# ---- design 1 ----
Figure 1. Placed cells, one color a class (design 1).
Scale: 4 px per µm.
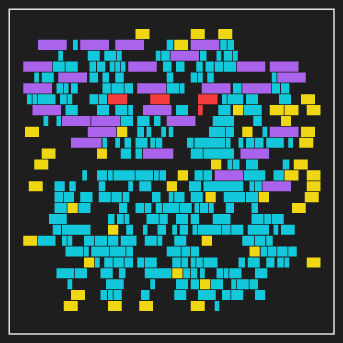
Figure 2. Close-up of the layout (design 1).
Window x 8 to 33, y 48 to 73 µm. Cells in gray, sequential cells in the stronger gray; small squares are vias.
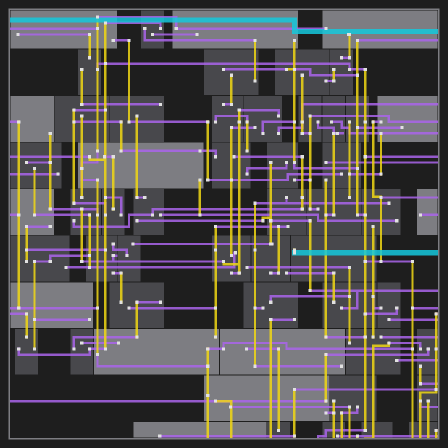
`src/rtl/incubator_thermal_plant.sv`:
```
// Incubator chamber thermal model: integrates heater/cooler/fan effects on a
// prescaled tick, clamps to 0..255, drifts toward ambient when idle, and
// accepts a forced load of the temperature. Sticky fault on heater/cooler conflict.
module incubator_thermal_plant #(
  parameter int TICK_DIV  = 16,
  parameter int AMBIENT   = 25,
  parameter int RESET_T   = 25,
  parameter int HEAT_STEP = 2,
  parameter int COOL_STEP = 1,
  parameter int CRS_W     = 4
) (
  input  logic             clk,
  input  logic             rst,
  input  logic             heater,
  input  logic             cooler,
  input  logic [CRS_W-1:0] crs,
  input  logic             ld_en,
  input  logic [7:0]       ld_val,
  output logic [7:0]       sensor,
  output logic [1:0]       mode,
  output logic             fault
);

  typedef enum logic [1:0] {
    DRIFT    = 2'b00,
    HEAT     = 2'b01,
    COOL     = 2'b10,
    CONFLICT = 2'b11
  } mode_e;

  localparam logic [15:0] CNT_LAST = 16'(TICK_DIV - 1);

  mode_e             mode_q, mode_d, mode_dec;
  logic [15:0]       cnt_q, cnt_d;
  logic [7:0]        sensor_q, sensor_d;
  logic              fault_q, fault_d;
  logic              mode_chg;
  logic signed [9:0] upd_wide;
  logic [7:0]        upd_val;

  // Decode the actuator pair into a mode: heater maps to bit 0, cooler to bit 1.
  always_comb begin
    mode_dec = mode_e'({cooler, heater});
  end

  // Candidate temperature for a tick in the current mode. The intermediate is
  // signed with headroom above 255 so both saturation directions are visible.
  always_comb begin
    upd_wide = $signed({2'b00, sensor_q});
    case (mode_q)
      HEAT: upd_wide = $signed({2'b00, sensor_q}) + $signed(10'(HEAT_STEP));
      COOL: upd_wide = $signed({2'b00, sensor_q}) - $signed(10'(COOL_STEP))
                       - $signed({{(10 - CRS_W){1'b0}}, crs});
      DRIFT: begin
        if (sensor_q > 8'(AMBIENT)) begin
          upd_wide = $signed({2'b00, sensor_q}) - 10'sd1;
        end else if (sensor_q < 8'(AMBIENT)) begin
          upd_wide = $signed({2'b00, sensor_q}) + 10'sd1;
        end
      end
      default: upd_wide = $signed({2'b00, sensor_q});
    endcase
    if (upd_wide < 10'sd0) begin
      upd_val = 8'd0;
    end else if (upd_wide > 10'sd255) begin
      upd_val = 8'd255;
    end else begin
      upd_val = upd_wide[7:0];
    end
  end

  // Next state: a load beats a mode change, which beats a tick; a mode change
  // or load restarts the prescaler so the next update is a full period away.
  always_comb begin
    mode_d   = mode_dec;
    cnt_d    = cnt_q;
    sensor_d = sensor_q;
    fault_d  = fault_q;
    mode_chg = (mode_dec != mode_q);
    if (mode_chg && (mode_dec == CONFLICT)) begin
      fault_d = 1'b1;
    end
    if (ld_en) begin
      sensor_d = ld_val;
      cnt_d    = 16'd0;
    end else if (mode_chg) begin
      cnt_d = 16'd0;
    end else if (cnt_q == CNT_LAST) begin
      cnt_d    = 16'd0;
      sensor_d = upd_val;
    end else begin
      cnt_d = cnt_q + 16'd1;
    end
  end

  // State registers; reset dominates the load strobe.
  always_ff @(posedge clk) begin
    if (rst) begin
      sensor_q <= 8'(RESET_T);
      mode_q   <= DRIFT;
      cnt_q    <= 16'd0;
      fault_q  <= 1'b0;
    end else begin
      sensor_q <= sensor_d;
      mode_q   <= mode_d;
      cnt_q    <= cnt_d;
      fault_q  <= fault_d;
    end
  end

  assign sensor = sensor_q;
  assign mode   = mode_q;
  assign fault  = fault_q;

endmodule

```
`config.mk`:
```
export PLATFORM = sky130hd
export DESIGN_NAME = incubator_thermal_plant
export DESIGN_NICKNAME = d
export VERILOG_FILES = /design/src/rtl/incubator_thermal_plant.sv
export SDC_FILE = /design/constraint.sdc
export NUM_CORES = 1
export LEC_CHECK = 0
export CAP_MARGIN = 20
export CORE_MARGIN = 3
export CORE_UTILIZATION = 41
export CTS_CLUSTER_SIZE = 16
export DETAILED_ROUTE_END_ITERATION = 8
export SLEW_MARGIN = 10
export SYNTH_ARGS = -nofsm -noshare
export SYNTH_HDL_FRONTEND = slang
export SYNTH_SLANG_ARGS = --single-unit
export TNS_END_PERCENT = 5
```
`constraint.sdc`:
```
create_clock -name clk -period 2.7 [get_ports clk]
set_input_delay 0.405 -clock clk [delete_from_list [all_inputs] [get_ports clk]]
set_output_delay 0.405 -clock clk [all_outputs]
set_load 0.02 [all_outputs]
```
==> run_results.csv <==
group,metric,value,unit
outcome,status,"finished, final reports clean",
finish,nNonClkBuffers,44,
routing,route.met2.wl,2580,µm
clocking,clockRootBuffer,"clkbuf_8",
finish,logic_area,1650,µm²
setup_path,crit_path_start,"sensor[1]",
yosys,ff_type,"dfxtp_1",
yosys,xor_share,10.3,%
timing,slew_headroom,61.2,%
finish,post-route-cell-area,2780,µm²
setup_path,slowest_stage,"fa_1",
finish,drive_gt1_share,14.7,%
setup_path,timing.rr.start,"sensor[1]",
run,drv_cap,0,
finish,buf_share,14.3,%
timing,finalHoldViolCount,0,
pwr,power.group.top,"sequential cells",
pwr,switchingPower,0.000359,W
global_routing,antenna_found_initial,0,
setup_path,cp-start-kind,"flop",
pwr,clockPowerShare,22.1,%
global_routing,grt_pass1_wl,9960,µm
run,warnings,29,
finish,post-route-util,52.8,%
finish,fin_cells,390,
setup_path,max_stage_delay,0.44,ns
yosys,yosysMostFrequentCell,"nor2_1",
finish,logic_gates,230,
setup_path,r2r_cells,9,
finish,sh_comb_area,59.4,%
## Picture notes: Figure 1
red -> clock drivers and dummy loads  # cells 4
purple -> registers  # cells 27
cyan -> remaining logic cells  # cells 245
yellow -> remaining buffers and delay cells  # cells 44

## Picture notes: Figure 2
yellow -> M2
purple -> M1
cyan -> M3
sequential cells in the window = 8
netlist names of flops here include = `cnt_q` (7), `sensor` (1)
most frequent = nor2_1 (9), dfxtp_1 (8)
cells with their middle in the window = 45


# ---- design 2 ----
Figure 3. Cell sizes after repair (design 2).
Scale: 6 px per µm.
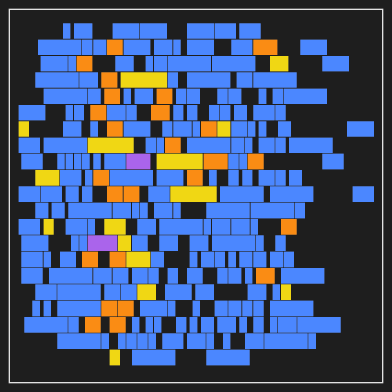
Figure 4. Placed cells, one color a class (design 2).
Scale: 6 px per µm.
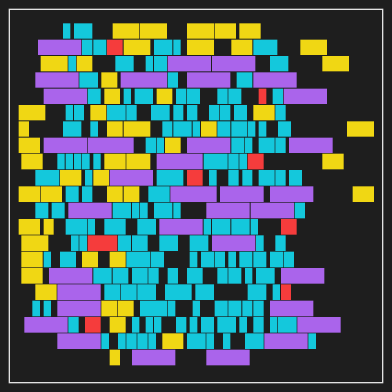
Figure 5. Close-up of the layout (design 2).
Window x 3 to 28, y 34 to 59 µm. Cells in gray, sequential cells in the stronger gray; small squares are vias.
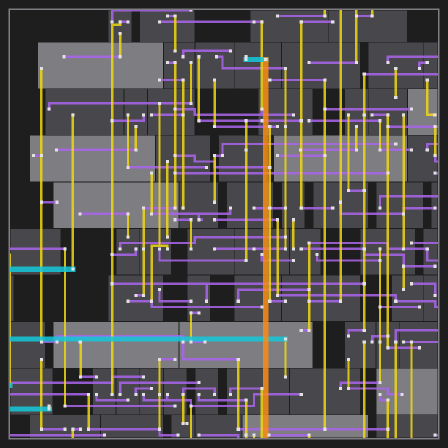
--- config.mk ---
export PLATFORM = sky130hd
export DESIGN_NAME = dct_block_scheduler
export DESIGN_NICKNAME = d
export VERILOG_FILES = /design/src/rtl/jfpjc_dct_pkg.sv /design/src/rtl/dct_buffer_pingpong.sv /design/src/rtl/dct_block_scheduler.sv
export SDC_FILE = /design/constraint.sdc
export NUM_CORES = 1
export LEC_CHECK = 0
export CAP_MARGIN = 15
export CORE_UTILIZATION = 46
export DETAILED_ROUTE_END_ITERATION = 8
export PLACE_DENSITY = 0.81
export SKIP_CTS_REPAIR_TIMING = 1
export SLEW_MARGIN = 20
export SYNTH_ARGS = -nofsm -noshare
export SYNTH_HDL_FRONTEND = slang
export SYNTH_SLANG_ARGS = --single-unit
--- constraint.sdc ---
create_clock -name clock -period 1.78 [get_ports clock]
set_input_delay 0.356 -clock clock [delete_from_list [all_inputs] [get_ports clock]]
set_output_delay 0.356 -clock clock [all_outputs]
set_load 0.02 [all_outputs]
--- src/rtl/jfpjc_dct_pkg.sv ---
// Shared definitions for the 8x8 DCT pipeline: scheduler states, sizing
// helpers and the block size shared with the DCT and quantizer.
package jfpjc_dct_pkg;

  typedef enum logic [2:0] {
    ST_IDLE,
    ST_LAUNCH,
    ST_RUN,
    ST_RETIRE,
    ST_FAULT
  } dct_state_e;

  localparam int unsigned DCT_TIMEOUT_CYCLES_DEF = 2048;
  localparam int unsigned DCT_BLOCK_SIZE         = 64;

  // Run-timer width for a given timeout; never narrower than one bit.
  function automatic int unsigned dct_timer_width(input int unsigned cycles);
    return (cycles < 2) ? 1 : $clog2(cycles);
  endfunction

  localparam int unsigned DCT_TIMER_W = dct_timer_width(DCT_TIMEOUT_CYCLES_DEF);

  // One-hot buffer mask for a 1-bit ping-pong selector.
  function automatic logic [1:0] buf_onehot(input logic sel);
    return sel ? 2'b10 : 2'b01;
  endfunction

endpackage

--- src/rtl/dct_buffer_pingpong.sv ---
// Ping-pong buffer tracker: a 1-bit pointer plus a 2-bit occupancy vector.
// With OCC_IS_LEVEL the occupancy follows i_set as a level (masked by
// i_clear); otherwise it is a register set/cleared by pulses.
module dct_buffer_pingpong #(
  parameter bit OCC_IS_LEVEL = 1'b0
) (
  input  logic       i_clk,
  input  logic       i_rst,
  input  logic       i_toggle,
  input  logic [1:0] i_set,
  input  logic [1:0] i_clear,
  output logic       o_ptr,
  output logic [1:0] o_occ
);

  logic r_ptr;

  // Pointer flips once per retired block.
  always_ff @(posedge i_clk) begin
    if (i_rst) begin
      r_ptr <= 1'b0;
    end else if (i_toggle) begin
      r_ptr <= ~r_ptr;
    end
  end

  assign o_ptr = r_ptr;

  generate
    if (OCC_IS_LEVEL) begin : g_level
      assign o_occ = i_set & ~i_clear;
    end else begin : g_reg
      logic [1:0] r_occ;

      // Set wins over a same-cycle clear, so a stray release never drops a fresh block.
      always_ff @(posedge i_clk) begin
        if (i_rst) begin
          r_occ <= '0;
        end else begin
          r_occ <= (r_occ & ~i_clear) | i_set;
        end
      end

      assign o_occ = r_occ;
    end
  endgenerate

endmodule

--- src/rtl/dct_block_scheduler.sv ---
// Sequences the 2-D DCT over ping-pong source/coefficient buffers, keeping
// blocks in arrival order and flagging a sticky fault if the engine hangs.
module dct_block_scheduler
  import jfpjc_dct_pkg::*;
#(
  parameter int unsigned TIMEOUT_CYCLES = DCT_TIMEOUT_CYCLES_DEF,
  parameter int unsigned COUNT_W        = 16
) (
  input  logic               clock,
  input  logic               reset,
  input  logic               enable,
  input  logic [1:0]         src_ready,
  output logic [1:0]         src_release,
  output logic               src_sel,
  output logic               dct_nreset,
  input  logic               dct_finished,
  output logic               dst_sel,
  output logic [1:0]         dst_valid,
  input  logic [1:0]         dst_release,
  output logic               busy,
  output logic               fault,
  output logic [COUNT_W-1:0] blocks_done
);

  localparam int unsigned          TIMER_W    = dct_timer_width(TIMEOUT_CYCLES);
  localparam logic [TIMER_W-1:0]   TIMER_LAST = TIMER_W'(TIMEOUT_CYCLES - 1);

  dct_state_e         r_state;
  dct_state_e         w_next_state;
  logic [TIMER_W-1:0] r_timer;
  logic [COUNT_W-1:0] r_blocks_done;

  logic       w_src_ptr;
  logic [1:0] w_src_occ;
  logic       w_dst_ptr;
  logic [1:0] w_dst_occ;
  logic       w_retire;
  logic       w_launch;
  logic [1:0] w_dst_set;

  assign w_retire  = (r_state == ST_RETIRE);
  assign w_dst_set = w_retire ? buf_onehot(w_dst_ptr) : 2'b00;

  // Only the buffer under each pointer is considered, which preserves order.
  assign w_launch = enable && w_src_occ[w_src_ptr] && !w_dst_occ[w_dst_ptr];

  dct_buffer_pingpong #(
    .OCC_IS_LEVEL (1'b1)
  ) u_src_buf (
    .i_clk    (clock),
    .i_rst    (reset),
    .i_toggle (w_retire),
    .i_set    (src_ready),
    .i_clear  (2'b00),
    .o_ptr    (w_src_ptr),
    .o_occ    (w_src_occ)
  );

  dct_buffer_pingpong #(
    .OCC_IS_LEVEL (1'b0)
  ) u_dst_buf (
    .i_clk    (clock),
    .i_rst    (reset),
    .i_toggle (w_retire),
    .i_set    (w_dst_set),
    .i_clear  (dst_release),
    .o_ptr    (w_dst_ptr),
    .o_occ    (w_dst_occ)
  );

  // State register.
  always_ff @(posedge clock) begin
    if (reset) begin
      r_state <= ST_IDLE;
    end else begin
      r_state <= w_next_state;
    end
  end

  // Next-state logic; a zero timer marks the blanked first RUN cycle.
  always_comb begin
    w_next_state = r_state;
    case (r_state)
      ST_IDLE:   if (w_launch) w_next_state = ST_LAUNCH;
      ST_LAUNCH: w_next_state = ST_RUN;
      ST_RUN: begin
        if ((r_timer != '0) && dct_finished) begin
          w_next_state = ST_RETIRE;
        end else if (r_timer == TIMER_LAST) begin
          w_next_state = ST_FAULT;
        end
      end
      ST_RETIRE: w_next_state = ST_IDLE;
      ST_FAULT:  w_next_state = ST_FAULT;
      default:   w_next_state = ST_IDLE;
    endcase
  end

  // Outputs decoded from registered state only.
  always_comb begin
    dct_nreset  = (r_state == ST_RUN);
    busy        = (r_state == ST_LAUNCH) || (r_state == ST_RUN) || (r_state == ST_RETIRE);
    fault       = (r_state == ST_FAULT);
    src_release = w_retire ? buf_onehot(w_src_ptr) : 2'b00;
  end

  // Run timer: cleared in LAUNCH, counts every RUN cycle.
  always_ff @(posedge clock) begin
    if (reset) begin
      r_timer <= '0;
    end else if (r_state == ST_LAUNCH) begin
      r_timer <= '0;
    end else if (r_state == ST_RUN) begin
      r_timer <= r_timer + 1'b1;
    end
  end

  // Retired-block counter, wrapping.
  always_ff @(posedge clock) begin
    if (reset) begin
      r_blocks_done <= '0;
    end else if (w_retire) begin
      r_blocks_done <= r_blocks_done + 1'b1;
    end
  end

  assign src_sel     = w_src_ptr;
  assign dst_sel     = w_dst_ptr;
  assign dst_valid   = w_dst_occ;
  assign blocks_done = r_blocks_done;

endmodule
==> run_results.csv <==
group,metric,value,unit
routing,route.met2.wl,1630,µm
global_routing,use_met3,4.76,%
setup_path,crit_chain,"clkdlybuf4s50_1",
finish,post-route-util,64.7,%
pwr,powerDensity,593,nW/µm²
yosys,synthArstFlopShare,0,%
placed_design,dpl_cell_area,2100,µm²
timing,min_period,1.73,ns
yosys,ys.flops,34,
setup_path,critical_path.max_fanout,5,
yosys,ys_cells,199,
timing,clock.fmax,578,MHz
global_routing,grt_pass1_vias,1377,
clocking,cts_buffer_depth,2,
pwr,pg_seq,0.000769,W
floorplan,std_cell_rows,21,
setup_path,cp.arrival,1.37,ns
yosys,ys_warn_count,0,
finish,clock_buffers,7,
outcome,status,"finished, final reports clean",
setup_path,max_stage_delay,0.62,ns
## Picture notes: Figure 3
yellow -> x2  # cells 15, most used dfxtp_2
blue -> x1 and smaller  # cells 203, most used dfxtp_1
purple -> x6 and larger  # cells 2
orange -> x3 and x4  # cells 25, most used buf_4
area delta synth->final: 32.6%
setup slack after layout: 0.0503 ns
Plain + repair buffers: 49
Non-Filler Cell Area, Final: 2190 µm²

## Picture notes: Figure 4
yellow -> remaining buffers and delay cells  # cells 49
red -> clock drivers and dummy loads  # cells 8
purple -> registers  # cells 34
cyan -> remaining logic cells  # cells 154

## Picture notes: Figure 5
cyan -> M3
orange -> M4
yellow -> M2
purple -> M1
sequential cells in the window = 7
cells with their middle in the window = 60
most frequent = nor2_1 (11), buf_4 (8), dlymetal6s2s_1 (6)
netlist names of flops here include = `blocks_done` (5)


# ---- design 3 ----
Figure 6. Cell sizes after repair (design 3).
Scale: 3 px per µm.
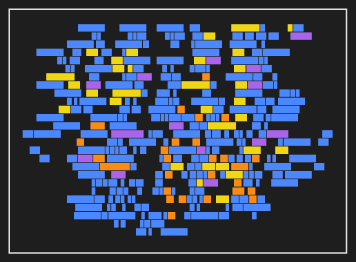
Figure 7. M1 wires (design 3).
Scale: 4 px per µm.
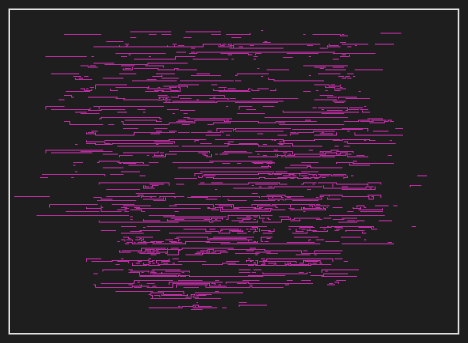
Figure 8. Placed cells, one color a class (design 3).
Scale: 3 px per µm.
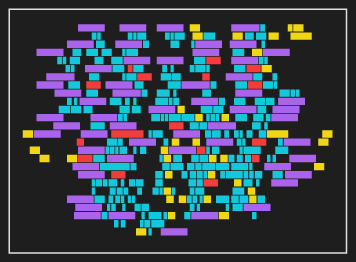
--- config.mk ---
export PLATFORM = sky130hd
export DESIGN_NAME = digital_lock_seq
export DESIGN_NICKNAME = d
export VERILOG_FILES = /design/src/rtl/lock_pkg.sv /design/src/rtl/pb_edge_sync.sv /design/src/rtl/digital_lock_seq.sv
export SDC_FILE = /design/constraint.sdc
export NUM_CORES = 1
export LEC_CHECK = 0
export CAP_MARGIN = 10
export CORE_ASPECT_RATIO = 0.7
export CORE_MARGIN = 4
export CORE_UTILIZATION = 40
export DETAILED_ROUTE_END_ITERATION = 12
export SLEW_MARGIN = 20
export SYNTH_ARGS = -nofsm -noshare
export SYNTH_HDL_FRONTEND = slang
export SYNTH_HIERARCHICAL = 1
export SYNTH_SLANG_ARGS = --single-unit
--- constraint.sdc ---
create_clock -name clk -period 2.1 [get_ports clk]
set_input_delay 0.315 -clock clk [delete_from_list [all_inputs] [get_ports clk]]
set_output_delay 0.315 -clock clk [all_outputs]
set_load 0.05 [all_outputs]
--- src/rtl/lock_pkg.sv ---
// Shared types and width helpers for the digit-sequence lock.
package lock_pkg;

  typedef enum logic [2:0] {
    ST_ENTRY    = 3'd0,
    ST_CHECK    = 3'd1,
    ST_UNLOCKED = 3'd2,
    ST_PROGRAM  = 3'd3,
    ST_LOCKOUT  = 3'd4
  } lock_state_t;

  function automatic int attempt_width(input int max_attempts);
    return $clog2(max_attempts + 1);
  endfunction

  function automatic int index_width(input int code_len);
    return (code_len > 1) ? $clog2(code_len) : 1;
  endfunction

  // One down-counter covers both windows, so size it for the longer one.
  function automatic int timer_width(input int unlock_cycles, input int lockout_cycles);
    int m;
    m = (unlock_cycles > lockout_cycles) ? unlock_cycles : lockout_cycles;
    return (m > 0) ? $clog2(m + 1) : 1;
  endfunction

  localparam int AW     = attempt_width(3);
  localparam int IDX_W  = index_width(4);
  localparam int CODE_W = 4 * 4;

endpackage

--- src/rtl/pb_edge_sync.sv ---
// Pushbutton conditioner: two-flop synchroniser followed by a registered
// rising-edge detector, giving one single-cycle pulse per press.
module pb_edge_sync (
  input  logic clk,
  input  logic i_rst_n,
  input  logic i_btn,
  output logic o_pulse
);

  logic r_sync1;
  logic r_sync2;
  logic r_prev;
  logic r_pulse;

  always_ff @(posedge clk or negedge i_rst_n) begin
    if (!i_rst_n) begin
      r_sync1 <= 1'b0;
      r_sync2 <= 1'b0;
      r_prev  <= 1'b0;
      r_pulse <= 1'b0;
    end else begin
      r_sync1 <= i_btn;
      r_sync2 <= r_sync1;
      r_prev  <= r_sync2;
      r_pulse <= r_sync2 & ~r_prev;
    end
  end

  assign o_pulse = r_pulse;

endmodule

--- src/rtl/digital_lock_seq.sv ---
// Multi-digit code lock with timed unlock window, attempt-limited lockout
// and in-field code reprogramming while unlocked.
module digital_lock_seq
  import lock_pkg::*;
#(
  parameter int DIGIT_W        = 4,
  parameter int CODE_LEN       = 4,
  parameter int MAX_ATTEMPTS   = 3,
  parameter int UNLOCK_CYCLES  = 500,
  parameter int LOCKOUT_CYCLES = 1000,
  parameter logic [CODE_LEN*DIGIT_W-1:0] DEFAULT_CODE = 16'h1234
) (
  input  logic                                      clk,
  input  logic                                      reset,
  input  logic                                      admin_reset,
  input  logic                                      enter,
  input  logic                                      program_mode,
  input  logic [DIGIT_W-1:0]                        code_in,
  output logic                                      unlock_led,
  output logic                                      lockout_led,
  output logic [attempt_width(MAX_ATTEMPTS)-1:0]    attempt_led,
  output logic [index_width(CODE_LEN)-1:0]          digit_idx,
  output logic                                      error_pulse,
  output logic                                      prog_led
);

  localparam int ATT_W     = attempt_width(MAX_ATTEMPTS);
  localparam int DIG_IDX_W = index_width(CODE_LEN);
  localparam int BUF_W     = CODE_LEN * DIGIT_W;
  localparam int TMR_W     = timer_width(UNLOCK_CYCLES, LOCKOUT_CYCLES);

  lock_state_t          r_state;
  lock_state_t          w_state_next;
  logic [DIG_IDX_W-1:0] r_idx;
  logic [DIG_IDX_W-1:0] w_idx_next;
  logic [BUF_W-1:0]     r_buf;
  logic [BUF_W-1:0]     w_buf_next;
  logic [BUF_W-1:0]     w_buf_wr;
  logic [BUF_W-1:0]     r_code;
  logic [BUF_W-1:0]     w_code_next;
  logic [ATT_W-1:0]     r_att;
  logic [ATT_W-1:0]     w_att_next;
  logic [ATT_W-1:0]     w_att_inc;
  logic [TMR_W-1:0]     r_timer;
  logic [TMR_W-1:0]     w_timer_next;
  logic                 w_err_next;
  logic                 r_err;
  logic                 r_unlock_led;
  logic                 r_lockout_led;
  logic                 r_prog_led;
  logic                 w_press;
  logic                 w_last;

  pb_edge_sync u_enter_sync (
    .clk     (clk),
    .i_rst_n (reset),
    .i_btn   (enter),
    .o_pulse (w_press)
  );

  // Entry and program staging share one buffer; digit 0 lives in the MS slot.
  generate
    for (genvar gi = 0; gi < CODE_LEN; gi++) begin : g_slot
      assign w_buf_wr[(CODE_LEN-1-gi)*DIGIT_W +: DIGIT_W] =
        (r_idx == DIG_IDX_W'(gi)) ? code_in : r_buf[(CODE_LEN-1-gi)*DIGIT_W +: DIGIT_W];
    end
  endgenerate

  assign w_last    = (r_idx == DIG_IDX_W'(CODE_LEN - 1));
  assign w_att_inc = (r_att == ATT_W'(MAX_ATTEMPTS)) ? r_att : r_att + 1'b1;

  always_comb begin
    w_state_next = r_state;
    w_idx_next   = r_idx;
    w_buf_next   = r_buf;
    w_code_next  = r_code;
    w_att_next   = r_att;
    w_timer_next = r_timer;
    w_err_next   = 1'b0;

    unique case (r_state)
      ST_ENTRY: begin
        if (w_press) begin
          w_buf_next = w_buf_wr;
          if (w_last) begin
            w_idx_next   = '0;
            w_state_next = ST_CHECK;
          end else begin
            w_idx_next = r_idx + 1'b1;
          end
        end
      end

      // Whole-code compare only, so a wrong early digit is never revealed.
      ST_CHECK: begin
        if (r_buf == r_code) begin
          w_state_next = ST_UNLOCKED;
          w_att_next   = '0;
          w_timer_next = TMR_W'(UNLOCK_CYCLES);
        end else begin
          w_err_next = 1'b1;
          w_att_next = w_att_inc;
          if (w_att_inc == ATT_W'(MAX_ATTEMPTS)) begin
            w_state_next = ST_LOCKOUT;
            w_timer_next = TMR_W'(LOCKOUT_CYCLES);
          end else begin
            w_state_next = ST_ENTRY;
          end
        end
      end

      // Expiry wins over a simultaneous program request.
      ST_UNLOCKED: begin
        if (r_timer <= TMR_W'(1)) begin
          w_state_next = ST_ENTRY;
          w_timer_next = '0;
        end else begin
          w_timer_next = r_timer - 1'b1;
          if (w_press && program_mode) begin
            w_state_next = ST_PROGRAM;
            w_idx_next   = '0;
          end
        end
      end

      ST_PROGRAM: begin
        if (w_press) begin
          w_buf_next = w_buf_wr;
          if (w_last) begin
            w_code_next  = w_buf_wr;
            w_idx_next   = '0;
            w_state_next = ST_ENTRY;
          end else begin
            w_idx_next = r_idx + 1'b1;
          end
        end
      end

      ST_LOCKOUT: begin
        if (LOCKOUT_CYCLES != 0) begin
          if (r_timer <= TMR_W'(1)) begin
            w_state_next = ST_ENTRY;
            w_att_next   = '0;
            w_timer_next = '0;
          end else begin
            w_timer_next = r_timer - 1'b1;
          end
        end
      end

      default: begin
        w_state_next = ST_ENTRY;
        w_idx_next   = '0;
      end
    endcase

    if (admin_reset) begin
      w_state_next = ST_ENTRY;
      w_idx_next   = '0;
      w_att_next   = '0;
      w_timer_next = '0;
      w_err_next   = 1'b0;
      w_code_next  = r_code;
    end
  end

  always_ff @(posedge clk or negedge reset) begin
    if (!reset) begin
      r_state       <= ST_ENTRY;
      r_idx         <= '0;
      r_buf         <= '0;
      r_code        <= DEFAULT_CODE;
      r_att         <= '0;
      r_timer       <= '0;
      r_err         <= 1'b0;
      r_unlock_led  <= 1'b0;
      r_lockout_led <= 1'b0;
      r_prog_led    <= 1'b0;
    end else begin
      r_state       <= w_state_next;
      r_idx         <= w_idx_next;
      r_buf         <= w_buf_next;
      r_code        <= w_code_next;
      r_att         <= w_att_next;
      r_timer       <= w_timer_next;
      r_err         <= w_err_next;
      r_unlock_led  <= (w_state_next == ST_UNLOCKED);
      r_lockout_led <= (w_state_next == ST_LOCKOUT);
      r_prog_led    <= (w_state_next == ST_PROGRAM);
    end
  end

  assign unlock_led  = r_unlock_led;
  assign lockout_led = r_lockout_led;
  assign prog_led    = r_prog_led;
  assign attempt_led = r_att;
  assign digit_idx   = r_idx;
  assign error_pulse = r_err;

endmodule

==> run_results.csv <==
group,metric,value,unit
finish,buf_share,9.54,%
setup_path,worstReg2RegEnd,"r_timer[8]",
placed_design,dpl.cell_count,406,
global_routing,grt_util_all_layers,17.1,%
global_routing,grt.busiest_layer,"met1",
setup_path,crit_cells,5,
yosys,synth_top_area_share,43.0,%
timing,clock_skew,0.0110,ns
finish,clock_area_share,5.59,%
outcome,status,"finished, final reports clean",
clocking,path_clk_slew,0.07,ns
min_path,hold_depth,0,
routing,wl_met1,3650,µm
yosys,yosysMostFrequentCell,"dfrtp_1",
yosys,synthTopLogicFamily,"simple AND/OR/NAND/NOR gates",
pwr,pg_seq,0.00128,W
Notes on Figure 6 above:
blue -> x1 and smaller  # cells 254, most used dfrtp_1
orange -> x3 and x4  # cells 27, most used buf_4
purple -> x6 and larger  # cells 14, most used clkbuf_8
yellow -> x2  # cells 31, most used mux2_2

Notes on Figure 7 above:
wire length on this layer = 3650 µm
nets with wire on the layer = 315
share of all routed wire = 51%
main direction = horizontal
longest straight run = 34.5 µm

Notes on Figure 8 above:
red -> clock drivers and dummy loads  # cells 16
purple -> registers  # cells 57
yellow -> remaining buffers and delay cells  # cells 38
cyan -> remaining logic cells  # cells 215


# ---- design 4 ----
### src/rtl/tilt_control_decoder_if.sv
// Sample bus from the SPI accelerometer controller: one strobe plus a signed X/Y pair.
interface tilt_control_decoder_if #(
    parameter int DATA_WIDTH = 16
);
    logic                         data_update;
    logic signed [DATA_WIDTH-1:0] data_x;
    logic signed [DATA_WIDTH-1:0] data_y;

    modport master (output data_update, output data_x, output data_y);
    modport slave  (input  data_update, input  data_x, input  data_y);
endinterface

### src/rtl/tilt_control_decoder.sv
// Turns calibrated accelerometer samples into debounced left/right levels and a
// fixed-width, re-arming jump pulse. All outputs are registered.
module tilt_control_decoder #(
    parameter int DATA_WIDTH = 16,
    parameter int LR_ON      = 100,
    parameter int LR_OFF     = 60,
    parameter int JUMP_ON    = 200,
    parameter int JUMP_OFF   = 120,
    parameter int DEBOUNCE   = 2,
    parameter int JUMP_PULSE = 8
) (
    input  logic                   clk,
    input  logic                   reset,
    input  logic                   enable,
    input  logic                   cal,
    tilt_control_decoder_if.slave  smp,
    output logic                   left,
    output logic                   right,
    output logic                   jump,
    output logic                   calibrated
);

    localparam int XW = DATA_WIDTH + 1;
    localparam int DW = $clog2(DEBOUNCE + 1);
    localparam int PW = $clog2(JUMP_PULSE + 1);

    localparam logic signed [XW-1:0] LR_ON_T    = XW'(LR_ON);
    localparam logic signed [XW-1:0] LR_OFF_T   = XW'(LR_OFF);
    localparam logic signed [XW-1:0] JUMP_ON_T  = XW'(JUMP_ON);
    localparam logic signed [XW-1:0] JUMP_OFF_T = XW'(JUMP_OFF);

    typedef enum logic [1:0] {LR_CENTER, LR_LEFT, LR_RIGHT} lr_state_t;
    typedef enum logic [1:0] {J_IDLE, J_PULSE, J_REARM} jump_state_t;

    function automatic logic signed [XW-1:0] widen(input logic signed [DATA_WIDTH-1:0] v);
        return {v[DATA_WIDTH-1], v};
    endfunction

    logic signed [DATA_WIDTH-1:0] off_x;
    logic signed [DATA_WIDTH-1:0] off_y;
    lr_state_t                    lr_state;
    jump_state_t                  jump_state;
    logic [DW-1:0]                dcnt;
    logic                         dcnt_left;
    logic [PW-1:0]                pcnt;

    logic signed [XW-1:0] cx;
    logic signed [XW-1:0] cy;
    logic                 qual_l;
    logic                 qual_r;
    logic                 rel_l;
    logic                 rel_r;
    logic                 fire;
    logic                 rearm;
    logic [DW-1:0]        run_cnt;

    // One extra bit keeps the offset subtraction exact over the full input range.
    assign cx     = widen(smp.data_x) - widen(off_x);
    assign cy     = widen(smp.data_y) - widen(off_y);
    assign qual_l = cx > LR_ON_T;
    assign qual_r = cx < -LR_ON_T;
    assign rel_l  = cx <= LR_OFF_T;
    assign rel_r  = cx >= -LR_OFF_T;
    assign fire   = cy > JUMP_ON_T;
    assign rearm  = cy < JUMP_OFF_T;

    // A run continues only if it points the same way as the one being counted.
    always_comb begin
        run_cnt = DW'(1);
        if (dcnt != '0 && ((qual_l && dcnt_left) || (qual_r && !dcnt_left)))
            run_cnt = dcnt + DW'(1);
    end

    always_ff @(posedge clk or negedge reset) begin
        if (!reset) begin
            off_x      <= '0;
            off_y      <= '0;
            calibrated <= 1'b0;
            lr_state   <= LR_CENTER;
            jump_state <= J_IDLE;
            dcnt       <= '0;
            dcnt_left  <= 1'b0;
            pcnt       <= '0;
            left       <= 1'b0;
            right      <= 1'b0;
            jump       <= 1'b0;
        end else if (cal) begin
            off_x      <= smp.data_x;
            off_y      <= smp.data_y;
            calibrated <= 1'b1;
            lr_state   <= LR_CENTER;
            jump_state <= J_IDLE;
            dcnt       <= '0;
            pcnt       <= '0;
            left       <= 1'b0;
            right      <= 1'b0;
            jump       <= 1'b0;
        end else if (!enable) begin
            lr_state   <= LR_CENTER;
            jump_state <= J_IDLE;
            dcnt       <= '0;
            pcnt       <= '0;
            left       <= 1'b0;
            right      <= 1'b0;
            jump       <= 1'b0;
        end else begin
            if (smp.data_update) begin
                case (lr_state)
                    LR_CENTER: begin
                        if (qual_l || qual_r) begin
                            if (run_cnt == DW'(DEBOUNCE)) begin
                                lr_state <= qual_l ? LR_LEFT : LR_RIGHT;
                                left     <= qual_l;
                                right    <= qual_r;
                                dcnt     <= '0;
                            end else begin
                                dcnt      <= run_cnt;
                                dcnt_left <= qual_l;
                            end
                        end else begin
                            dcnt <= '0;
                        end
                    end
                    LR_LEFT: begin
                        if (rel_l) begin
                            lr_state <= LR_CENTER;
                            left     <= 1'b0;
                        end
                    end
                    LR_RIGHT: begin
                        if (rel_r) begin
                            lr_state <= LR_CENTER;
                            right    <= 1'b0;
                        end
                    end
                    default: begin
                        lr_state <= LR_CENTER;
                        left     <= 1'b0;
                        right    <= 1'b0;
                    end
                endcase
            end

            // The pulse counter runs on every clock, independent of sample strobes.
            case (jump_state)
                J_IDLE: begin
                    if (smp.data_update && fire) begin
                        jump_state <= J_PULSE;
                        pcnt       <= PW'(JUMP_PULSE);
                        jump       <= 1'b1;
                    end
                end
                J_PULSE: begin
                    if (pcnt == PW'(1)) begin
                        jump_state <= J_REARM;
                        pcnt       <= '0;
                        jump       <= 1'b0;
                    end else begin
                        pcnt <= pcnt - PW'(1);
                    end
                end
                J_REARM: begin
                    if (smp.data_update && rearm)
                        jump_state <= J_IDLE;
                end
                default: begin
                    jump_state <= J_IDLE;
                    pcnt       <= '0;
                    jump       <= 1'b0;
                end
            endcase
        end
    end

endmodule

### src/flat_wrapper.sv
// flat-port wrapper written by rule: the top's interface ports become plain ports
module tilt_control_decoder_flat 
#(
    parameter int DATA_WIDTH = 16,
    parameter int LR_ON      = 100,
    parameter int LR_OFF     = 60,
    parameter int JUMP_ON    = 200,
    parameter int JUMP_OFF   = 120,
    parameter int DEBOUNCE   = 2,
    parameter int JUMP_PULSE = 8
)
  (clk, reset, enable, cal, left, right, jump, calibrated, smp_data_update, smp_data_x, smp_data_y);
  tilt_control_decoder_if #(.DATA_WIDTH(DATA_WIDTH)) smp_i ();
  input  logic clk;
  input  logic reset;
  input  logic enable;
  input  logic cal;
  output logic left;
  output logic right;
  output logic jump;
  output logic calibrated;
  input wire logic [$bits(smp_i.data_update)-1:0] smp_data_update;
  input wire logic [$bits(smp_i.data_x)-1:0] smp_data_x;
  input wire logic [$bits(smp_i.data_y)-1:0] smp_data_y;
  assign smp_i.data_update = smp_data_update;
  assign smp_i.data_x = smp_data_x;
  assign smp_i.data_y = smp_data_y;
  tilt_control_decoder #(.DATA_WIDTH(DATA_WIDTH), .LR_ON(LR_ON), .LR_OFF(LR_OFF), .JUMP_ON(JUMP_ON), .JUMP_OFF(JUMP_OFF), .DEBOUNCE(DEBOUNCE), .JUMP_PULSE(JUMP_PULSE)) u_core (.clk(clk), .reset(reset), .enable(enable), .cal(cal), .smp(smp_i), .left(left), .right(right), .jump(jump), .calibrated(calibrated));
endmodule
### config.mk
export PLATFORM = sky130hd
export DESIGN_NAME = tilt_control_decoder_flat
export DESIGN_NICKNAME = d
export VERILOG_FILES = /design/src/rtl/tilt_control_decoder_if.sv /design/src/rtl/tilt_control_decoder.sv /design/src/flat_wrapper.sv
export SDC_FILE = /design/constraint.sdc
export NUM_CORES = 1
export LEC_CHECK = 0
export CAP_MARGIN = 20
export CORE_MARGIN = 4
export CORE_UTILIZATION = 45
export DETAILED_ROUTE_END_ITERATION = 16
export GPL_TIMING_DRIVEN = 0
export MAX_ROUTING_LAYER = met4
export PLACE_DENSITY = 0.66
export SYNTH_ARGS = -nofsm -noshare
export SYNTH_HDL_FRONTEND = slang
export SYNTH_SLANG_ARGS = --single-unit
### constraint.sdc
create_clock -name clk -period 7.93 [get_ports clk]
set_input_delay 2.379 -clock clk [delete_from_list [all_inputs] [get_ports clk]]
set_output_delay 2.379 -clock clk [all_outputs]
set_load 0.01 [all_outputs]
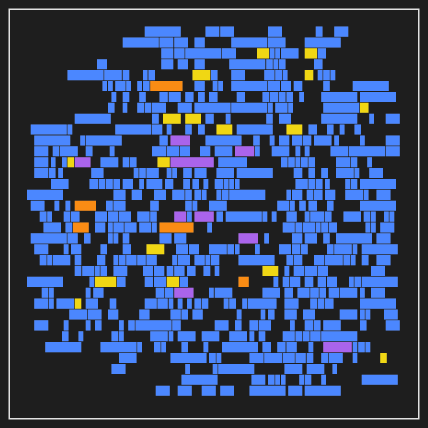
Figure 9: design 4, cell sizes after repair.
Scale: 4 px per µm.
purple -> x6 and larger  # cells 9, most used clkbuf_8
yellow -> x2  # cells 17
blue -> x1 and smaller  # cells 496, most used o21ai_0
orange -> x3 and x4  # cells 5

==> run_results.csv <==
group,metric,value,unit
outcome,status,"finished, final reports clean",
routing,avgRoutedWirePerCell,14.4,µm
yosys,yosysMostFrequentCell,"o21ai_0",
setup_path,path_delay_family,"AND-OR/OR-AND gates",
setup_path,worst-path-buf-inv,2,
clocking,post_cts_buffers,0,
min_path,worst_hold_path_type,"reg -> reg",
setup_path,criticalPathCategory,"in -> reg",
global_routing,grt_max_degree,34,
pwr,p_int,0.000488,W
placed_design,dp_hpwl,7000,µm
yosys,synthArstFlopShare,100,%
min_path,hold_depth,1,
finish,fill_cells,833,
timing,clock.fmax,177,MHz
pwr,fin_total_pwr,0.000765,W
routing,wl,9130,µm
finish,diodes,0,
routing,via_per_inst,5.63,

# ---- design 5 ----
File: config.mk
export PLATFORM = sky130hd
export DESIGN_NAME = spi_slave_rx
export DESIGN_NICKNAME = d
export VERILOG_FILES = /design/src/rtl/spi_slave_rx.sv
export SDC_FILE = /design/constraint.sdc
export NUM_CORES = 1
export LEC_CHECK = 0
export CELL_PAD_IN_SITES_DETAIL_PLACEMENT = 0
export CELL_PAD_IN_SITES_GLOBAL_PLACEMENT = 1
export CORE_UTILIZATION = 54
export DETAILED_ROUTE_END_ITERATION = 10
export DONT_BUFFER_PORTS = 1
export HOLD_SLACK_MARGIN = 0.03
export MAX_ROUTING_LAYER = met4
export PLACE_DENSITY = 0.83
export SLEW_MARGIN = 20
export SYNTH_ARGS = -nofsm -noshare
export SYNTH_HDL_FRONTEND = slang
export SYNTH_SLANG_ARGS = --single-unit
File: constraint.sdc
create_clock -name clk -period 2.58 [get_ports clk]
set_input_delay 0.516 -clock clk [delete_from_list [all_inputs] [get_ports clk]]
set_output_delay 0.516 -clock clk [all_outputs]
set_load 0.02 [all_outputs]
File: src/rtl/spi_slave_rx.sv
// SPI receive endpoint: synchronises sclk/cs/mosi into clk, deserialises LSB-first frames
// sampled on sclk falling edges, and reports complete words (done) or short frames (frame_err).
module spi_slave_rx #(
  parameter int DATA_WIDTH  = 12,
  parameter int SYNC_STAGES = 2
) (
  input  logic                  clk,
  input  logic                  rst_n,
  input  logic                  sclk,
  input  logic                  cs,
  input  logic                  mosi,
  output logic [DATA_WIDTH-1:0] dout,
  output logic                  done,
  output logic                  frame_err,
  output logic                  busy
);

  localparam int CNT_W = $clog2(DATA_WIDTH + 1);

  typedef enum logic [1:0] {
    IDLE = 2'd0,
    RECV = 2'd1,
    HOLD = 2'd2
  } state_t;

  logic [SYNC_STAGES-1:0] sclk_sync_p0;
  logic [SYNC_STAGES-1:0] cs_sync_p0;
  logic [SYNC_STAGES-1:0] mosi_sync_p0;
  logic                   sclk_prev_p1;
  logic                   cs_prev_p1;

  logic                   sclk_s;
  logic                   cs_s;
  logic                   mosi_s;
  logic                   sclk_fall;
  logic                   cs_rise;

  state_t                 state_q, state_d;
  logic [CNT_W-1:0]       bit_cnt_q, bit_cnt_d;
  logic [DATA_WIDTH-1:0]  shreg_q, shreg_d;
  logic [DATA_WIDTH-1:0]  dout_q, dout_d;
  logic                   done_q, done_d;
  logic                   err_q, err_d;

  // Stage p0: synchroniser chains; cs presets high so reset looks like "not selected"
  always_ff @(posedge clk or negedge rst_n) begin
    if (!rst_n) begin
      sclk_sync_p0 <= '0;
      cs_sync_p0   <= '1;
      mosi_sync_p0 <= '0;
    end else begin
      sclk_sync_p0 <= {sclk_sync_p0[SYNC_STAGES-2:0], sclk};
      cs_sync_p0   <= {cs_sync_p0[SYNC_STAGES-2:0], cs};
      mosi_sync_p0 <= {mosi_sync_p0[SYNC_STAGES-2:0], mosi};
    end
  end

  assign sclk_s = sclk_sync_p0[SYNC_STAGES-1];
  assign cs_s   = cs_sync_p0[SYNC_STAGES-1];
  assign mosi_s = mosi_sync_p0[SYNC_STAGES-1];

  // Stage p1: history flops for edge detection on the synchronised levels
  always_ff @(posedge clk or negedge rst_n) begin
    if (!rst_n) begin
      sclk_prev_p1 <= 1'b0;
      cs_prev_p1   <= 1'b1;
    end else begin
      sclk_prev_p1 <= sclk_s;
      cs_prev_p1   <= cs_s;
    end
  end

  assign sclk_fall = sclk_prev_p1 & ~sclk_s;
  assign cs_rise   = ~cs_prev_p1 & cs_s;

  always_comb begin
    state_d   = state_q;
    bit_cnt_d = bit_cnt_q;
    shreg_d   = shreg_q;
    dout_d    = dout_q;
    done_d    = 1'b0;
    err_d     = 1'b0;

    unique case (state_q)
      IDLE: begin
        if (!cs_s) begin
          state_d   = RECV;
          bit_cnt_d = '0;
          shreg_d   = '0;
        end
      end

      RECV: begin
        // A closing cs edge takes priority over a coincident sclk edge
        if (cs_rise) begin
          err_d   = (bit_cnt_q < CNT_W'(DATA_WIDTH));
          state_d = IDLE;
        end else if (sclk_fall && !cs_s) begin
          for (int i = 0; i < DATA_WIDTH; i++) begin
            if (bit_cnt_q == CNT_W'(i)) shreg_d[i] = mosi_s;
          end
          bit_cnt_d = bit_cnt_q + CNT_W'(1);
          if (bit_cnt_q == CNT_W'(DATA_WIDTH - 1)) begin
            dout_d  = shreg_d;
            done_d  = 1'b1;
            state_d = HOLD;
          end
        end
      end

      HOLD: begin
        if (cs_rise) state_d = IDLE;
      end

      default: state_d = IDLE;
    endcase
  end

  // Stage p2: frame state, shift register and registered outputs
  always_ff @(posedge clk or negedge rst_n) begin
    if (!rst_n) begin
      state_q   <= IDLE;
      bit_cnt_q <= '0;
      shreg_q   <= '0;
      dout_q    <= '0;
      done_q    <= 1'b0;
      err_q     <= 1'b0;
    end else begin
      state_q   <= state_d;
      bit_cnt_q <= bit_cnt_d;
      shreg_q   <= shreg_d;
      dout_q    <= dout_d;
      done_q    <= done_d;
      err_q     <= err_d;
    end
  end

  assign dout      = dout_q;
  assign done      = done_q;
  assign frame_err = err_q;
  assign busy      = (state_q != IDLE);

endmodule

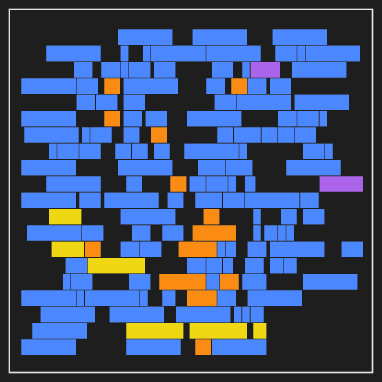
Figure 10: design 5, cell sizes after repair.
Scale: 6 px per µm.
orange -> x3 and x4  # cells 13, most used clkbuf_4
blue -> x1 and smaller  # cells 125, most used dfrtp_1
yellow -> x2  # cells 6, most used dfstp_2
purple -> x6 and larger  # cells 2

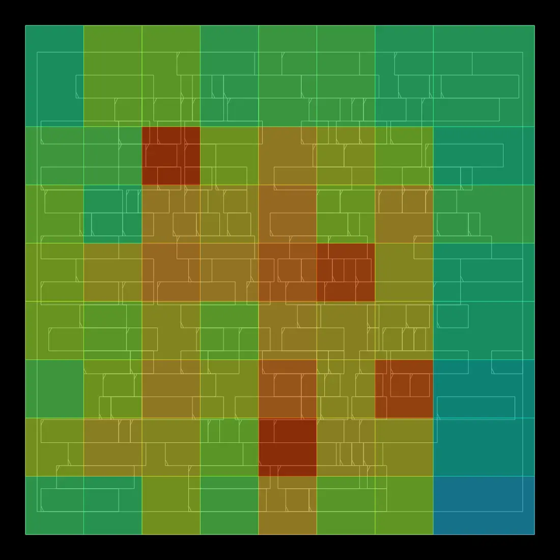
Figure 11: design 5, routing congestion map.
M3 GR Usage: 6.28%
drt wl/cell: 16.2 µm

==> run_results.csv <==
group,metric,value,unit
outcome,status,"finished, final reports clean",
placed_design,dpl.cell_count,180,
finish,fin_cells,190,
yosys,ys_cells,143,
floorplan,chip_area,3630,µm²
placed_design,gp_congestion,0.718,
setup_path,timing.rr.start,"bit_cnt_q[0]",
yosys,ys_sh_aoi,11.3,%
yosys,ys.flops,40,
pwr,vdd_drop_max,0.000436,V
clocking,clock-sinks,40,
routing,vias,1084,
yosys,yosysUniqueCellTypes,29,
clocking,clockRootBuffer,"clkbuf_4",
setup_path,path_delay_family,"simple AND/OR/NAND/NOR gates",
yosys,ys_warn_count,0,
finish,fill_cells,250,
global_routing,grt_max_degree,41,
yosys,syn_nets,152,
global_routing,grt_use_met2,31.7,%
setup_path,cp.arrival,2.26,ns
yosys,yosysSeqAreaShare,54.8,%
floorplan,die_h,60.3,µm
global_routing,grt_pass1_wl,5180,µm
clocking,numCtsBuffers,5,
pwr,powerClk,0.000343,W
min_path,worst_hold_path_type,"in -> reg",
finish,flop_area,1000,µm²
timing,finalHoldViolCount,0,
floorplan,tapCellCount,44,

# ---- design 6 ----
## src/rtl/time_tmr_opgroup_sched.sv

```systemverilog
// Round-robin opgroup arbiter that emits every accepted element three times
// (TMR replicas 0..2) under a shared ID, holding the lock until the last replica drains.
module time_tmr_opgroup_sched #(
  parameter int NumOpgroups  = 3,
  parameter int DataWidth    = 8,
  parameter int IDSize       = 4,
  parameter int LockTimeout  = 5,
  localparam int OpgroupWidth = ($clog2(NumOpgroups) > 1) ? $clog2(NumOpgroups) : 1
) (
  input  logic                             clk_i,
  input  logic                             rst_i,
  input  logic [NumOpgroups-1:0]           req_valid_i,
  input  logic [NumOpgroups*DataWidth-1:0] req_data_i,
  output logic [NumOpgroups-1:0]           req_ready_o,
  output logic [DataWidth-1:0]             data_o,
  output logic [OpgroupWidth-1:0]          opgroup_o,
  output logic [IDSize-1:0]                id_o,
  output logic [1:0]                       replica_o,
  output logic                             valid_o,
  input  logic                             ready_i,
  output logic                             busy_o,
  output logic                             lock_timeout_o
);

  localparam int CntW = $clog2(LockTimeout + 1);

  typedef enum logic [1:0] {IDLE = 2'd0, SEND0 = 2'd1, SEND1 = 2'd2, SEND2 = 2'd3} state_t;

  typedef struct packed {
    logic [DataWidth-1:0]    data;
    logic [OpgroupWidth-1:0] opgroup;
    logic [IDSize-1:0]       id;
  } elem_t;

  state_t                                 state, state_nxt;
  elem_t                                  elem;
  logic [NumOpgroups-1:0][DataWidth-1:0]  req_data;
  logic [OpgroupWidth-1:0]                rr, gnt_idx, scan;
  logic                                   gnt_vld, up_hs, last_hs, stall;
  logic [IDSize-1:0]                      id_cnt;
  logic [CntW-1:0]                        stall_cnt;

  assign req_data = req_data_i;

  // First set valid bit at or after rr, wrapping past the last opgroup.
  always_comb begin
    gnt_vld = 1'b0;
    gnt_idx = '0;
    scan    = rr;
    for (int i = 0; i < NumOpgroups; i++) begin
      if (req_valid_i[scan] && !gnt_vld) begin
        gnt_vld = 1'b1;
        gnt_idx = scan;
      end
      scan = (scan == OpgroupWidth'(NumOpgroups - 1)) ? '0 : scan + OpgroupWidth'(1);
    end
  end

  assign up_hs   = (state == IDLE) && gnt_vld;
  assign last_hs = (state == SEND2) && ready_i;
  assign stall   = valid_o && !ready_i;

  always_comb begin
    req_ready_o = '0;
    if (up_hs && !rst_i) req_ready_o[gnt_idx] = 1'b1;
  end

  always_ff @(posedge clk_i or posedge rst_i) begin
    if (rst_i) state <= IDLE;
    else       state <= state_nxt;
  end

  always_comb begin
    state_nxt = state;
    replica_o = 2'd0;
    case (state)
      IDLE:  if (gnt_vld) state_nxt = SEND0;
      SEND0: if (ready_i) state_nxt = SEND1;
      SEND1: begin
        replica_o = 2'd1;
        if (ready_i) state_nxt = SEND2;
      end
      SEND2: begin
        replica_o = 2'd2;
        if (ready_i) state_nxt = IDLE;
      end
      default: state_nxt = IDLE;
    endcase
  end

  always_ff @(posedge clk_i or posedge rst_i) begin
    if (rst_i) begin
      elem   <= '0;
      rr     <= '0;
      id_cnt <= '0;
    end else begin
      if (up_hs) elem <= '{data: req_data[gnt_idx], opgroup: gnt_idx, id: id_cnt};
      if (last_hs) begin
        id_cnt <= id_cnt + IDSize'(1);
        rr     <= (elem.opgroup == OpgroupWidth'(NumOpgroups - 1)) ?
                  '0 : elem.opgroup + OpgroupWidth'(1);
      end
    end
  end

  // Stall watchdog: the pulse lands in the cycle after the LockTimeout-th stalled cycle.
  always_ff @(posedge clk_i or posedge rst_i) begin
    if (rst_i) begin
      stall_cnt      <= '0;
      lock_timeout_o <= 1'b0;
    end else begin
      lock_timeout_o <= 1'b0;
      if (!stall) begin
        stall_cnt <= '0;
      end else if (stall_cnt == CntW'(LockTimeout - 1)) begin
        stall_cnt      <= '0;
        lock_timeout_o <= 1'b1;
      end else begin
        stall_cnt <= stall_cnt + CntW'(1);
      end
    end
  end

  assign valid_o   = (state != IDLE);
  assign busy_o    = (state != IDLE);
  assign data_o    = elem.data;
  assign opgroup_o = elem.opgroup;
  assign id_o      = elem.id;

endmodule

```

## config.mk

```make
export PLATFORM = sky130hd
export DESIGN_NAME = time_tmr_opgroup_sched
export DESIGN_NICKNAME = d
export VERILOG_FILES = /design/src/rtl/time_tmr_opgroup_sched.sv
export SDC_FILE = /design/constraint.sdc
export NUM_CORES = 1
export LEC_CHECK = 0
export CORE_ASPECT_RATIO = 0.6
export CORE_MARGIN = 3
export CORE_UTILIZATION = 40
export DETAILED_ROUTE_END_ITERATION = 12
export GPL_TIMING_DRIVEN = 1
export HOLD_SLACK_MARGIN = 0.06
export PLACE_DENSITY = 0.75
export SLEW_MARGIN = 20
export SYNTH_ARGS = -nofsm -noshare
export SYNTH_HDL_FRONTEND = slang
export SYNTH_SLANG_ARGS = --single-unit
```

## constraint.sdc

```tcl
create_clock -name clk_i -period 1.9 [get_ports clk_i]
set_input_delay 0.57 -clock clk_i [delete_from_list [all_inputs] [get_ports clk_i]]
set_output_delay 0.57 -clock clk_i [all_outputs]
set_load 0.05 [all_outputs]
```

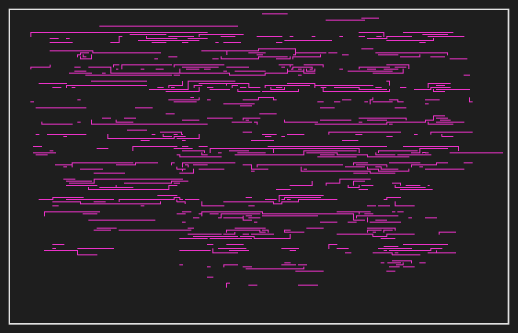
Figure 12: design 6, M1 wires.
Scale: 6 px per µm.
share of all routed wire = 47%
nets with wire on the layer = 205
via count: 1198
met1 usage: 25.0%

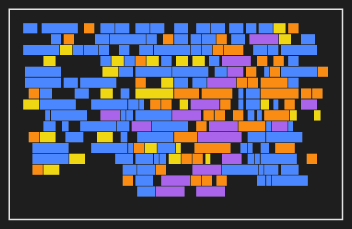
Figure 13: design 6, cell sizes after repair.
Scale: 4 px per µm.
blue -> x1 and smaller  # cells 108
purple -> x6 and larger  # cells 17, most used buf_12
yellow -> x2  # cells 25, most used o21ai_2
orange -> x3 and x4  # cells 47, most used buf_4
setup slack after layout: -0.228 ns
Non-Filler Cell Area, Final: 2340 µm²
Plain + repair buffers: 76
area delta synth->final: 64.8%

==> run_results.csv <==
group,metric,value,unit
outcome,violations,"setup timing",
yosys,yosysSeqAreaShare,45.8,%
outcome,status,"finished with violations",
timing,setup_ws,-0.228,ns
setup_path,r2r_cells,5,
finish,diodes,0,
clocking,numCtsBuffers,3,
setup_path,max_stage_delay,0.45,ns
yosys,synth_top_area_share,45.8,%
floorplan,die_w,83.0,µm
pwr,clockPowerShare,11.4,%
routing,drtPass1Iterations,4,
setup_path,path_delay_family,"flip-flops",
clocking,path_clk_slew,0.09,ns
routing,wl_met1,1700,µm
finish,fin_cells,242,
global_routing,grt_util_all_layers,18.0,%
timing,setup_violations,3,
finish,post-route-util,70.5,%
finish,drive_gt1_share,45.2,%
finish,lay_top_cells,"36 x buf_4, 25 x dfrtp_1, 25 x clkdlybuf4s50_1, 16 x a22oi_1, 11 x o21ai_2",
setup_path,slowest_stage,"dfrtp_2",
timing,period_used_share,112,%
placed_design,dp_hpwl,2920,µm
clocking,cts_resized,21,

# ---- design 7 ----
Figure 14. M1 wires (design 7).
Scale: 4 px per µm.
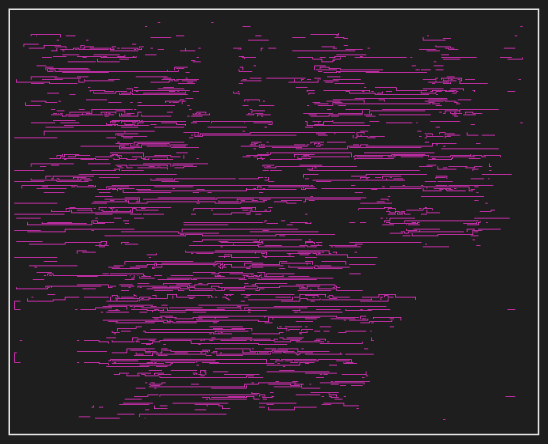
`src/rtl/beep_pkg.sv`:
```
// Shared definitions for the melody sequencer: note codes, pitch table, FSM states.
package beep_pkg;

  localparam logic [3:0] REST = 4'd0;
  localparam logic [3:0] C4   = 4'd1;
  localparam logic [3:0] D4   = 4'd2;
  localparam logic [3:0] E4   = 4'd3;
  localparam logic [3:0] F4   = 4'd4;
  localparam logic [3:0] G4   = 4'd5;
  localparam logic [3:0] A4   = 4'd6;
  localparam logic [3:0] B4   = 4'd7;

  typedef enum logic [2:0] {S_IDLE, S_LOAD, S_NOTE, S_GAP, S_DONE} state_t;

  typedef struct packed {
    logic [3:0] code;
    logic [2:0] dur;
  } note_t;

  function automatic logic is_tone(input logic [3:0] code);
    return (code >= C4) && (code <= B4);
  endfunction

  // Half-period counts at 50 MHz: round(25e6 / f).
  function automatic logic [31:0] note_period(input logic [3:0] code);
    case (code)
      C4:      return 32'd95420;
      D4:      return 32'd85034;
      E4:      return 32'd75758;
      F4:      return 32'd71633;
      G4:      return 32'd63776;
      A4:      return 32'd56818;
      B4:      return 32'd50607;
      default: return 32'd0;
    endcase
  endfunction

endpackage

```
`src/rtl/melody_rom.sv`:
```
// Fixed song ROM: 4-bit address to {code, dur}.
module melody_rom
  import beep_pkg::*;
(
  input  logic [3:0] addr,
  output note_t      entry
);

  always_comb begin
    entry = '{code: REST, dur: 3'd0};
    case (addr)
      4'd0: entry = '{code: C4, dur: 3'd1};
      4'd1: entry = '{code: D4, dur: 3'd1};
      4'd2: entry = '{code: E4, dur: 3'd1};
      4'd3: entry = '{code: C4, dur: 3'd1};
      4'd4: entry = '{code: G4, dur: 3'd3};
      4'd5: entry = '{code: REST, dur: 3'd0};
      4'd6: entry = '{code: G4, dur: 3'd3};
      4'd7: entry = '{code: B4, dur: 3'd0};
      default: ;
    endcase
  end

endmodule

```
`src/rtl/melody_seq.sv`:
```
// Melody sequencer: walks the note ROM and drives the beep counter's period/enable.
module melody_seq
  import beep_pkg::*;
#(
  parameter int DUR_UNIT = 12_500_000,
  parameter int GAP_CYC  = 2_500_000,
  parameter int NOTE_NUM = 16
) (
  input  logic        clk,
  input  logic        rst,
  input  logic        play,
  input  logic        loop_en,
  output logic [31:0] cnt_acc,
  output logic        mode,
  output logic        cnt_going,
  output logic [3:0]  note_idx,
  output logic        busy,
  output logic        done
);

  localparam int DW = $clog2(8 * DUR_UNIT);
  localparam int GW = (GAP_CYC < 2) ? 1 : $clog2(GAP_CYC + 1);

  state_t         state, state_nx;
  logic [DW-1:0]  dur_cnt;
  logic [GW-1:0]  gap_cnt;
  logic           armed;
  logic           last;
  note_t          entry;

  melody_rom u_rom (
    .addr  (note_idx),
    .entry (entry)
  );

  assign last      = (note_idx == 4'(NOTE_NUM - 1));
  assign cnt_going = (state == S_NOTE) && is_tone(entry.code);
  assign busy      = (state != S_IDLE);
  assign done      = (state == S_DONE);

  always_comb begin
    state_nx = state;
    case (state)
      S_IDLE: if (play && armed) state_nx = S_LOAD;
      S_LOAD: state_nx = S_NOTE;
      S_NOTE: if (dur_cnt == '0) state_nx = S_GAP;
      S_GAP:  if (gap_cnt == '0) state_nx = (!last || loop_en) ? S_LOAD : S_DONE;
      S_DONE: state_nx = S_IDLE;
      default: state_nx = S_IDLE;
    endcase
    if (!play && state != S_IDLE) state_nx = S_IDLE;
  end

  always_ff @(posedge clk) begin
    if (rst) begin
      state    <= S_IDLE;
      cnt_acc  <= '0;
      note_idx <= '0;
      dur_cnt  <= '0;
      gap_cnt  <= '0;
      mode     <= 1'b0;
      armed    <= 1'b1;
    end else begin
      state <= state_nx;
      mode  <= 1'b1;
      // A finished pass must see play low before it may start again.
      if (!play)                armed <= 1'b1;
      else if (state == S_DONE) armed <= 1'b0;

      if (state_nx == S_IDLE) begin
        cnt_acc  <= '0;
        note_idx <= '0;
        dur_cnt  <= '0;
        gap_cnt  <= '0;
      end else begin
        case (state)
          S_LOAD: begin
            cnt_acc <= note_period(entry.code);
            dur_cnt <= DW'((int'(entry.dur) + 1) * DUR_UNIT - 1);
          end
          S_NOTE: begin
            if (dur_cnt == '0) gap_cnt <= GW'(GAP_CYC - 1);
            else               dur_cnt <= dur_cnt - 1'b1;
          end
          S_GAP: begin
            if (gap_cnt != '0)           gap_cnt  <= gap_cnt - 1'b1;
            else if (state_nx == S_LOAD) note_idx <= last ? 4'd0 : note_idx + 4'd1;
          end
          default: ;
        endcase
      end
    end
  end

endmodule

```
`config.mk`:
```
export PLATFORM = sky130hd
export DESIGN_NAME = melody_seq
export DESIGN_NICKNAME = d
export VERILOG_FILES = /design/src/rtl/beep_pkg.sv /design/src/rtl/melody_rom.sv /design/src/rtl/melody_seq.sv
export SDC_FILE = /design/constraint.sdc
export NUM_CORES = 1
export LEC_CHECK = 0
export CORE_ASPECT_RATIO = 0.8
export CORE_UTILIZATION = 30
export CTS_BUF_LIST = sky130_fd_sc_hd__clkbuf_4 sky130_fd_sc_hd__clkbuf_8
export DETAILED_ROUTE_END_ITERATION = 10
export GPL_TIMING_DRIVEN = 0
export PLACE_DENSITY = 0.44
export SLEW_MARGIN = 10
export SYNTH_ARGS = -nofsm -noshare
export SYNTH_HDL_FRONTEND = slang
export SYNTH_SLANG_ARGS = --single-unit
```
`constraint.sdc`:
```
create_clock -name clk -period 4.95 [get_ports clk]
set_clock_uncertainty 0.05 [all_clocks]
set_input_delay 0.7425 -clock clk [delete_from_list [all_inputs] [get_ports clk]]
set_output_delay 0.7425 -clock clk [all_outputs]
set_load 0.05 [all_outputs]
```
==> run_results.csv <==
group,metric,value,unit
outcome,status,"finished, final reports clean",
timing,drv_slew,0,
finish,clock_buffers,13,
pwr,vdd_drop_max,0.000140,V
timing,setup_ws,1.30,ns
yosys,ys.flops,75,
yosys,yosysMostFrequentCell,"dfxtp_1",
clocking,clockRootBuffer,"clkbuf_8",
finish,lay_top_cells,"75 x dfxtp_1, 59 x nor2_1, 51 x a21oi_1, 35 x nand2_1, 28 x clkdlybuf4s50_1",
finish,flop_area,1500,µm²
timing,clock.fmax,274,MHz
routing,wl_met3,468,µm
routing,drtPass1Iterations,4,
setup_path,slowest_stage,"clkdlybuf4s50_1",
timing,rsz0062_at_grt,"false",
yosys,yosysSeqAreaShare,37.1,%
setup_path,timing.rr.start,"dur_cnt[10]",
floorplan,die_h,106,µm
global_routing,grt.busiest_layer,"met2",
## Picture notes: Figure 14
longest straight run = 49.2 µm
nets with wire on the layer = 517
main direction = horizontal
met1 usage: 23.7%
via count: 3644
Final Routed Wirelength: 11400 µm


# ---- design 8 ----
Figure 15. Close-up of the layout (design 8).
Window x 1 to 26, y 35 to 60 µm. Cells in gray, sequential cells in the stronger gray; small squares are vias.
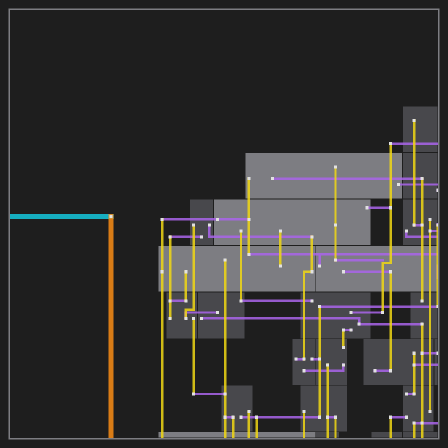
`src/rtl/morse_tx_pkg.sv`:
```
// Shared types and constants for the Morse letter transmitter.
// The letter table covers A..H; element timing is in time-base ticks.
package morse_tx_pkg;

    localparam int unsigned DOT_UNITS        = 1;
    localparam int unsigned DASH_UNITS       = 3;
    localparam int unsigned GAP_UNITS        = 1;
    localparam int unsigned LETTER_GAP_UNITS = 3;

    localparam int unsigned SEL_W  = 3;
    localparam int unsigned PAT_W  = 4;
    localparam int unsigned LEN_W  = 3;
    localparam int unsigned UNIT_W = 2;

    typedef enum logic [1:0] {
        ST_IDLE = 2'd0,
        ST_ON   = 2'd1,
        ST_OFF  = 2'd2,
        ST_LGAP = 2'd3
    } state_t;

    // Element pattern is MSB first, 1 = dash; len counts valid elements.
    typedef struct packed {
        logic [PAT_W-1:0] pattern;
        logic [LEN_W-1:0] len;
    } letter_code_t;

    function automatic letter_code_t letter_lookup(input logic [SEL_W-1:0] sel);
        letter_code_t code;
        case (sel)
            3'd0:    code = '{pattern: 4'b0100, len: 3'd2};  // A .-
            3'd1:    code = '{pattern: 4'b1000, len: 3'd4};  // B -...
            3'd2:    code = '{pattern: 4'b1010, len: 3'd4};  // C -.-.
            3'd3:    code = '{pattern: 4'b1000, len: 3'd3};  // D -..
            3'd4:    code = '{pattern: 4'b0000, len: 3'd1};  // E .
            3'd5:    code = '{pattern: 4'b0010, len: 3'd4};  // F ..-.
            3'd6:    code = '{pattern: 4'b1100, len: 3'd3};  // G --.
            default: code = '{pattern: 4'b0000, len: 3'd4};  // H ....
        endcase
        return code;
    endfunction

    function automatic logic [UNIT_W-1:0] element_units(input logic is_dash);
        return is_dash ? UNIT_W'(DASH_UNITS) : UNIT_W'(DOT_UNITS);
    endfunction

endpackage

```
`src/rtl/morse_letter_rom.sv`:
```
// Combinational letter code lookup: letter_sel -> {pattern, len}.
module morse_letter_rom
    import morse_tx_pkg::*;
(
    input  logic [SEL_W-1:0] letter_sel_i,
    output letter_code_t     code_c
);

    always_comb begin
        code_c = letter_lookup(letter_sel_i);
    end

endmodule

```
`src/rtl/morse_letter_tx.sv`:
```
// Keys one Morse letter (A..H) onto an LED, paced by the external unit tick.
// Optional MORSE_TX_LETTER_GAP_EN appends an inter-letter silence before done.
module morse_letter_tx
    import morse_tx_pkg::*;
(
    input  logic             clk,
    input  logic             reset_n,
    input  logic             tick,
    input  logic             start,
    input  logic [SEL_W-1:0] letter_sel,
    output logic             tick_en,
    output logic             led,
    output logic             busy,
    output logic             done
);

    letter_code_t      code_c;
    state_t            state_q;
    logic [PAT_W-1:0]  pattern_q;
    logic [LEN_W-1:0]  elem_left_q;
    logic [UNIT_W-1:0] unit_q;
    logic              led_q;
    logic              busy_q;
    logic              tick_en_q;
    logic              done_q;

    morse_letter_rom u_rom (
        .letter_sel_i (letter_sel),
        .code_c       (code_c)
    );

    // pattern_q[PAT_W-1] always holds the element being keyed or about to be keyed;
    // it is shifted as each element finishes so the gap phase already sees the next one.
    always_ff @(posedge clk or negedge reset_n) begin
        if (!reset_n) begin
            state_q     <= ST_IDLE;
            pattern_q   <= '0;
            elem_left_q <= '0;
            unit_q      <= '0;
            led_q       <= 1'b0;
            busy_q      <= 1'b0;
            tick_en_q   <= 1'b0;
            done_q      <= 1'b0;
        end else begin
            done_q <= 1'b0;
            case (state_q)
                ST_IDLE: begin
                    if (start) begin
                        state_q     <= ST_ON;
                        pattern_q   <= code_c.pattern;
                        elem_left_q <= code_c.len - LEN_W'(1);
                        unit_q      <= element_units(code_c.pattern[PAT_W-1]);
                        led_q       <= 1'b1;
                        busy_q      <= 1'b1;
                        tick_en_q   <= 1'b1;
                    end
                end
                ST_ON: begin
                    if (tick) begin
                        if (unit_q != UNIT_W'(1)) begin
                            unit_q <= unit_q - UNIT_W'(1);
                        end else if (elem_left_q != '0) begin
                            state_q   <= ST_OFF;
                            led_q     <= 1'b0;
                            unit_q    <= UNIT_W'(GAP_UNITS);
                            pattern_q <= {pattern_q[PAT_W-2:0], 1'b0};
                        end else begin
`ifdef MORSE_TX_LETTER_GAP_EN
                            state_q <= ST_LGAP;
                            led_q   <= 1'b0;
                            unit_q  <= UNIT_W'(LETTER_GAP_UNITS);
`else
                            state_q   <= ST_IDLE;
                            led_q     <= 1'b0;
                            busy_q    <= 1'b0;
                            tick_en_q <= 1'b0;
                            done_q    <= 1'b1;
`endif
                        end
                    end
                end
                ST_OFF: begin
                    if (tick) begin
                        if (unit_q != UNIT_W'(1)) begin
                            unit_q <= unit_q - UNIT_W'(1);
                        end else begin
                            state_q     <= ST_ON;
                            led_q       <= 1'b1;
                            unit_q      <= element_units(pattern_q[PAT_W-1]);
                            elem_left_q <= elem_left_q - LEN_W'(1);
                        end
                    end
                end
`ifdef MORSE_TX_LETTER_GAP_EN
                ST_LGAP: begin
                    if (tick) begin
                        if (unit_q != UNIT_W'(1)) begin
                            unit_q <= unit_q - UNIT_W'(1);
                        end else begin
                            state_q   <= ST_IDLE;
                            busy_q    <= 1'b0;
                            tick_en_q <= 1'b0;
                            done_q    <= 1'b1;
                        end
                    end
                end
`endif
                default: begin
                    state_q   <= ST_IDLE;
                    led_q     <= 1'b0;
                    busy_q    <= 1'b0;
                    tick_en_q <= 1'b0;
                end
            endcase
        end
    end

    assign tick_en = tick_en_q;
    assign led     = led_q;
    assign busy    = busy_q;
    assign done    = done_q;

endmodule

```
`config.mk`:
```
export PLATFORM = sky130hd
export DESIGN_NAME = morse_letter_tx
export DESIGN_NICKNAME = d
export VERILOG_FILES = /design/src/rtl/morse_tx_pkg.sv /design/src/rtl/morse_letter_rom.sv /design/src/rtl/morse_letter_tx.sv
export SDC_FILE = /design/constraint.sdc
export NUM_CORES = 1
export LEC_CHECK = 0
export CORE_ASPECT_RATIO = 1.2
export CORE_MARGIN = 8
export CORE_UTILIZATION = 48
export CTS_CLUSTER_SIZE = 24
export DETAILED_ROUTE_END_ITERATION = 7
export PLACE_DENSITY = 0.73
export SYNTH_ARGS = -nofsm -noshare
export SYNTH_HDL_FRONTEND = slang
export SYNTH_SLANG_ARGS = --single-unit
```
`constraint.sdc`:
```
create_clock -name clk -period 2.1 [get_ports clk]
set_clock_uncertainty 0.15 [all_clocks]
set_input_delay 0.21 -clock clk [delete_from_list [all_inputs] [get_ports clk]]
set_output_delay 0.21 -clock clk [all_outputs]
set_load 0.005 [all_outputs]
```
==> run_results.csv <==
group,metric,value,unit
finish,diodes,0,
pwr,power.group.top,"combinational logic",
outcome,status,"finished, final reports clean",
setup_path,timing.rr.start,"led",
finish,post-route-cell-area,1130,µm²
timing,rsz0062_at_grt,"false",
clocking,cts.hold.buffers_added,0,
placed_design,gp_congestion,0.779,
floorplan,die_w,55.5,µm
yosys,synthTopLogicFamily,"AND-OR/OR-AND gates",
pwr,powerClk,0.000190,W
setup_path,crit_chain,"buf_4 > ha_2 > nor4b_4 > a2111oi_4 > mux2_2",
yosys,synth_top_area_share,33.4,%
pwr,netSwitchingFraction,39.9,%
run,drv_cap,0,
finish,clock_buffers,4,
pwr,powerDensity,1530,nW/µm²
global_routing,grt_pass1_wl,3210,µm
routing,vias,713,
routing,wl_met1,781,µm
clocking,clock-sinks,12,
finish,logic_gates,69,
setup_path,cp-start-kind,"flop",
routing,drtPass1Iterations,4,
yosys,synth-adder-area-share,9.74,%
run,warnings,30,
clocking,path_clk_slew,0.08,ns
routing,drt_iter0_markers,13,
Notes on Figure 15 above:
cyan -> M3
orange -> M4
purple -> M1
yellow -> M2
sequential cells in the window = 4
netlist names of flops here include = `pattern_q` (2), `unit_q` (2)
cells with their middle in the window = 16
most frequent = dfrtp_1 (4), a21oi_1 (3), mux2_2 (3)


# ---- design 9 ----
Figure 16. M1 wires (design 9).
Scale: 4 px per µm.
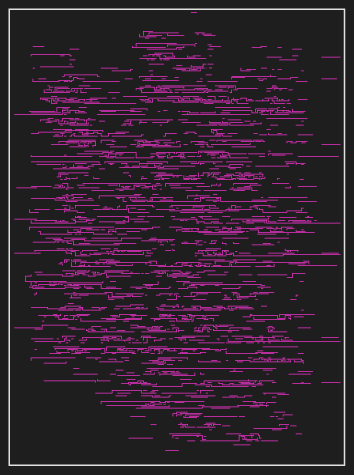
Figure 17. Routing congestion map (design 9).
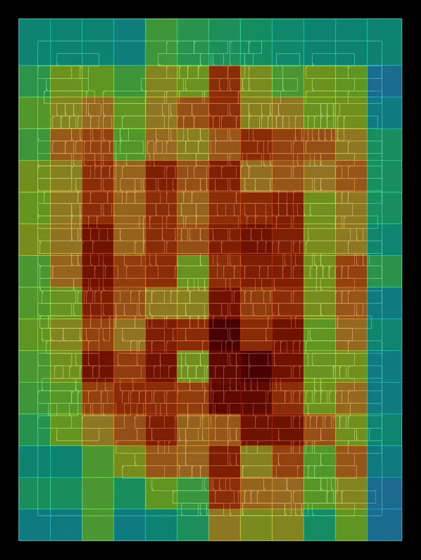
[src/rtl/prog_loader_pkg.sv]
// Shared types and frame constants for the boot-time program loader.
package prog_loader_pkg;

  typedef enum logic [2:0] {
    S_IDLE,
    S_HDR_HI,
    S_HDR_LO,
    S_DATA,
    S_WRITE,
    S_CSUM,
    S_DONE,
    S_ERR
  } ldr_state_t;

  localparam int          HDR_BYTES      = 2;
  localparam int          BYTES_PER_WORD = 4;
  localparam logic [7:0]  CSUM_INIT      = 8'h00;

  // Word-count register width follows the header length.
  localparam int          CNT_W          = 8 * HDR_BYTES;
  localparam int          IDX_W          = $clog2(BYTES_PER_WORD);

endpackage

[src/rtl/prog_loader_word_assembler.sv]
// Big-endian byte-to-word shifter with running XOR checksum.
import prog_loader_pkg::*;

module word_assembler #(
  parameter int WORD_W = 32
) (
  input  logic              clk,
  input  logic              rst,
  input  logic              clr,
  input  logic              shift,
  input  logic [7:0]        data,
  output logic [WORD_W-1:0] word,
  output logic [7:0]        csum,
  output logic              last
);

  logic [IDX_W-1:0] idx;

  // Shift bytes in MSB-first; clr restarts the byte index and checksum.
  always_ff @(posedge clk or negedge rst) begin
    if (!rst) begin
      word <= '0;
      idx  <= '0;
      csum <= CSUM_INIT;
    end else if (clr) begin
      idx  <= '0;
      csum <= CSUM_INIT;
    end else if (shift) begin
      word <= {word[WORD_W-9:0], data};
      csum <= csum ^ data;
      idx  <= idx + 1'b1;
    end
  end

  // The byte currently being shifted completes the word.
  always_comb begin
    last = (idx == IDX_W'(BYTES_PER_WORD - 1));
  end

endmodule

[src/rtl/prog_loader.sv]
// Framed byte-stream loader: writes instruction memory, then releases the core.
import prog_loader_pkg::*;

module prog_loader #(
  parameter int                ADDR_W    = 16,
  parameter int                WORD_W    = 32,
  parameter logic [ADDR_W-1:0] BASE_ADDR = '0
) (
  input  logic              clk,
  input  logic              rst,
  input  logic              start,
  input  logic              in_valid,
  input  logic [7:0]        in_data,
  output logic              in_ready,
  output logic              mem_we,
  output logic [ADDR_W-1:0] mem_addr,
  output logic [WORD_W-1:0] mem_wdata,
  output logic              core_hold,
  output logic              done,
  output logic              err
);

  ldr_state_t        state, state_nxt;
  logic [CNT_W-1:0]  remain;
  logic [ADDR_W-1:0] addr;
  logic              ld_hi, ld_lo, clr, shift, wr;
  logic [WORD_W-1:0] word;
  logic [7:0]        csum;
  logic              last;

  word_assembler #(.WORD_W(WORD_W)) u_asm (
    .clk   (clk),
    .rst   (rst),
    .clr   (clr),
    .shift (shift),
    .data  (in_data),
    .word  (word),
    .csum  (csum),
    .last  (last)
  );

  // State register.
  always_ff @(posedge clk or negedge rst) begin
    if (!rst) state <= S_IDLE;
    else      state <= state_nxt;
  end

  // Next-state and control decode; in_ready depends on state only, and
  // in_valid is consulted only in states where in_ready is already high.
  always_comb begin
    state_nxt = state;
    in_ready  = 1'b0;
    ld_hi     = 1'b0;
    ld_lo     = 1'b0;
    clr       = 1'b0;
    shift     = 1'b0;
    wr        = 1'b0;
    case (state)
      S_IDLE: if (start) state_nxt = S_HDR_HI;
      S_HDR_HI: begin
        in_ready = 1'b1;
        if (in_valid) begin
          ld_hi     = 1'b1;
          state_nxt = S_HDR_LO;
        end
      end
      S_HDR_LO: begin
        in_ready = 1'b1;
        if (in_valid) begin
          ld_lo     = 1'b1;
          clr       = 1'b1;
          state_nxt = ({remain[CNT_W-1:8], in_data} == '0) ? S_CSUM : S_DATA;
        end
      end
      S_DATA: begin
        in_ready = 1'b1;
        if (in_valid) begin
          shift = 1'b1;
          if (last) state_nxt = S_WRITE;
        end
      end
      S_WRITE: begin
        wr        = 1'b1;
        state_nxt = (remain == CNT_W'(1)) ? S_CSUM : S_DATA;
      end
      S_CSUM: begin
        in_ready = 1'b1;
        if (in_valid) state_nxt = (in_data == csum) ? S_DONE : S_ERR;
      end
      S_DONE, S_ERR: if (start) state_nxt = S_HDR_HI;
      default: state_nxt = S_IDLE;
    endcase
  end

  // Remaining-word counter and write address.
  always_ff @(posedge clk or negedge rst) begin
    if (!rst) begin
      remain <= '0;
      addr   <= BASE_ADDR;
    end else begin
      if (ld_hi) remain[CNT_W-1:8] <= in_data;
      if (ld_lo) begin
        remain[7:0] <= in_data;
        addr        <= BASE_ADDR;
      end
      if (wr) begin
        remain <= remain - 1'b1;
        addr   <= addr + 1'b1;
      end
    end
  end

  // Outputs are pure decodes of registered state and datapath.
  always_comb begin
    mem_we    = wr;
    mem_addr  = addr;
    mem_wdata = word;
    done      = (state == S_DONE);
    err       = (state == S_ERR);
    core_hold = (state != S_DONE);
  end

endmodule

[config.mk]
export PLATFORM = sky130hd
export DESIGN_NAME = prog_loader
export DESIGN_NICKNAME = d
export VERILOG_FILES = /design/src/rtl/prog_loader_pkg.sv /design/src/rtl/prog_loader_word_assembler.sv /design/src/rtl/prog_loader.sv
export SDC_FILE = /design/constraint.sdc
export NUM_CORES = 1
export LEC_CHECK = 0
export ABC_CLOCK_PERIOD_IN_PS = 1630
export CAP_MARGIN = 10
export CORE_ASPECT_RATIO = 1.4
export CORE_MARGIN = 4
export CORE_UTILIZATION = 48
export DETAILED_ROUTE_END_ITERATION = 10
export PLACE_DENSITY = 0.83
export REMOVE_ABC_BUFFERS = 1
export SLEW_MARGIN = 0
export SYNTH_ARGS = -nofsm -noshare
export SYNTH_HDL_FRONTEND = slang
export SYNTH_SLANG_ARGS = --single-unit
[constraint.sdc]
create_clock -name clk -period 1.63 [get_ports clk]
set_input_delay 0.4075 -clock clk [delete_from_list [all_inputs] [get_ports clk]]
set_output_delay 0.4075 -clock clk [all_outputs]
set_load 0.05 [all_outputs]
==> run_results.csv <==
group,metric,value,unit
outcome,status,"finished with violations",
outcome,violations,"setup timing",
timing,period_used_share,116,%
placed_design,gp_congestion,0.889,
timing,rsz0062_at_grt,"true",
pwr,fin_total_pwr,0.0121,W
finish,nNonClkBuffers,151,
clocking,cts.hold.buffers_added,0,
finish,flop_area,1930,µm²
pwr,vdd_drop_max,0.00113,V
global_routing,grt_max_degree,78,
floorplan,chip_area,9480,µm²
setup_path,max_stage_delay,0.42,ns
pwr,p_seq_share,29.1,%
yosys,area_leaders,"dfrtp_1 50%, nand2_1 12%, o21ai_0 4.7%",
yosys,xor_share,0.916,%
timing,tightest_slew,0.525,ns
pwr,netSwitchingFraction,44.2,%
floorplan,die_w,83.5,µm
clocking,cts_tree,"yes",
finish,logic_area,1930,µm²
timing,setup_violations,23,
setup_path,worstReg2RegEnd,"remain[12]",
floorplan,coreArea,7750,µm²
timing,setup_ws,-0.257,ns
run,warnings,28,
finish,mostFrequentLayoutCell,"nand2_1",
About Figure 16:
wire length on this layer = 4570 µm
nets with wire on the layer = 526
main direction = horizontal
longest straight run = 32.2 µm

About Figure 17:
GRT Util Overall: 26.8%
GR peak layer: met2


# ---- design 10 ----
===== config.mk =====
export PLATFORM = sky130hd
export DESIGN_NAME = freq_meter
export DESIGN_NICKNAME = d
export VERILOG_FILES = /design/src/rtl/freq_meter_pkg.sv /design/src/rtl/sig_sync_edge.sv /design/src/rtl/freq_meter.sv
export SDC_FILE = /design/constraint.sdc
export NUM_CORES = 1
export LEC_CHECK = 0
export ABC_AREA = 1
export CAP_MARGIN = 20
export CORE_MARGIN = 3
export CORE_UTILIZATION = 40
export DETAILED_ROUTE_END_ITERATION = 6
export PLACE_DENSITY = 0.7
export SLEW_MARGIN = 30
export SYNTH_ARGS = -nofsm -noshare
export SYNTH_HDL_FRONTEND = slang
export SYNTH_SLANG_ARGS = --single-unit

===== constraint.sdc =====
create_clock -name clk_50MHz -period 4 [get_ports clk_50MHz]
set_input_delay 1 -clock clk_50MHz [delete_from_list [all_inputs] [get_ports clk_50MHz]]
set_output_delay 1 -clock clk_50MHz [all_outputs]
set_load 0.02 [all_outputs]

===== src/rtl/freq_meter_pkg.sv =====
`default_nettype none
// ============================================================================
//  Module   : freq_meter_pkg
//  Purpose  : Shared types and default constants for the frequency meter.
//             state_t        - measurement FSM states
//             GATE_CYCLES_1S - one-second gate at a 50 MHz system clock
//             CNT_W_DEF      - default edge-counter / result width
//  Revision : 1.0 - initial release
// ============================================================================
package freq_meter_pkg;

  typedef enum logic [1:0] {
    IDLE  = 2'd0,
    GATE  = 2'd1,
    LATCH = 2'd2
  } state_t;

  localparam int GATE_CYCLES_1S = 50000000;
  localparam int CNT_W_DEF      = 32;

endpackage
`default_nettype wire


===== src/rtl/sig_sync_edge.sv =====
`default_nettype none
// ============================================================================
//  Module   : sig_sync_edge
//  Purpose  : Multi-flop synchroniser for an asynchronous input followed by a
//             rising-edge detector. Reusable for push-button style inputs.
//  Ports    : clk      - sampling clock
//             rst_n    - asynchronous active-low reset
//             sig_in   - asynchronous input
//             edge_det - high for one cycle after a synchronised 0->1 rise
//  Revision : 1.0 - initial release
// ============================================================================
module sig_sync_edge
  import freq_meter_pkg::*;
#(
  parameter int SYNC_STAGES = 2
) (
  input  logic clk,
  input  logic rst_n,
  input  logic sig_in,
  output logic edge_det
);

  logic [SYNC_STAGES-1:0] r_sync;
  logic                   r_prev;

  always_ff @(posedge clk or negedge rst_n) begin
    if (!rst_n) begin
      r_sync <= '0;
      r_prev <= 1'b0;
    end else begin
      r_sync <= {r_sync[SYNC_STAGES-2:0], sig_in};
      r_prev <= r_sync[SYNC_STAGES-1];
    end
  end

  // Edge is combinational off two registers, so it is clean and is consumed
  // by the counter on the following clock edge.
  assign edge_det = r_sync[SYNC_STAGES-1] & ~r_prev;

endmodule
`default_nettype wire


===== src/rtl/freq_meter.sv =====
`default_nettype none
// ============================================================================
//  Module   : freq_meter
//  Purpose  : Counts rising edges of an external signal over a fixed gate
//             window of GATE_CYCLES clocks and publishes the count.
//  Ports    : clk_50MHz - system clock
//             reset     - asynchronous active-low reset
//             en        - measurement enable (level)
//             sig_in    - asynchronous signal under measurement
//             freq      - last completed measurement (edges per window)
//             valid     - one-cycle strobe while a new result is presented
//             overflow  - last completed measurement saturated
//             busy      - a window is open or its result is being latched
//  Revision : 1.0 - initial release
// ============================================================================
module freq_meter
  import freq_meter_pkg::*;
#(
  parameter int GATE_CYCLES = GATE_CYCLES_1S,
  parameter int CNT_W       = CNT_W_DEF,
  parameter int SYNC_STAGES = 2
) (
  input  logic             clk_50MHz,
  input  logic             reset,
  input  logic             en,
  input  logic             sig_in,
  output logic [CNT_W-1:0] freq,
  output logic             valid,
  output logic             overflow,
  output logic             busy
);

  localparam int                GATE_W      = $clog2(GATE_CYCLES);
  localparam logic [GATE_W-1:0] C_GATE_LAST = GATE_W'(GATE_CYCLES - 1);
  localparam logic [CNT_W-1:0]  C_CNT_MAX   = '1;

  state_t            r_state;
  state_t            w_next_state;
  logic [GATE_W-1:0] r_gate_cnt;
  logic [CNT_W-1:0]  r_edge_cnt;
  logic              r_sat;

  logic              w_edge;
  logic              w_gate_last;
  logic              w_at_max;
  logic              w_counting;
  logic              w_latch;
  logic [CNT_W-1:0]  w_final_cnt;
  logic              w_final_sat;

  sig_sync_edge #(
    .SYNC_STAGES (SYNC_STAGES)
  ) u_sync (
    .clk      (clk_50MHz),
    .rst_n    (reset),
    .sig_in   (sig_in),
    .edge_det (w_edge)
  );

  assign w_gate_last = (r_gate_cnt == C_GATE_LAST);
  assign w_at_max    = (r_edge_cnt == C_CNT_MAX);
  // Dropping en aborts the window, even on its final cycle.
  assign w_counting  = (r_state == GATE) && en && !w_gate_last;
  assign w_latch     = (r_state == GATE) && en && w_gate_last;

  // The edge seen on the last gate cycle still belongs to the window, so the
  // published value folds it in rather than reading the stale counter.
  assign w_final_cnt = (w_edge && !w_at_max) ? r_edge_cnt + CNT_W'(1) : r_edge_cnt;
  assign w_final_sat = r_sat | (w_edge & w_at_max);

  // State register
  always_ff @(posedge clk_50MHz or negedge reset) begin
    if (!reset) begin
      r_state <= IDLE;
    end else begin
      r_state <= w_next_state;
    end
  end

  // Next-state logic
  always_comb begin
    w_next_state = r_state;
    case (r_state)
      IDLE: begin
        if (en) w_next_state = GATE;
      end
      GATE: begin
        if (!en)              w_next_state = IDLE;
        else if (w_gate_last) w_next_state = LATCH;
      end
      LATCH: begin
        w_next_state = en ? GATE : IDLE;
      end
      default: w_next_state = IDLE;
    endcase
  end

  // Outputs decoded from the state register only
  always_comb begin
    valid = (r_state == LATCH);
    busy  = (r_state != IDLE);
  end

  // Gate and edge counters: run only inside an open window, otherwise held
  // clear (idle, abort, window end, and the dead latch cycle).
  always_ff @(posedge clk_50MHz or negedge reset) begin
    if (!reset) begin
      r_gate_cnt <= '0;
      r_edge_cnt <= '0;
      r_sat      <= 1'b0;
    end else if (w_counting) begin
      r_gate_cnt <= r_gate_cnt + GATE_W'(1);
      if (w_edge) begin
        if (w_at_max) r_sat      <= 1'b1;
        else          r_edge_cnt <= r_edge_cnt + CNT_W'(1);
      end
    end else begin
      r_gate_cnt <= '0;
      r_edge_cnt <= '0;
      r_sat      <= 1'b0;
    end
  end

  // Result registers, loaded as the FSM enters LATCH
  always_ff @(posedge clk_50MHz or negedge reset) begin
    if (!reset) begin
      freq     <= '0;
      overflow <= 1'b0;
    end else if (w_latch) begin
      freq     <= w_final_cnt;
      overflow <= w_final_sat;
    end
  end

endmodule
`default_nettype wire


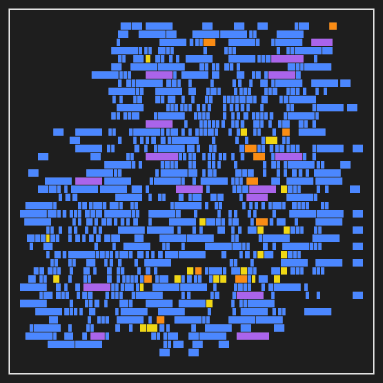
Figure 18: design 10, cell sizes after repair.
Scale: 3 px per µm.
orange -> x3 and x4  # cells 11, most used nor2_4
yellow -> x2  # cells 23, most used nand2_2
blue -> x1 and smaller  # cells 714, most used nand2_1
purple -> x6 and larger  # cells 15, most used clkbuf_16

==> run_results.csv <==
group,metric,value,unit
outcome,status,"finished, final reports clean",
floorplan,chip_area,14600,µm²
timing,slew_headroom,52.6,%
finish,logic_gates,545,
timing,setup_violations,0,
clocking,post_cts_buffers,0,
setup_path,cp.arrival,2.93,ns
timing,rsz0062_at_grt,"false",
yosys,xor_share,4.31,%
setup_path,r2r_slack,1.67,ns
pwr,pg_seq,0.000991,W
yosys,area_leaders,"dfrtp_1 46%, nand2_1 20%, nor2_1 7.0%",
clocking,path_clk_slew,0.06,ns
setup_path,crit_chain,"clkdlybuf4s50_1 > inv_1 > nor3_1 > nand3_2 > buf_4 > inv_2 > nand3_1 > nand2_1",
global_routing,antenna_found_initial,0,
routing,vias,4418,
timing,setup_tns,0,ns
timing,min_period,2.65,ns
global_routing,grt_util_all_layers,17.7,%
min_path,worstHoldEndpoint,"u_sync.r_sync[1]",
placed_design,dpl_cell_area,5810,µm²
global_routing,grt.busiest_layer,"met2",
clocking,cts_buffer_depth,2,
clocking,clock_latency,0.35,ns
yosys,synthArstFlopShare,100,%
finish,nNonClkBuffers,41,
yosys,syn_area_per_cell,7.31,µm²
timing,setup_ws,1.35,ns
setup_path,critical_path.max_fanout,35,
clocking,numCtsBuffers,9,

# ---- design 11 ----
Figure 19. Cell sizes after repair (design 11).
Scale: 6 px per µm.
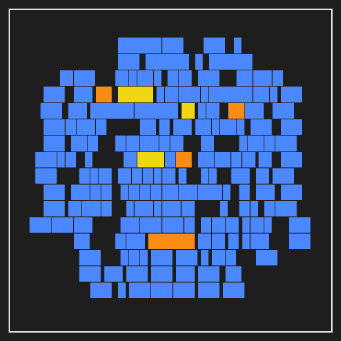
Figure 20. M1 wires (design 11).
Scale: 10 px per µm.
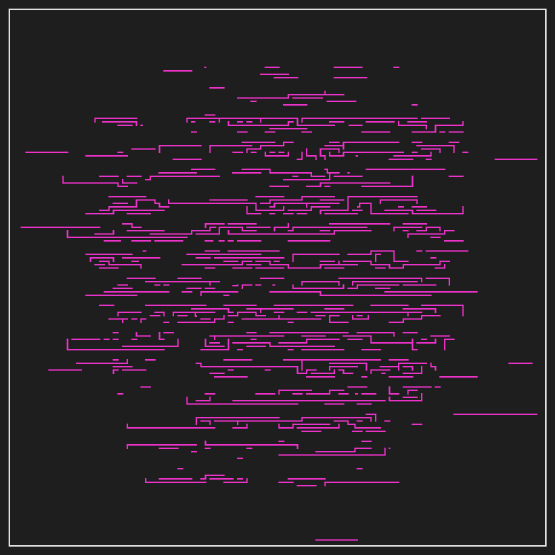
===== config.mk =====
export PLATFORM = sky130hd
export DESIGN_NAME = cpu_ctrl_fsm_v2
export DESIGN_NICKNAME = d
export VERILOG_FILES = /design/src/rtl/cpu_ctrl_fsm_v2.sv
export SDC_FILE = /design/constraint.sdc
export NUM_CORES = 1
export LEC_CHECK = 0
export CAP_MARGIN = 20
export CORE_MARGIN = 3
export CORE_UTILIZATION = 44
export CTS_CLUSTER_DIAMETER = 30
export CTS_CLUSTER_SIZE = 25
export DETAILED_ROUTE_END_ITERATION = 10
export PLACE_DENSITY = 0.95
export SYNTH_ARGS = -nofsm -noshare
export SYNTH_HDL_FRONTEND = slang
export SYNTH_SLANG_ARGS = --single-unit

===== constraint.sdc =====
create_clock -name clk -period 5.1 [get_ports clk]
set_clock_uncertainty 0.2 [all_clocks]
set_input_delay 0.51 -clock clk [delete_from_list [all_inputs] [get_ports clk]]
set_output_delay 0.51 -clock clk [all_outputs]
set_load 0.01 [all_outputs]

===== src/rtl/cpu_ctrl_fsm_v2.sv =====
// Multicycle RV32I control unit: memory handshake, full branch set, jumps, LUI/AUIPC, sized accesses.
// Optional memory wait timeout with sticky bus_err when CPU_CTRL_MEM_TIMEOUT_EN is defined.
module cpu_ctrl_fsm_v2 #(
  parameter int unsigned ALU_OP_WIDTH   = 4,
  parameter int unsigned TIMEOUT_CYCLES = 64
) (
  input  logic                    clk,
  input  logic                    rst,
  input  logic [6:0]              opc,
  input  logic [2:0]              funct3,
  input  logic [6:0]              funct7,
  input  logic                    z_flag,
  input  logic                    n_flag,
  input  logic                    c_flag,
  input  logic                    v_flag,
  input  logic                    mem_ready,
  output logic                    pc_wr_en,
  output logic                    mem_req,
  output logic                    mem_addr_src,
  output logic                    mem_wr_en,
  output logic [1:0]              mem_size,
  output logic                    instr_wr_en,
  output logic [1:0]              result_src,
  output logic [ALU_OP_WIDTH-1:0] alu_op_sel,
  output logic [1:0]              alu_a_src,
  output logic [1:0]              alu_b_src,
  output logic [2:0]              imd_src,
  output logic                    regfl_wr_en,
  output logic                    illegal_instr,
  output logic                    bus_err
);

  typedef enum logic [4:0] {
    S_FETCH, S_DECODE, S_MEM_ADDR, S_MEM_READ, S_MEM_WB, S_MEM_WRITE,
    S_EXEC_R, S_EXEC_I, S_ALU_WB, S_BRANCH, S_JAL_T, S_JALR_A, S_JALR_T,
    S_LUI, S_AUIPC, S_HALT, S_BUS_ERR
  } state_t;

  localparam logic [6:0] OPC_LOAD   = 7'b0000011;
  localparam logic [6:0] OPC_STORE  = 7'b0100011;
  localparam logic [6:0] OPC_R      = 7'b0110011;
  localparam logic [6:0] OPC_I      = 7'b0010011;
  localparam logic [6:0] OPC_BRANCH = 7'b1100011;
  localparam logic [6:0] OPC_JAL    = 7'b1101111;
  localparam logic [6:0] OPC_JALR   = 7'b1100111;
  localparam logic [6:0] OPC_LUI    = 7'b0110111;
  localparam logic [6:0] OPC_AUIPC  = 7'b0010111;

  localparam logic [ALU_OP_WIDTH-1:0] ALU_ADD  = ALU_OP_WIDTH'(0);
  localparam logic [ALU_OP_WIDTH-1:0] ALU_SUB  = ALU_OP_WIDTH'(1);
  localparam logic [ALU_OP_WIDTH-1:0] ALU_AND  = ALU_OP_WIDTH'(2);
  localparam logic [ALU_OP_WIDTH-1:0] ALU_OR   = ALU_OP_WIDTH'(3);
  localparam logic [ALU_OP_WIDTH-1:0] ALU_XOR  = ALU_OP_WIDTH'(4);
  localparam logic [ALU_OP_WIDTH-1:0] ALU_SLL  = ALU_OP_WIDTH'(5);
  localparam logic [ALU_OP_WIDTH-1:0] ALU_SRL  = ALU_OP_WIDTH'(6);
  localparam logic [ALU_OP_WIDTH-1:0] ALU_SRA  = ALU_OP_WIDTH'(7);
  localparam logic [ALU_OP_WIDTH-1:0] ALU_SLT  = ALU_OP_WIDTH'(8);
  localparam logic [ALU_OP_WIDTH-1:0] ALU_SLTU = ALU_OP_WIDTH'(9);

  state_t state, state_next;
  logic   illegal_q;
  logic   br_taken_c, br_valid_c;
  logic   timeout_c;

  // alt selects SUB/SRA; callers mask it for I-type so ADDI never becomes SUB
  function automatic logic [ALU_OP_WIDTH-1:0] alu_decode(input logic [2:0] f3, input logic alt);
    case (f3)
      3'b000:  alu_decode = alt ? ALU_SUB : ALU_ADD;
      3'b001:  alu_decode = ALU_SLL;
      3'b010:  alu_decode = ALU_SLT;
      3'b011:  alu_decode = ALU_SLTU;
      3'b100:  alu_decode = ALU_XOR;
      3'b101:  alu_decode = alt ? ALU_SRA : ALU_SRL;
      3'b110:  alu_decode = ALU_OR;
      default: alu_decode = ALU_AND;
    endcase
  endfunction

  // Branch condition from the flags of the rs1 - rs2 subtraction
  always_comb begin
    br_valid_c = 1'b1;
    br_taken_c = 1'b0;
    case (funct3)
      3'b000:  br_taken_c = z_flag;
      3'b001:  br_taken_c = !z_flag;
      3'b100:  br_taken_c = n_flag ^ v_flag;
      3'b101:  br_taken_c = !(n_flag ^ v_flag);
      3'b110:  br_taken_c = !c_flag;
      3'b111:  br_taken_c = c_flag;
      default: br_valid_c = 1'b0;
    endcase
  end

`ifdef CPU_CTRL_MEM_TIMEOUT_EN
  localparam logic [7:0] TIMEOUT_LAST = 8'(TIMEOUT_CYCLES - 1);
  logic [7:0] wait_cnt;
  logic       bus_err_q;
  logic       unused_bits;

  assign timeout_c   = !mem_ready && (wait_cnt == TIMEOUT_LAST);
  assign bus_err     = bus_err_q;
  assign unused_bits = ^{funct7[6], funct7[4:0]};

  // Wait counter restarts on every entry into a memory-waiting state
  always_ff @(posedge clk) begin
    if (rst) begin
      wait_cnt  <= 8'd0;
      bus_err_q <= 1'b0;
    end else begin
      if ((state_next != state) &&
          (state_next == S_FETCH || state_next == S_MEM_READ || state_next == S_MEM_WRITE))
        wait_cnt <= 8'd0;
      else if (!mem_ready &&
               (state == S_FETCH || state == S_MEM_READ || state == S_MEM_WRITE))
        wait_cnt <= wait_cnt + 8'd1;
      if (state_next == S_BUS_ERR)
        bus_err_q <= 1'b1;
    end
  end
`else
  logic unused_bits;
  assign timeout_c   = 1'b0;
  assign bus_err     = 1'b0;
  assign unused_bits = ^{funct7[6], funct7[4:0], 8'(TIMEOUT_CYCLES)};
`endif

  always_ff @(posedge clk) begin
    if (rst) begin
      state     <= S_FETCH;
      illegal_q <= 1'b0;
    end else begin
      state <= state_next;
      if (state_next == S_HALT)
        illegal_q <= 1'b1;
    end
  end

  assign illegal_instr = illegal_q;

  always_comb begin
    state_next   = state;
    pc_wr_en     = 1'b0;
    mem_req      = 1'b0;
    mem_addr_src = 1'b0;
    mem_wr_en    = 1'b0;
    mem_size     = 2'b10;
    instr_wr_en  = 1'b0;
    result_src   = 2'b10;
    alu_op_sel   = ALU_ADD;
    alu_a_src    = 2'b00;
    alu_b_src    = 2'b00;
    imd_src      = 3'b000;
    regfl_wr_en  = 1'b0;
    case (state)
      S_FETCH: begin
        alu_b_src = 2'b10;
        if (!rst) begin
          mem_req = 1'b1;
          if (mem_ready) begin
            instr_wr_en = 1'b1;
            pc_wr_en    = 1'b1;
            state_next  = S_DECODE;
          end else if (timeout_c) begin
            state_next = S_BUS_ERR;
          end
        end
      end
      S_DECODE: begin
        alu_a_src = 2'b01;
        alu_b_src = 2'b01;
        imd_src   = (opc == OPC_JAL) ? 3'b011 : 3'b010;
        case (opc)
          OPC_LOAD, OPC_STORE: state_next = S_MEM_ADDR;
          OPC_R:               state_next = S_EXEC_R;
          OPC_I:               state_next = S_EXEC_I;
          OPC_BRANCH:          state_next = S_BRANCH;
          OPC_JAL:             state_next = S_JAL_T;
          OPC_JALR:            state_next = S_JALR_A;
          OPC_LUI:             state_next = S_LUI;
          OPC_AUIPC:           state_next = S_AUIPC;
          default:             state_next = S_HALT;
        endcase
      end
      S_MEM_ADDR: begin
        alu_a_src = 2'b10;
        alu_b_src = 2'b01;
        imd_src   = (opc == OPC_STORE) ? 3'b001 : 3'b000;
        mem_size  = funct3[1:0];
        if (funct3[1:0] == 2'b11)
          state_next = S_HALT;
        else
          state_next = (opc == OPC_STORE) ? S_MEM_WRITE : S_MEM_READ;
      end
      S_MEM_READ: begin
        mem_req      = 1'b1;
        mem_addr_src = 1'b1;
        mem_size     = funct3[1:0];
        if (mem_ready)      state_next = S_MEM_WB;
        else if (timeout_c) state_next = S_BUS_ERR;
      end
      S_MEM_WB: begin
        result_src  = 2'b01;
        regfl_wr_en = 1'b1;
        mem_size    = funct3[1:0];
        state_next  = S_FETCH;
      end
      S_MEM_WRITE: begin
        mem_req      = 1'b1;
        mem_wr_en    = 1'b1;
        mem_addr_src = 1'b1;
        mem_size     = funct3[1:0];
        if (mem_ready)      state_next = S_FETCH;
        else if (timeout_c) state_next = S_BUS_ERR;
      end
      S_EXEC_R: begin
        alu_a_src  = 2'b10;
        alu_op_sel = alu_decode(funct3, funct7[5]);
        state_next = S_ALU_WB;
      end
      S_EXEC_I: begin
        alu_a_src  = 2'b10;
        alu_b_src  = 2'b01;
        alu_op_sel = alu_decode(funct3, funct7[5] && (funct3 == 3'b101));
        state_next = S_ALU_WB;
      end
      S_ALU_WB: begin
        result_src  = 2'b00;
        regfl_wr_en = 1'b1;
        state_next  = S_FETCH;
      end
      S_BRANCH: begin
        alu_a_src  = 2'b10;
        alu_op_sel = ALU_SUB;
        result_src = 2'b00;
        if (br_valid_c) begin
          pc_wr_en   = br_taken_c;
          state_next = S_FETCH;
        end else begin
          state_next = S_HALT;
        end
      end
      // Jump target sits in ALUOut; ALU meanwhile forms old PC + 4 for rd
      S_JAL_T, S_JALR_T: begin
        pc_wr_en   = 1'b1;
        result_src = (state == S_JALR_T) ? 2'b11 : 2'b00;
        alu_a_src  = 2'b01;
        alu_b_src  = 2'b10;
        state_next = S_ALU_WB;
      end
      S_JALR_A: begin
        alu_a_src  = 2'b10;
        alu_b_src  = 2'b01;
        state_next = S_JALR_T;
      end
      S_LUI: begin
        alu_a_src  = 2'b11;
        alu_b_src  = 2'b01;
        imd_src    = 3'b100;
        state_next = S_ALU_WB;
      end
      S_AUIPC: begin
        alu_a_src  = 2'b01;
        alu_b_src  = 2'b01;
        imd_src    = 3'b100;
        state_next = S_ALU_WB;
      end
      S_HALT, S_BUS_ERR: state_next = state;
      default:           state_next = S_HALT;
    endcase
  end

endmodule


==> run_results.csv <==
group,metric,value,unit
setup_path,worst-path-buf-inv,2,
pwr,switchingPower,0.000284,W
pwr,powerClk,0.0000455,W
pwr,clockPowerShare,7.5,%
floorplan,coreArea,2040,µm²
routing,top_layer,"met4",
setup_path,max_stage_delay,0.76,ns
yosys,yosysSeqAreaShare,12.1,%
floorplan,die_h,53.5,µm
setup_path,end_kind,"primary output",
min_path,hold_depth,2,
yosys,yosys_area,993,µm²
outcome,status,"finished, final reports clean",
clocking,cts.hold.buffers_added,0,
timing,period_used_share,63.0,%
timing,setup_tns,0,ns
finish,logic_area,776,µm²
## Picture notes: Figure 19
blue -> x1 and smaller  # cells 167, most used clkdlybuf4s50_1
yellow -> x2  # cells 3
orange -> x3 and x4  # cells 4, most used clkbuf_4
Plain + repair buffers: 39
setup slack after layout: 1.88 ns

## Picture notes: Figure 20
nets with wire on the layer = 169
main direction = horizontal
via count: 1219
Final Routed Wirelength: 2860 µm
met1 usage: 26.9%


# ---- design 12 ----
===== src/rtl/hazard_scoreboard_if.sv =====
// D-stage hazard interface: decoded Tuse/Tnew operand info in, stall/forward/HI-LO status out.
interface hazard_scoreboard_if #(
  parameter int unsigned NSTAGE = 3,
  parameter int unsigned TW     = 4
);
  localparam int unsigned SW = $clog2(NSTAGE + 1);

  logic          d_valid;
  logic [4:0]    d_rs;
  logic [4:0]    d_rt;
  logic [TW-1:0] d_tuse_rs;
  logic [TW-1:0] d_tuse_rt;
  logic [4:0]    d_wreg;
  logic [TW-1:0] d_tnew;
  logic          d_md_start;
  logic          d_md_div;
  logic          d_md_use;
  logic          stall;
  logic [SW-1:0] fwd_sel_rs;
  logic [SW-1:0] fwd_sel_rt;
  logic          md_busy;

  modport master (
    output d_valid, d_rs, d_rt, d_tuse_rs, d_tuse_rt, d_wreg, d_tnew,
           d_md_start, d_md_div, d_md_use,
    input  stall, fwd_sel_rs, fwd_sel_rt, md_busy
  );

  modport slave (
    input  d_valid, d_rs, d_rt, d_tuse_rs, d_tuse_rt, d_wreg, d_tnew,
           d_md_start, d_md_div, d_md_use,
    output stall, fwd_sel_rs, fwd_sel_rt, md_busy
  );
endinterface


===== src/rtl/hazard_scoreboard.sv =====
// Registered producer scoreboard beside the D stage: ages Tnew of in-flight writers,
// derives the D-stage stall and forward selects, and times the multi-cycle HI/LO unit.
module hazard_scoreboard #(
  parameter int unsigned NSTAGE   = 3,
  parameter int unsigned TW       = 4,
  parameter int unsigned MULT_LAT = 5,
  parameter int unsigned DIV_LAT  = 10
) (
  input logic            clk,
  input logic            reset,
  hazard_scoreboard_if.slave sb
);
  localparam int unsigned SW     = $clog2(NSTAGE + 1);
  localparam int unsigned MAXLAT = (DIV_LAT > MULT_LAT) ? DIV_LAT : MULT_LAT;
  localparam int unsigned MW     = $clog2(MAXLAT + 1);

  logic [4:0]    wreg [1:NSTAGE];
  logic [TW-1:0] tnew [1:NSTAGE];
  logic [MW-1:0] md_cnt;

  logic          hit_rs, hit_rt;
  logic          haz_rs, haz_rt;
  logic [SW-1:0] sel_rs, sel_rt;
  logic          md_busy, md_hazard, stall, issue;

  // Ascending scan with a hit flag: only the youngest matching entry decides.
  always_comb begin
    hit_rs = 1'b0;
    hit_rt = 1'b0;
    haz_rs = 1'b0;
    haz_rt = 1'b0;
    sel_rs = '0;
    sel_rt = '0;
    for (int unsigned k = 1; k <= NSTAGE; k++) begin
      if (!hit_rs && (sb.d_rs != '0) && (wreg[k] == sb.d_rs)) begin
        hit_rs = 1'b1;
        haz_rs = (tnew[k] > sb.d_tuse_rs);
        if (tnew[k] == '0) sel_rs = SW'(k);
      end
      if (!hit_rt && (sb.d_rt != '0) && (wreg[k] == sb.d_rt)) begin
        hit_rt = 1'b1;
        haz_rt = (tnew[k] > sb.d_tuse_rt);
        if (tnew[k] == '0) sel_rt = SW'(k);
      end
    end
  end

  assign md_busy   = (md_cnt != '0);
  assign md_hazard = (sb.d_md_use | sb.d_md_start) & md_busy;
  assign stall     = sb.d_valid & (haz_rs | haz_rt | md_hazard);
  assign issue     = sb.d_valid & ~stall;

  assign sb.stall      = stall;
  assign sb.fwd_sel_rs = sel_rs;
  assign sb.fwd_sel_rt = sel_rt;
  assign sb.md_busy    = md_busy;

  always_ff @(posedge clk or negedge reset) begin
    if (!reset) begin
      for (int unsigned k = 1; k <= NSTAGE; k++) begin
        wreg[k] <= '0;
        tnew[k] <= '0;
      end
      md_cnt <= '0;
    end else begin
      // A stalled or invalid D slot enters E as a bubble.
      wreg[1] <= issue ? sb.d_wreg : '0;
      tnew[1] <= issue ? sb.d_tnew : '0;
      for (int unsigned k = 2; k <= NSTAGE; k++) begin
        wreg[k] <= wreg[k-1];
        tnew[k] <= (tnew[k-1] != '0) ? tnew[k-1] - TW'(1) : '0;
      end
      if (issue && sb.d_md_start)
        md_cnt <= sb.d_md_div ? MW'(DIV_LAT) : MW'(MULT_LAT);
      else if (md_cnt != '0)
        md_cnt <= md_cnt - MW'(1);
    end
  end
endmodule


===== src/flat_wrapper.sv =====
// flat-port wrapper written by rule: the top's interface ports become plain ports
module hazard_scoreboard_flat 
#(
  parameter int unsigned NSTAGE   = 3,
  parameter int unsigned TW       = 4,
  parameter int unsigned MULT_LAT = 5,
  parameter int unsigned DIV_LAT  = 10
)
  (clk, reset, sb_d_valid, sb_d_rs, sb_d_rt, sb_d_tuse_rs, sb_d_tuse_rt, sb_d_wreg, sb_d_tnew, sb_d_md_start, sb_d_md_div, sb_d_md_use, sb_stall, sb_fwd_sel_rs, sb_fwd_sel_rt, sb_md_busy);
  hazard_scoreboard_if #(.NSTAGE(NSTAGE), .TW(TW)) sb_i ();
  input logic clk;
  input logic reset;
  input wire logic [$bits(sb_i.d_valid)-1:0] sb_d_valid;
  input wire logic [$bits(sb_i.d_rs)-1:0] sb_d_rs;
  input wire logic [$bits(sb_i.d_rt)-1:0] sb_d_rt;
  input wire logic [$bits(sb_i.d_tuse_rs)-1:0] sb_d_tuse_rs;
  input wire logic [$bits(sb_i.d_tuse_rt)-1:0] sb_d_tuse_rt;
  input wire logic [$bits(sb_i.d_wreg)-1:0] sb_d_wreg;
  input wire logic [$bits(sb_i.d_tnew)-1:0] sb_d_tnew;
  input wire logic [$bits(sb_i.d_md_start)-1:0] sb_d_md_start;
  input wire logic [$bits(sb_i.d_md_div)-1:0] sb_d_md_div;
  input wire logic [$bits(sb_i.d_md_use)-1:0] sb_d_md_use;
  output wire logic [$bits(sb_i.stall)-1:0] sb_stall;
  output wire logic [$bits(sb_i.fwd_sel_rs)-1:0] sb_fwd_sel_rs;
  output wire logic [$bits(sb_i.fwd_sel_rt)-1:0] sb_fwd_sel_rt;
  output wire logic [$bits(sb_i.md_busy)-1:0] sb_md_busy;
  assign sb_i.d_valid = sb_d_valid;
  assign sb_i.d_rs = sb_d_rs;
  assign sb_i.d_rt = sb_d_rt;
  assign sb_i.d_tuse_rs = sb_d_tuse_rs;
  assign sb_i.d_tuse_rt = sb_d_tuse_rt;
  assign sb_i.d_wreg = sb_d_wreg;
  assign sb_i.d_tnew = sb_d_tnew;
  assign sb_i.d_md_start = sb_d_md_start;
  assign sb_i.d_md_div = sb_d_md_div;
  assign sb_i.d_md_use = sb_d_md_use;
  assign sb_stall = sb_i.stall;
  assign sb_fwd_sel_rs = sb_i.fwd_sel_rs;
  assign sb_fwd_sel_rt = sb_i.fwd_sel_rt;
  assign sb_md_busy = sb_i.md_busy;
  hazard_scoreboard #(.NSTAGE(NSTAGE), .TW(TW), .MULT_LAT(MULT_LAT), .DIV_LAT(DIV_LAT)) u_core (.clk(clk), .reset(reset), .sb(sb_i));
endmodule

===== config.mk =====
export PLATFORM = sky130hd
export DESIGN_NAME = hazard_scoreboard_flat
export DESIGN_NICKNAME = d
export VERILOG_FILES = /design/src/rtl/hazard_scoreboard_if.sv /design/src/rtl/hazard_scoreboard.sv /design/src/flat_wrapper.sv
export SDC_FILE = /design/constraint.sdc
export NUM_CORES = 1
export LEC_CHECK = 0
export ABC_AREA = 1
export CAP_MARGIN = 20
export CORE_UTILIZATION = 50
export CTS_BUF_LIST = sky130_fd_sc_hd__clkbuf_2
export DETAILED_ROUTE_END_ITERATION = 16
export PLACE_DENSITY_LB_ADDON = 0.25
export SYNTH_ARGS = -nofsm -noshare
export SYNTH_HDL_FRONTEND = slang
export SYNTH_SLANG_ARGS = --single-unit

===== constraint.sdc =====
create_clock -name clk -period 3.9 [get_ports clk]
set_clock_uncertainty 0.15 [all_clocks]
set_input_delay 0.78 -clock clk [delete_from_list [all_inputs] [get_ports clk]]
set_output_delay 0.78 -clock clk [all_outputs]
set_load 0.02 [all_outputs]

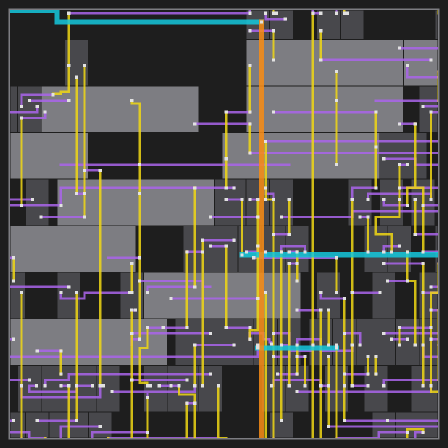
Figure 21: design 12, close-up of the layout.
Window x 6 to 31, y 42 to 67 µm. Cells in gray, sequential cells in the stronger gray; small squares are vias.
cyan -> M3
orange -> M4
yellow -> M2
purple -> M1
most frequent = nand2_1 (25), inv_1 (10), dfrtp_1 (8)
netlist names of flops here include = `u_core.wreg` (6), `u_core.md_cnt` (2)
sequential cells in the window = 8
cells with their middle in the window = 61

==> run_results.csv <==
group,metric,value,unit
yosys,synthArstFlopShare,100,%
timing,tightest_slew,0.462,ns
yosys,ys_sh_simple,37.5,%
yosys,yosysSeqAreaShare,30.6,%
placed_design,gp_congestion,0.894,
yosys,ys.flops,31,
outcome,status,"finished, final reports clean",
yosys,edf_count,0,
timing,setup_violations,0,
floorplan,tapCellCount,67,
finish,logic_area,1490,µm²
timing,setup_tns,0,ns
setup_path,worst-path-buf-inv,5,
yosys,synthTopLogicFamily,"simple AND/OR/NAND/NOR gates",
yosys,synth-adder-area-share,12.8,%
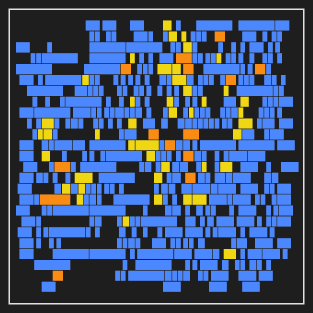
Figure 22: design 12, cell sizes after repair.
Scale: 4 px per µm.
blue -> x1 and smaller  # cells 376, most used nand2_1
orange -> x3 and x4  # cells 14, most used buf_4
yellow -> x2  # cells 43, most used inv_2


# ---- design 13 ----
Figure 23. Flops by top-level scope (design 13).
Scale: 2 px per µm. Other sequential cells in the stronger gray, the rest of the logic in the fainter gray.
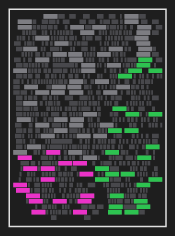
Figure 24. M1 wires (design 13).
Scale: 4 px per µm.
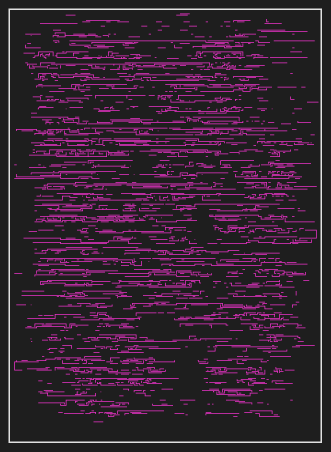
===== src/rtl/seg_pkg.sv =====
// Types and constants shared by the 7-segment encoder and the scan driver.
// Segment patterns are {g,f,e,d,c,b,a}, active-high.
package seg_pkg;

   localparam int unsigned SEG_W      = 7;
   localparam int unsigned NUM_DIGITS = 4;
   localparam int unsigned BUS_W      = SEG_W * NUM_DIGITS;

   localparam logic [SEG_W-1:0] SEG_BLANK = 7'b0000000;

   localparam logic [SEG_W-1:0] DIGIT_PAT [10] = '{
      7'h3F, 7'h06, 7'h5B, 7'h4F, 7'h66, 7'h6D, 7'h7D, 7'h07, 7'h7F, 7'h6F
   };

   // Indexed by digit number; digit 0 (leftmost) drives an[3].
   localparam logic [NUM_DIGITS-1:0] AN_ONEHOT [NUM_DIGITS] = '{
      4'b1000, 4'b0100, 4'b0010, 4'b0001
   };

   typedef logic [1:0] digit_idx_t;

   typedef struct packed {
      logic [BUS_W-1:0]      seg;
      logic [NUM_DIGITS-1:0] dp;
      logic [NUM_DIGITS-1:0] blink;
   } frame_t;

   function automatic logic [SEG_W-1:0] pick_digit(input logic [BUS_W-1:0] bus,
                                                   input digit_idx_t       idx);
      logic [SEG_W-1:0] d;
      case (idx)
         2'd0:    d = bus[27:21];
         2'd1:    d = bus[20:14];
         2'd2:    d = bus[13:7];
         default: d = bus[6:0];
      endcase
      return d;
   endfunction

endpackage


===== src/rtl/pulse_divider.sv =====
// Free-running modulo-DIV counter; o_tc is high during the terminal-count cycle.
// Synchronous active-low reset.
module pulse_divider #(
   parameter int unsigned DIV = 4
) (
   input  logic i_clk,
   input  logic i_resetn,
   output logic o_tc
);

   localparam int unsigned W = (DIV > 1) ? $clog2(DIV) : 1;

   logic [W-1:0] r_cnt;

   assign o_tc = (r_cnt == W'(DIV - 1));

   always_ff @(posedge i_clk) begin
      if (!i_resetn) begin
         r_cnt <= '0;
      end else if (o_tc) begin
         r_cnt <= '0;
      end else begin
         r_cnt <= r_cnt + 1'b1;
      end
   end

endmodule


===== src/rtl/seg_scan_driver.sv =====
// Multiplexes four framed 7-segment digits onto one segment bus with per-digit
// blink and decimal point, global blank and anti-ghosting dead time.
module seg_scan_driver
   import seg_pkg::*;
#(
   parameter int unsigned REFRESH_DIV = 100000,
   parameter int unsigned BLINK_DIV   = 25000000,
   parameter bit          ACTIVE_LOW  = 1'b1
) (
   input  logic                  i_clk,
   input  logic                  i_resetn,
   input  logic [BUS_W-1:0]      i_seg_in,
   input  logic [NUM_DIGITS-1:0] i_blink_mask,
   input  logic [NUM_DIGITS-1:0] i_dp_mask,
   input  logic                  i_blank,
   output logic [NUM_DIGITS-1:0] o_an,
   output logic [SEG_W-1:0]      o_seg_out,
   output logic                  o_dp_out,
   output logic [1:0]            o_digit_idx,
   output logic                  o_frame_tick
);

   localparam logic [NUM_DIGITS-1:0] AN_OFF  = ACTIVE_LOW ? '1 : '0;
   localparam logic [SEG_W-1:0]      SEG_OFF = ACTIVE_LOW ? ~SEG_BLANK : SEG_BLANK;
   localparam logic                  DP_OFF  = ACTIVE_LOW;

   logic                  w_pre_tc;
   logic                  w_blink_tc;
   logic                  w_wrap;
   logic                  w_off;
   logic                  w_blink_bit;
   logic [NUM_DIGITS-1:0] w_an_hi;
   logic [SEG_W-1:0]      w_seg_hi;
   logic                  w_dp_hi;
   frame_t                w_frame_in;
   frame_t                w_frame_use;

   digit_idx_t            r_idx;
   logic                  r_phase;
   logic                  r_load;
   logic                  r_tick;
   frame_t                r_frame;
   logic [NUM_DIGITS-1:0] r_an;
   logic [SEG_W-1:0]      r_seg;
   logic                  r_dp;

   pulse_divider #(
      .DIV (REFRESH_DIV)
   ) u_prescaler (
      .i_clk    (i_clk),
      .i_resetn (i_resetn),
      .o_tc     (w_pre_tc)
   );

   pulse_divider #(
      .DIV (BLINK_DIV)
   ) u_blink_div (
      .i_clk    (i_clk),
      .i_resetn (i_resetn),
      .o_tc     (w_blink_tc)
   );

   assign w_wrap = w_pre_tc && (r_idx == 2'd3);

   always_comb begin
      w_frame_in.seg   = i_seg_in;
      w_frame_in.dp    = i_dp_mask;
      w_frame_in.blink = i_blink_mask;
      // The first slot after reset shows the frame being loaded, not the cleared one.
      w_frame_use = r_load ? w_frame_in : r_frame;
   end

   always_comb begin
      w_blink_bit = w_frame_use.blink[~r_idx];
      w_off       = w_pre_tc || i_blank || (w_blink_bit && r_phase);
      w_an_hi     = w_off ? '0 : AN_ONEHOT[r_idx];
      w_seg_hi    = w_off ? SEG_BLANK : pick_digit(w_frame_use.seg, r_idx);
      w_dp_hi     = !w_off && w_frame_use.dp[~r_idx];
   end

   always_ff @(posedge i_clk) begin
      if (!i_resetn) begin
         r_idx   <= '0;
         r_phase <= 1'b0;
         r_load  <= 1'b1;
         r_tick  <= 1'b0;
         r_frame <= '0;
         r_an    <= AN_OFF;
         r_seg   <= SEG_OFF;
         r_dp    <= DP_OFF;
      end else begin
         if (w_pre_tc) begin
            r_idx <= r_idx + 2'd1;
         end
         if (w_blink_tc) begin
            r_phase <= ~r_phase;
         end
         if (r_load || w_wrap) begin
            r_frame <= w_frame_in;
         end
         r_load <= 1'b0;
         r_tick <= w_wrap;
         r_an   <= w_an_hi ^ AN_OFF;
         r_seg  <= w_seg_hi ^ SEG_OFF;
         r_dp   <= w_dp_hi ^ DP_OFF;
      end
   end

   assign o_an         = r_an;
   assign o_seg_out    = r_seg;
   assign o_dp_out     = r_dp;
   assign o_digit_idx  = r_idx;
   assign o_frame_tick = r_tick;

endmodule


===== config.mk =====
export PLATFORM = sky130hd
export DESIGN_NAME = seg_scan_driver
export DESIGN_NICKNAME = d
export VERILOG_FILES = /design/src/rtl/seg_pkg.sv /design/src/rtl/pulse_divider.sv /design/src/rtl/seg_scan_driver.sv
export SDC_FILE = /design/constraint.sdc
export NUM_CORES = 1
export LEC_CHECK = 0
export ABC_AREA = 1
export CAP_MARGIN = 30
export CORE_ASPECT_RATIO = 1.4
export CORE_UTILIZATION = 61
export DETAILED_ROUTE_END_ITERATION = 8
export PLACE_DENSITY_LB_ADDON = 0.25
export SYNTH_ARGS = -nofsm -noshare
export SYNTH_HDL_FRONTEND = slang
export SYNTH_SLANG_ARGS = --single-unit

===== constraint.sdc =====
create_clock -name i_clk -period 3.27 [get_ports i_clk]
set_input_delay 0.327 -clock i_clk [delete_from_list [all_inputs] [get_ports i_clk]]
set_output_delay 0.327 -clock i_clk [all_outputs]
set_load 0.005 [all_outputs]

==> run_results.csv <==
group,metric,value,unit
setup_path,crit_chain,"ha_1 > nand2_1 > nor2_4 > inv_2 > nor2_2 > nand3_4 > a21oi_1 > nor2_1",
placed_design,io_buffers,53,
finish,regMostFlops,"r_frame",
finish,buf_share,9.90,%
clocking,cts_max_level,3,
routing,drtPass1Iterations,6,
placed_design,dpl_cell_area,5380,µm²
timing,slew_headroom,48.5,%
yosys,synthTopLogicFamily,"simple AND/OR/NAND/NOR gates",
floorplan,tapCellCount,100,
pwr,powerDensity,411,nW/µm²
finish,final_nets,794,
yosys,ys.flops,95,
yosys,edf_count,0,
timing,clock.fmax,461,MHz
setup_path,slowest_stage,"nand3_4",
yosys,syn_inst,713,
pwr,p_seq_share,52.8,%
finish,fill_cells,638,
setup_path,cp.required,3.53,ns
min_path,hp-start,"u_blink_div.r_cnt[0]",
floorplan,std_cell_rows,38,
run,drv_cap,0,
pwr,powerClk,0.000834,W
routing,via_per_inst,5.44,
finish,nNonClkBuffers,56,
outcome,status,"finished, final reports clean",
About Figure 23:
green -> `u_blink_div`  # placed flops 25
magenta -> `u_prescaler`  # placed flops 17
not colored = 53

About Figure 24:
main direction = horizontal
longest straight run = 34.0 µm
share of all routed wire = 41%
nets with wire on the layer = 726
met1 usage: 32.5%
Final Routed Wirelength: 11700 µm
via count: 4638


# ---- design 14 ----
Figure 25. Cell sizes after repair (design 14).
Scale: 4 px per µm.
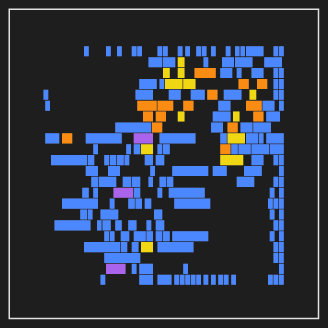
Figure 26. Routing congestion map (design 14).
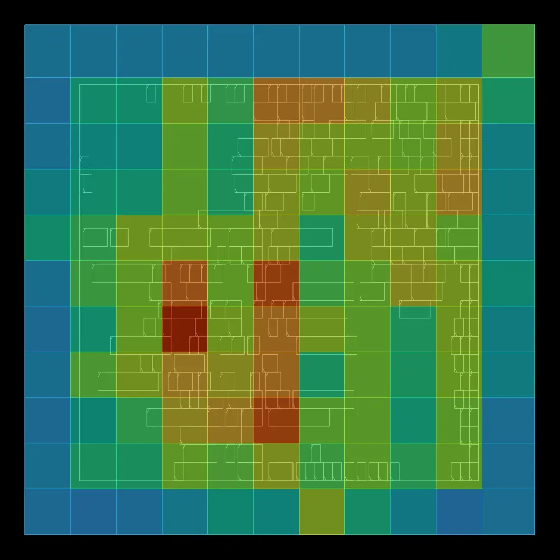
Figure 27. Placed cells, one color a class (design 14).
Scale: 4 px per µm.
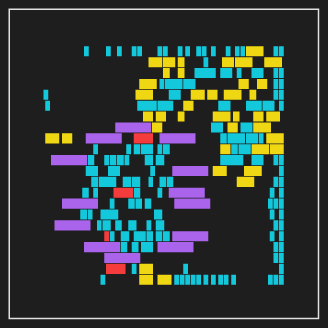
[src/rtl/pipeline_stall_ctrl.sv]
// pipeline_stall_ctrl: stall/flush sequencer for the 5-stage pipeline; optional statistics counters under STALL_STATS_EN.
module pipeline_stall_ctrl #(
  parameter int MISS_TIMEOUT = 255,
  parameter int CNT_W = 32
) (
  input  logic             clk_i,
  input  logic             rst_i,
  input  logic             idex_memread_i,
  input  logic [4:0]       idex_rt_i,
  input  logic [4:0]       ifid_rs_i,
  input  logic [4:0]       ifid_rt_i,
  input  logic             branch_taken_i,
  input  logic             dmem_req_i,
  input  logic             dmem_hit_i,
  input  logic             mem_ack_i,
  output logic             mem_req_o,
  output logic             refill_done_o,
  output logic             pc_write_o,
  output logic             ifid_write_o,
  output logic             ifid_flush_o,
  output logic             idex_bubble_o,
  output logic             pipe_hold_o,
  output logic             timeout_o,
  output logic [CNT_W-1:0] stall_cnt_o,
  output logic [CNT_W-1:0] miss_cnt_o
);
  localparam int WW = $clog2(MISS_TIMEOUT + 1);
  localparam logic [WW-1:0] LAST = WW'(MISS_TIMEOUT - 1);
  typedef enum logic [1:0] {RUN, MISS, RELEASE, HALT} state_t;
  state_t state_q, state_d;
  logic [WW-1:0] wait_q, wait_d;
  logic mem_req_q, mem_req_d, refill_done_q, refill_done_d, timeout_q, timeout_d;
  logic miss, lu, run, go;
  assign miss = dmem_req_i & ~dmem_hit_i;
  assign lu = idex_memread_i & (idex_rt_i != 5'd0) & ((idex_rt_i == ifid_rs_i) | (idex_rt_i == ifid_rt_i));
  assign run = state_q == RUN;
  assign go = run & ~miss & ~lu;
  assign pc_write_o = go;
  assign ifid_write_o = go;
  assign ifid_flush_o = go & branch_taken_i;
  assign idex_bubble_o = run & ~miss & lu;
  assign pipe_hold_o = ~run | miss;
  assign mem_req_o = mem_req_q;
  assign refill_done_o = refill_done_q;
  assign timeout_o = timeout_q;
  always_comb begin
    state_d = state_q;
    wait_d = wait_q;
    mem_req_d = mem_req_q;
    refill_done_d = 1'b0;
    timeout_d = timeout_q;
    case (state_q)
      RUN: if (miss) begin
        state_d = MISS;
        wait_d = '0;
        mem_req_d = 1'b1;
      end
      MISS: begin
        wait_d = wait_q + 1'b1;
        if (mem_ack_i) begin
          state_d = RELEASE;
          mem_req_d = 1'b0;
          refill_done_d = 1'b1;
        end else if (wait_q == LAST) begin
          state_d = HALT;
          mem_req_d = 1'b0;
          timeout_d = 1'b1;
        end
      end
      RELEASE: state_d = RUN;
      default: ;
    endcase
  end
  always_ff @(posedge clk_i or negedge rst_i) begin
    if (!rst_i) begin
      state_q <= RUN;
      wait_q <= '0;
      mem_req_q <= 1'b0;
      refill_done_q <= 1'b0;
      timeout_q <= 1'b0;
    end else begin
      state_q <= state_d;
      wait_q <= wait_d;
      mem_req_q <= mem_req_d;
      refill_done_q <= refill_done_d;
      timeout_q <= timeout_d;
    end
  end
`ifdef STALL_STATS_EN
  logic [CNT_W-1:0] stall_cnt_q, miss_cnt_q;
  always_ff @(posedge clk_i or negedge rst_i) begin
    if (!rst_i) begin
      stall_cnt_q <= '0;
      miss_cnt_q <= '0;
    end else begin
      if (idex_bubble_o && stall_cnt_q != '1) stall_cnt_q <= stall_cnt_q + 1'b1;
      if (pipe_hold_o && state_q != HALT && miss_cnt_q != '1) miss_cnt_q <= miss_cnt_q + 1'b1;
    end
  end
  assign stall_cnt_o = stall_cnt_q;
  assign miss_cnt_o = miss_cnt_q;
`else
  assign stall_cnt_o = '0;
  assign miss_cnt_o = '0;
`endif
endmodule

[config.mk]
export PLATFORM = sky130hd
export DESIGN_NAME = pipeline_stall_ctrl
export DESIGN_NICKNAME = d
export VERILOG_FILES = /design/src/rtl/pipeline_stall_ctrl.sv
export SDC_FILE = /design/constraint.sdc
export NUM_CORES = 1
export LEC_CHECK = 0
export CORE_MARGIN = 8
export CORE_UTILIZATION = 34
export CTS_CLUSTER_DIAMETER = 80
export DETAILED_ROUTE_END_ITERATION = 8
export HOLD_SLACK_MARGIN = 0.03
export PLACE_DENSITY_LB_ADDON = 0.25
export SLEW_MARGIN = 15
export SYNTH_ARGS = -nofsm -noshare
export SYNTH_HDL_FRONTEND = slang
export SYNTH_SLANG_ARGS = --single-unit
[constraint.sdc]
create_clock -name clk_i -period 1.8 [get_ports clk_i]
set_clock_uncertainty 0.2 [all_clocks]
set_input_delay 0.18 -clock clk_i [delete_from_list [all_inputs] [get_ports clk_i]]
set_output_delay 0.18 -clock clk_i [all_outputs]
set_load 0.005 [all_outputs]
==> run_results.csv <==
group,metric,value,unit
yosys,ys.flops,13,
routing,via_per_inst,3.87,
timing,clock.fmax,571,MHz
clocking,numCtsBuffers,3,
routing,vias,936,
routing,drt_iter0_markers,4,
yosys,synthArstFlopShare,100,%
finish,logic_area,709,µm²
finish,area_growth,21.0,%
timing,setup_violations,0,
setup_path,worst-path-buf-inv,2,
outcome,status,"finished, final reports clean",
yosys,ys_sh_simple,12.0,%
floorplan,fp-utilization,35.0,%
pwr,p_leak,0.875,nW
clocking,cts_max_level,1,
setup_path,end_kind,"primary output",
pwr,powerClk,0.000257,W
setup_path,cp.required,1.42,ns
yosys,synthTopLogicFamily,"buffers and inverters",
setup_path,max_stage_delay,0.49,ns
About Figure 25:
blue -> x1 and smaller  # cells 164, most used conb_1
orange -> x3 and x4  # cells 15, most used buf_4
purple -> x6 and larger  # cells 3, most used clkbuf_8
yellow -> x2  # cells 12, most used buf_2

About Figure 26:
M3 GR Usage: 5.59%
share of the core filled with cells: 42.4%

About Figure 27:
yellow -> remaining buffers and delay cells  # cells 40
purple -> registers  # cells 13
cyan -> remaining logic cells  # cells 137
red -> clock drivers and dummy loads  # cells 4
Core Box Area: 3610 µm²
sequential cell area share: 21.3%
# rows: 22


# ---- design 15 ----
<file path="src/rtl/combo_lock_fsm.sv">
// Combination-lock controller: builds a DIGITS-long BCD code from NEXT/ENTER pulses and checks it.
// Optional auto-relock from OPEN after OPEN_CYCLES is enabled by defining COMBO_LOCK_AUTO_RELOCK_EN.
module combo_lock_fsm #(
    parameter int                  DIGITS         = 4,
    parameter logic [4*DIGITS-1:0] CODE           = 16'h1234,
    parameter int                  FAIL_CYCLES    = 8,
    parameter int                  MAX_TRIES      = 3,
    parameter int                  LOCKOUT_CYCLES = 64,
    parameter int                  OPEN_CYCLES    = 32
) (
    input  logic       clk,
    input  logic       rst_n,
    input  logic       next_pulse,
    input  logic       enter_pulse,
    output logic [3:0] digit,
    output logic [2:0] digit_idx,
    output logic       unlocked,
    output logic       error,
    output logic       locked_out,
    output logic [1:0] fail_count
);
    // state   | meaning
    // ENTRY   | collecting digits
    // CHECK   | one-cycle compare of collected code against CODE
    // OPEN    | unlocked, waiting for relock
    // FAIL    | error shown for FAIL_CYCLES, buttons ignored
    // LOCKOUT | too many wrong codes, buttons ignored for LOCKOUT_CYCLES
    localparam logic [2:0] S_ENTRY   = 3'd0;
    localparam logic [2:0] S_CHECK   = 3'd1;
    localparam logic [2:0] S_OPEN    = 3'd2;
    localparam logic [2:0] S_FAIL    = 3'd3;
    localparam logic [2:0] S_LOCKOUT = 3'd4;

    localparam int MAX_A    = (FAIL_CYCLES > LOCKOUT_CYCLES) ? FAIL_CYCLES : LOCKOUT_CYCLES;
    localparam int MAX_WAIT = (OPEN_CYCLES > MAX_A) ? OPEN_CYCLES : MAX_A;
    localparam int CW       = $clog2(MAX_WAIT) + 1;

    logic [2:0]          r_state;
    logic [2:0]          w_next;
    logic [CW-1:0]       r_cnt;
    logic [3:0]          r_digit;
    logic [2:0]          r_idx;
    logic [4*DIGITS-1:0] r_code;
    logic [4*DIGITS-1:0] w_code_shift;
    logic [1:0]          r_fail;
    logic [2:0]          w_fail_inc;
    logic                w_fail_max;
    logic                r_unlocked;
    logic                r_error;
    logic                r_locked;

    generate
        if (DIGITS == 1) begin : g_one
            assign w_code_shift = r_digit;
        end else begin : g_many
            assign w_code_shift = {r_code[4*DIGITS-5:0], r_digit};
        end
    endgenerate

    assign w_fail_inc = {1'b0, r_fail} + 3'd1;
    assign w_fail_max = (int'(w_fail_inc) >= MAX_TRIES);

    always_comb begin
        w_next = r_state;
        case (r_state)
            S_ENTRY:   if (enter_pulse && (r_idx == 3'(DIGITS - 1))) w_next = S_CHECK;
            S_CHECK:   if (r_code == CODE)  w_next = S_OPEN;
                       else if (w_fail_max) w_next = S_LOCKOUT;
                       else                 w_next = S_FAIL;
`ifdef COMBO_LOCK_AUTO_RELOCK_EN
            S_OPEN:    if (enter_pulse || (r_cnt == '0)) w_next = S_ENTRY;
`else
            S_OPEN:    if (enter_pulse) w_next = S_ENTRY;
`endif
            S_FAIL:    if (r_cnt == '0) w_next = S_ENTRY;
            S_LOCKOUT: if (r_cnt == '0) w_next = S_ENTRY;
            default:   w_next = S_ENTRY;
        endcase
    end

    always_ff @(posedge clk or negedge rst_n) begin
        if (!rst_n) begin
            r_state    <= S_ENTRY;
            r_cnt      <= '0;
            r_digit    <= 4'd0;
            r_idx      <= 3'd0;
            r_code     <= '0;
            r_fail     <= 2'd0;
            r_unlocked <= 1'b0;
            r_error    <= 1'b0;
            r_locked   <= 1'b0;
        end else begin
            r_state    <= w_next;
            r_unlocked <= (w_next == S_OPEN);
            r_error    <= (w_next == S_FAIL);
            r_locked   <= (w_next == S_LOCKOUT);

            // Counter is loaded with N-1 so the state is held for exactly N cycles
            if (w_next != r_state) begin
                case (w_next)
                    S_FAIL:    r_cnt <= CW'(FAIL_CYCLES - 1);
                    S_LOCKOUT: r_cnt <= CW'(LOCKOUT_CYCLES - 1);
`ifdef COMBO_LOCK_AUTO_RELOCK_EN
                    S_OPEN:    r_cnt <= CW'(OPEN_CYCLES - 1);
`endif
                    default:   r_cnt <= '0;
                endcase
            end else if (r_cnt != '0) begin
                r_cnt <= r_cnt - 1'b1;
            end

            case (r_state)
                S_ENTRY: begin
                    if (enter_pulse) begin
                        r_code  <= w_code_shift;
                        r_digit <= 4'd0;
                        r_idx   <= (r_idx == 3'(DIGITS - 1)) ? 3'd0 : r_idx + 3'd1;
                    end else if (next_pulse) begin
                        r_digit <= (r_digit == 4'd9) ? 4'd0 : r_digit + 4'd1;
                    end
                end
                S_CHECK: begin
                    if (r_code == CODE) r_fail <= 2'd0;
                    else if (w_fail_max) r_fail <= 2'(MAX_TRIES);
                    else r_fail <= w_fail_inc[1:0];
                end
                S_LOCKOUT: if (w_next == S_ENTRY) r_fail <= 2'd0;
                default: ;
            endcase

            if ((w_next == S_ENTRY) && (r_state != S_ENTRY)) r_code <= '0;
        end
    end

    assign digit      = r_digit;
    assign digit_idx  = r_idx;
    assign unlocked   = r_unlocked;
    assign error      = r_error;
    assign locked_out = r_locked;
    assign fail_count = r_fail;
endmodule

</file>
<file path="config.mk">
export PLATFORM = sky130hd
export DESIGN_NAME = combo_lock_fsm
export DESIGN_NICKNAME = d
export VERILOG_FILES = /design/src/rtl/combo_lock_fsm.sv
export SDC_FILE = /design/constraint.sdc
export NUM_CORES = 1
export LEC_CHECK = 0
export ABC_AREA = 1
export CORE_MARGIN = 5
export CORE_UTILIZATION = 58
export CTS_BUF_LIST = sky130_fd_sc_hd__clkbuf_4 sky130_fd_sc_hd__clkbuf_8 sky130_fd_sc_hd__clkbuf_16
export DETAILED_ROUTE_END_ITERATION = 16
export GPL_TIMING_DRIVEN = 0
export PLACE_DENSITY_LB_ADDON = 0.25
export SYNTH_ARGS = -nofsm -noshare
export SYNTH_HDL_FRONTEND = slang
export SYNTH_SLANG_ARGS = --single-unit
export TNS_END_PERCENT = 30
</file>
<file path="constraint.sdc">
create_clock -name clk -period 2.2 [get_ports clk]
set_input_delay 0.33 -clock clk [delete_from_list [all_inputs] [get_ports clk]]
set_output_delay 0.33 -clock clk [all_outputs]
set_load 0.02 [all_outputs]
</file>
==> run_results.csv <==
group,metric,value,unit
floorplan,die_w,70.0,µm
setup_path,timing.rr.start,"r_cnt[0]",
setup_path,max_stage_delay,0.41,ns
finish,post-route-cell-area,2370,µm²
pwr,switchingPower,0.000245,W
global_routing,grt_max_degree,39,
routing,drt_iter0_markers,68,
global_routing,use_met1,21.9,%
yosys,ys_sh_simple,31.1,%
finish,post-route-util,69.3,%
clocking,cts_tree,"yes",
routing,top_layer,"met4",
finish,buf_share,7.14,%
min_path,worst_hold_path_type,"in -> async",
yosys,ys_cells,259,
pwr,netSwitchingFraction,20.7,%
finish,lay_top_cells,"74 x nand2_1, 41 x inv_1, 38 x dfrtp_1, 17 x o21ai_0, 15 x nand3_1",
clocking,cts.hold.buffers_added,0,
outcome,status,"finished, final reports clean",
setup_path,slowest_stage,"dfrtp_1",
setup_path,worst-path-buf-inv,3,
global_routing,grt_use_met2,27.2,%
finish,flop_area,951,µm²
routing,vias,1596,
yosys,synthTopLogicFamily,"simple AND/OR/NAND/NOR gates",
run,warnings,27,
finish,dominant_cells,"sequential cells",
pwr,p_comb,0.0000187,W
timing,tightest_slew,0.828,ns
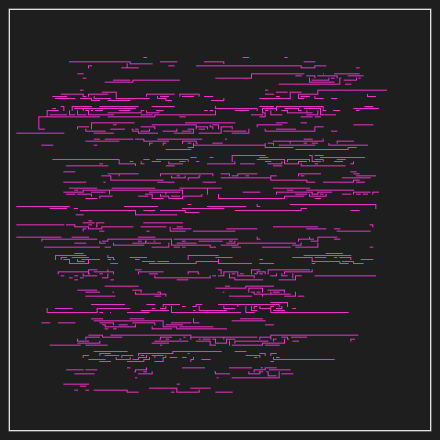
Figure 28: design 15, M1 wires.
Scale: 6 px per µm.
longest straight run = 17.5 µm
wire length on this layer = 1840 µm
share of all routed wire = 50%

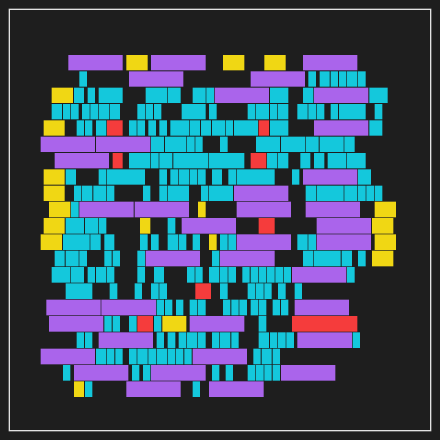
Figure 29: design 15, placed cells, one color a class.
Scale: 6 px per µm.
yellow -> remaining buffers and delay cells  # cells 19
cyan -> remaining logic cells  # cells 217
purple -> registers  # cells 38
red -> clock drivers and dummy loads  # cells 8


# ---- design 16 ----
==> src/rtl/star_scan_scheduler.sv <==
// star_scan_scheduler: raster-scans the image ROM, triggers the top/bottom finder on uncovered bright pixels
// and records each finder result in a small star table.
module star_scan_scheduler #(
  parameter int XSZ       = 6,
  parameter int YSZ       = 6,
  parameter int X_RES     = 60,
  parameter int Y_RES     = 60,
  parameter int THRESHOLD = 0,
  parameter int MAX_STARS = 8,
  parameter int IDX_SZ    = 3,
  parameter int TIMEOUT   = 255
) (
  input  logic              clk,
  input  logic              resetn,
  input  logic              start,
  output logic [11:0]       ram_addr,
  input  logic [2:0]        ram_q,
  output logic              star_found,
  output logic [XSZ-1:0]    star_x,
  output logic [YSZ-1:0]    star_y,
  input  logic              tb_found,
  input  logic [YSZ-1:0]    most_top,
  input  logic [YSZ-1:0]    most_bottom,
  input  logic [XSZ-1:0]    mid_x,
  input  logic [IDX_SZ-1:0] rd_idx,
  output logic [YSZ-1:0]    rd_top,
  output logic [YSZ-1:0]    rd_bottom,
  output logic [XSZ-1:0]    rd_mid,
  output logic [IDX_SZ:0]   star_cnt,
  output logic              busy,
  output logic              done,
  output logic              overflow,
  output logic              timeout_err
);
  localparam int TW = $clog2(TIMEOUT + 1);
  localparam logic [XSZ-1:0] XMAX = XSZ'(X_RES - 1);
  localparam logic [YSZ-1:0] YMAX = YSZ'(Y_RES - 1);
  localparam logic [XSZ:0] HI_MAX = (XSZ + 1)'(X_RES - 1);
  localparam logic [XSZ:0] HI_ONE = (XSZ + 1)'(1);
  typedef enum logic [3:0] {IDLE, ADDR, WAIT, TEST, TRIGGER, WAITFIN, CAPTURE, ADVANCE, DONE} state_t;
  state_t state;
  logic [XSZ-1:0] x;
  logic [YSZ-1:0] y;
  logic [TW-1:0] tmo_cnt;
  logic [YSZ-1:0] t_top [MAX_STARS];
  logic [YSZ-1:0] t_bot [MAX_STARS];
  logic [XSZ-1:0] t_mid [MAX_STARS];
  logic [XSZ-1:0] t_xlo [MAX_STARS];
  logic [MAX_STARS-1:0] hit;
  logic [11:0] addr_nxt;
  logic [IDX_SZ:0] cnt_inc;
  logic covered, bright, last_px;
  // x_hi wraps in XSZ+1 bits before saturating, so a seed right of the mirrored edge clamps to the last column
  for (genvar i = 0; i < MAX_STARS; i++) begin : g_cov
    logic [XSZ:0] x_hi_raw, x_hi;
    assign x_hi_raw = {t_mid[i], 1'b0} + HI_ONE - {1'b0, t_xlo[i]};
    assign x_hi = (x_hi_raw > HI_MAX) ? HI_MAX : x_hi_raw;
    assign hit[i] = ((IDX_SZ + 1)'(i) < star_cnt) && (y >= t_top[i]) && (y <= t_bot[i]) &&
                    (x >= t_xlo[i]) && ({1'b0, x} <= x_hi);
  end
  assign covered = |hit;
  assign bright = ram_q != 3'(THRESHOLD);
  assign last_px = (x == XMAX) && (y == YMAX);
  assign addr_nxt = 12'({y, 5'b0}) + 12'({y, 4'b0}) + 12'({y, 3'b0}) + 12'({y, 2'b0}) + 12'(x);
  assign cnt_inc = star_cnt + (IDX_SZ + 1)'(1);
  assign rd_top = t_top[rd_idx];
  assign rd_bottom = t_bot[rd_idx];
  assign rd_mid = t_mid[rd_idx];
  always_ff @(posedge clk or negedge resetn) begin
    if (!resetn) begin
      state <= IDLE;
      x <= '0;
      y <= '0;
      tmo_cnt <= '0;
      star_cnt <= '0;
      ram_addr <= '0;
      star_found <= 1'b0;
      star_x <= '0;
      star_y <= '0;
      busy <= 1'b0;
      done <= 1'b0;
      overflow <= 1'b0;
      timeout_err <= 1'b0;
      for (int i = 0; i < MAX_STARS; i++) begin
        t_top[i] <= '0;
        t_bot[i] <= '0;
        t_mid[i] <= '0;
        t_xlo[i] <= '0;
      end
    end else begin
      case (state)
        IDLE, DONE: if (start) begin
          state <= ADDR;
          x <= '0;
          y <= '0;
          star_cnt <= '0;
          busy <= 1'b1;
          done <= 1'b0;
          overflow <= 1'b0;
          timeout_err <= 1'b0;
        end
        ADDR: begin
          ram_addr <= addr_nxt;
          state <= WAIT;
        end
        WAIT: state <= TEST;
        TEST: if (bright && !covered) begin
          state <= TRIGGER;
          star_x <= x;
          star_y <= y;
          star_found <= 1'b1;
        end else state <= ADVANCE;
        TRIGGER: begin
          star_found <= 1'b0;
          tmo_cnt <= '0;
          state <= WAITFIN;
        end
        WAITFIN: begin
          tmo_cnt <= tmo_cnt + TW'(1);
          if (tb_found && tmo_cnt >= TW'(2)) state <= CAPTURE;
          else if (tmo_cnt == TW'(TIMEOUT)) begin
            timeout_err <= 1'b1;
            state <= ADVANCE;
          end
        end
        CAPTURE: begin
          t_top[star_cnt[IDX_SZ-1:0]] <= most_top;
          t_bot[star_cnt[IDX_SZ-1:0]] <= most_bottom;
          t_mid[star_cnt[IDX_SZ-1:0]] <= mid_x;
          t_xlo[star_cnt[IDX_SZ-1:0]] <= star_x;
          star_cnt <= cnt_inc;
          if (cnt_inc == (IDX_SZ + 1)'(MAX_STARS) && !last_px) begin
            overflow <= 1'b1;
            done <= 1'b1;
            busy <= 1'b0;
            state <= DONE;
          end else state <= ADVANCE;
        end
        ADVANCE: begin
          x <= (x == XMAX) ? '0 : x + XSZ'(1);
          y <= (x == XMAX) ? y + YSZ'(1) : y;
          if (last_px) begin
            done <= 1'b1;
            busy <= 1'b0;
            state <= DONE;
          end else state <= ADDR;
        end
        default: state <= IDLE;
      endcase
    end
  end
endmodule

==> config.mk <==
export PLATFORM = sky130hd
export DESIGN_NAME = star_scan_scheduler
export DESIGN_NICKNAME = d
export VERILOG_FILES = /design/src/rtl/star_scan_scheduler.sv
export SDC_FILE = /design/constraint.sdc
export NUM_CORES = 1
export LEC_CHECK = 0
export ABC_AREA = 1
export CAP_MARGIN = 10
export CORE_UTILIZATION = 40
export CTS_CLUSTER_DIAMETER = 30
export DETAILED_ROUTE_END_ITERATION = 6
export HOLD_SLACK_MARGIN = 0.15
export PLACE_DENSITY = 0.63
export SKIP_CTS_REPAIR_TIMING = 1
export SYNTH_ARGS = -nofsm -noshare
export SYNTH_HDL_FRONTEND = slang
export SYNTH_SLANG_ARGS = --single-unit
==> constraint.sdc <==
create_clock -name clk -period 5.6 [get_ports clk]
set_input_delay 0.56 -clock clk [delete_from_list [all_inputs] [get_ports clk]]
set_output_delay 0.56 -clock clk [all_outputs]
set_load 0.03 [all_outputs]
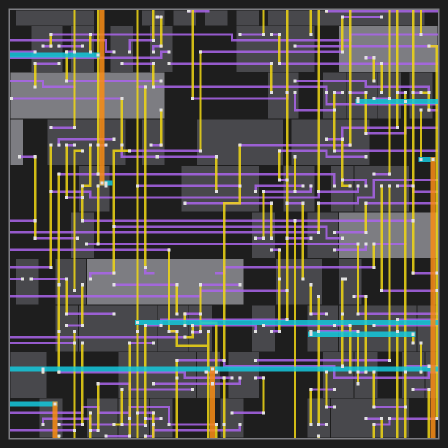
Figure 30: design 16, close-up of the layout.
Window x 42 to 67, y 150 to 175 µm. Cells in gray, sequential cells in the stronger gray; small squares are vias.
purple -> M1
yellow -> M2
cyan -> M3
orange -> M4
cells with their middle in the window = 51
netlist names of flops here include = `t_bot` (4)
most frequent = nand2_1 (15), o21ai_0 (8), ha_1 (7)
sequential cells in the window = 4

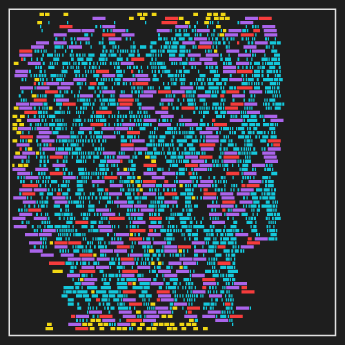
Figure 31: design 16, placed cells, one color a class.
Scale: 1.5 px per µm.
cyan -> remaining logic cells  # cells 1995
yellow -> remaining buffers and delay cells  # cells 101
red -> clock drivers and dummy loads  # cells 109
purple -> registers  # cells 249
Core Box Area: 45400 µm²
Non-Filler Cell Area, Final: 21900 µm²
share of the core filled with cells: 48.3%

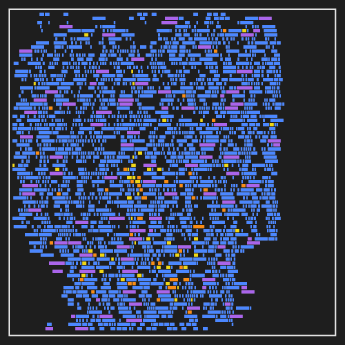
Figure 32: design 16, cell sizes after repair.
Scale: 1.5 px per µm.
purple -> x6 and larger  # cells 89, most used clkbuf_16
yellow -> x2  # cells 45, most used o21ai_2
blue -> x1 and smaller  # cells 2281, most used nand2_1
orange -> x3 and x4  # cells 39, most used buf_4

==> run_results.csv <==
group,metric,value,unit
yosys,syn-cell-area,18400,µm²
global_routing,grt_util_all_layers,22.6,%
clocking,clock_latency,0.60,ns
placed_design,dpl.cell_count,2944,
placed_design,pre_cts_slack,1.63,ns
yosys,synthMuxAreaShare,0,%
timing,min_period,4.05,ns
finish,dominant_cells,"logic gates",
global_routing,grt_pass1_wl,83300,µm
outcome,status,"finished, final reports clean",
pwr,power_frac_comb,48.7,%
clocking,clock-sinks,249,
pwr,p_comb,0.00637,W
global_routing,grt_use_met2,38.6,%
pwr,powerClk,0.00382,W
yosys,ys_sh_simple,18.1,%
global_routing,grt_pass1_vias,15800,
finish,final_nets,2746,
yosys,ys_warn_count,0,
finish,mostFrequentLayoutCell,"nand2_1",
yosys,syn_nets,2654,

# ---- design 17 ----
--- src/rtl/microwave_pkg.sv ---
`default_nettype none
// ============================================================================
// Module   : microwave_pkg
// Brief    : Shared state encoding, BCD digit type and time constants.
// Revision : 1.0 - initial release
// ============================================================================
package microwave_pkg;

  typedef enum logic [2:0] {
    IDLE  = 3'd0,
    SET   = 3'd1,
    RUN   = 3'd2,
    PAUSE = 3'd3,
    DONE  = 3'd4
  } state_t;

  typedef logic [3:0] bcd_t;

  localparam bcd_t MAX_TENS         = 4'd5;
  localparam bcd_t QUICK_START_TENS = 4'd3;

endpackage
`default_nettype wire

--- src/rtl/bcd_time_decrementer.sv ---
`default_nettype none
// ============================================================================
// Module   : bcd_time_decrementer
// Brief    : Combinational one-second BCD decrement of M:SS; saturates at 0:00.
// Revision : 1.0 - initial release
// ============================================================================
module bcd_time_decrementer
  import microwave_pkg::*;
(
  input  logic [3:0] min_in,
  input  logic [3:0] tens_in,
  input  logic [3:0] ones_in,
  output logic [3:0] min_out,
  output logic [3:0] tens_out,
  output logic [3:0] ones_out,
  output logic       is_zero
);

  always_comb begin
    min_out  = min_in;
    tens_out = tens_in;
    ones_out = ones_in;
    if (ones_in != 4'd0) begin
      ones_out = ones_in - 4'd1;
    end else if (tens_in != 4'd0) begin
      ones_out = 4'd9;
      tens_out = tens_in - 4'd1;
    end else if (min_in != 4'd0) begin
      ones_out = 4'd9;
      tens_out = MAX_TENS;
      min_out  = min_in - 4'd1;
    end
  end

  // Flags the decremented result, so the caller can enter DONE on the same edge.
  assign is_zero = (min_out == 4'd0) && (tens_out == 4'd0) && (ones_out == 4'd0);

endmodule
`default_nettype wire

--- src/rtl/microwave_timer.sv ---
`default_nettype none
// ============================================================================
// Module   : microwave_timer
// Brief    : Keypad cook-time entry and 1 Hz BCD countdown feeding seg7_driver.
//            Optional MICROWAVE_QUICK_START_EN: zero-time start loads 0:30.
// Revision : 1.0 - initial release
// ============================================================================
module microwave_timer
  import microwave_pkg::*;
#(
  parameter int CLK_DIV = 50_000_000
) (
  input  logic       clk,
  input  logic       rst_n,
  input  logic       key_valid,
  input  logic [3:0] key_digit,
  input  logic       start,
  input  logic       stop,
  input  logic       door_closed,
  output logic [3:0] seconds_ones,
  output logic [3:0] seconds_tens,
  output logic [3:0] minutes,
  output logic       magnetron_on,
  output logic       done
);

  localparam int                   c_presc_w   = (CLK_DIV > 1) ? $clog2(CLK_DIV) : 1;
  localparam logic [c_presc_w-1:0] c_presc_max = c_presc_w'(CLK_DIV - 1);

  state_t               r_state, w_next_state;
  bcd_t                 r_ones, r_tens, r_min;
  bcd_t                 w_ones_nx, w_tens_nx, w_min_nx;
  logic [c_presc_w-1:0] r_presc, w_presc_nx;
  logic                 r_magnetron, r_done;
  logic                 w_magnetron_nx, w_done_nx;

  bcd_t w_dec_ones, w_dec_tens, w_dec_min;
  logic w_dec_zero;
  logic w_time_zero;
  logic w_key_ok;

  bcd_time_decrementer u_dec (
    .min_in   (r_min),
    .tens_in  (r_tens),
    .ones_in  (r_ones),
    .min_out  (w_dec_min),
    .tens_out (w_dec_tens),
    .ones_out (w_dec_ones),
    .is_zero  (w_dec_zero)
  );

  assign w_time_zero = (r_min == 4'd0) && (r_tens == 4'd0) && (r_ones == 4'd0);
  // Refusing a key while ones > 5 keeps the shifted-in tens digit a legal 0-5.
  assign w_key_ok    = key_valid && (key_digit <= 4'd9) && (r_ones <= MAX_TENS);

  always_ff @(posedge clk) begin
    if (!rst_n) begin
      r_state     <= IDLE;
      r_ones      <= 4'd0;
      r_tens      <= 4'd0;
      r_min       <= 4'd0;
      r_presc     <= '0;
      r_magnetron <= 1'b0;
      r_done      <= 1'b0;
    end else begin
      r_state     <= w_next_state;
      r_ones      <= w_ones_nx;
      r_tens      <= w_tens_nx;
      r_min       <= w_min_nx;
      r_presc     <= w_presc_nx;
      r_magnetron <= w_magnetron_nx;
      r_done      <= w_done_nx;
    end
  end

  always_comb begin
    w_next_state = r_state;
    w_ones_nx    = r_ones;
    w_tens_nx    = r_tens;
    w_min_nx     = r_min;
    w_presc_nx   = r_presc;
    case (r_state)
      IDLE, SET: begin
        if (stop) begin
          w_next_state = IDLE;
          w_ones_nx    = 4'd0;
          w_tens_nx    = 4'd0;
          w_min_nx     = 4'd0;
        end else if (start) begin
          if (door_closed && !w_time_zero) begin
            w_next_state = RUN;
            w_presc_nx   = '0;
          end
`ifdef MICROWAVE_QUICK_START_EN
          else if (door_closed) begin
            w_next_state = RUN;
            w_presc_nx   = '0;
            w_ones_nx    = 4'd0;
            w_tens_nx    = QUICK_START_TENS;
            w_min_nx     = 4'd0;
          end
`endif
        end else if (w_key_ok) begin
          w_next_state = SET;
          w_min_nx     = r_tens;
          w_tens_nx    = r_ones;
          w_ones_nx    = key_digit;
        end
      end
      RUN: begin
        if (stop || !door_closed) begin
          w_next_state = PAUSE;
        end else if (r_presc == c_presc_max) begin
          w_presc_nx = '0;
          w_ones_nx  = w_dec_ones;
          w_tens_nx  = w_dec_tens;
          w_min_nx   = w_dec_min;
          if (w_dec_zero) begin
            w_next_state = DONE;
          end
        end else begin
          w_presc_nx = r_presc + 1'b1;
        end
      end
      PAUSE: begin
        if (stop) begin
          w_next_state = IDLE;
          w_ones_nx    = 4'd0;
          w_tens_nx    = 4'd0;
          w_min_nx     = 4'd0;
        end else if (start && door_closed) begin
          w_next_state = RUN;
          w_presc_nx   = '0;
        end
      end
      DONE: begin
        if (stop || key_valid || !door_closed) begin
          w_next_state = IDLE;
          w_ones_nx    = 4'd0;
          w_tens_nx    = 4'd0;
          w_min_nx     = 4'd0;
        end
      end
      default: begin
        w_next_state = IDLE;
        w_ones_nx    = 4'd0;
        w_tens_nx    = 4'd0;
        w_min_nx     = 4'd0;
        w_presc_nx   = '0;
      end
    endcase
  end

  // Decoded from the next state so the registered flags track r_state exactly.
  always_comb begin
    w_magnetron_nx = (w_next_state == RUN);
    w_done_nx      = (w_next_state == DONE);
  end

  assign seconds_ones = r_ones;
  assign seconds_tens = r_tens;
  assign minutes      = r_min;
  assign magnetron_on = r_magnetron;
  assign done         = r_done;

endmodule
`default_nettype wire

--- config.mk ---
export PLATFORM = sky130hd
export DESIGN_NAME = microwave_timer
export DESIGN_NICKNAME = d
export VERILOG_FILES = /design/src/rtl/microwave_pkg.sv /design/src/rtl/bcd_time_decrementer.sv /design/src/rtl/microwave_timer.sv
export SDC_FILE = /design/constraint.sdc
export NUM_CORES = 1
export LEC_CHECK = 0
export ABC_AREA = 1
export CORE_ASPECT_RATIO = 1.5
export CORE_UTILIZATION = 40
export DETAILED_ROUTE_END_ITERATION = 12
export GPL_ROUTABILITY_DRIVEN = 0
export MAX_ROUTING_LAYER = met4
export PLACE_DENSITY = 0.65
export SETUP_SLACK_MARGIN = 0.4
export SLEW_MARGIN = 5
export SYNTH_ARGS = -nofsm -noshare
export SYNTH_HDL_FRONTEND = slang
export SYNTH_SLANG_ARGS = --single-unit
--- constraint.sdc ---
create_clock -name clk -period 3.1 [get_ports clk]
set_clock_uncertainty 0.05 [all_clocks]
set_input_delay 0.93 -clock clk [delete_from_list [all_inputs] [get_ports clk]]
set_output_delay 0.93 -clock clk [all_outputs]
set_load 0.1 [all_outputs]
==> run_results.csv <==
group,metric,value,unit
placed_design,pre_cts_slack,0.157,ns
floorplan,tapCellCount,78,
finish,clock_area_share,3.08,%
global_routing,grt_util_all_layers,21.2,%
finish,dominant_cells,"logic gates",
floorplan,die_h,105,µm
routing,post-route-drc-count,8,
outcome,status,"finished with violations",
outcome,violations,"DRC",
routing,route.met2.wl,3970,µm
yosys,edf_count,0,
timing,clock.fmax,389,MHz
yosys,netlist_top_cells_count,"112 x nand2_1, 45 x inv_1, 43 x dfxtp_1, 43 x nor2_1, 33 x nand3_1",
finish,logic_gates,319,
setup_path,r2r_cells,12,
yosys,yosysSeqAreaShare,30.4,%
yosys,synth_top_area_share,30.4,%
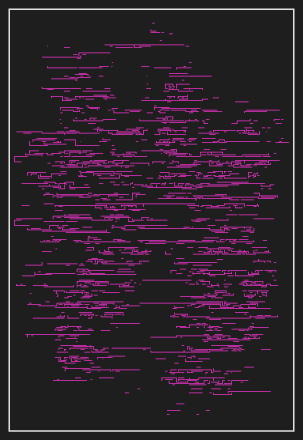
Figure 33: design 17, M1 wires.
Scale: 4 px per µm.
main direction = horizontal
longest straight run = 24.8 µm

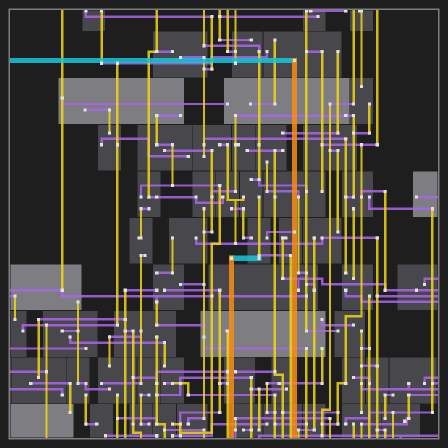
Figure 34: design 17, close-up of the layout.
Window x 5 to 30, y 66 to 91 µm. Cells in gray, sequential cells in the stronger gray; small squares are vias.
cyan -> M3
yellow -> M2
orange -> M4
purple -> M1
most frequent = nand2_1 (11), inv_1 (6), dfxtp_1 (5)
netlist names of flops here include = `r_presc` (5)
sequential cells in the window = 5
cells with their middle in the window = 54

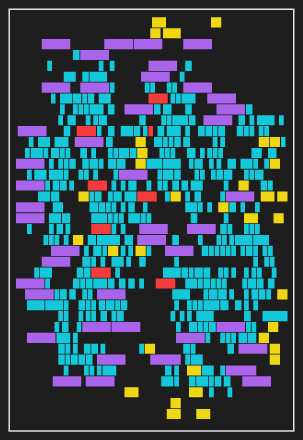
Figure 35: design 17, placed cells, one color a class.
Scale: 4 px per µm.
cyan -> remaining logic cells  # cells 377
red -> clock drivers and dummy loads  # cells 8
purple -> registers  # cells 43
yellow -> remaining buffers and delay cells  # cells 33
sequential cell area share: 26.6%
Core Box Area: 6850 µm²
share of the core filled with cells: 47.4%


# ---- design 18 ----
$ cat config.mk
export PLATFORM = sky130hd
export DESIGN_NAME = gray_code_pipe_flat
export DESIGN_NICKNAME = d
export VERILOG_FILES = /design/src/rtl/gray_code_pipe_if.sv /design/src/rtl/gray_code_pipe.sv /design/src/flat_wrapper.sv
export SDC_FILE = /design/constraint.sdc
export NUM_CORES = 1
export LEC_CHECK = 0
export CORE_ASPECT_RATIO = 0.6
export CORE_MARGIN = 2
export CORE_UTILIZATION = 30
export DETAILED_ROUTE_END_ITERATION = 10
export PLACE_DENSITY = 0.61
export SETUP_SLACK_MARGIN = 0.15
export SYNTH_ARGS = -nofsm -noshare
export SYNTH_HDL_FRONTEND = slang
export SYNTH_SLANG_ARGS = --single-unit
$ cat constraint.sdc
create_clock -name clk -period 2.1 [get_ports clk]
set_clock_uncertainty 0.05 [all_clocks]
set_input_delay 0.315 -clock clk [delete_from_list [all_inputs] [get_ports clk]]
set_output_delay 0.315 -clock clk [all_outputs]
set_load 0.005 [all_outputs]
$ cat src/rtl/gray_code_pipe_if.sv
// Stream bundle for gray_code_pipe: input beat channel, output beat channel
// and the step-error counter readout.
interface gray_code_pipe_if #(
    parameter int WIDTH = 8,
    parameter int CNT_W = 8
);
    logic             in_valid;
    logic             in_ready;
    logic [WIDTH-1:0] in_data;
    logic             in_mode;
    logic             out_valid;
    logic             out_ready;
    logic [WIDTH-1:0] out_data;
    logic             out_mode;
    logic             out_step_err;
    logic [CNT_W-1:0] err_count;

    modport master (
        output in_valid, in_data, in_mode, out_ready,
        input  in_ready, out_valid, out_data, out_mode, out_step_err, err_count
    );

    modport slave (
        input  in_valid, in_data, in_mode, out_ready,
        output in_ready, out_valid, out_data, out_mode, out_step_err, err_count
    );
endinterface

$ cat src/rtl/gray_code_pipe.sv
// Pipelined Gray<->binary converter with valid/ready stream, per-beat mode
// and a single-bit-step checker on the Gray->binary input sequence.
module gray_code_pipe #(
    parameter int WIDTH  = 8,
    parameter int STAGES = 2,
    parameter int CNT_W  = 8
) (
    input logic              clk,
    input logic              rst,
    input logic              clr,
    gray_code_pipe_if.slave  bus
);
    localparam logic [WIDTH-1:0] ONE = WIDTH'(1);

    logic [STAGES-1:0] st_valid;
    logic [WIDTH-1:0]  st_data [STAGES];
    logic [STAGES-1:0] st_mode;
    logic [STAGES-1:0] st_err;

    logic [WIDTH-1:0]  prev_gray;
    logic              have_prev;
    logic [CNT_W-1:0]  err_cnt;

    logic              adv;
    logic              accept;
    logic              step_err;
    logic [WIDTH-1:0]  conv;
    logic [WIDTH-1:0]  diff;

    assign adv          = !st_valid[STAGES-1] || bus.out_ready;
    assign bus.in_ready = adv && !clr;
    assign accept       = bus.in_valid && adv && !clr;

    always_comb begin
        conv = '0;
        if (bus.in_mode) begin
            conv = bus.in_data ^ (bus.in_data >> 1);
        end else begin
            conv[WIDTH-1] = bus.in_data[WIDTH-1];
            for (int unsigned i = 2; i <= WIDTH; i++) begin
                conv[WIDTH-i] = bus.in_data[WIDTH-i] ^ conv[WIDTH-i+1];
            end
        end
    end

    // More than one bit set in diff <=> clearing its lowest set bit leaves a nonzero value.
    assign diff     = bus.in_data ^ prev_gray;
    assign step_err = have_prev && !bus.in_mode && ((diff & (diff - ONE)) != '0);

    // Data/mode/err only load behind a valid beat, so bubbles never disturb held outputs.
    always_ff @(posedge clk or posedge rst) begin
        if (rst) begin
            st_valid <= '0;
            st_mode  <= '0;
            st_err   <= '0;
            for (int unsigned s = 0; s < STAGES; s++) begin
                st_data[s] <= '0;
            end
        end else if (clr) begin
            st_valid <= '0;
        end else if (adv) begin
            st_valid[0] <= accept;
            if (accept) begin
                st_data[0] <= conv;
                st_mode[0] <= bus.in_mode;
                st_err[0]  <= step_err;
            end
            for (int unsigned s = 1; s < STAGES; s++) begin
                st_valid[s] <= st_valid[s-1];
                if (st_valid[s-1]) begin
                    st_data[s] <= st_data[s-1];
                    st_mode[s] <= st_mode[s-1];
                    st_err[s]  <= st_err[s-1];
                end
            end
        end
    end

    always_ff @(posedge clk or posedge rst) begin
        if (rst) begin
            prev_gray <= '0;
            have_prev <= 1'b0;
        end else if (clr) begin
            prev_gray <= '0;
            have_prev <= 1'b0;
        end else if (accept && !bus.in_mode) begin
            prev_gray <= bus.in_data;
            have_prev <= 1'b1;
        end
    end

    always_ff @(posedge clk or posedge rst) begin
        if (rst) begin
            err_cnt <= '0;
        end else if (clr) begin
            err_cnt <= '0;
        end else if (st_valid[STAGES-1] && bus.out_ready && st_err[STAGES-1]
                     && (err_cnt != '1)) begin
            err_cnt <= err_cnt + CNT_W'(1);
        end
    end

    assign bus.out_valid    = st_valid[STAGES-1];
    assign bus.out_data     = st_data[STAGES-1];
    assign bus.out_mode     = st_mode[STAGES-1];
    assign bus.out_step_err = st_err[STAGES-1];
    assign bus.err_count    = err_cnt;
endmodule

$ cat src/flat_wrapper.sv
// flat-port wrapper written by rule: the top's interface ports become plain ports
module gray_code_pipe_flat 
#(
    parameter int WIDTH  = 8,
    parameter int STAGES = 2,
    parameter int CNT_W  = 8
)
  (clk, rst, clr, bus_in_valid, bus_in_data, bus_in_mode, bus_out_ready, bus_in_ready, bus_out_valid, bus_out_data, bus_out_mode, bus_out_step_err, bus_err_count);
  gray_code_pipe_if #(.WIDTH(WIDTH), .CNT_W(CNT_W)) bus_i ();
  input logic clk;
  input logic rst;
  input logic clr;
  input wire logic [$bits(bus_i.in_valid)-1:0] bus_in_valid;
  input wire logic [$bits(bus_i.in_data)-1:0] bus_in_data;
  input wire logic [$bits(bus_i.in_mode)-1:0] bus_in_mode;
  input wire logic [$bits(bus_i.out_ready)-1:0] bus_out_ready;
  output wire logic [$bits(bus_i.in_ready)-1:0] bus_in_ready;
  output wire logic [$bits(bus_i.out_valid)-1:0] bus_out_valid;
  output wire logic [$bits(bus_i.out_data)-1:0] bus_out_data;
  output wire logic [$bits(bus_i.out_mode)-1:0] bus_out_mode;
  output wire logic [$bits(bus_i.out_step_err)-1:0] bus_out_step_err;
  output wire logic [$bits(bus_i.err_count)-1:0] bus_err_count;
  assign bus_i.in_valid = bus_in_valid;
  assign bus_i.in_data = bus_in_data;
  assign bus_i.in_mode = bus_in_mode;
  assign bus_i.out_ready = bus_out_ready;
  assign bus_in_ready = bus_i.in_ready;
  assign bus_out_valid = bus_i.out_valid;
  assign bus_out_data = bus_i.out_data;
  assign bus_out_mode = bus_i.out_mode;
  assign bus_out_step_err = bus_i.out_step_err;
  assign bus_err_count = bus_i.err_count;
  gray_code_pipe #(.WIDTH(WIDTH), .STAGES(STAGES), .CNT_W(CNT_W)) u_core (.clk(clk), .rst(rst), .clr(clr), .bus(bus_i));
endmodule
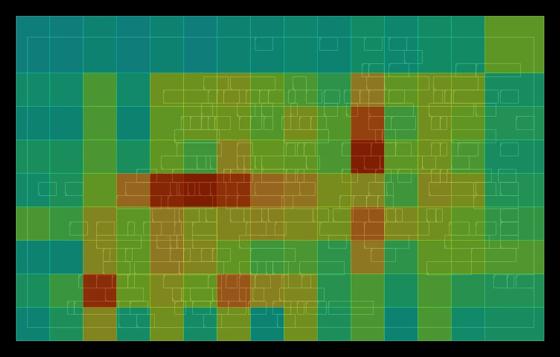
Figure 36: design 18, routing congestion map.
met1 usage: 18.2%
GR peak layer: met1
GRT Util Overall: 12.4%
M3 GR Usage: 3.82%
met2 Use GR: 15.8%

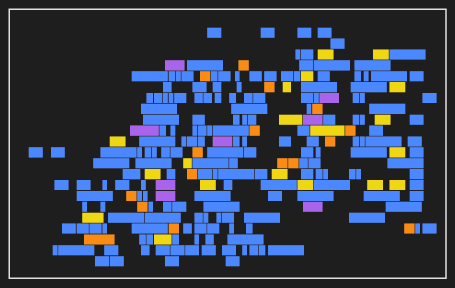
Figure 37: design 18, cell sizes after repair.
Scale: 4 px per µm.
blue -> x1 and smaller  # cells 183, most used dfrtp_1
purple -> x6 and larger  # cells 8, most used clkbuf_8
yellow -> x2  # cells 19, most used mux2_2
orange -> x3 and x4  # cells 16, most used buf_4
Plain + repair buffers: 49
Non-Filler Cell Area, Final: 2540 µm²
area delta synth->final: 28.4%
setup slack after layout: 0.266 ns

==> run_results.csv <==
group,metric,value,unit
setup_path,cp-start-kind,"flop",
yosys,ys_sh_simple,14.2,%
routing,final_antenna_net_count,0,
yosys,ff_type,"dfrtp_1",
setup_path,timing.rr.start,"u_core.bus.err_count[0]",
yosys,syn_inst,186,
global_routing,grt.overflow.total,0,
finish,final_nets,240,
setup_path,end_kind,"flop",
setup_path,cp.required,2.27,ns
placed_design,pre_cts_slack,-0.0175,ns
routing,drt_iter0_markers,52,
timing,hold_ws,0.392,ns
yosys,ys_cells,186,
outcome,status,"finished, final reports clean",
pwr,power.group.top,"sequential cells",
clocking,cts_buffer_depth,2,
timing,min_period,1.83,ns

# ---- design 19 ----
Figure 38. Cell sizes after repair (design 19).
Scale: 6 px per µm.
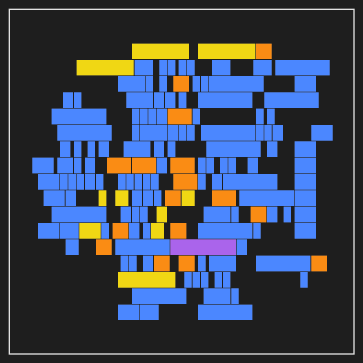
Figure 39. Placed cells, one color a class (design 19).
Scale: 6 px per µm.
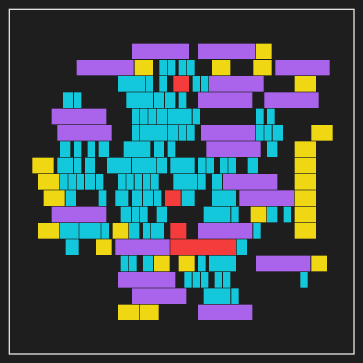
File: config.mk
export PLATFORM = sky130hd
export DESIGN_NAME = keypad_scan
export DESIGN_NICKNAME = d
export VERILOG_FILES = /design/src/rtl/keypad_scan_pkg.sv /design/src/rtl/keypad_debounce.sv /design/src/rtl/keypad_scan.sv
export SDC_FILE = /design/constraint.sdc
export NUM_CORES = 1
export LEC_CHECK = 0
export ABC_AREA = 1
export CORE_MARGIN = 3
export CORE_UTILIZATION = 40
export CTS_CLUSTER_SIZE = 25
export DETAILED_ROUTE_END_ITERATION = 7
export PLACE_DENSITY = 0.74
export SLEW_MARGIN = 20
export SYNTH_ARGS = -nofsm -noshare
export SYNTH_HDL_FRONTEND = slang
export SYNTH_SLANG_ARGS = --single-unit
File: constraint.sdc
create_clock -name Keypad_clk -period 1.7 [get_ports Keypad_clk]
set_input_delay 0.425 -clock Keypad_clk [delete_from_list [all_inputs] [get_ports Keypad_clk]]
set_output_delay 0.425 -clock Keypad_clk [all_outputs]
set_load 0.005 [all_outputs]
File: src/rtl/keypad_scan_pkg.sv
// Shared definitions for the 4x4 keypad scanner: FSM encoding, column drive
// patterns, key-code width and small encode helpers.
package keypad_scan_pkg;

  localparam int KEY_W    = 4;
  localparam int NUM_COLS = 4;

  typedef enum logic [1:0] {
    ST_SCAN     = 2'd0,
    ST_DEBOUNCE = 2'd1,
    ST_PRESSED  = 2'd2,
    ST_RELEASE  = 2'd3
  } kp_state_e;

  localparam logic [3:0] COL_DRV_0 = 4'b1110;
  localparam logic [3:0] COL_DRV_1 = 4'b1101;
  localparam logic [3:0] COL_DRV_2 = 4'b1011;
  localparam logic [3:0] COL_DRV_3 = 4'b0111;

  function automatic logic [3:0] col_drive(input logic [1:0] idx);
    logic [3:0] drv;
    case (idx)
      2'd0:    drv = COL_DRV_0;
      2'd1:    drv = COL_DRV_1;
      2'd2:    drv = COL_DRV_2;
      default: drv = COL_DRV_3;
    endcase
    return drv;
  endfunction

  // Rows are active-low; the lowest-index asserted row wins on multi-press.
  function automatic logic [1:0] lowest_low_row(input logic [3:0] rows);
    logic [1:0] r;
    if (!rows[0])      r = 2'd0;
    else if (!rows[1]) r = 2'd1;
    else if (!rows[2]) r = 2'd2;
    else               r = 2'd3;
    return r;
  endfunction

  // row*4+col is just the concatenation for a 4-column matrix.
  function automatic logic [KEY_W-1:0] key_encode(input logic [1:0] row,
                                                  input logic [1:0] col);
    return {row, col};
  endfunction

endpackage

File: src/rtl/keypad_debounce.sv
// Consecutive-sample counter: done rises on the sample that completes
// DEBOUNCE_CNT matches in a row; the count saturates and clears on request.
module keypad_debounce #(
  parameter int DEBOUNCE_CNT = 4
) (
  input  logic clk,
  input  logic rst,
  input  logic match,
  input  logic clear,
  output logic done
);

  localparam int CW = (DEBOUNCE_CNT < 1) ? 1 : $clog2(DEBOUNCE_CNT + 1);
  localparam logic [CW-1:0] CNT_MAX  = CW'(DEBOUNCE_CNT);
  localparam logic [CW-1:0] CNT_LAST = CW'(DEBOUNCE_CNT - 1);

  logic [CW-1:0] cnt_q;
  logic [CW-1:0] cnt_d;

  always_comb begin
    cnt_d = cnt_q;
    if (clear || !match) begin
      cnt_d = '0;
    end else if (cnt_q != CNT_MAX) begin
      cnt_d = cnt_q + CW'(1);
    end
  end

  // Combinational so the owning FSM can leave on the completing sample itself.
  assign done = match && (cnt_q >= CNT_LAST);

  always_ff @(posedge clk or posedge rst) begin
    if (rst) begin
      cnt_q <= '0;
    end else begin
      cnt_q <= cnt_d;
    end
  end

endmodule

File: src/rtl/keypad_scan.sv
// 4x4 matrix keypad scanner with press/release debounce and a one-clock
// key_valid strobe. Optional auto-repeat is enabled by KEYPAD_SCAN_REPEAT_EN.
module keypad_scan
  import keypad_scan_pkg::*;
#(
  parameter int DEBOUNCE_CNT = 4,
  parameter int REPEAT_CNT   = 64
) (
  input  logic             Keypad_clk,
  input  logic             reset,
  input  logic [3:0]       row_in,
  output logic [3:0]       col_out,
  output logic [KEY_W-1:0] key_code,
  output logic             key_valid,
  output logic             key_held,
  output logic [1:0]       dbg_state_o
);

  if (REPEAT_CNT < 2) begin : g_bad_repeat_cnt
    $error("keypad_scan: REPEAT_CNT must be at least 2");
  end

  kp_state_e        state_q;
  logic [1:0]       col_idx_q;
  logic [1:0]       row_q;
  logic             phase_q;
  logic [3:0]       col_out_q;
  logic [KEY_W-1:0] key_code_q;
  logic             key_valid_q;
  logic             key_held_q;

  logic       rows_idle;
  logic [1:0] col_next;
  logic       db_match;
  logic       db_clear;
  logic       db_done;
  logic       rpt_fire;

  assign rows_idle = (row_in == 4'hF);
  assign col_next  = col_idx_q + 2'd1;

  // Debounce only runs in DEBOUNCE and RELEASE; leaving either state or
  // losing the match clears it, so every state change starts from zero.
  always_comb begin
    db_match = 1'b0;
    db_clear = 1'b1;
    case (state_q)
      ST_DEBOUNCE: begin
        db_match = ~row_in[row_q];
        db_clear = ~db_match | db_done;
      end
      ST_RELEASE: begin
        db_match = rows_idle;
        db_clear = ~db_match | db_done;
      end
      default: begin
        db_match = 1'b0;
        db_clear = 1'b1;
      end
    endcase
  end

  keypad_debounce #(
    .DEBOUNCE_CNT(DEBOUNCE_CNT)
  ) u_debounce (
    .clk  (Keypad_clk),
    .rst  (reset),
    .match(db_match),
    .clear(db_clear),
    .done (db_done)
  );

`ifdef KEYPAD_SCAN_REPEAT_EN
  localparam int RW = $clog2(REPEAT_CNT);

  logic [RW-1:0] rpt_cnt_q;

  // Held at zero outside PRESSED, so every entry starts a fresh period.
  assign rpt_fire = (state_q == ST_PRESSED) && (rpt_cnt_q == RW'(REPEAT_CNT - 1));

  always_ff @(posedge Keypad_clk or posedge reset) begin
    if (reset) begin
      rpt_cnt_q <= '0;
    end else if (state_q != ST_PRESSED || rpt_fire) begin
      rpt_cnt_q <= '0;
    end else begin
      rpt_cnt_q <= rpt_cnt_q + RW'(1);
    end
  end
`else
  assign rpt_fire = 1'b0;
`endif

  always_ff @(posedge Keypad_clk or posedge reset) begin
    if (reset) begin
      state_q     <= ST_SCAN;
      col_idx_q   <= 2'd0;
      row_q       <= 2'd0;
      phase_q     <= 1'b0;
      col_out_q   <= COL_DRV_0;
      key_code_q  <= '0;
      key_valid_q <= 1'b0;
      key_held_q  <= 1'b0;
    end else begin
      key_valid_q <= 1'b0;
      case (state_q)
        ST_SCAN: begin
          if (!phase_q) begin
            phase_q <= 1'b1;
          end else begin
            // Sample clock: either lock onto this column or move on.
            phase_q <= 1'b0;
            if (!rows_idle) begin
              row_q   <= lowest_low_row(row_in);
              state_q <= ST_DEBOUNCE;
            end else begin
              col_idx_q <= col_next;
              col_out_q <= col_drive(col_next);
            end
          end
        end
        ST_DEBOUNCE: begin
          if (!db_match) begin
            state_q   <= ST_SCAN;
            col_idx_q <= col_next;
            col_out_q <= col_drive(col_next);
          end else if (db_done) begin
            state_q     <= ST_PRESSED;
            key_code_q  <= key_encode(row_q, col_idx_q);
            key_valid_q <= 1'b1;
            key_held_q  <= 1'b1;
          end
        end
        ST_PRESSED: begin
          if (rows_idle) begin
            state_q <= ST_RELEASE;
          end else if (rpt_fire) begin
            key_valid_q <= 1'b1;
          end
        end
        ST_RELEASE: begin
          if (!db_match) begin
            state_q <= ST_PRESSED;
          end else if (db_done) begin
            state_q    <= ST_SCAN;
            key_held_q <= 1'b0;
            col_idx_q  <= col_next;
            col_out_q  <= col_drive(col_next);
          end
        end
        default: begin
          state_q <= ST_SCAN;
        end
      endcase
    end
  end

  assign col_out     = col_out_q;
  assign key_code    = key_code_q;
  assign key_valid   = key_valid_q;
  assign key_held    = key_held_q;
  assign dbg_state_o = state_q;

endmodule

==> run_results.csv <==
group,metric,value,unit
pwr,fin_total_pwr,0.00227,W
finish,logic_gates,81,
setup_path,cp.arrival,1.82,ns
finish,clock_buffers,3,
setup_path,crit_path_start,"row_in[0]",
clocking,cts.hold.buffers_added,0,
timing,tightest_slew,0.252,ns
setup_path,cp-endpoint,"col_idx_q[0]",
timing,setup_ws,0.0886,ns
placed_design,dp_hpwl,1540,µm
setup_path,cp.required,1.91,ns
routing,wl,1930,µm
finish,final_nets,164,
pwr,p_comb,0.00105,W
clocking,cts_buffer_depth,2,
floorplan,die_w,57.2,µm
setup_path,end_kind,"flop",
yosys,area_leaders,"dfrtp_1 41%, nand2_1 12%, ha_1 8.4%",
clocking,clock-sinks,20,
finish,mostFrequentLayoutCell,"nand2_1",
global_routing,use_met1,14.3,%
outcome,status,"finished, final reports clean",
setup_path,r2r_slack,0.18,ns
yosys,ys_warn_count,0,
floorplan,chip_area,3270,µm²
setup_path,criticalPathCategory,"in -> reg",
setup_path,r2r_cells,9,
finish,post-route-util,57.9,%
finish,area_growth,29.2,%
global_routing,grt.overflow.total,0,
## Picture notes: Figure 38
orange -> x3 and x4  # cells 16, most used buf_4
yellow -> x2  # cells 10
blue -> x1 and smaller  # cells 123, most used nand2_1
purple -> x6 and larger  # cells 1, most used bufinv_16

## Picture notes: Figure 39
yellow -> remaining buffers and delay cells  # cells 24
purple -> registers  # cells 20
red -> clock drivers and dummy loads  # cells 4
cyan -> remaining logic cells  # cells 102


# ---- design 20 ----
===== config.mk =====
export PLATFORM = sky130hd
export DESIGN_NAME = msrv32_instr_fetch_ctrl_flat
export DESIGN_NICKNAME = d
export VERILOG_FILES = /design/src/rtl/msrv32_instr_fetch_ctrl_if.sv /design/src/rtl/msrv32_instr_fetch_ctrl.sv /design/src/flat_wrapper.sv
export SDC_FILE = /design/constraint.sdc
export NUM_CORES = 1
export LEC_CHECK = 0
export CAP_MARGIN = 30
export CORE_MARGIN = 4
export CORE_UTILIZATION = 50
export DETAILED_ROUTE_END_ITERATION = 10
export PLACE_DENSITY_LB_ADDON = 0.15
export RECOVER_POWER = 100
export SETUP_SLACK_MARGIN = 0.2
export SYNTH_ARGS = -nofsm -noshare
export SYNTH_HDL_FRONTEND = slang
export SYNTH_SLANG_ARGS = --single-unit
export TNS_END_PERCENT = 50

===== constraint.sdc =====
create_clock -name ms_risc32_mp_clk_in -period 11.5 [get_ports ms_risc32_mp_clk_in]
set_clock_uncertainty 0.2 [all_clocks]
set_input_delay 2.3 -clock ms_risc32_mp_clk_in [delete_from_list [all_inputs] [get_ports ms_risc32_mp_clk_in]]
set_output_delay 2.3 -clock ms_risc32_mp_clk_in [all_outputs]
set_load 0.03 [all_outputs]

===== src/rtl/msrv32_instr_fetch_ctrl_if.sv =====
// Instruction-memory fetch bus between the fetch controller (master) and
// instruction memory (slave): one outstanding word request, completed by ack.
interface msrv32_instr_fetch_ctrl_if;
    logic        imem_req_out;
    logic [31:0] imem_addr_out;
    logic        imem_ack_in;
    logic [31:0] imem_rdata_in;

    modport master (
        output imem_req_out, imem_addr_out,
        input  imem_ack_in, imem_rdata_in
    );

    modport slave (
        input  imem_req_out, imem_addr_out,
        output imem_ack_in, imem_rdata_in
    );
endinterface


===== src/rtl/msrv32_instr_fetch_ctrl.sv =====
// MS-RISC32 instruction fetch controller: one word fetch at a time from the
// current PC, results buffered with their PCs in a small queue for decode.
module msrv32_instr_fetch_ctrl #(
    parameter int DEPTH = 2
) (
    input  logic                              ms_risc32_mp_clk_in,
    input  logic                              ms_risc32_mp_rst_in,
    input  logic [31:0]                       pc_in,
    input  logic                              fetch_en_in,
    input  logic                              flush_in,
    msrv32_instr_fetch_ctrl_if.master         imem,
    output logic                              pc_advance_out,
    output logic                              instr_valid_out,
    output logic [31:0]                       instr_out,
    output logic [31:0]                       instr_pc_out,
    input  logic                              instr_ready_in,
    output logic                              misaligned_out
);

    localparam int CNT_W = $clog2(DEPTH + 1);
    localparam int PTR_W = $clog2(DEPTH);

    typedef enum logic [1:0] {IDLE, REQ, DROP} state_t;

    state_t             state, nstate;
    logic               start, mis_set, outstanding, space, push, pop;
    logic [CNT_W-1:0]   count;
    logic [PTR_W-1:0]   rd_ptr, wr_ptr;
    logic [31:0]        q_instr [DEPTH];
    logic [31:0]        q_pc    [DEPTH];
    logic [31:0]        addr_q;

    // The in-flight fetch reserves a queue slot, so a push can never find it full.
    assign outstanding = (state != IDLE);
    assign space       = ({1'b0, count} + (CNT_W+1)'(outstanding)) < (CNT_W+1)'(DEPTH);

    always_ff @(posedge ms_risc32_mp_clk_in) begin
        if (ms_risc32_mp_rst_in) state <= IDLE;
        else                     state <= nstate;
    end

    always_comb begin
        nstate         = state;
        start          = 1'b0;
        mis_set        = 1'b0;
        pc_advance_out = 1'b0;
        case (state)
            IDLE: begin
                if (fetch_en_in && !flush_in) begin
                    if (pc_in[1:0] != 2'b00)
                        mis_set = 1'b1;
                    else if (space && !misaligned_out) begin
                        start  = 1'b1;
                        nstate = REQ;
                    end
                end
            end
            REQ: begin
                if (imem.imem_ack_in) begin
                    pc_advance_out = !flush_in;
                    nstate         = IDLE;
                end else if (flush_in) begin
                    nstate = DROP;
                end
            end
            DROP: begin
                // Memory still owes us a response to a flushed fetch; swallow it.
                if (imem.imem_ack_in) nstate = IDLE;
            end
            default: nstate = IDLE;
        endcase
    end

    assign push = pc_advance_out;
    assign pop  = instr_valid_out & instr_ready_in;

    always_ff @(posedge ms_risc32_mp_clk_in) begin
        if (ms_risc32_mp_rst_in) begin
            addr_q         <= '0;
            count          <= '0;
            rd_ptr         <= '0;
            wr_ptr         <= '0;
            misaligned_out <= 1'b0;
            for (int i = 0; i < DEPTH; i++) begin
                q_instr[i] <= '0;
                q_pc[i]    <= '0;
            end
        end else begin
            assert (!(push && count == CNT_W'(DEPTH)));
            if (start) addr_q <= pc_in;
            if (flush_in) begin
                count          <= '0;
                rd_ptr         <= '0;
                wr_ptr         <= '0;
                misaligned_out <= 1'b0;
            end else begin
                if (mis_set) misaligned_out <= 1'b1;
                if (push) begin
                    q_instr[wr_ptr] <= imem.imem_rdata_in;
                    q_pc[wr_ptr]    <= addr_q;
                    wr_ptr          <= wr_ptr + 1'b1;
                end
                if (pop) rd_ptr <= rd_ptr + 1'b1;
                case ({push, pop})
                    2'b10:   count <= count + 1'b1;
                    2'b01:   count <= count - 1'b1;
                    default: count <= count;
                endcase
            end
        end
    end

    assign imem.imem_req_out  = outstanding;
    assign imem.imem_addr_out = addr_q;
    assign instr_valid_out    = (count != '0);
    assign instr_out          = q_instr[rd_ptr];
    assign instr_pc_out       = q_pc[rd_ptr];

endmodule


===== src/flat_wrapper.sv =====
// flat-port wrapper written by rule: the top's interface ports become plain ports
module msrv32_instr_fetch_ctrl_flat 
#(
    parameter int DEPTH = 2
)
  (ms_risc32_mp_clk_in, ms_risc32_mp_rst_in, pc_in, fetch_en_in, flush_in, pc_advance_out, instr_valid_out, instr_out, instr_pc_out, instr_ready_in, misaligned_out, imem_imem_req_out, imem_imem_addr_out, imem_imem_ack_in, imem_imem_rdata_in);
  msrv32_instr_fetch_ctrl_if imem_i ();
  input  logic ms_risc32_mp_clk_in;
  input  logic ms_risc32_mp_rst_in;
  input  logic [31:0] pc_in;
  input  logic fetch_en_in;
  input  logic flush_in;
  output logic pc_advance_out;
  output logic instr_valid_out;
  output logic [31:0] instr_out;
  output logic [31:0] instr_pc_out;
  input  logic instr_ready_in;
  output logic misaligned_out;
  output wire logic [$bits(imem_i.imem_req_out)-1:0] imem_imem_req_out;
  output wire logic [$bits(imem_i.imem_addr_out)-1:0] imem_imem_addr_out;
  input wire logic [$bits(imem_i.imem_ack_in)-1:0] imem_imem_ack_in;
  input wire logic [$bits(imem_i.imem_rdata_in)-1:0] imem_imem_rdata_in;
  assign imem_imem_req_out = imem_i.imem_req_out;
  assign imem_imem_addr_out = imem_i.imem_addr_out;
  assign imem_i.imem_ack_in = imem_imem_ack_in;
  assign imem_i.imem_rdata_in = imem_imem_rdata_in;
  msrv32_instr_fetch_ctrl #(.DEPTH(DEPTH)) u_core (.ms_risc32_mp_clk_in(ms_risc32_mp_clk_in), .ms_risc32_mp_rst_in(ms_risc32_mp_rst_in), .pc_in(pc_in), .fetch_en_in(fetch_en_in), .flush_in(flush_in), .imem(imem_i), .pc_advance_out(pc_advance_out), .instr_valid_out(instr_valid_out), .instr_out(instr_out), .instr_pc_out(instr_pc_out), .instr_ready_in(instr_ready_in), .misaligned_out(misaligned_out));
endmodule

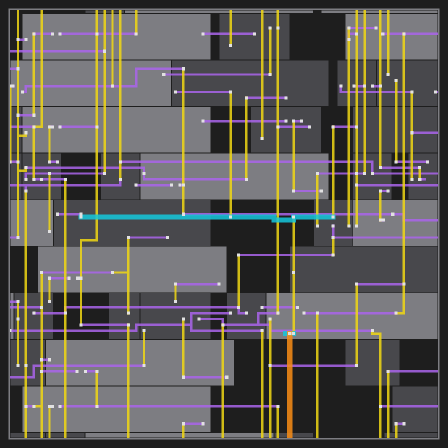
Figure 40: design 20, close-up of the layout.
Window x 20 to 45, y 84 to 109 µm. Cells in gray, sequential cells in the stronger gray; small squares are vias.
purple -> M1
yellow -> M2
orange -> M4
cyan -> M3
sequential cells in the window = 8
most frequent = edfxtp_1 (8), and2_1 (4), clkbuf_16 (4)
cells with their middle in the window = 28
netlist names of flops here include = `u_core.q_pc` (8)

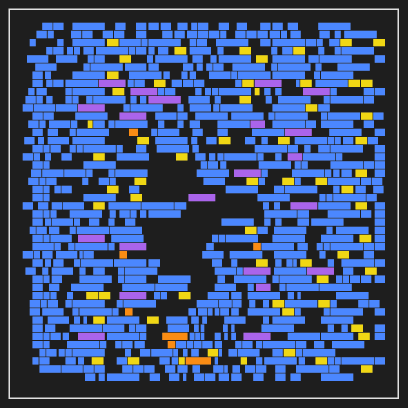
Figure 41: design 20, cell sizes after repair.
Scale: 3 px per µm.
blue -> x1 and smaller  # cells 605, most used edfxtp_1
orange -> x3 and x4  # cells 7, most used clkinvlp_4
yellow -> x2  # cells 61, most used mux2_2
purple -> x6 and larger  # cells 21, most used clkbuf_16
setup slack after layout: 4.35 ns
Non-Filler Cell Area, Final: 9630 µm²

==> run_results.csv <==
group,metric,value,unit
timing,drv_slew,322,
clocking,cts.hold.buffers_added,0,
finish,area_growth,31.1,%
run,drv_cap,5,
timing,tightest_slew,3.75,ns
timing,finalHoldViolCount,0,
pwr,powerClk,0.000530,W
setup_path,r2r_slack,6.97,ns
routing,avgRoutedWirePerCell,16.3,µm
placed_design,io_buffers,169,
routing,post-route-drc-count,0,
finish,diodes,0,
setup_path,crit_cells,3,
floorplan,chip_area,16700,µm²
global_routing,grt.overflow.total,0,
setup_path,end_kind,"flop",
outcome,violations,"capacitance limit, slew limit",
clocking,clock-sinks,168,
outcome,status,"finished with violations",
routing,top_layer,"met4",
yosys,yosys_area,7340,µm²
finish,dominant_cells,"sequential cells",

# ---- design 21 ----
[config.mk]
export PLATFORM = sky130hd
export DESIGN_NAME = keyword_char_tx
export DESIGN_NICKNAME = d
export VERILOG_FILES = /design/src/rtl/keyword_pkg.sv /design/src/rtl/char_case_sel.sv /design/src/rtl/keyword_char_tx.sv
export SDC_FILE = /design/constraint.sdc
export NUM_CORES = 1
export LEC_CHECK = 0
export CORE_ASPECT_RATIO = 1.25
export CORE_MARGIN = 4
export CORE_UTILIZATION = 53
export CTS_CLUSTER_SIZE = 14
export DETAILED_ROUTE_END_ITERATION = 8
export PLACE_DENSITY = 0.82
export SETUP_SLACK_MARGIN = 0.05
export SLEW_MARGIN = 20
export SYNTH_ARGS = -nofsm -noshare
export SYNTH_HDL_FRONTEND = slang
export SYNTH_HIERARCHICAL = 1
export SYNTH_SLANG_ARGS = --single-unit
[constraint.sdc]
create_clock -name clk -period 2.6 [get_ports clk]
set_input_delay 0.52 -clock clk [delete_from_list [all_inputs] [get_ports clk]]
set_output_delay 0.52 -clock clk [all_outputs]
set_load 0.05 [all_outputs]
[src/rtl/keyword_pkg.sv]
// keyword_pkg: keyword characters, case offset and FSM state encodings shared by the keyword tx and detectors
package keyword_pkg;
    localparam int KW_LEN = 6;
    localparam logic [7:0] KW_CHARS [0:KW_LEN-1] = '{8'h63, 8'h73, 8'h63, 8'h6f, 8'h72, 8'h65};
    localparam logic [7:0] CASE_OFFSET = 8'h20;
    localparam logic [2:0] LAST_IDX = 3'(KW_LEN - 1);
    typedef enum logic [1:0] {ST_IDLE, ST_SEND, ST_SEP} state_t;
endpackage

[src/rtl/char_case_sel.sv]
// char_case_sel: picks keyword character idx and uppercases it when its case_mask bit is set
module char_case_sel
    import keyword_pkg::*;
(
    input  logic [2:0] idx,
    input  logic [5:0] case_mask,
    output logic [7:0] char_sel
);
    assign char_sel = case_mask[idx] ? KW_CHARS[idx] - CASE_OFFSET : KW_CHARS[idx];
endmodule

[src/rtl/keyword_char_tx.sv]
// keyword_char_tx: streams the keyword N times over a valid/ready byte interface,
// with per-character case selection and an optional separator between repetitions
module keyword_char_tx
    import keyword_pkg::*;
#(
    parameter int REP_W = 4,
    parameter logic [7:0] SEP_CHAR = 8'h20
) (
    input  logic             clk,
    input  logic             reset,
    input  logic             start,
    input  logic [REP_W-1:0] rep_cnt,
    input  logic [5:0]       case_mask,
    input  logic             sep_en,
    input  logic             abort,
    output logic [7:0]       char_out,
    output logic             char_valid,
    input  logic             char_ready,
    output logic             busy,
    output logic             done
);
    state_t           state;
    logic [2:0]       idx;
    logic [REP_W-1:0] rep_left;
    logic [5:0]       mask_q;
    logic             sep_q;
    logic [2:0]       sel_idx;
    logic [5:0]       sel_mask;
    logic [7:0]       sel_char;

    // look ahead to the character presented after the next load so char_out stays registered
    assign sel_idx  = (state == ST_SEND && idx != LAST_IDX) ? idx + 3'd1 : 3'd0;
    assign sel_mask = (state == ST_IDLE) ? case_mask : mask_q;

    char_case_sel u_sel (.idx(sel_idx), .case_mask(sel_mask), .char_sel(sel_char));

    always_ff @(posedge clk or posedge reset) begin
        if (reset) begin
            state      <= ST_IDLE;
            idx        <= '0;
            rep_left   <= '0;
            mask_q     <= '0;
            sep_q      <= 1'b0;
            char_out   <= '0;
            char_valid <= 1'b0;
            busy       <= 1'b0;
            done       <= 1'b0;
        end else begin
            done <= 1'b0;
            case (state)
                ST_IDLE: begin
                    if (start && rep_cnt != '0) begin
                        rep_left   <= rep_cnt;
                        mask_q     <= case_mask;
                        sep_q      <= sep_en;
                        idx        <= '0;
                        char_out   <= sel_char;
                        char_valid <= 1'b1;
                        busy       <= 1'b1;
                        state      <= ST_SEND;
                    end else if (start) begin
                        done <= 1'b1;
                    end
                end
                ST_SEND: begin
                    if (abort) begin
                        char_valid <= 1'b0;
                        busy       <= 1'b0;
                        state      <= ST_IDLE;
                    end else if (char_ready) begin
                        if (idx != LAST_IDX) begin
                            idx      <= idx + 3'd1;
                            char_out <= sel_char;
                        end else if (rep_left == REP_W'(1)) begin
                            char_valid <= 1'b0;
                            busy       <= 1'b0;
                            done       <= 1'b1;
                            state      <= ST_IDLE;
                        end else begin
                            rep_left <= rep_left - REP_W'(1);
                            idx      <= '0;
                            char_out <= sep_q ? SEP_CHAR : sel_char;
                            state    <= sep_q ? ST_SEP : ST_SEND;
                        end
                    end
                end
                ST_SEP: begin
                    if (abort) begin
                        char_valid <= 1'b0;
                        busy       <= 1'b0;
                        state      <= ST_IDLE;
                    end else if (char_ready) begin
                        idx      <= '0;
                        char_out <= sel_char;
                        state    <= ST_SEND;
                    end
                end
                default: state <= ST_IDLE;
            endcase
        end
    end
endmodule
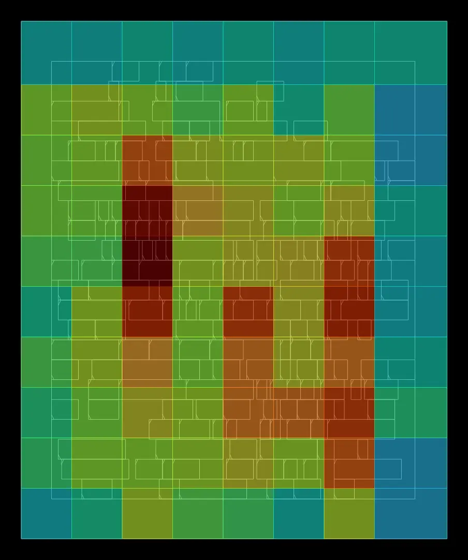
Figure 42: design 21, routing congestion map.
met1 usage: 20.7%
met2 Use GR: 32.5%
drt wl/cell: 15.3 µm
share of the core filled with cells: 66.8%
M3 GR Usage: 2.37%

==> run_results.csv <==
group,metric,value,unit
finish,post-route-cell-area,1990,µm²
pwr,switchingPower,0.00116,W
yosys,yosys.area.top_type,"dfrtp_1",
pwr,vdd_drop_max,0.000699,V
outcome,status,"finished, final reports clean",
floorplan,fp-utilization,56.2,%
run,drv_cap,0,
yosys,area_leaders,"dfrtp_1 39%, mux2_2 11%, mux2i_1 6.6%",
timing,rsz0062_at_grt,"false",
pwr,power_frac_comb,64.1,%
placed_design,dpl_cell_area,1950,µm²
yosys,ys_cells,163,
finish,sh_seq_area,32.7,%
finish,clock_buffers,4,
finish,drive_gt1_share,18.3,%
yosys,xor_share,0,%
setup_path,r2r_cells,6,
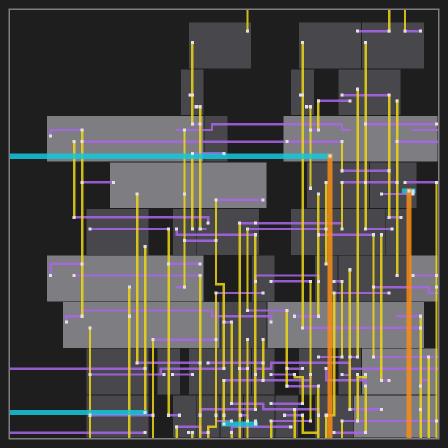
Figure 43: design 21, close-up of the layout.
Window x 2 to 27, y 41 to 66 µm. Cells in gray, sequential cells in the stronger gray; small squares are vias.
orange -> M4
cyan -> M3
purple -> M1
yellow -> M2
cells with their middle in the window = 38
sequential cells in the window = 7
netlist names of flops here include = `char_out` (6), `idx` (1)
most frequent = dfrtp_1 (7)


# ---- design 22 ----
Figure 44. Cell sizes after repair (design 22).
Scale: 4 px per µm.
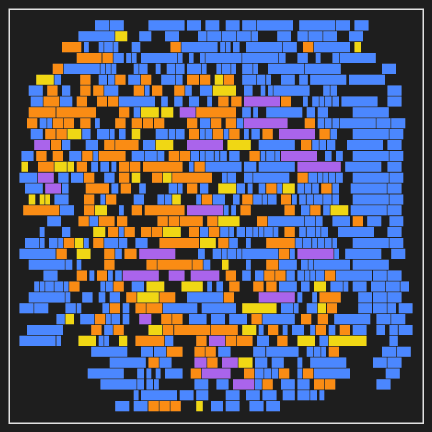
Figure 45. M1 wires (design 22).
Scale: 4 px per µm.
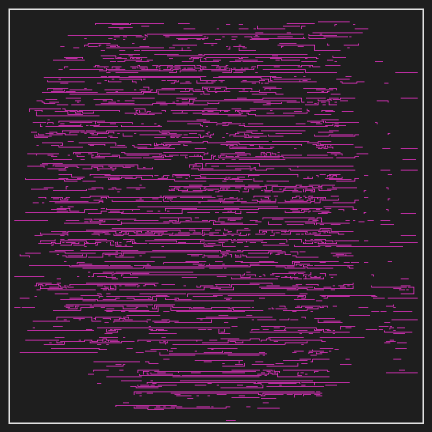
$ cat src/rtl/oflow_core_fsm_fe_ctrl.sv
// Feature-extraction sequencer: issues per-set PE starts, gathers PE completions, paces sets on downstream release.
// Optional watchdog on the FE wait (adds fe_timeout) is enabled by defining OFLOW_FE_TIMEOUT_EN.
module oflow_core_fsm_fe_ctrl #(
  parameter int PE_NUM            = 24,
  parameter int SET_LEN           = 6,
  parameter int REMAIN_BBOX_LEN   = 5,
  parameter int FRAME_NUM_WIDTH   = 16,
  parameter int FE_TIMEOUT_CYCLES = 1024
) (
  input  logic                       clk,
  input  logic                       reset_N,
  input  logic                       start_fe,
  input  logic [SET_LEN-1:0]         num_of_sets,
  input  logic [REMAIN_BBOX_LEN-1:0] counter_of_remain_bboxes,
  input  logic [FRAME_NUM_WIDTH-1:0] frame_num,
  input  logic [PE_NUM-1:0]          done_fe_i,
  input  logic                       done_registration,
  input  logic                       done_score_calc,
  output logic [PE_NUM-1:0]          start_fe_i,
  output logic                       done_fe,
  output logic [SET_LEN-1:0]         counter_set_fe,
  output logic                       busy,
`ifdef OFLOW_FE_TIMEOUT_EN
  output logic                       fe_timeout,
`endif
  output logic                       done_frame_fe
);

  typedef enum logic [1:0] {IDLE, ISSUE, WAIT_FE, WAIT_NEXT} state_t;

  state_t               state;
  logic [PE_NUM-1:0]    done_seen;
  logic [PE_NUM-1:0]    cur_mask;
  logic [SET_LEN-1:0]   last_idx;
  logic [SET_LEN-1:0]   next_set;
  logic                 last_set;
  logic                 fe_all;
  logic                 release_ok;

  // Only the last set may be partial; an out-of-range remainder means a full set.
  function automatic logic [PE_NUM-1:0] set_mask(input logic                       is_last,
                                                  input logic [REMAIN_BBOX_LEN-1:0] remain);
    logic [PE_NUM-1:0] m;
    m = '1;
    if (is_last && (remain != '0) && (int'(remain) < PE_NUM))
      m = m >> (PE_NUM - int'(remain));
    return m;
  endfunction

  assign last_idx   = num_of_sets - SET_LEN'(1);
  assign next_set   = counter_set_fe + SET_LEN'(1);
  assign last_set   = (counter_set_fe == last_idx);
  assign cur_mask   = set_mask(last_set, counter_of_remain_bboxes);
  assign release_ok = (frame_num == '0) ? done_registration : done_score_calc;
  assign busy       = (state != IDLE);

  // Same-cycle bypass: a set completes on the cycle its final PE reports.
  assign fe_all = (state == WAIT_FE) && ((done_seen | (done_fe_i & cur_mask)) == cur_mask);

`ifdef OFLOW_FE_TIMEOUT_EN
  logic [15:0] wd_cnt;
  logic        wd_hit;
  assign wd_hit  = (state == WAIT_FE) && (wd_cnt == 16'(FE_TIMEOUT_CYCLES - 1));
  assign done_fe = fe_all || wd_hit;
`else
  assign done_fe = fe_all;
`endif

  always_ff @(posedge clk or negedge reset_N) begin
    if (!reset_N) begin
      state          <= IDLE;
      counter_set_fe <= '0;
      done_seen      <= '0;
      start_fe_i     <= '0;
      done_frame_fe  <= 1'b0;
`ifdef OFLOW_FE_TIMEOUT_EN
      wd_cnt         <= '0;
      fe_timeout     <= 1'b0;
`endif
    end else begin
      start_fe_i    <= '0;
      done_frame_fe <= 1'b0;
      case (state)
        IDLE: begin
          if (start_fe) begin
            counter_set_fe <= '0;
`ifdef OFLOW_FE_TIMEOUT_EN
            fe_timeout     <= 1'b0;
`endif
            if (num_of_sets != '0) begin
              start_fe_i <= set_mask(num_of_sets == SET_LEN'(1), counter_of_remain_bboxes);
              state      <= ISSUE;
            end else begin
              done_frame_fe <= 1'b1;
            end
          end
        end
        ISSUE: begin
          done_seen <= '0;
`ifdef OFLOW_FE_TIMEOUT_EN
          wd_cnt    <= '0;
`endif
          state     <= WAIT_FE;
        end
        WAIT_FE: begin
          done_seen <= done_seen | (done_fe_i & cur_mask);
`ifdef OFLOW_FE_TIMEOUT_EN
          wd_cnt    <= wd_cnt + 16'd1;
          if (wd_hit && !fe_all)
            fe_timeout <= 1'b1;
`endif
          if (done_fe)
            state <= WAIT_NEXT;
        end
        WAIT_NEXT: begin
          if (release_ok) begin
            if (last_set) begin
              counter_set_fe <= '0;
              done_frame_fe  <= 1'b1;
              state          <= IDLE;
            end else begin
              counter_set_fe <= next_set;
              start_fe_i     <= set_mask(next_set == last_idx, counter_of_remain_bboxes);
              state          <= ISSUE;
            end
          end
        end
        default: state <= IDLE;
      endcase
    end
  end

endmodule

$ cat config.mk
export PLATFORM = sky130hd
export DESIGN_NAME = oflow_core_fsm_fe_ctrl
export DESIGN_NICKNAME = d
export VERILOG_FILES = /design/src/rtl/oflow_core_fsm_fe_ctrl.sv
export SDC_FILE = /design/constraint.sdc
export NUM_CORES = 1
export LEC_CHECK = 0
export ABC_CLOCK_PERIOD_IN_PS = 2900
export CAP_MARGIN = 15
export CORE_MARGIN = 2
export CORE_UTILIZATION = 40
export CTS_BUF_LIST = sky130_fd_sc_hd__clkbuf_16
export CTS_CLUSTER_DIAMETER = 150
export CTS_CLUSTER_SIZE = 25
export DETAILED_ROUTE_END_ITERATION = 6
export PLACE_DENSITY = 0.73
export SYNTH_ARGS = -nofsm -noshare
export SYNTH_HDL_FRONTEND = slang
export SYNTH_SLANG_ARGS = --single-unit
export TNS_END_PERCENT = 20
$ cat constraint.sdc
create_clock -name clk -period 2.9 [get_ports clk]
set_clock_uncertainty 0.15 [all_clocks]
set_input_delay 0.29 -clock clk [delete_from_list [all_inputs] [get_ports clk]]
set_output_delay 0.29 -clock clk [all_outputs]
set_load 0.01 [all_outputs]
==> run_results.csv <==
group,metric,value,unit
outcome,status,"finished with violations",
outcome,violations,"setup timing",
yosys,yosysMostFrequentCell,"dfrtp_1",
pwr,fin_total_pwr,0.00521,W
finish,mostFrequentLayoutCell,"buf_4",
finish,final_nets,750,
finish,clock_buffers,9,
timing,setup_ws,-0.364,ns
yosys,syn-cell-area,3930,µm²
clocking,numCtsBuffers,9,
pwr,p_comb,0.00270,W
floorplan,die_h,103,µm
setup_path,timing.rr.start,"counter_set_fe[2]",
clocking,cts_resized,50,
setup_path,crit_cells,11,
setup_path,r2r_cells,13,
min_path,worst_hold_path_type,"reg -> reg",
timing,setup_violations,3,
timing,finalHoldViolCount,0,
setup_path,max_stage_delay,0.44,ns
pwr,pg_seq,0.00133,W
finish,nNonClkBuffers,238,
setup_path,slowest_stage,"xor3_1",
floorplan,tapCellCount,133,
clocking,cts.hold.buffers_added,1,
min_path,hp-start,"done_seen[9]",
yosys,ys.flops,57,
min_path,hold_depth,2,
Notes on Figure 44 above:
blue -> x1 and smaller  # cells 451, most used clkdlybuf4s50_1
purple -> x6 and larger  # cells 23, most used clkbuf_16
yellow -> x2  # cells 46, most used or2_2
orange -> x3 and x4  # cells 171, most used buf_4

Notes on Figure 45 above:
wire length on this layer = 6350 µm
share of all routed wire = 43%
main direction = horizontal
nets with wire on the layer = 688
met1 usage: 37.7%
via count: 4553


# ---- design 23 ----
Figure 46. Routing congestion map (design 23).
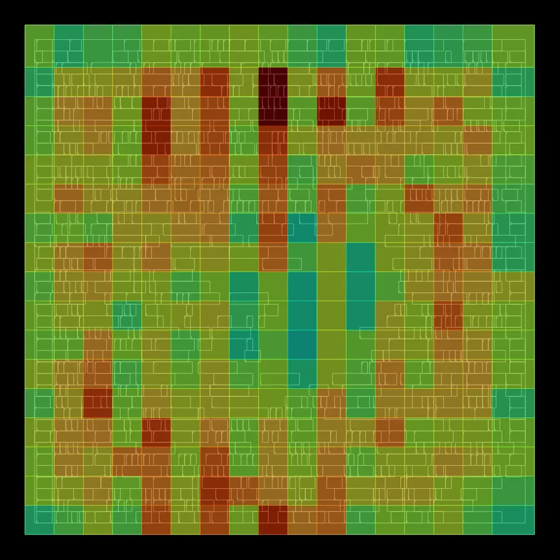
--- src/rtl/riscv_mem_pkg.sv ---
// ---------------------------------------------------------------------------
// riscv_mem_pkg
// Shared types for the unified-memory port arbiter:
//   arb_mode_e  - arbitration policy (fixed data-priority or round-robin)
//   arb_state_e - arbiter FSM states
//   port_e      - identifies the requesting core port (fetch or data)
// Also holds the conflict-resolution helper used by rr_arbiter2.
// ---------------------------------------------------------------------------
package riscv_mem_pkg;

    localparam int XLEN = 32;

    typedef enum logic {
        ARB_FIXED = 1'b0,
        ARB_RR    = 1'b1
    } arb_mode_e;

    typedef enum logic [1:0] {
        IDLE    = 2'd0,
        BUSY_IF = 2'd1,
        BUSY_DM = 2'd2
    } arb_state_e;

    typedef enum logic {
        PORT_IF = 1'b0,
        PORT_DM = 1'b1
    } port_e;

    // Winner of a simultaneous request. Fixed mode always favours the data
    // port; round-robin favours whichever port did not win last time.
    function automatic logic conflict_pick_dm(input arb_mode_e mode,
                                              input port_e     last);
        return (mode == ARB_FIXED) || (last == PORT_IF);
    endfunction

endpackage

--- src/rtl/rr_arbiter2.sv ---
// ---------------------------------------------------------------------------
// rr_arbiter2
// Two-input grant generator with a last-winner register.
//   clk_i      : clock
//   reset_i    : asynchronous active-low reset (last winner -> IF)
//   en_i       : grants may only be issued while high (arbiter idle)
//   req_if_i   : fetch port request
//   req_dm_i   : data port request
//   gnt_if_o   : fetch grant (combinational)
//   gnt_dm_o   : data grant (combinational)
// At most one grant is ever high. The last-winner register is updated on
// every grant, so in round-robin mode the port that lost the previous
// arbitration (or did not take part in it) wins the next conflict.
// ---------------------------------------------------------------------------
module rr_arbiter2
    import riscv_mem_pkg::*;
#(
    parameter arb_mode_e MODE = ARB_FIXED
) (
    input  logic clk_i,
    input  logic reset_i,
    input  logic en_i,
    input  logic req_if_i,
    input  logic req_dm_i,
    output logic gnt_if_o,
    output logic gnt_dm_o
);

    port_e last_q;
    port_e last_d;

    always_comb begin
        gnt_if_o = 1'b0;
        gnt_dm_o = 1'b0;
        if (en_i) begin
            if (req_if_i && req_dm_i) begin
                if (conflict_pick_dm(MODE, last_q)) begin
                    gnt_dm_o = 1'b1;
                end else begin
                    gnt_if_o = 1'b1;
                end
            end else begin
                gnt_if_o = req_if_i;
                gnt_dm_o = req_dm_i;
            end
        end
    end

    always_comb begin
        last_d = last_q;
        if (gnt_dm_o) begin
            last_d = PORT_DM;
        end else if (gnt_if_o) begin
            last_d = PORT_IF;
        end
    end

    always_ff @(posedge clk_i or negedge reset_i) begin
        if (!reset_i) begin
            last_q <= PORT_IF;
        end else begin
            last_q <= last_d;
        end
    end

endmodule

--- src/rtl/mem_port_arbiter.sv ---
// ---------------------------------------------------------------------------
// mem_port_arbiter
// Shares one single-outstanding unified memory port between the core's
// instruction-fetch (IF) and load/store (DM) ports.
//
// Parameter
//   ARB_MODE     : ARB_FIXED (DM always wins a conflict) or ARB_RR
// Ports
//   clk_i, reset_i                 : clock, asynchronous active-low reset
//   if_req_i, if_addr_i            : fetch request (held until granted)
//   if_gnt_o                       : fetch accepted this cycle
//   if_rvalid_o, if_rdata_o        : fetch data, one-cycle pulse
//   dm_req_i, dm_we_i, dm_addr_i,
//   dm_wdata_i                     : load/store request (held until granted)
//   dm_gnt_o                       : load/store accepted this cycle
//   dm_rvalid_o, dm_rdata_o        : load data / store done (data 0 for stores)
//   mem_req_o, mem_we_o, mem_addr_o,
//   mem_wdata_o                    : registered command to memory
//   mem_ready_i, mem_rdata_i       : memory completion and read data
//   stall_o                        : core must hold PC and pipeline state
//
// Timing: a grant is issued combinationally in IDLE; the command is
// registered and held for k BUSY cycles until mem_ready_i; the response
// pulses one cycle after mem_ready_i, in the next IDLE cycle, where a new
// grant may already be issued.
// ---------------------------------------------------------------------------
module mem_port_arbiter
    import riscv_mem_pkg::*;
#(
    parameter arb_mode_e ARB_MODE = ARB_FIXED
) (
    input  logic            clk_i,
    input  logic            reset_i,

    input  logic            if_req_i,
    input  logic [XLEN-1:0] if_addr_i,
    output logic            if_gnt_o,
    output logic            if_rvalid_o,
    output logic [XLEN-1:0] if_rdata_o,

    input  logic            dm_req_i,
    input  logic            dm_we_i,
    input  logic [XLEN-1:0] dm_addr_i,
    input  logic [XLEN-1:0] dm_wdata_i,
    output logic            dm_gnt_o,
    output logic            dm_rvalid_o,
    output logic [XLEN-1:0] dm_rdata_o,

    output logic            mem_req_o,
    output logic            mem_we_o,
    output logic [XLEN-1:0] mem_addr_o,
    output logic [XLEN-1:0] mem_wdata_o,
    input  logic            mem_ready_i,
    input  logic [XLEN-1:0] mem_rdata_i,

    output logic            stall_o
);

    arb_state_e      state_q;
    logic            mem_req_q;
    logic            mem_we_q;
    logic [XLEN-1:0] mem_addr_q;
    logic [XLEN-1:0] mem_wdata_q;
    logic            if_rvalid_q;
    logic            dm_rvalid_q;
    logic [XLEN-1:0] if_rdata_q;
    logic [XLEN-1:0] dm_rdata_q;

    logic            arb_en;
    logic            if_gnt;
    logic            dm_gnt;

    // Grants are combinational, so they are additionally gated by reset_i
    // to keep them low while reset is asserted even if requests are high.
    assign arb_en = (state_q == IDLE) && reset_i;

    rr_arbiter2 #(
        .MODE (ARB_MODE)
    ) u_rr_arbiter2 (
        .clk_i    (clk_i),
        .reset_i  (reset_i),
        .en_i     (arb_en),
        .req_if_i (if_req_i),
        .req_dm_i (dm_req_i),
        .gnt_if_o (if_gnt),
        .gnt_dm_o (dm_gnt)
    );

    always_ff @(posedge clk_i or negedge reset_i) begin
        if (!reset_i) begin
            state_q     <= IDLE;
            mem_req_q   <= 1'b0;
            mem_we_q    <= 1'b0;
            mem_addr_q  <= '0;
            mem_wdata_q <= '0;
            if_rvalid_q <= 1'b0;
            dm_rvalid_q <= 1'b0;
            if_rdata_q  <= '0;
            dm_rdata_q  <= '0;
        end else begin
            // Response strobes are single-cycle; the data registers keep
            // their value until the next response on the same port.
            if_rvalid_q <= 1'b0;
            dm_rvalid_q <= 1'b0;
            case (state_q)
                IDLE: begin
                    // mem_ready_i is deliberately not looked at here.
                    if (dm_gnt) begin
                        state_q     <= BUSY_DM;
                        mem_req_q   <= 1'b1;
                        mem_we_q    <= dm_we_i;
                        mem_addr_q  <= dm_addr_i;
                        mem_wdata_q <= dm_wdata_i;
                    end else if (if_gnt) begin
                        state_q     <= BUSY_IF;
                        mem_req_q   <= 1'b1;
                        mem_we_q    <= 1'b0;
                        mem_addr_q  <= if_addr_i;
                        mem_wdata_q <= '0;
                    end
                end
                BUSY_IF: begin
                    if (mem_ready_i) begin
                        state_q     <= IDLE;
                        mem_req_q   <= 1'b0;
                        if_rvalid_q <= 1'b1;
                        if_rdata_q  <= mem_rdata_i;
                    end
                end
                BUSY_DM: begin
                    if (mem_ready_i) begin
                        state_q     <= IDLE;
                        mem_req_q   <= 1'b0;
                        dm_rvalid_q <= 1'b1;
                        // Stores return zero rather than whatever the bus shows.
                        dm_rdata_q  <= mem_we_q ? '0 : mem_rdata_i;
                    end
                end
                default: begin
                    state_q   <= IDLE;
                    mem_req_q <= 1'b0;
                end
            endcase
        end
    end

    assign if_gnt_o    = if_gnt;
    assign dm_gnt_o    = dm_gnt;
    assign if_rvalid_o = if_rvalid_q;
    assign if_rdata_o  = if_rdata_q;
    assign dm_rvalid_o = dm_rvalid_q;
    assign dm_rdata_o  = dm_rdata_q;
    assign mem_req_o   = mem_req_q;
    assign mem_we_o    = mem_we_q;
    assign mem_addr_o  = mem_addr_q;
    assign mem_wdata_o = mem_wdata_q;

    // Stall while a transaction is outstanding or while any request is
    // left waiting this cycle; forced low during reset.
    assign stall_o = reset_i &&
                     ((state_q != IDLE) ||
                      (if_req_i && !if_gnt) ||
                      (dm_req_i && !dm_gnt));

endmodule

--- config.mk ---
export PLATFORM = sky130hd
export DESIGN_NAME = mem_port_arbiter
export DESIGN_NICKNAME = d
export VERILOG_FILES = /design/src/rtl/riscv_mem_pkg.sv /design/src/rtl/rr_arbiter2.sv /design/src/rtl/mem_port_arbiter.sv
export SDC_FILE = /design/constraint.sdc
export NUM_CORES = 1
export LEC_CHECK = 0
export ABC_AREA = 1
export ABC_CLOCK_PERIOD_IN_PS = 1600
export CAP_MARGIN = 15
export CORE_MARGIN = 2
export CORE_UTILIZATION = 41
export CTS_CLUSTER_DIAMETER = 30
export DETAILED_ROUTE_END_ITERATION = 8
export PLACE_DENSITY = 0.81
export SYNTH_ARGS = -nofsm -noshare
export SYNTH_HDL_FRONTEND = slang
export SYNTH_SLANG_ARGS = --single-unit
--- constraint.sdc ---
create_clock -name clk_i -period 1.6 [get_ports clk_i]
set_input_delay 0.24 -clock clk_i [delete_from_list [all_inputs] [get_ports clk_i]]
set_output_delay 0.24 -clock clk_i [all_outputs]
set_load 0.01 [all_outputs]
==> run_results.csv <==
group,metric,value,unit
outcome,status,"finished with violations",
outcome,violations,"setup timing",
routing,vias,5296,
finish,fin_cells,1126,
yosys,synth-adder-area-share,0.676,%
timing,setup_ws,-0.0205,ns
yosys,yosysUniqueCellTypes,18,
routing,wl_met3,1340,µm
yosys,synth_top_area_share,60.4,%
global_routing,grt.overflow.total,0,
setup_path,cp-endpoint,"dm_gnt_o",
pwr,netSwitchingFraction,33.7,%
finish,nNonClkBuffers,301,
routing,final_antenna_net_count,0,
clocking,post_cts_buffers,1,
setup_path,path_delay_family,"flip-flops",
yosys,ys_sh_simple,25.3,%
timing,setup_violations,2,
pwr,power_frac_comb,43.3,%
global_routing,use_met1,27.3,%
placed_design,io_buffers,268,
floorplan,die_w,120,µm
timing,finalHoldViolCount,0,
min_path,worst_hold_path_type,"in -> async",
finish,post-route-util,71.1,%
Notes on Figure 46 above:
met2 Use GR: 39.7%
GRT Util Overall: 23.4%



## Gallery

Placed cells, one color a class.
panel A
Scale: 4 px per µm.
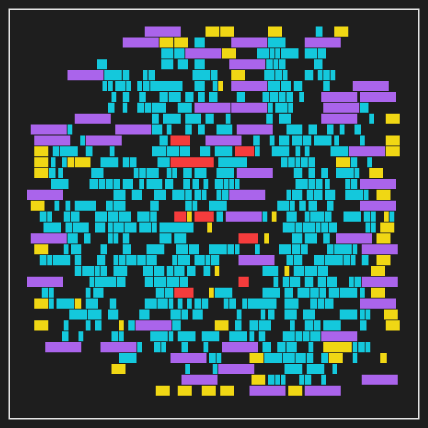
panel B
Scale: 6 px per µm.
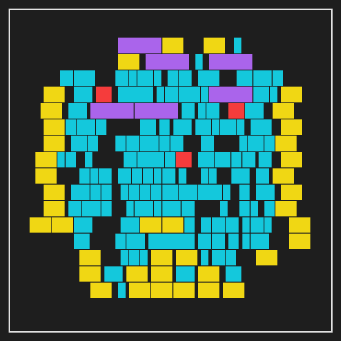
panel C
Scale: 4 px per µm.
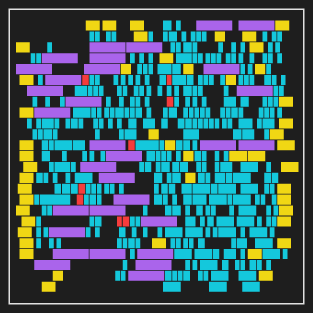
panel D
Scale: 4 px per µm.
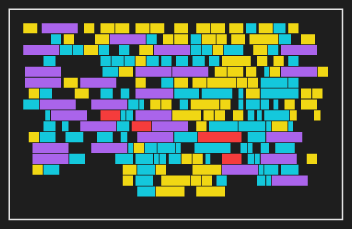
panel E
Scale: 3 px per µm.
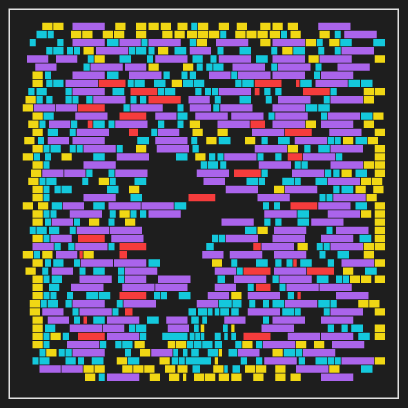
panel F
Scale: 6 px per µm.
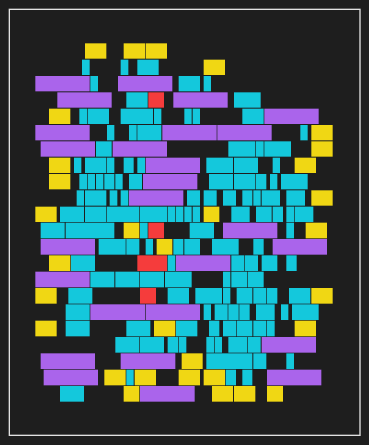
| from | picture |
|---|---|
| design 21 | panel F |
| design 11 | panel B |
| design 20 | panel E |
| design 4 | panel A |
| design 6 | panel D |
| design 12 | panel C |
The one with the most sequential cells is panel E.


==> screenshots <==
Routing congestion map.
image #1
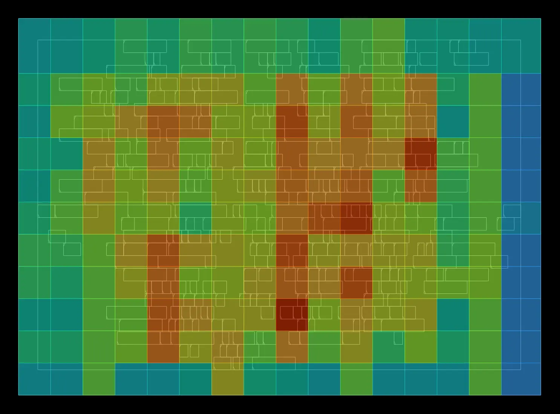
image #2
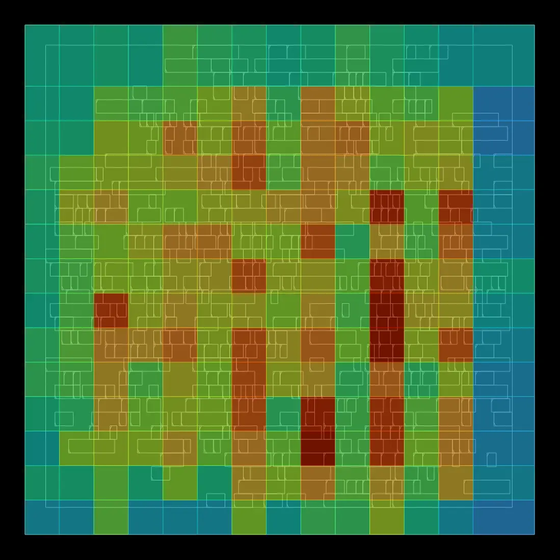
image #3
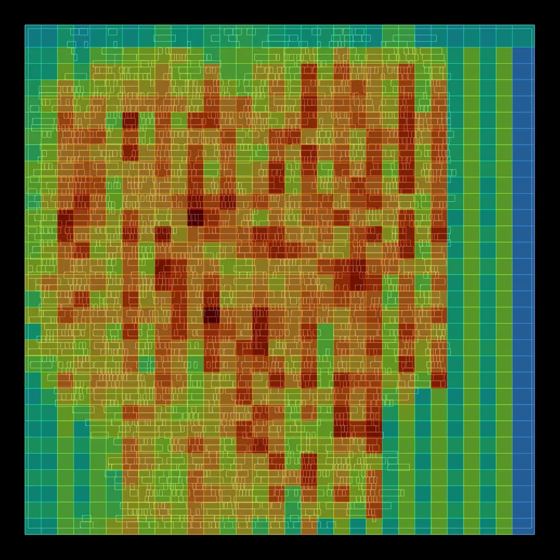
image #4
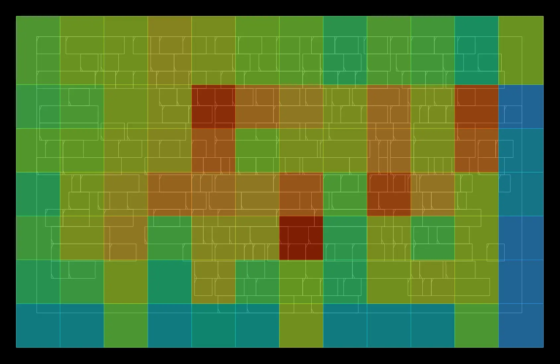
image #5
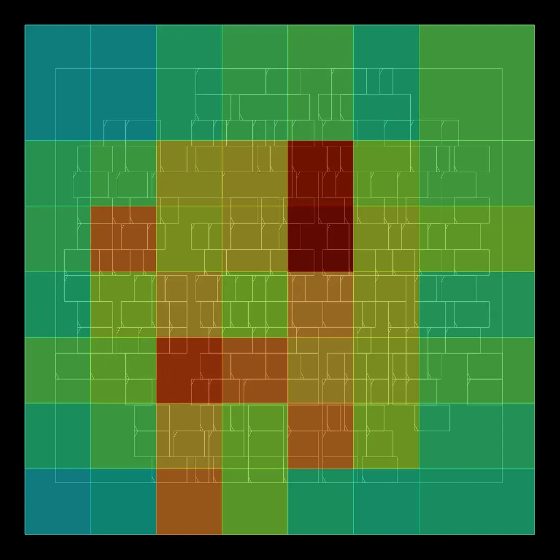
image #6
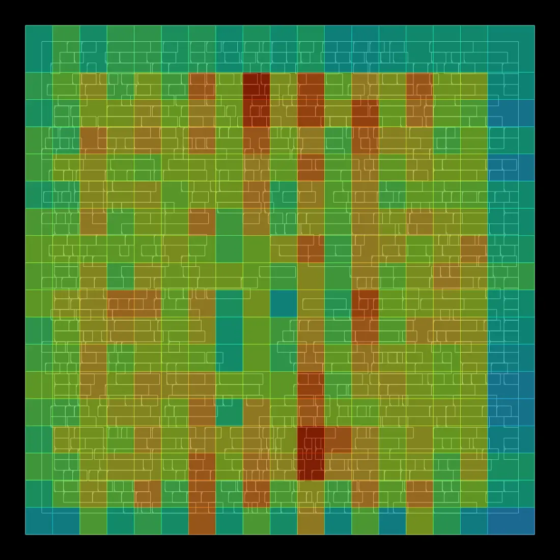
Design 3 is image #1.
Design 11 is image #5.
Design 20 is image #6.
Design 4 is image #2.
Design 6 is image #4.
Design 16 is image #3.

No activity file was given, so power comes from the tool's default toggle rates.
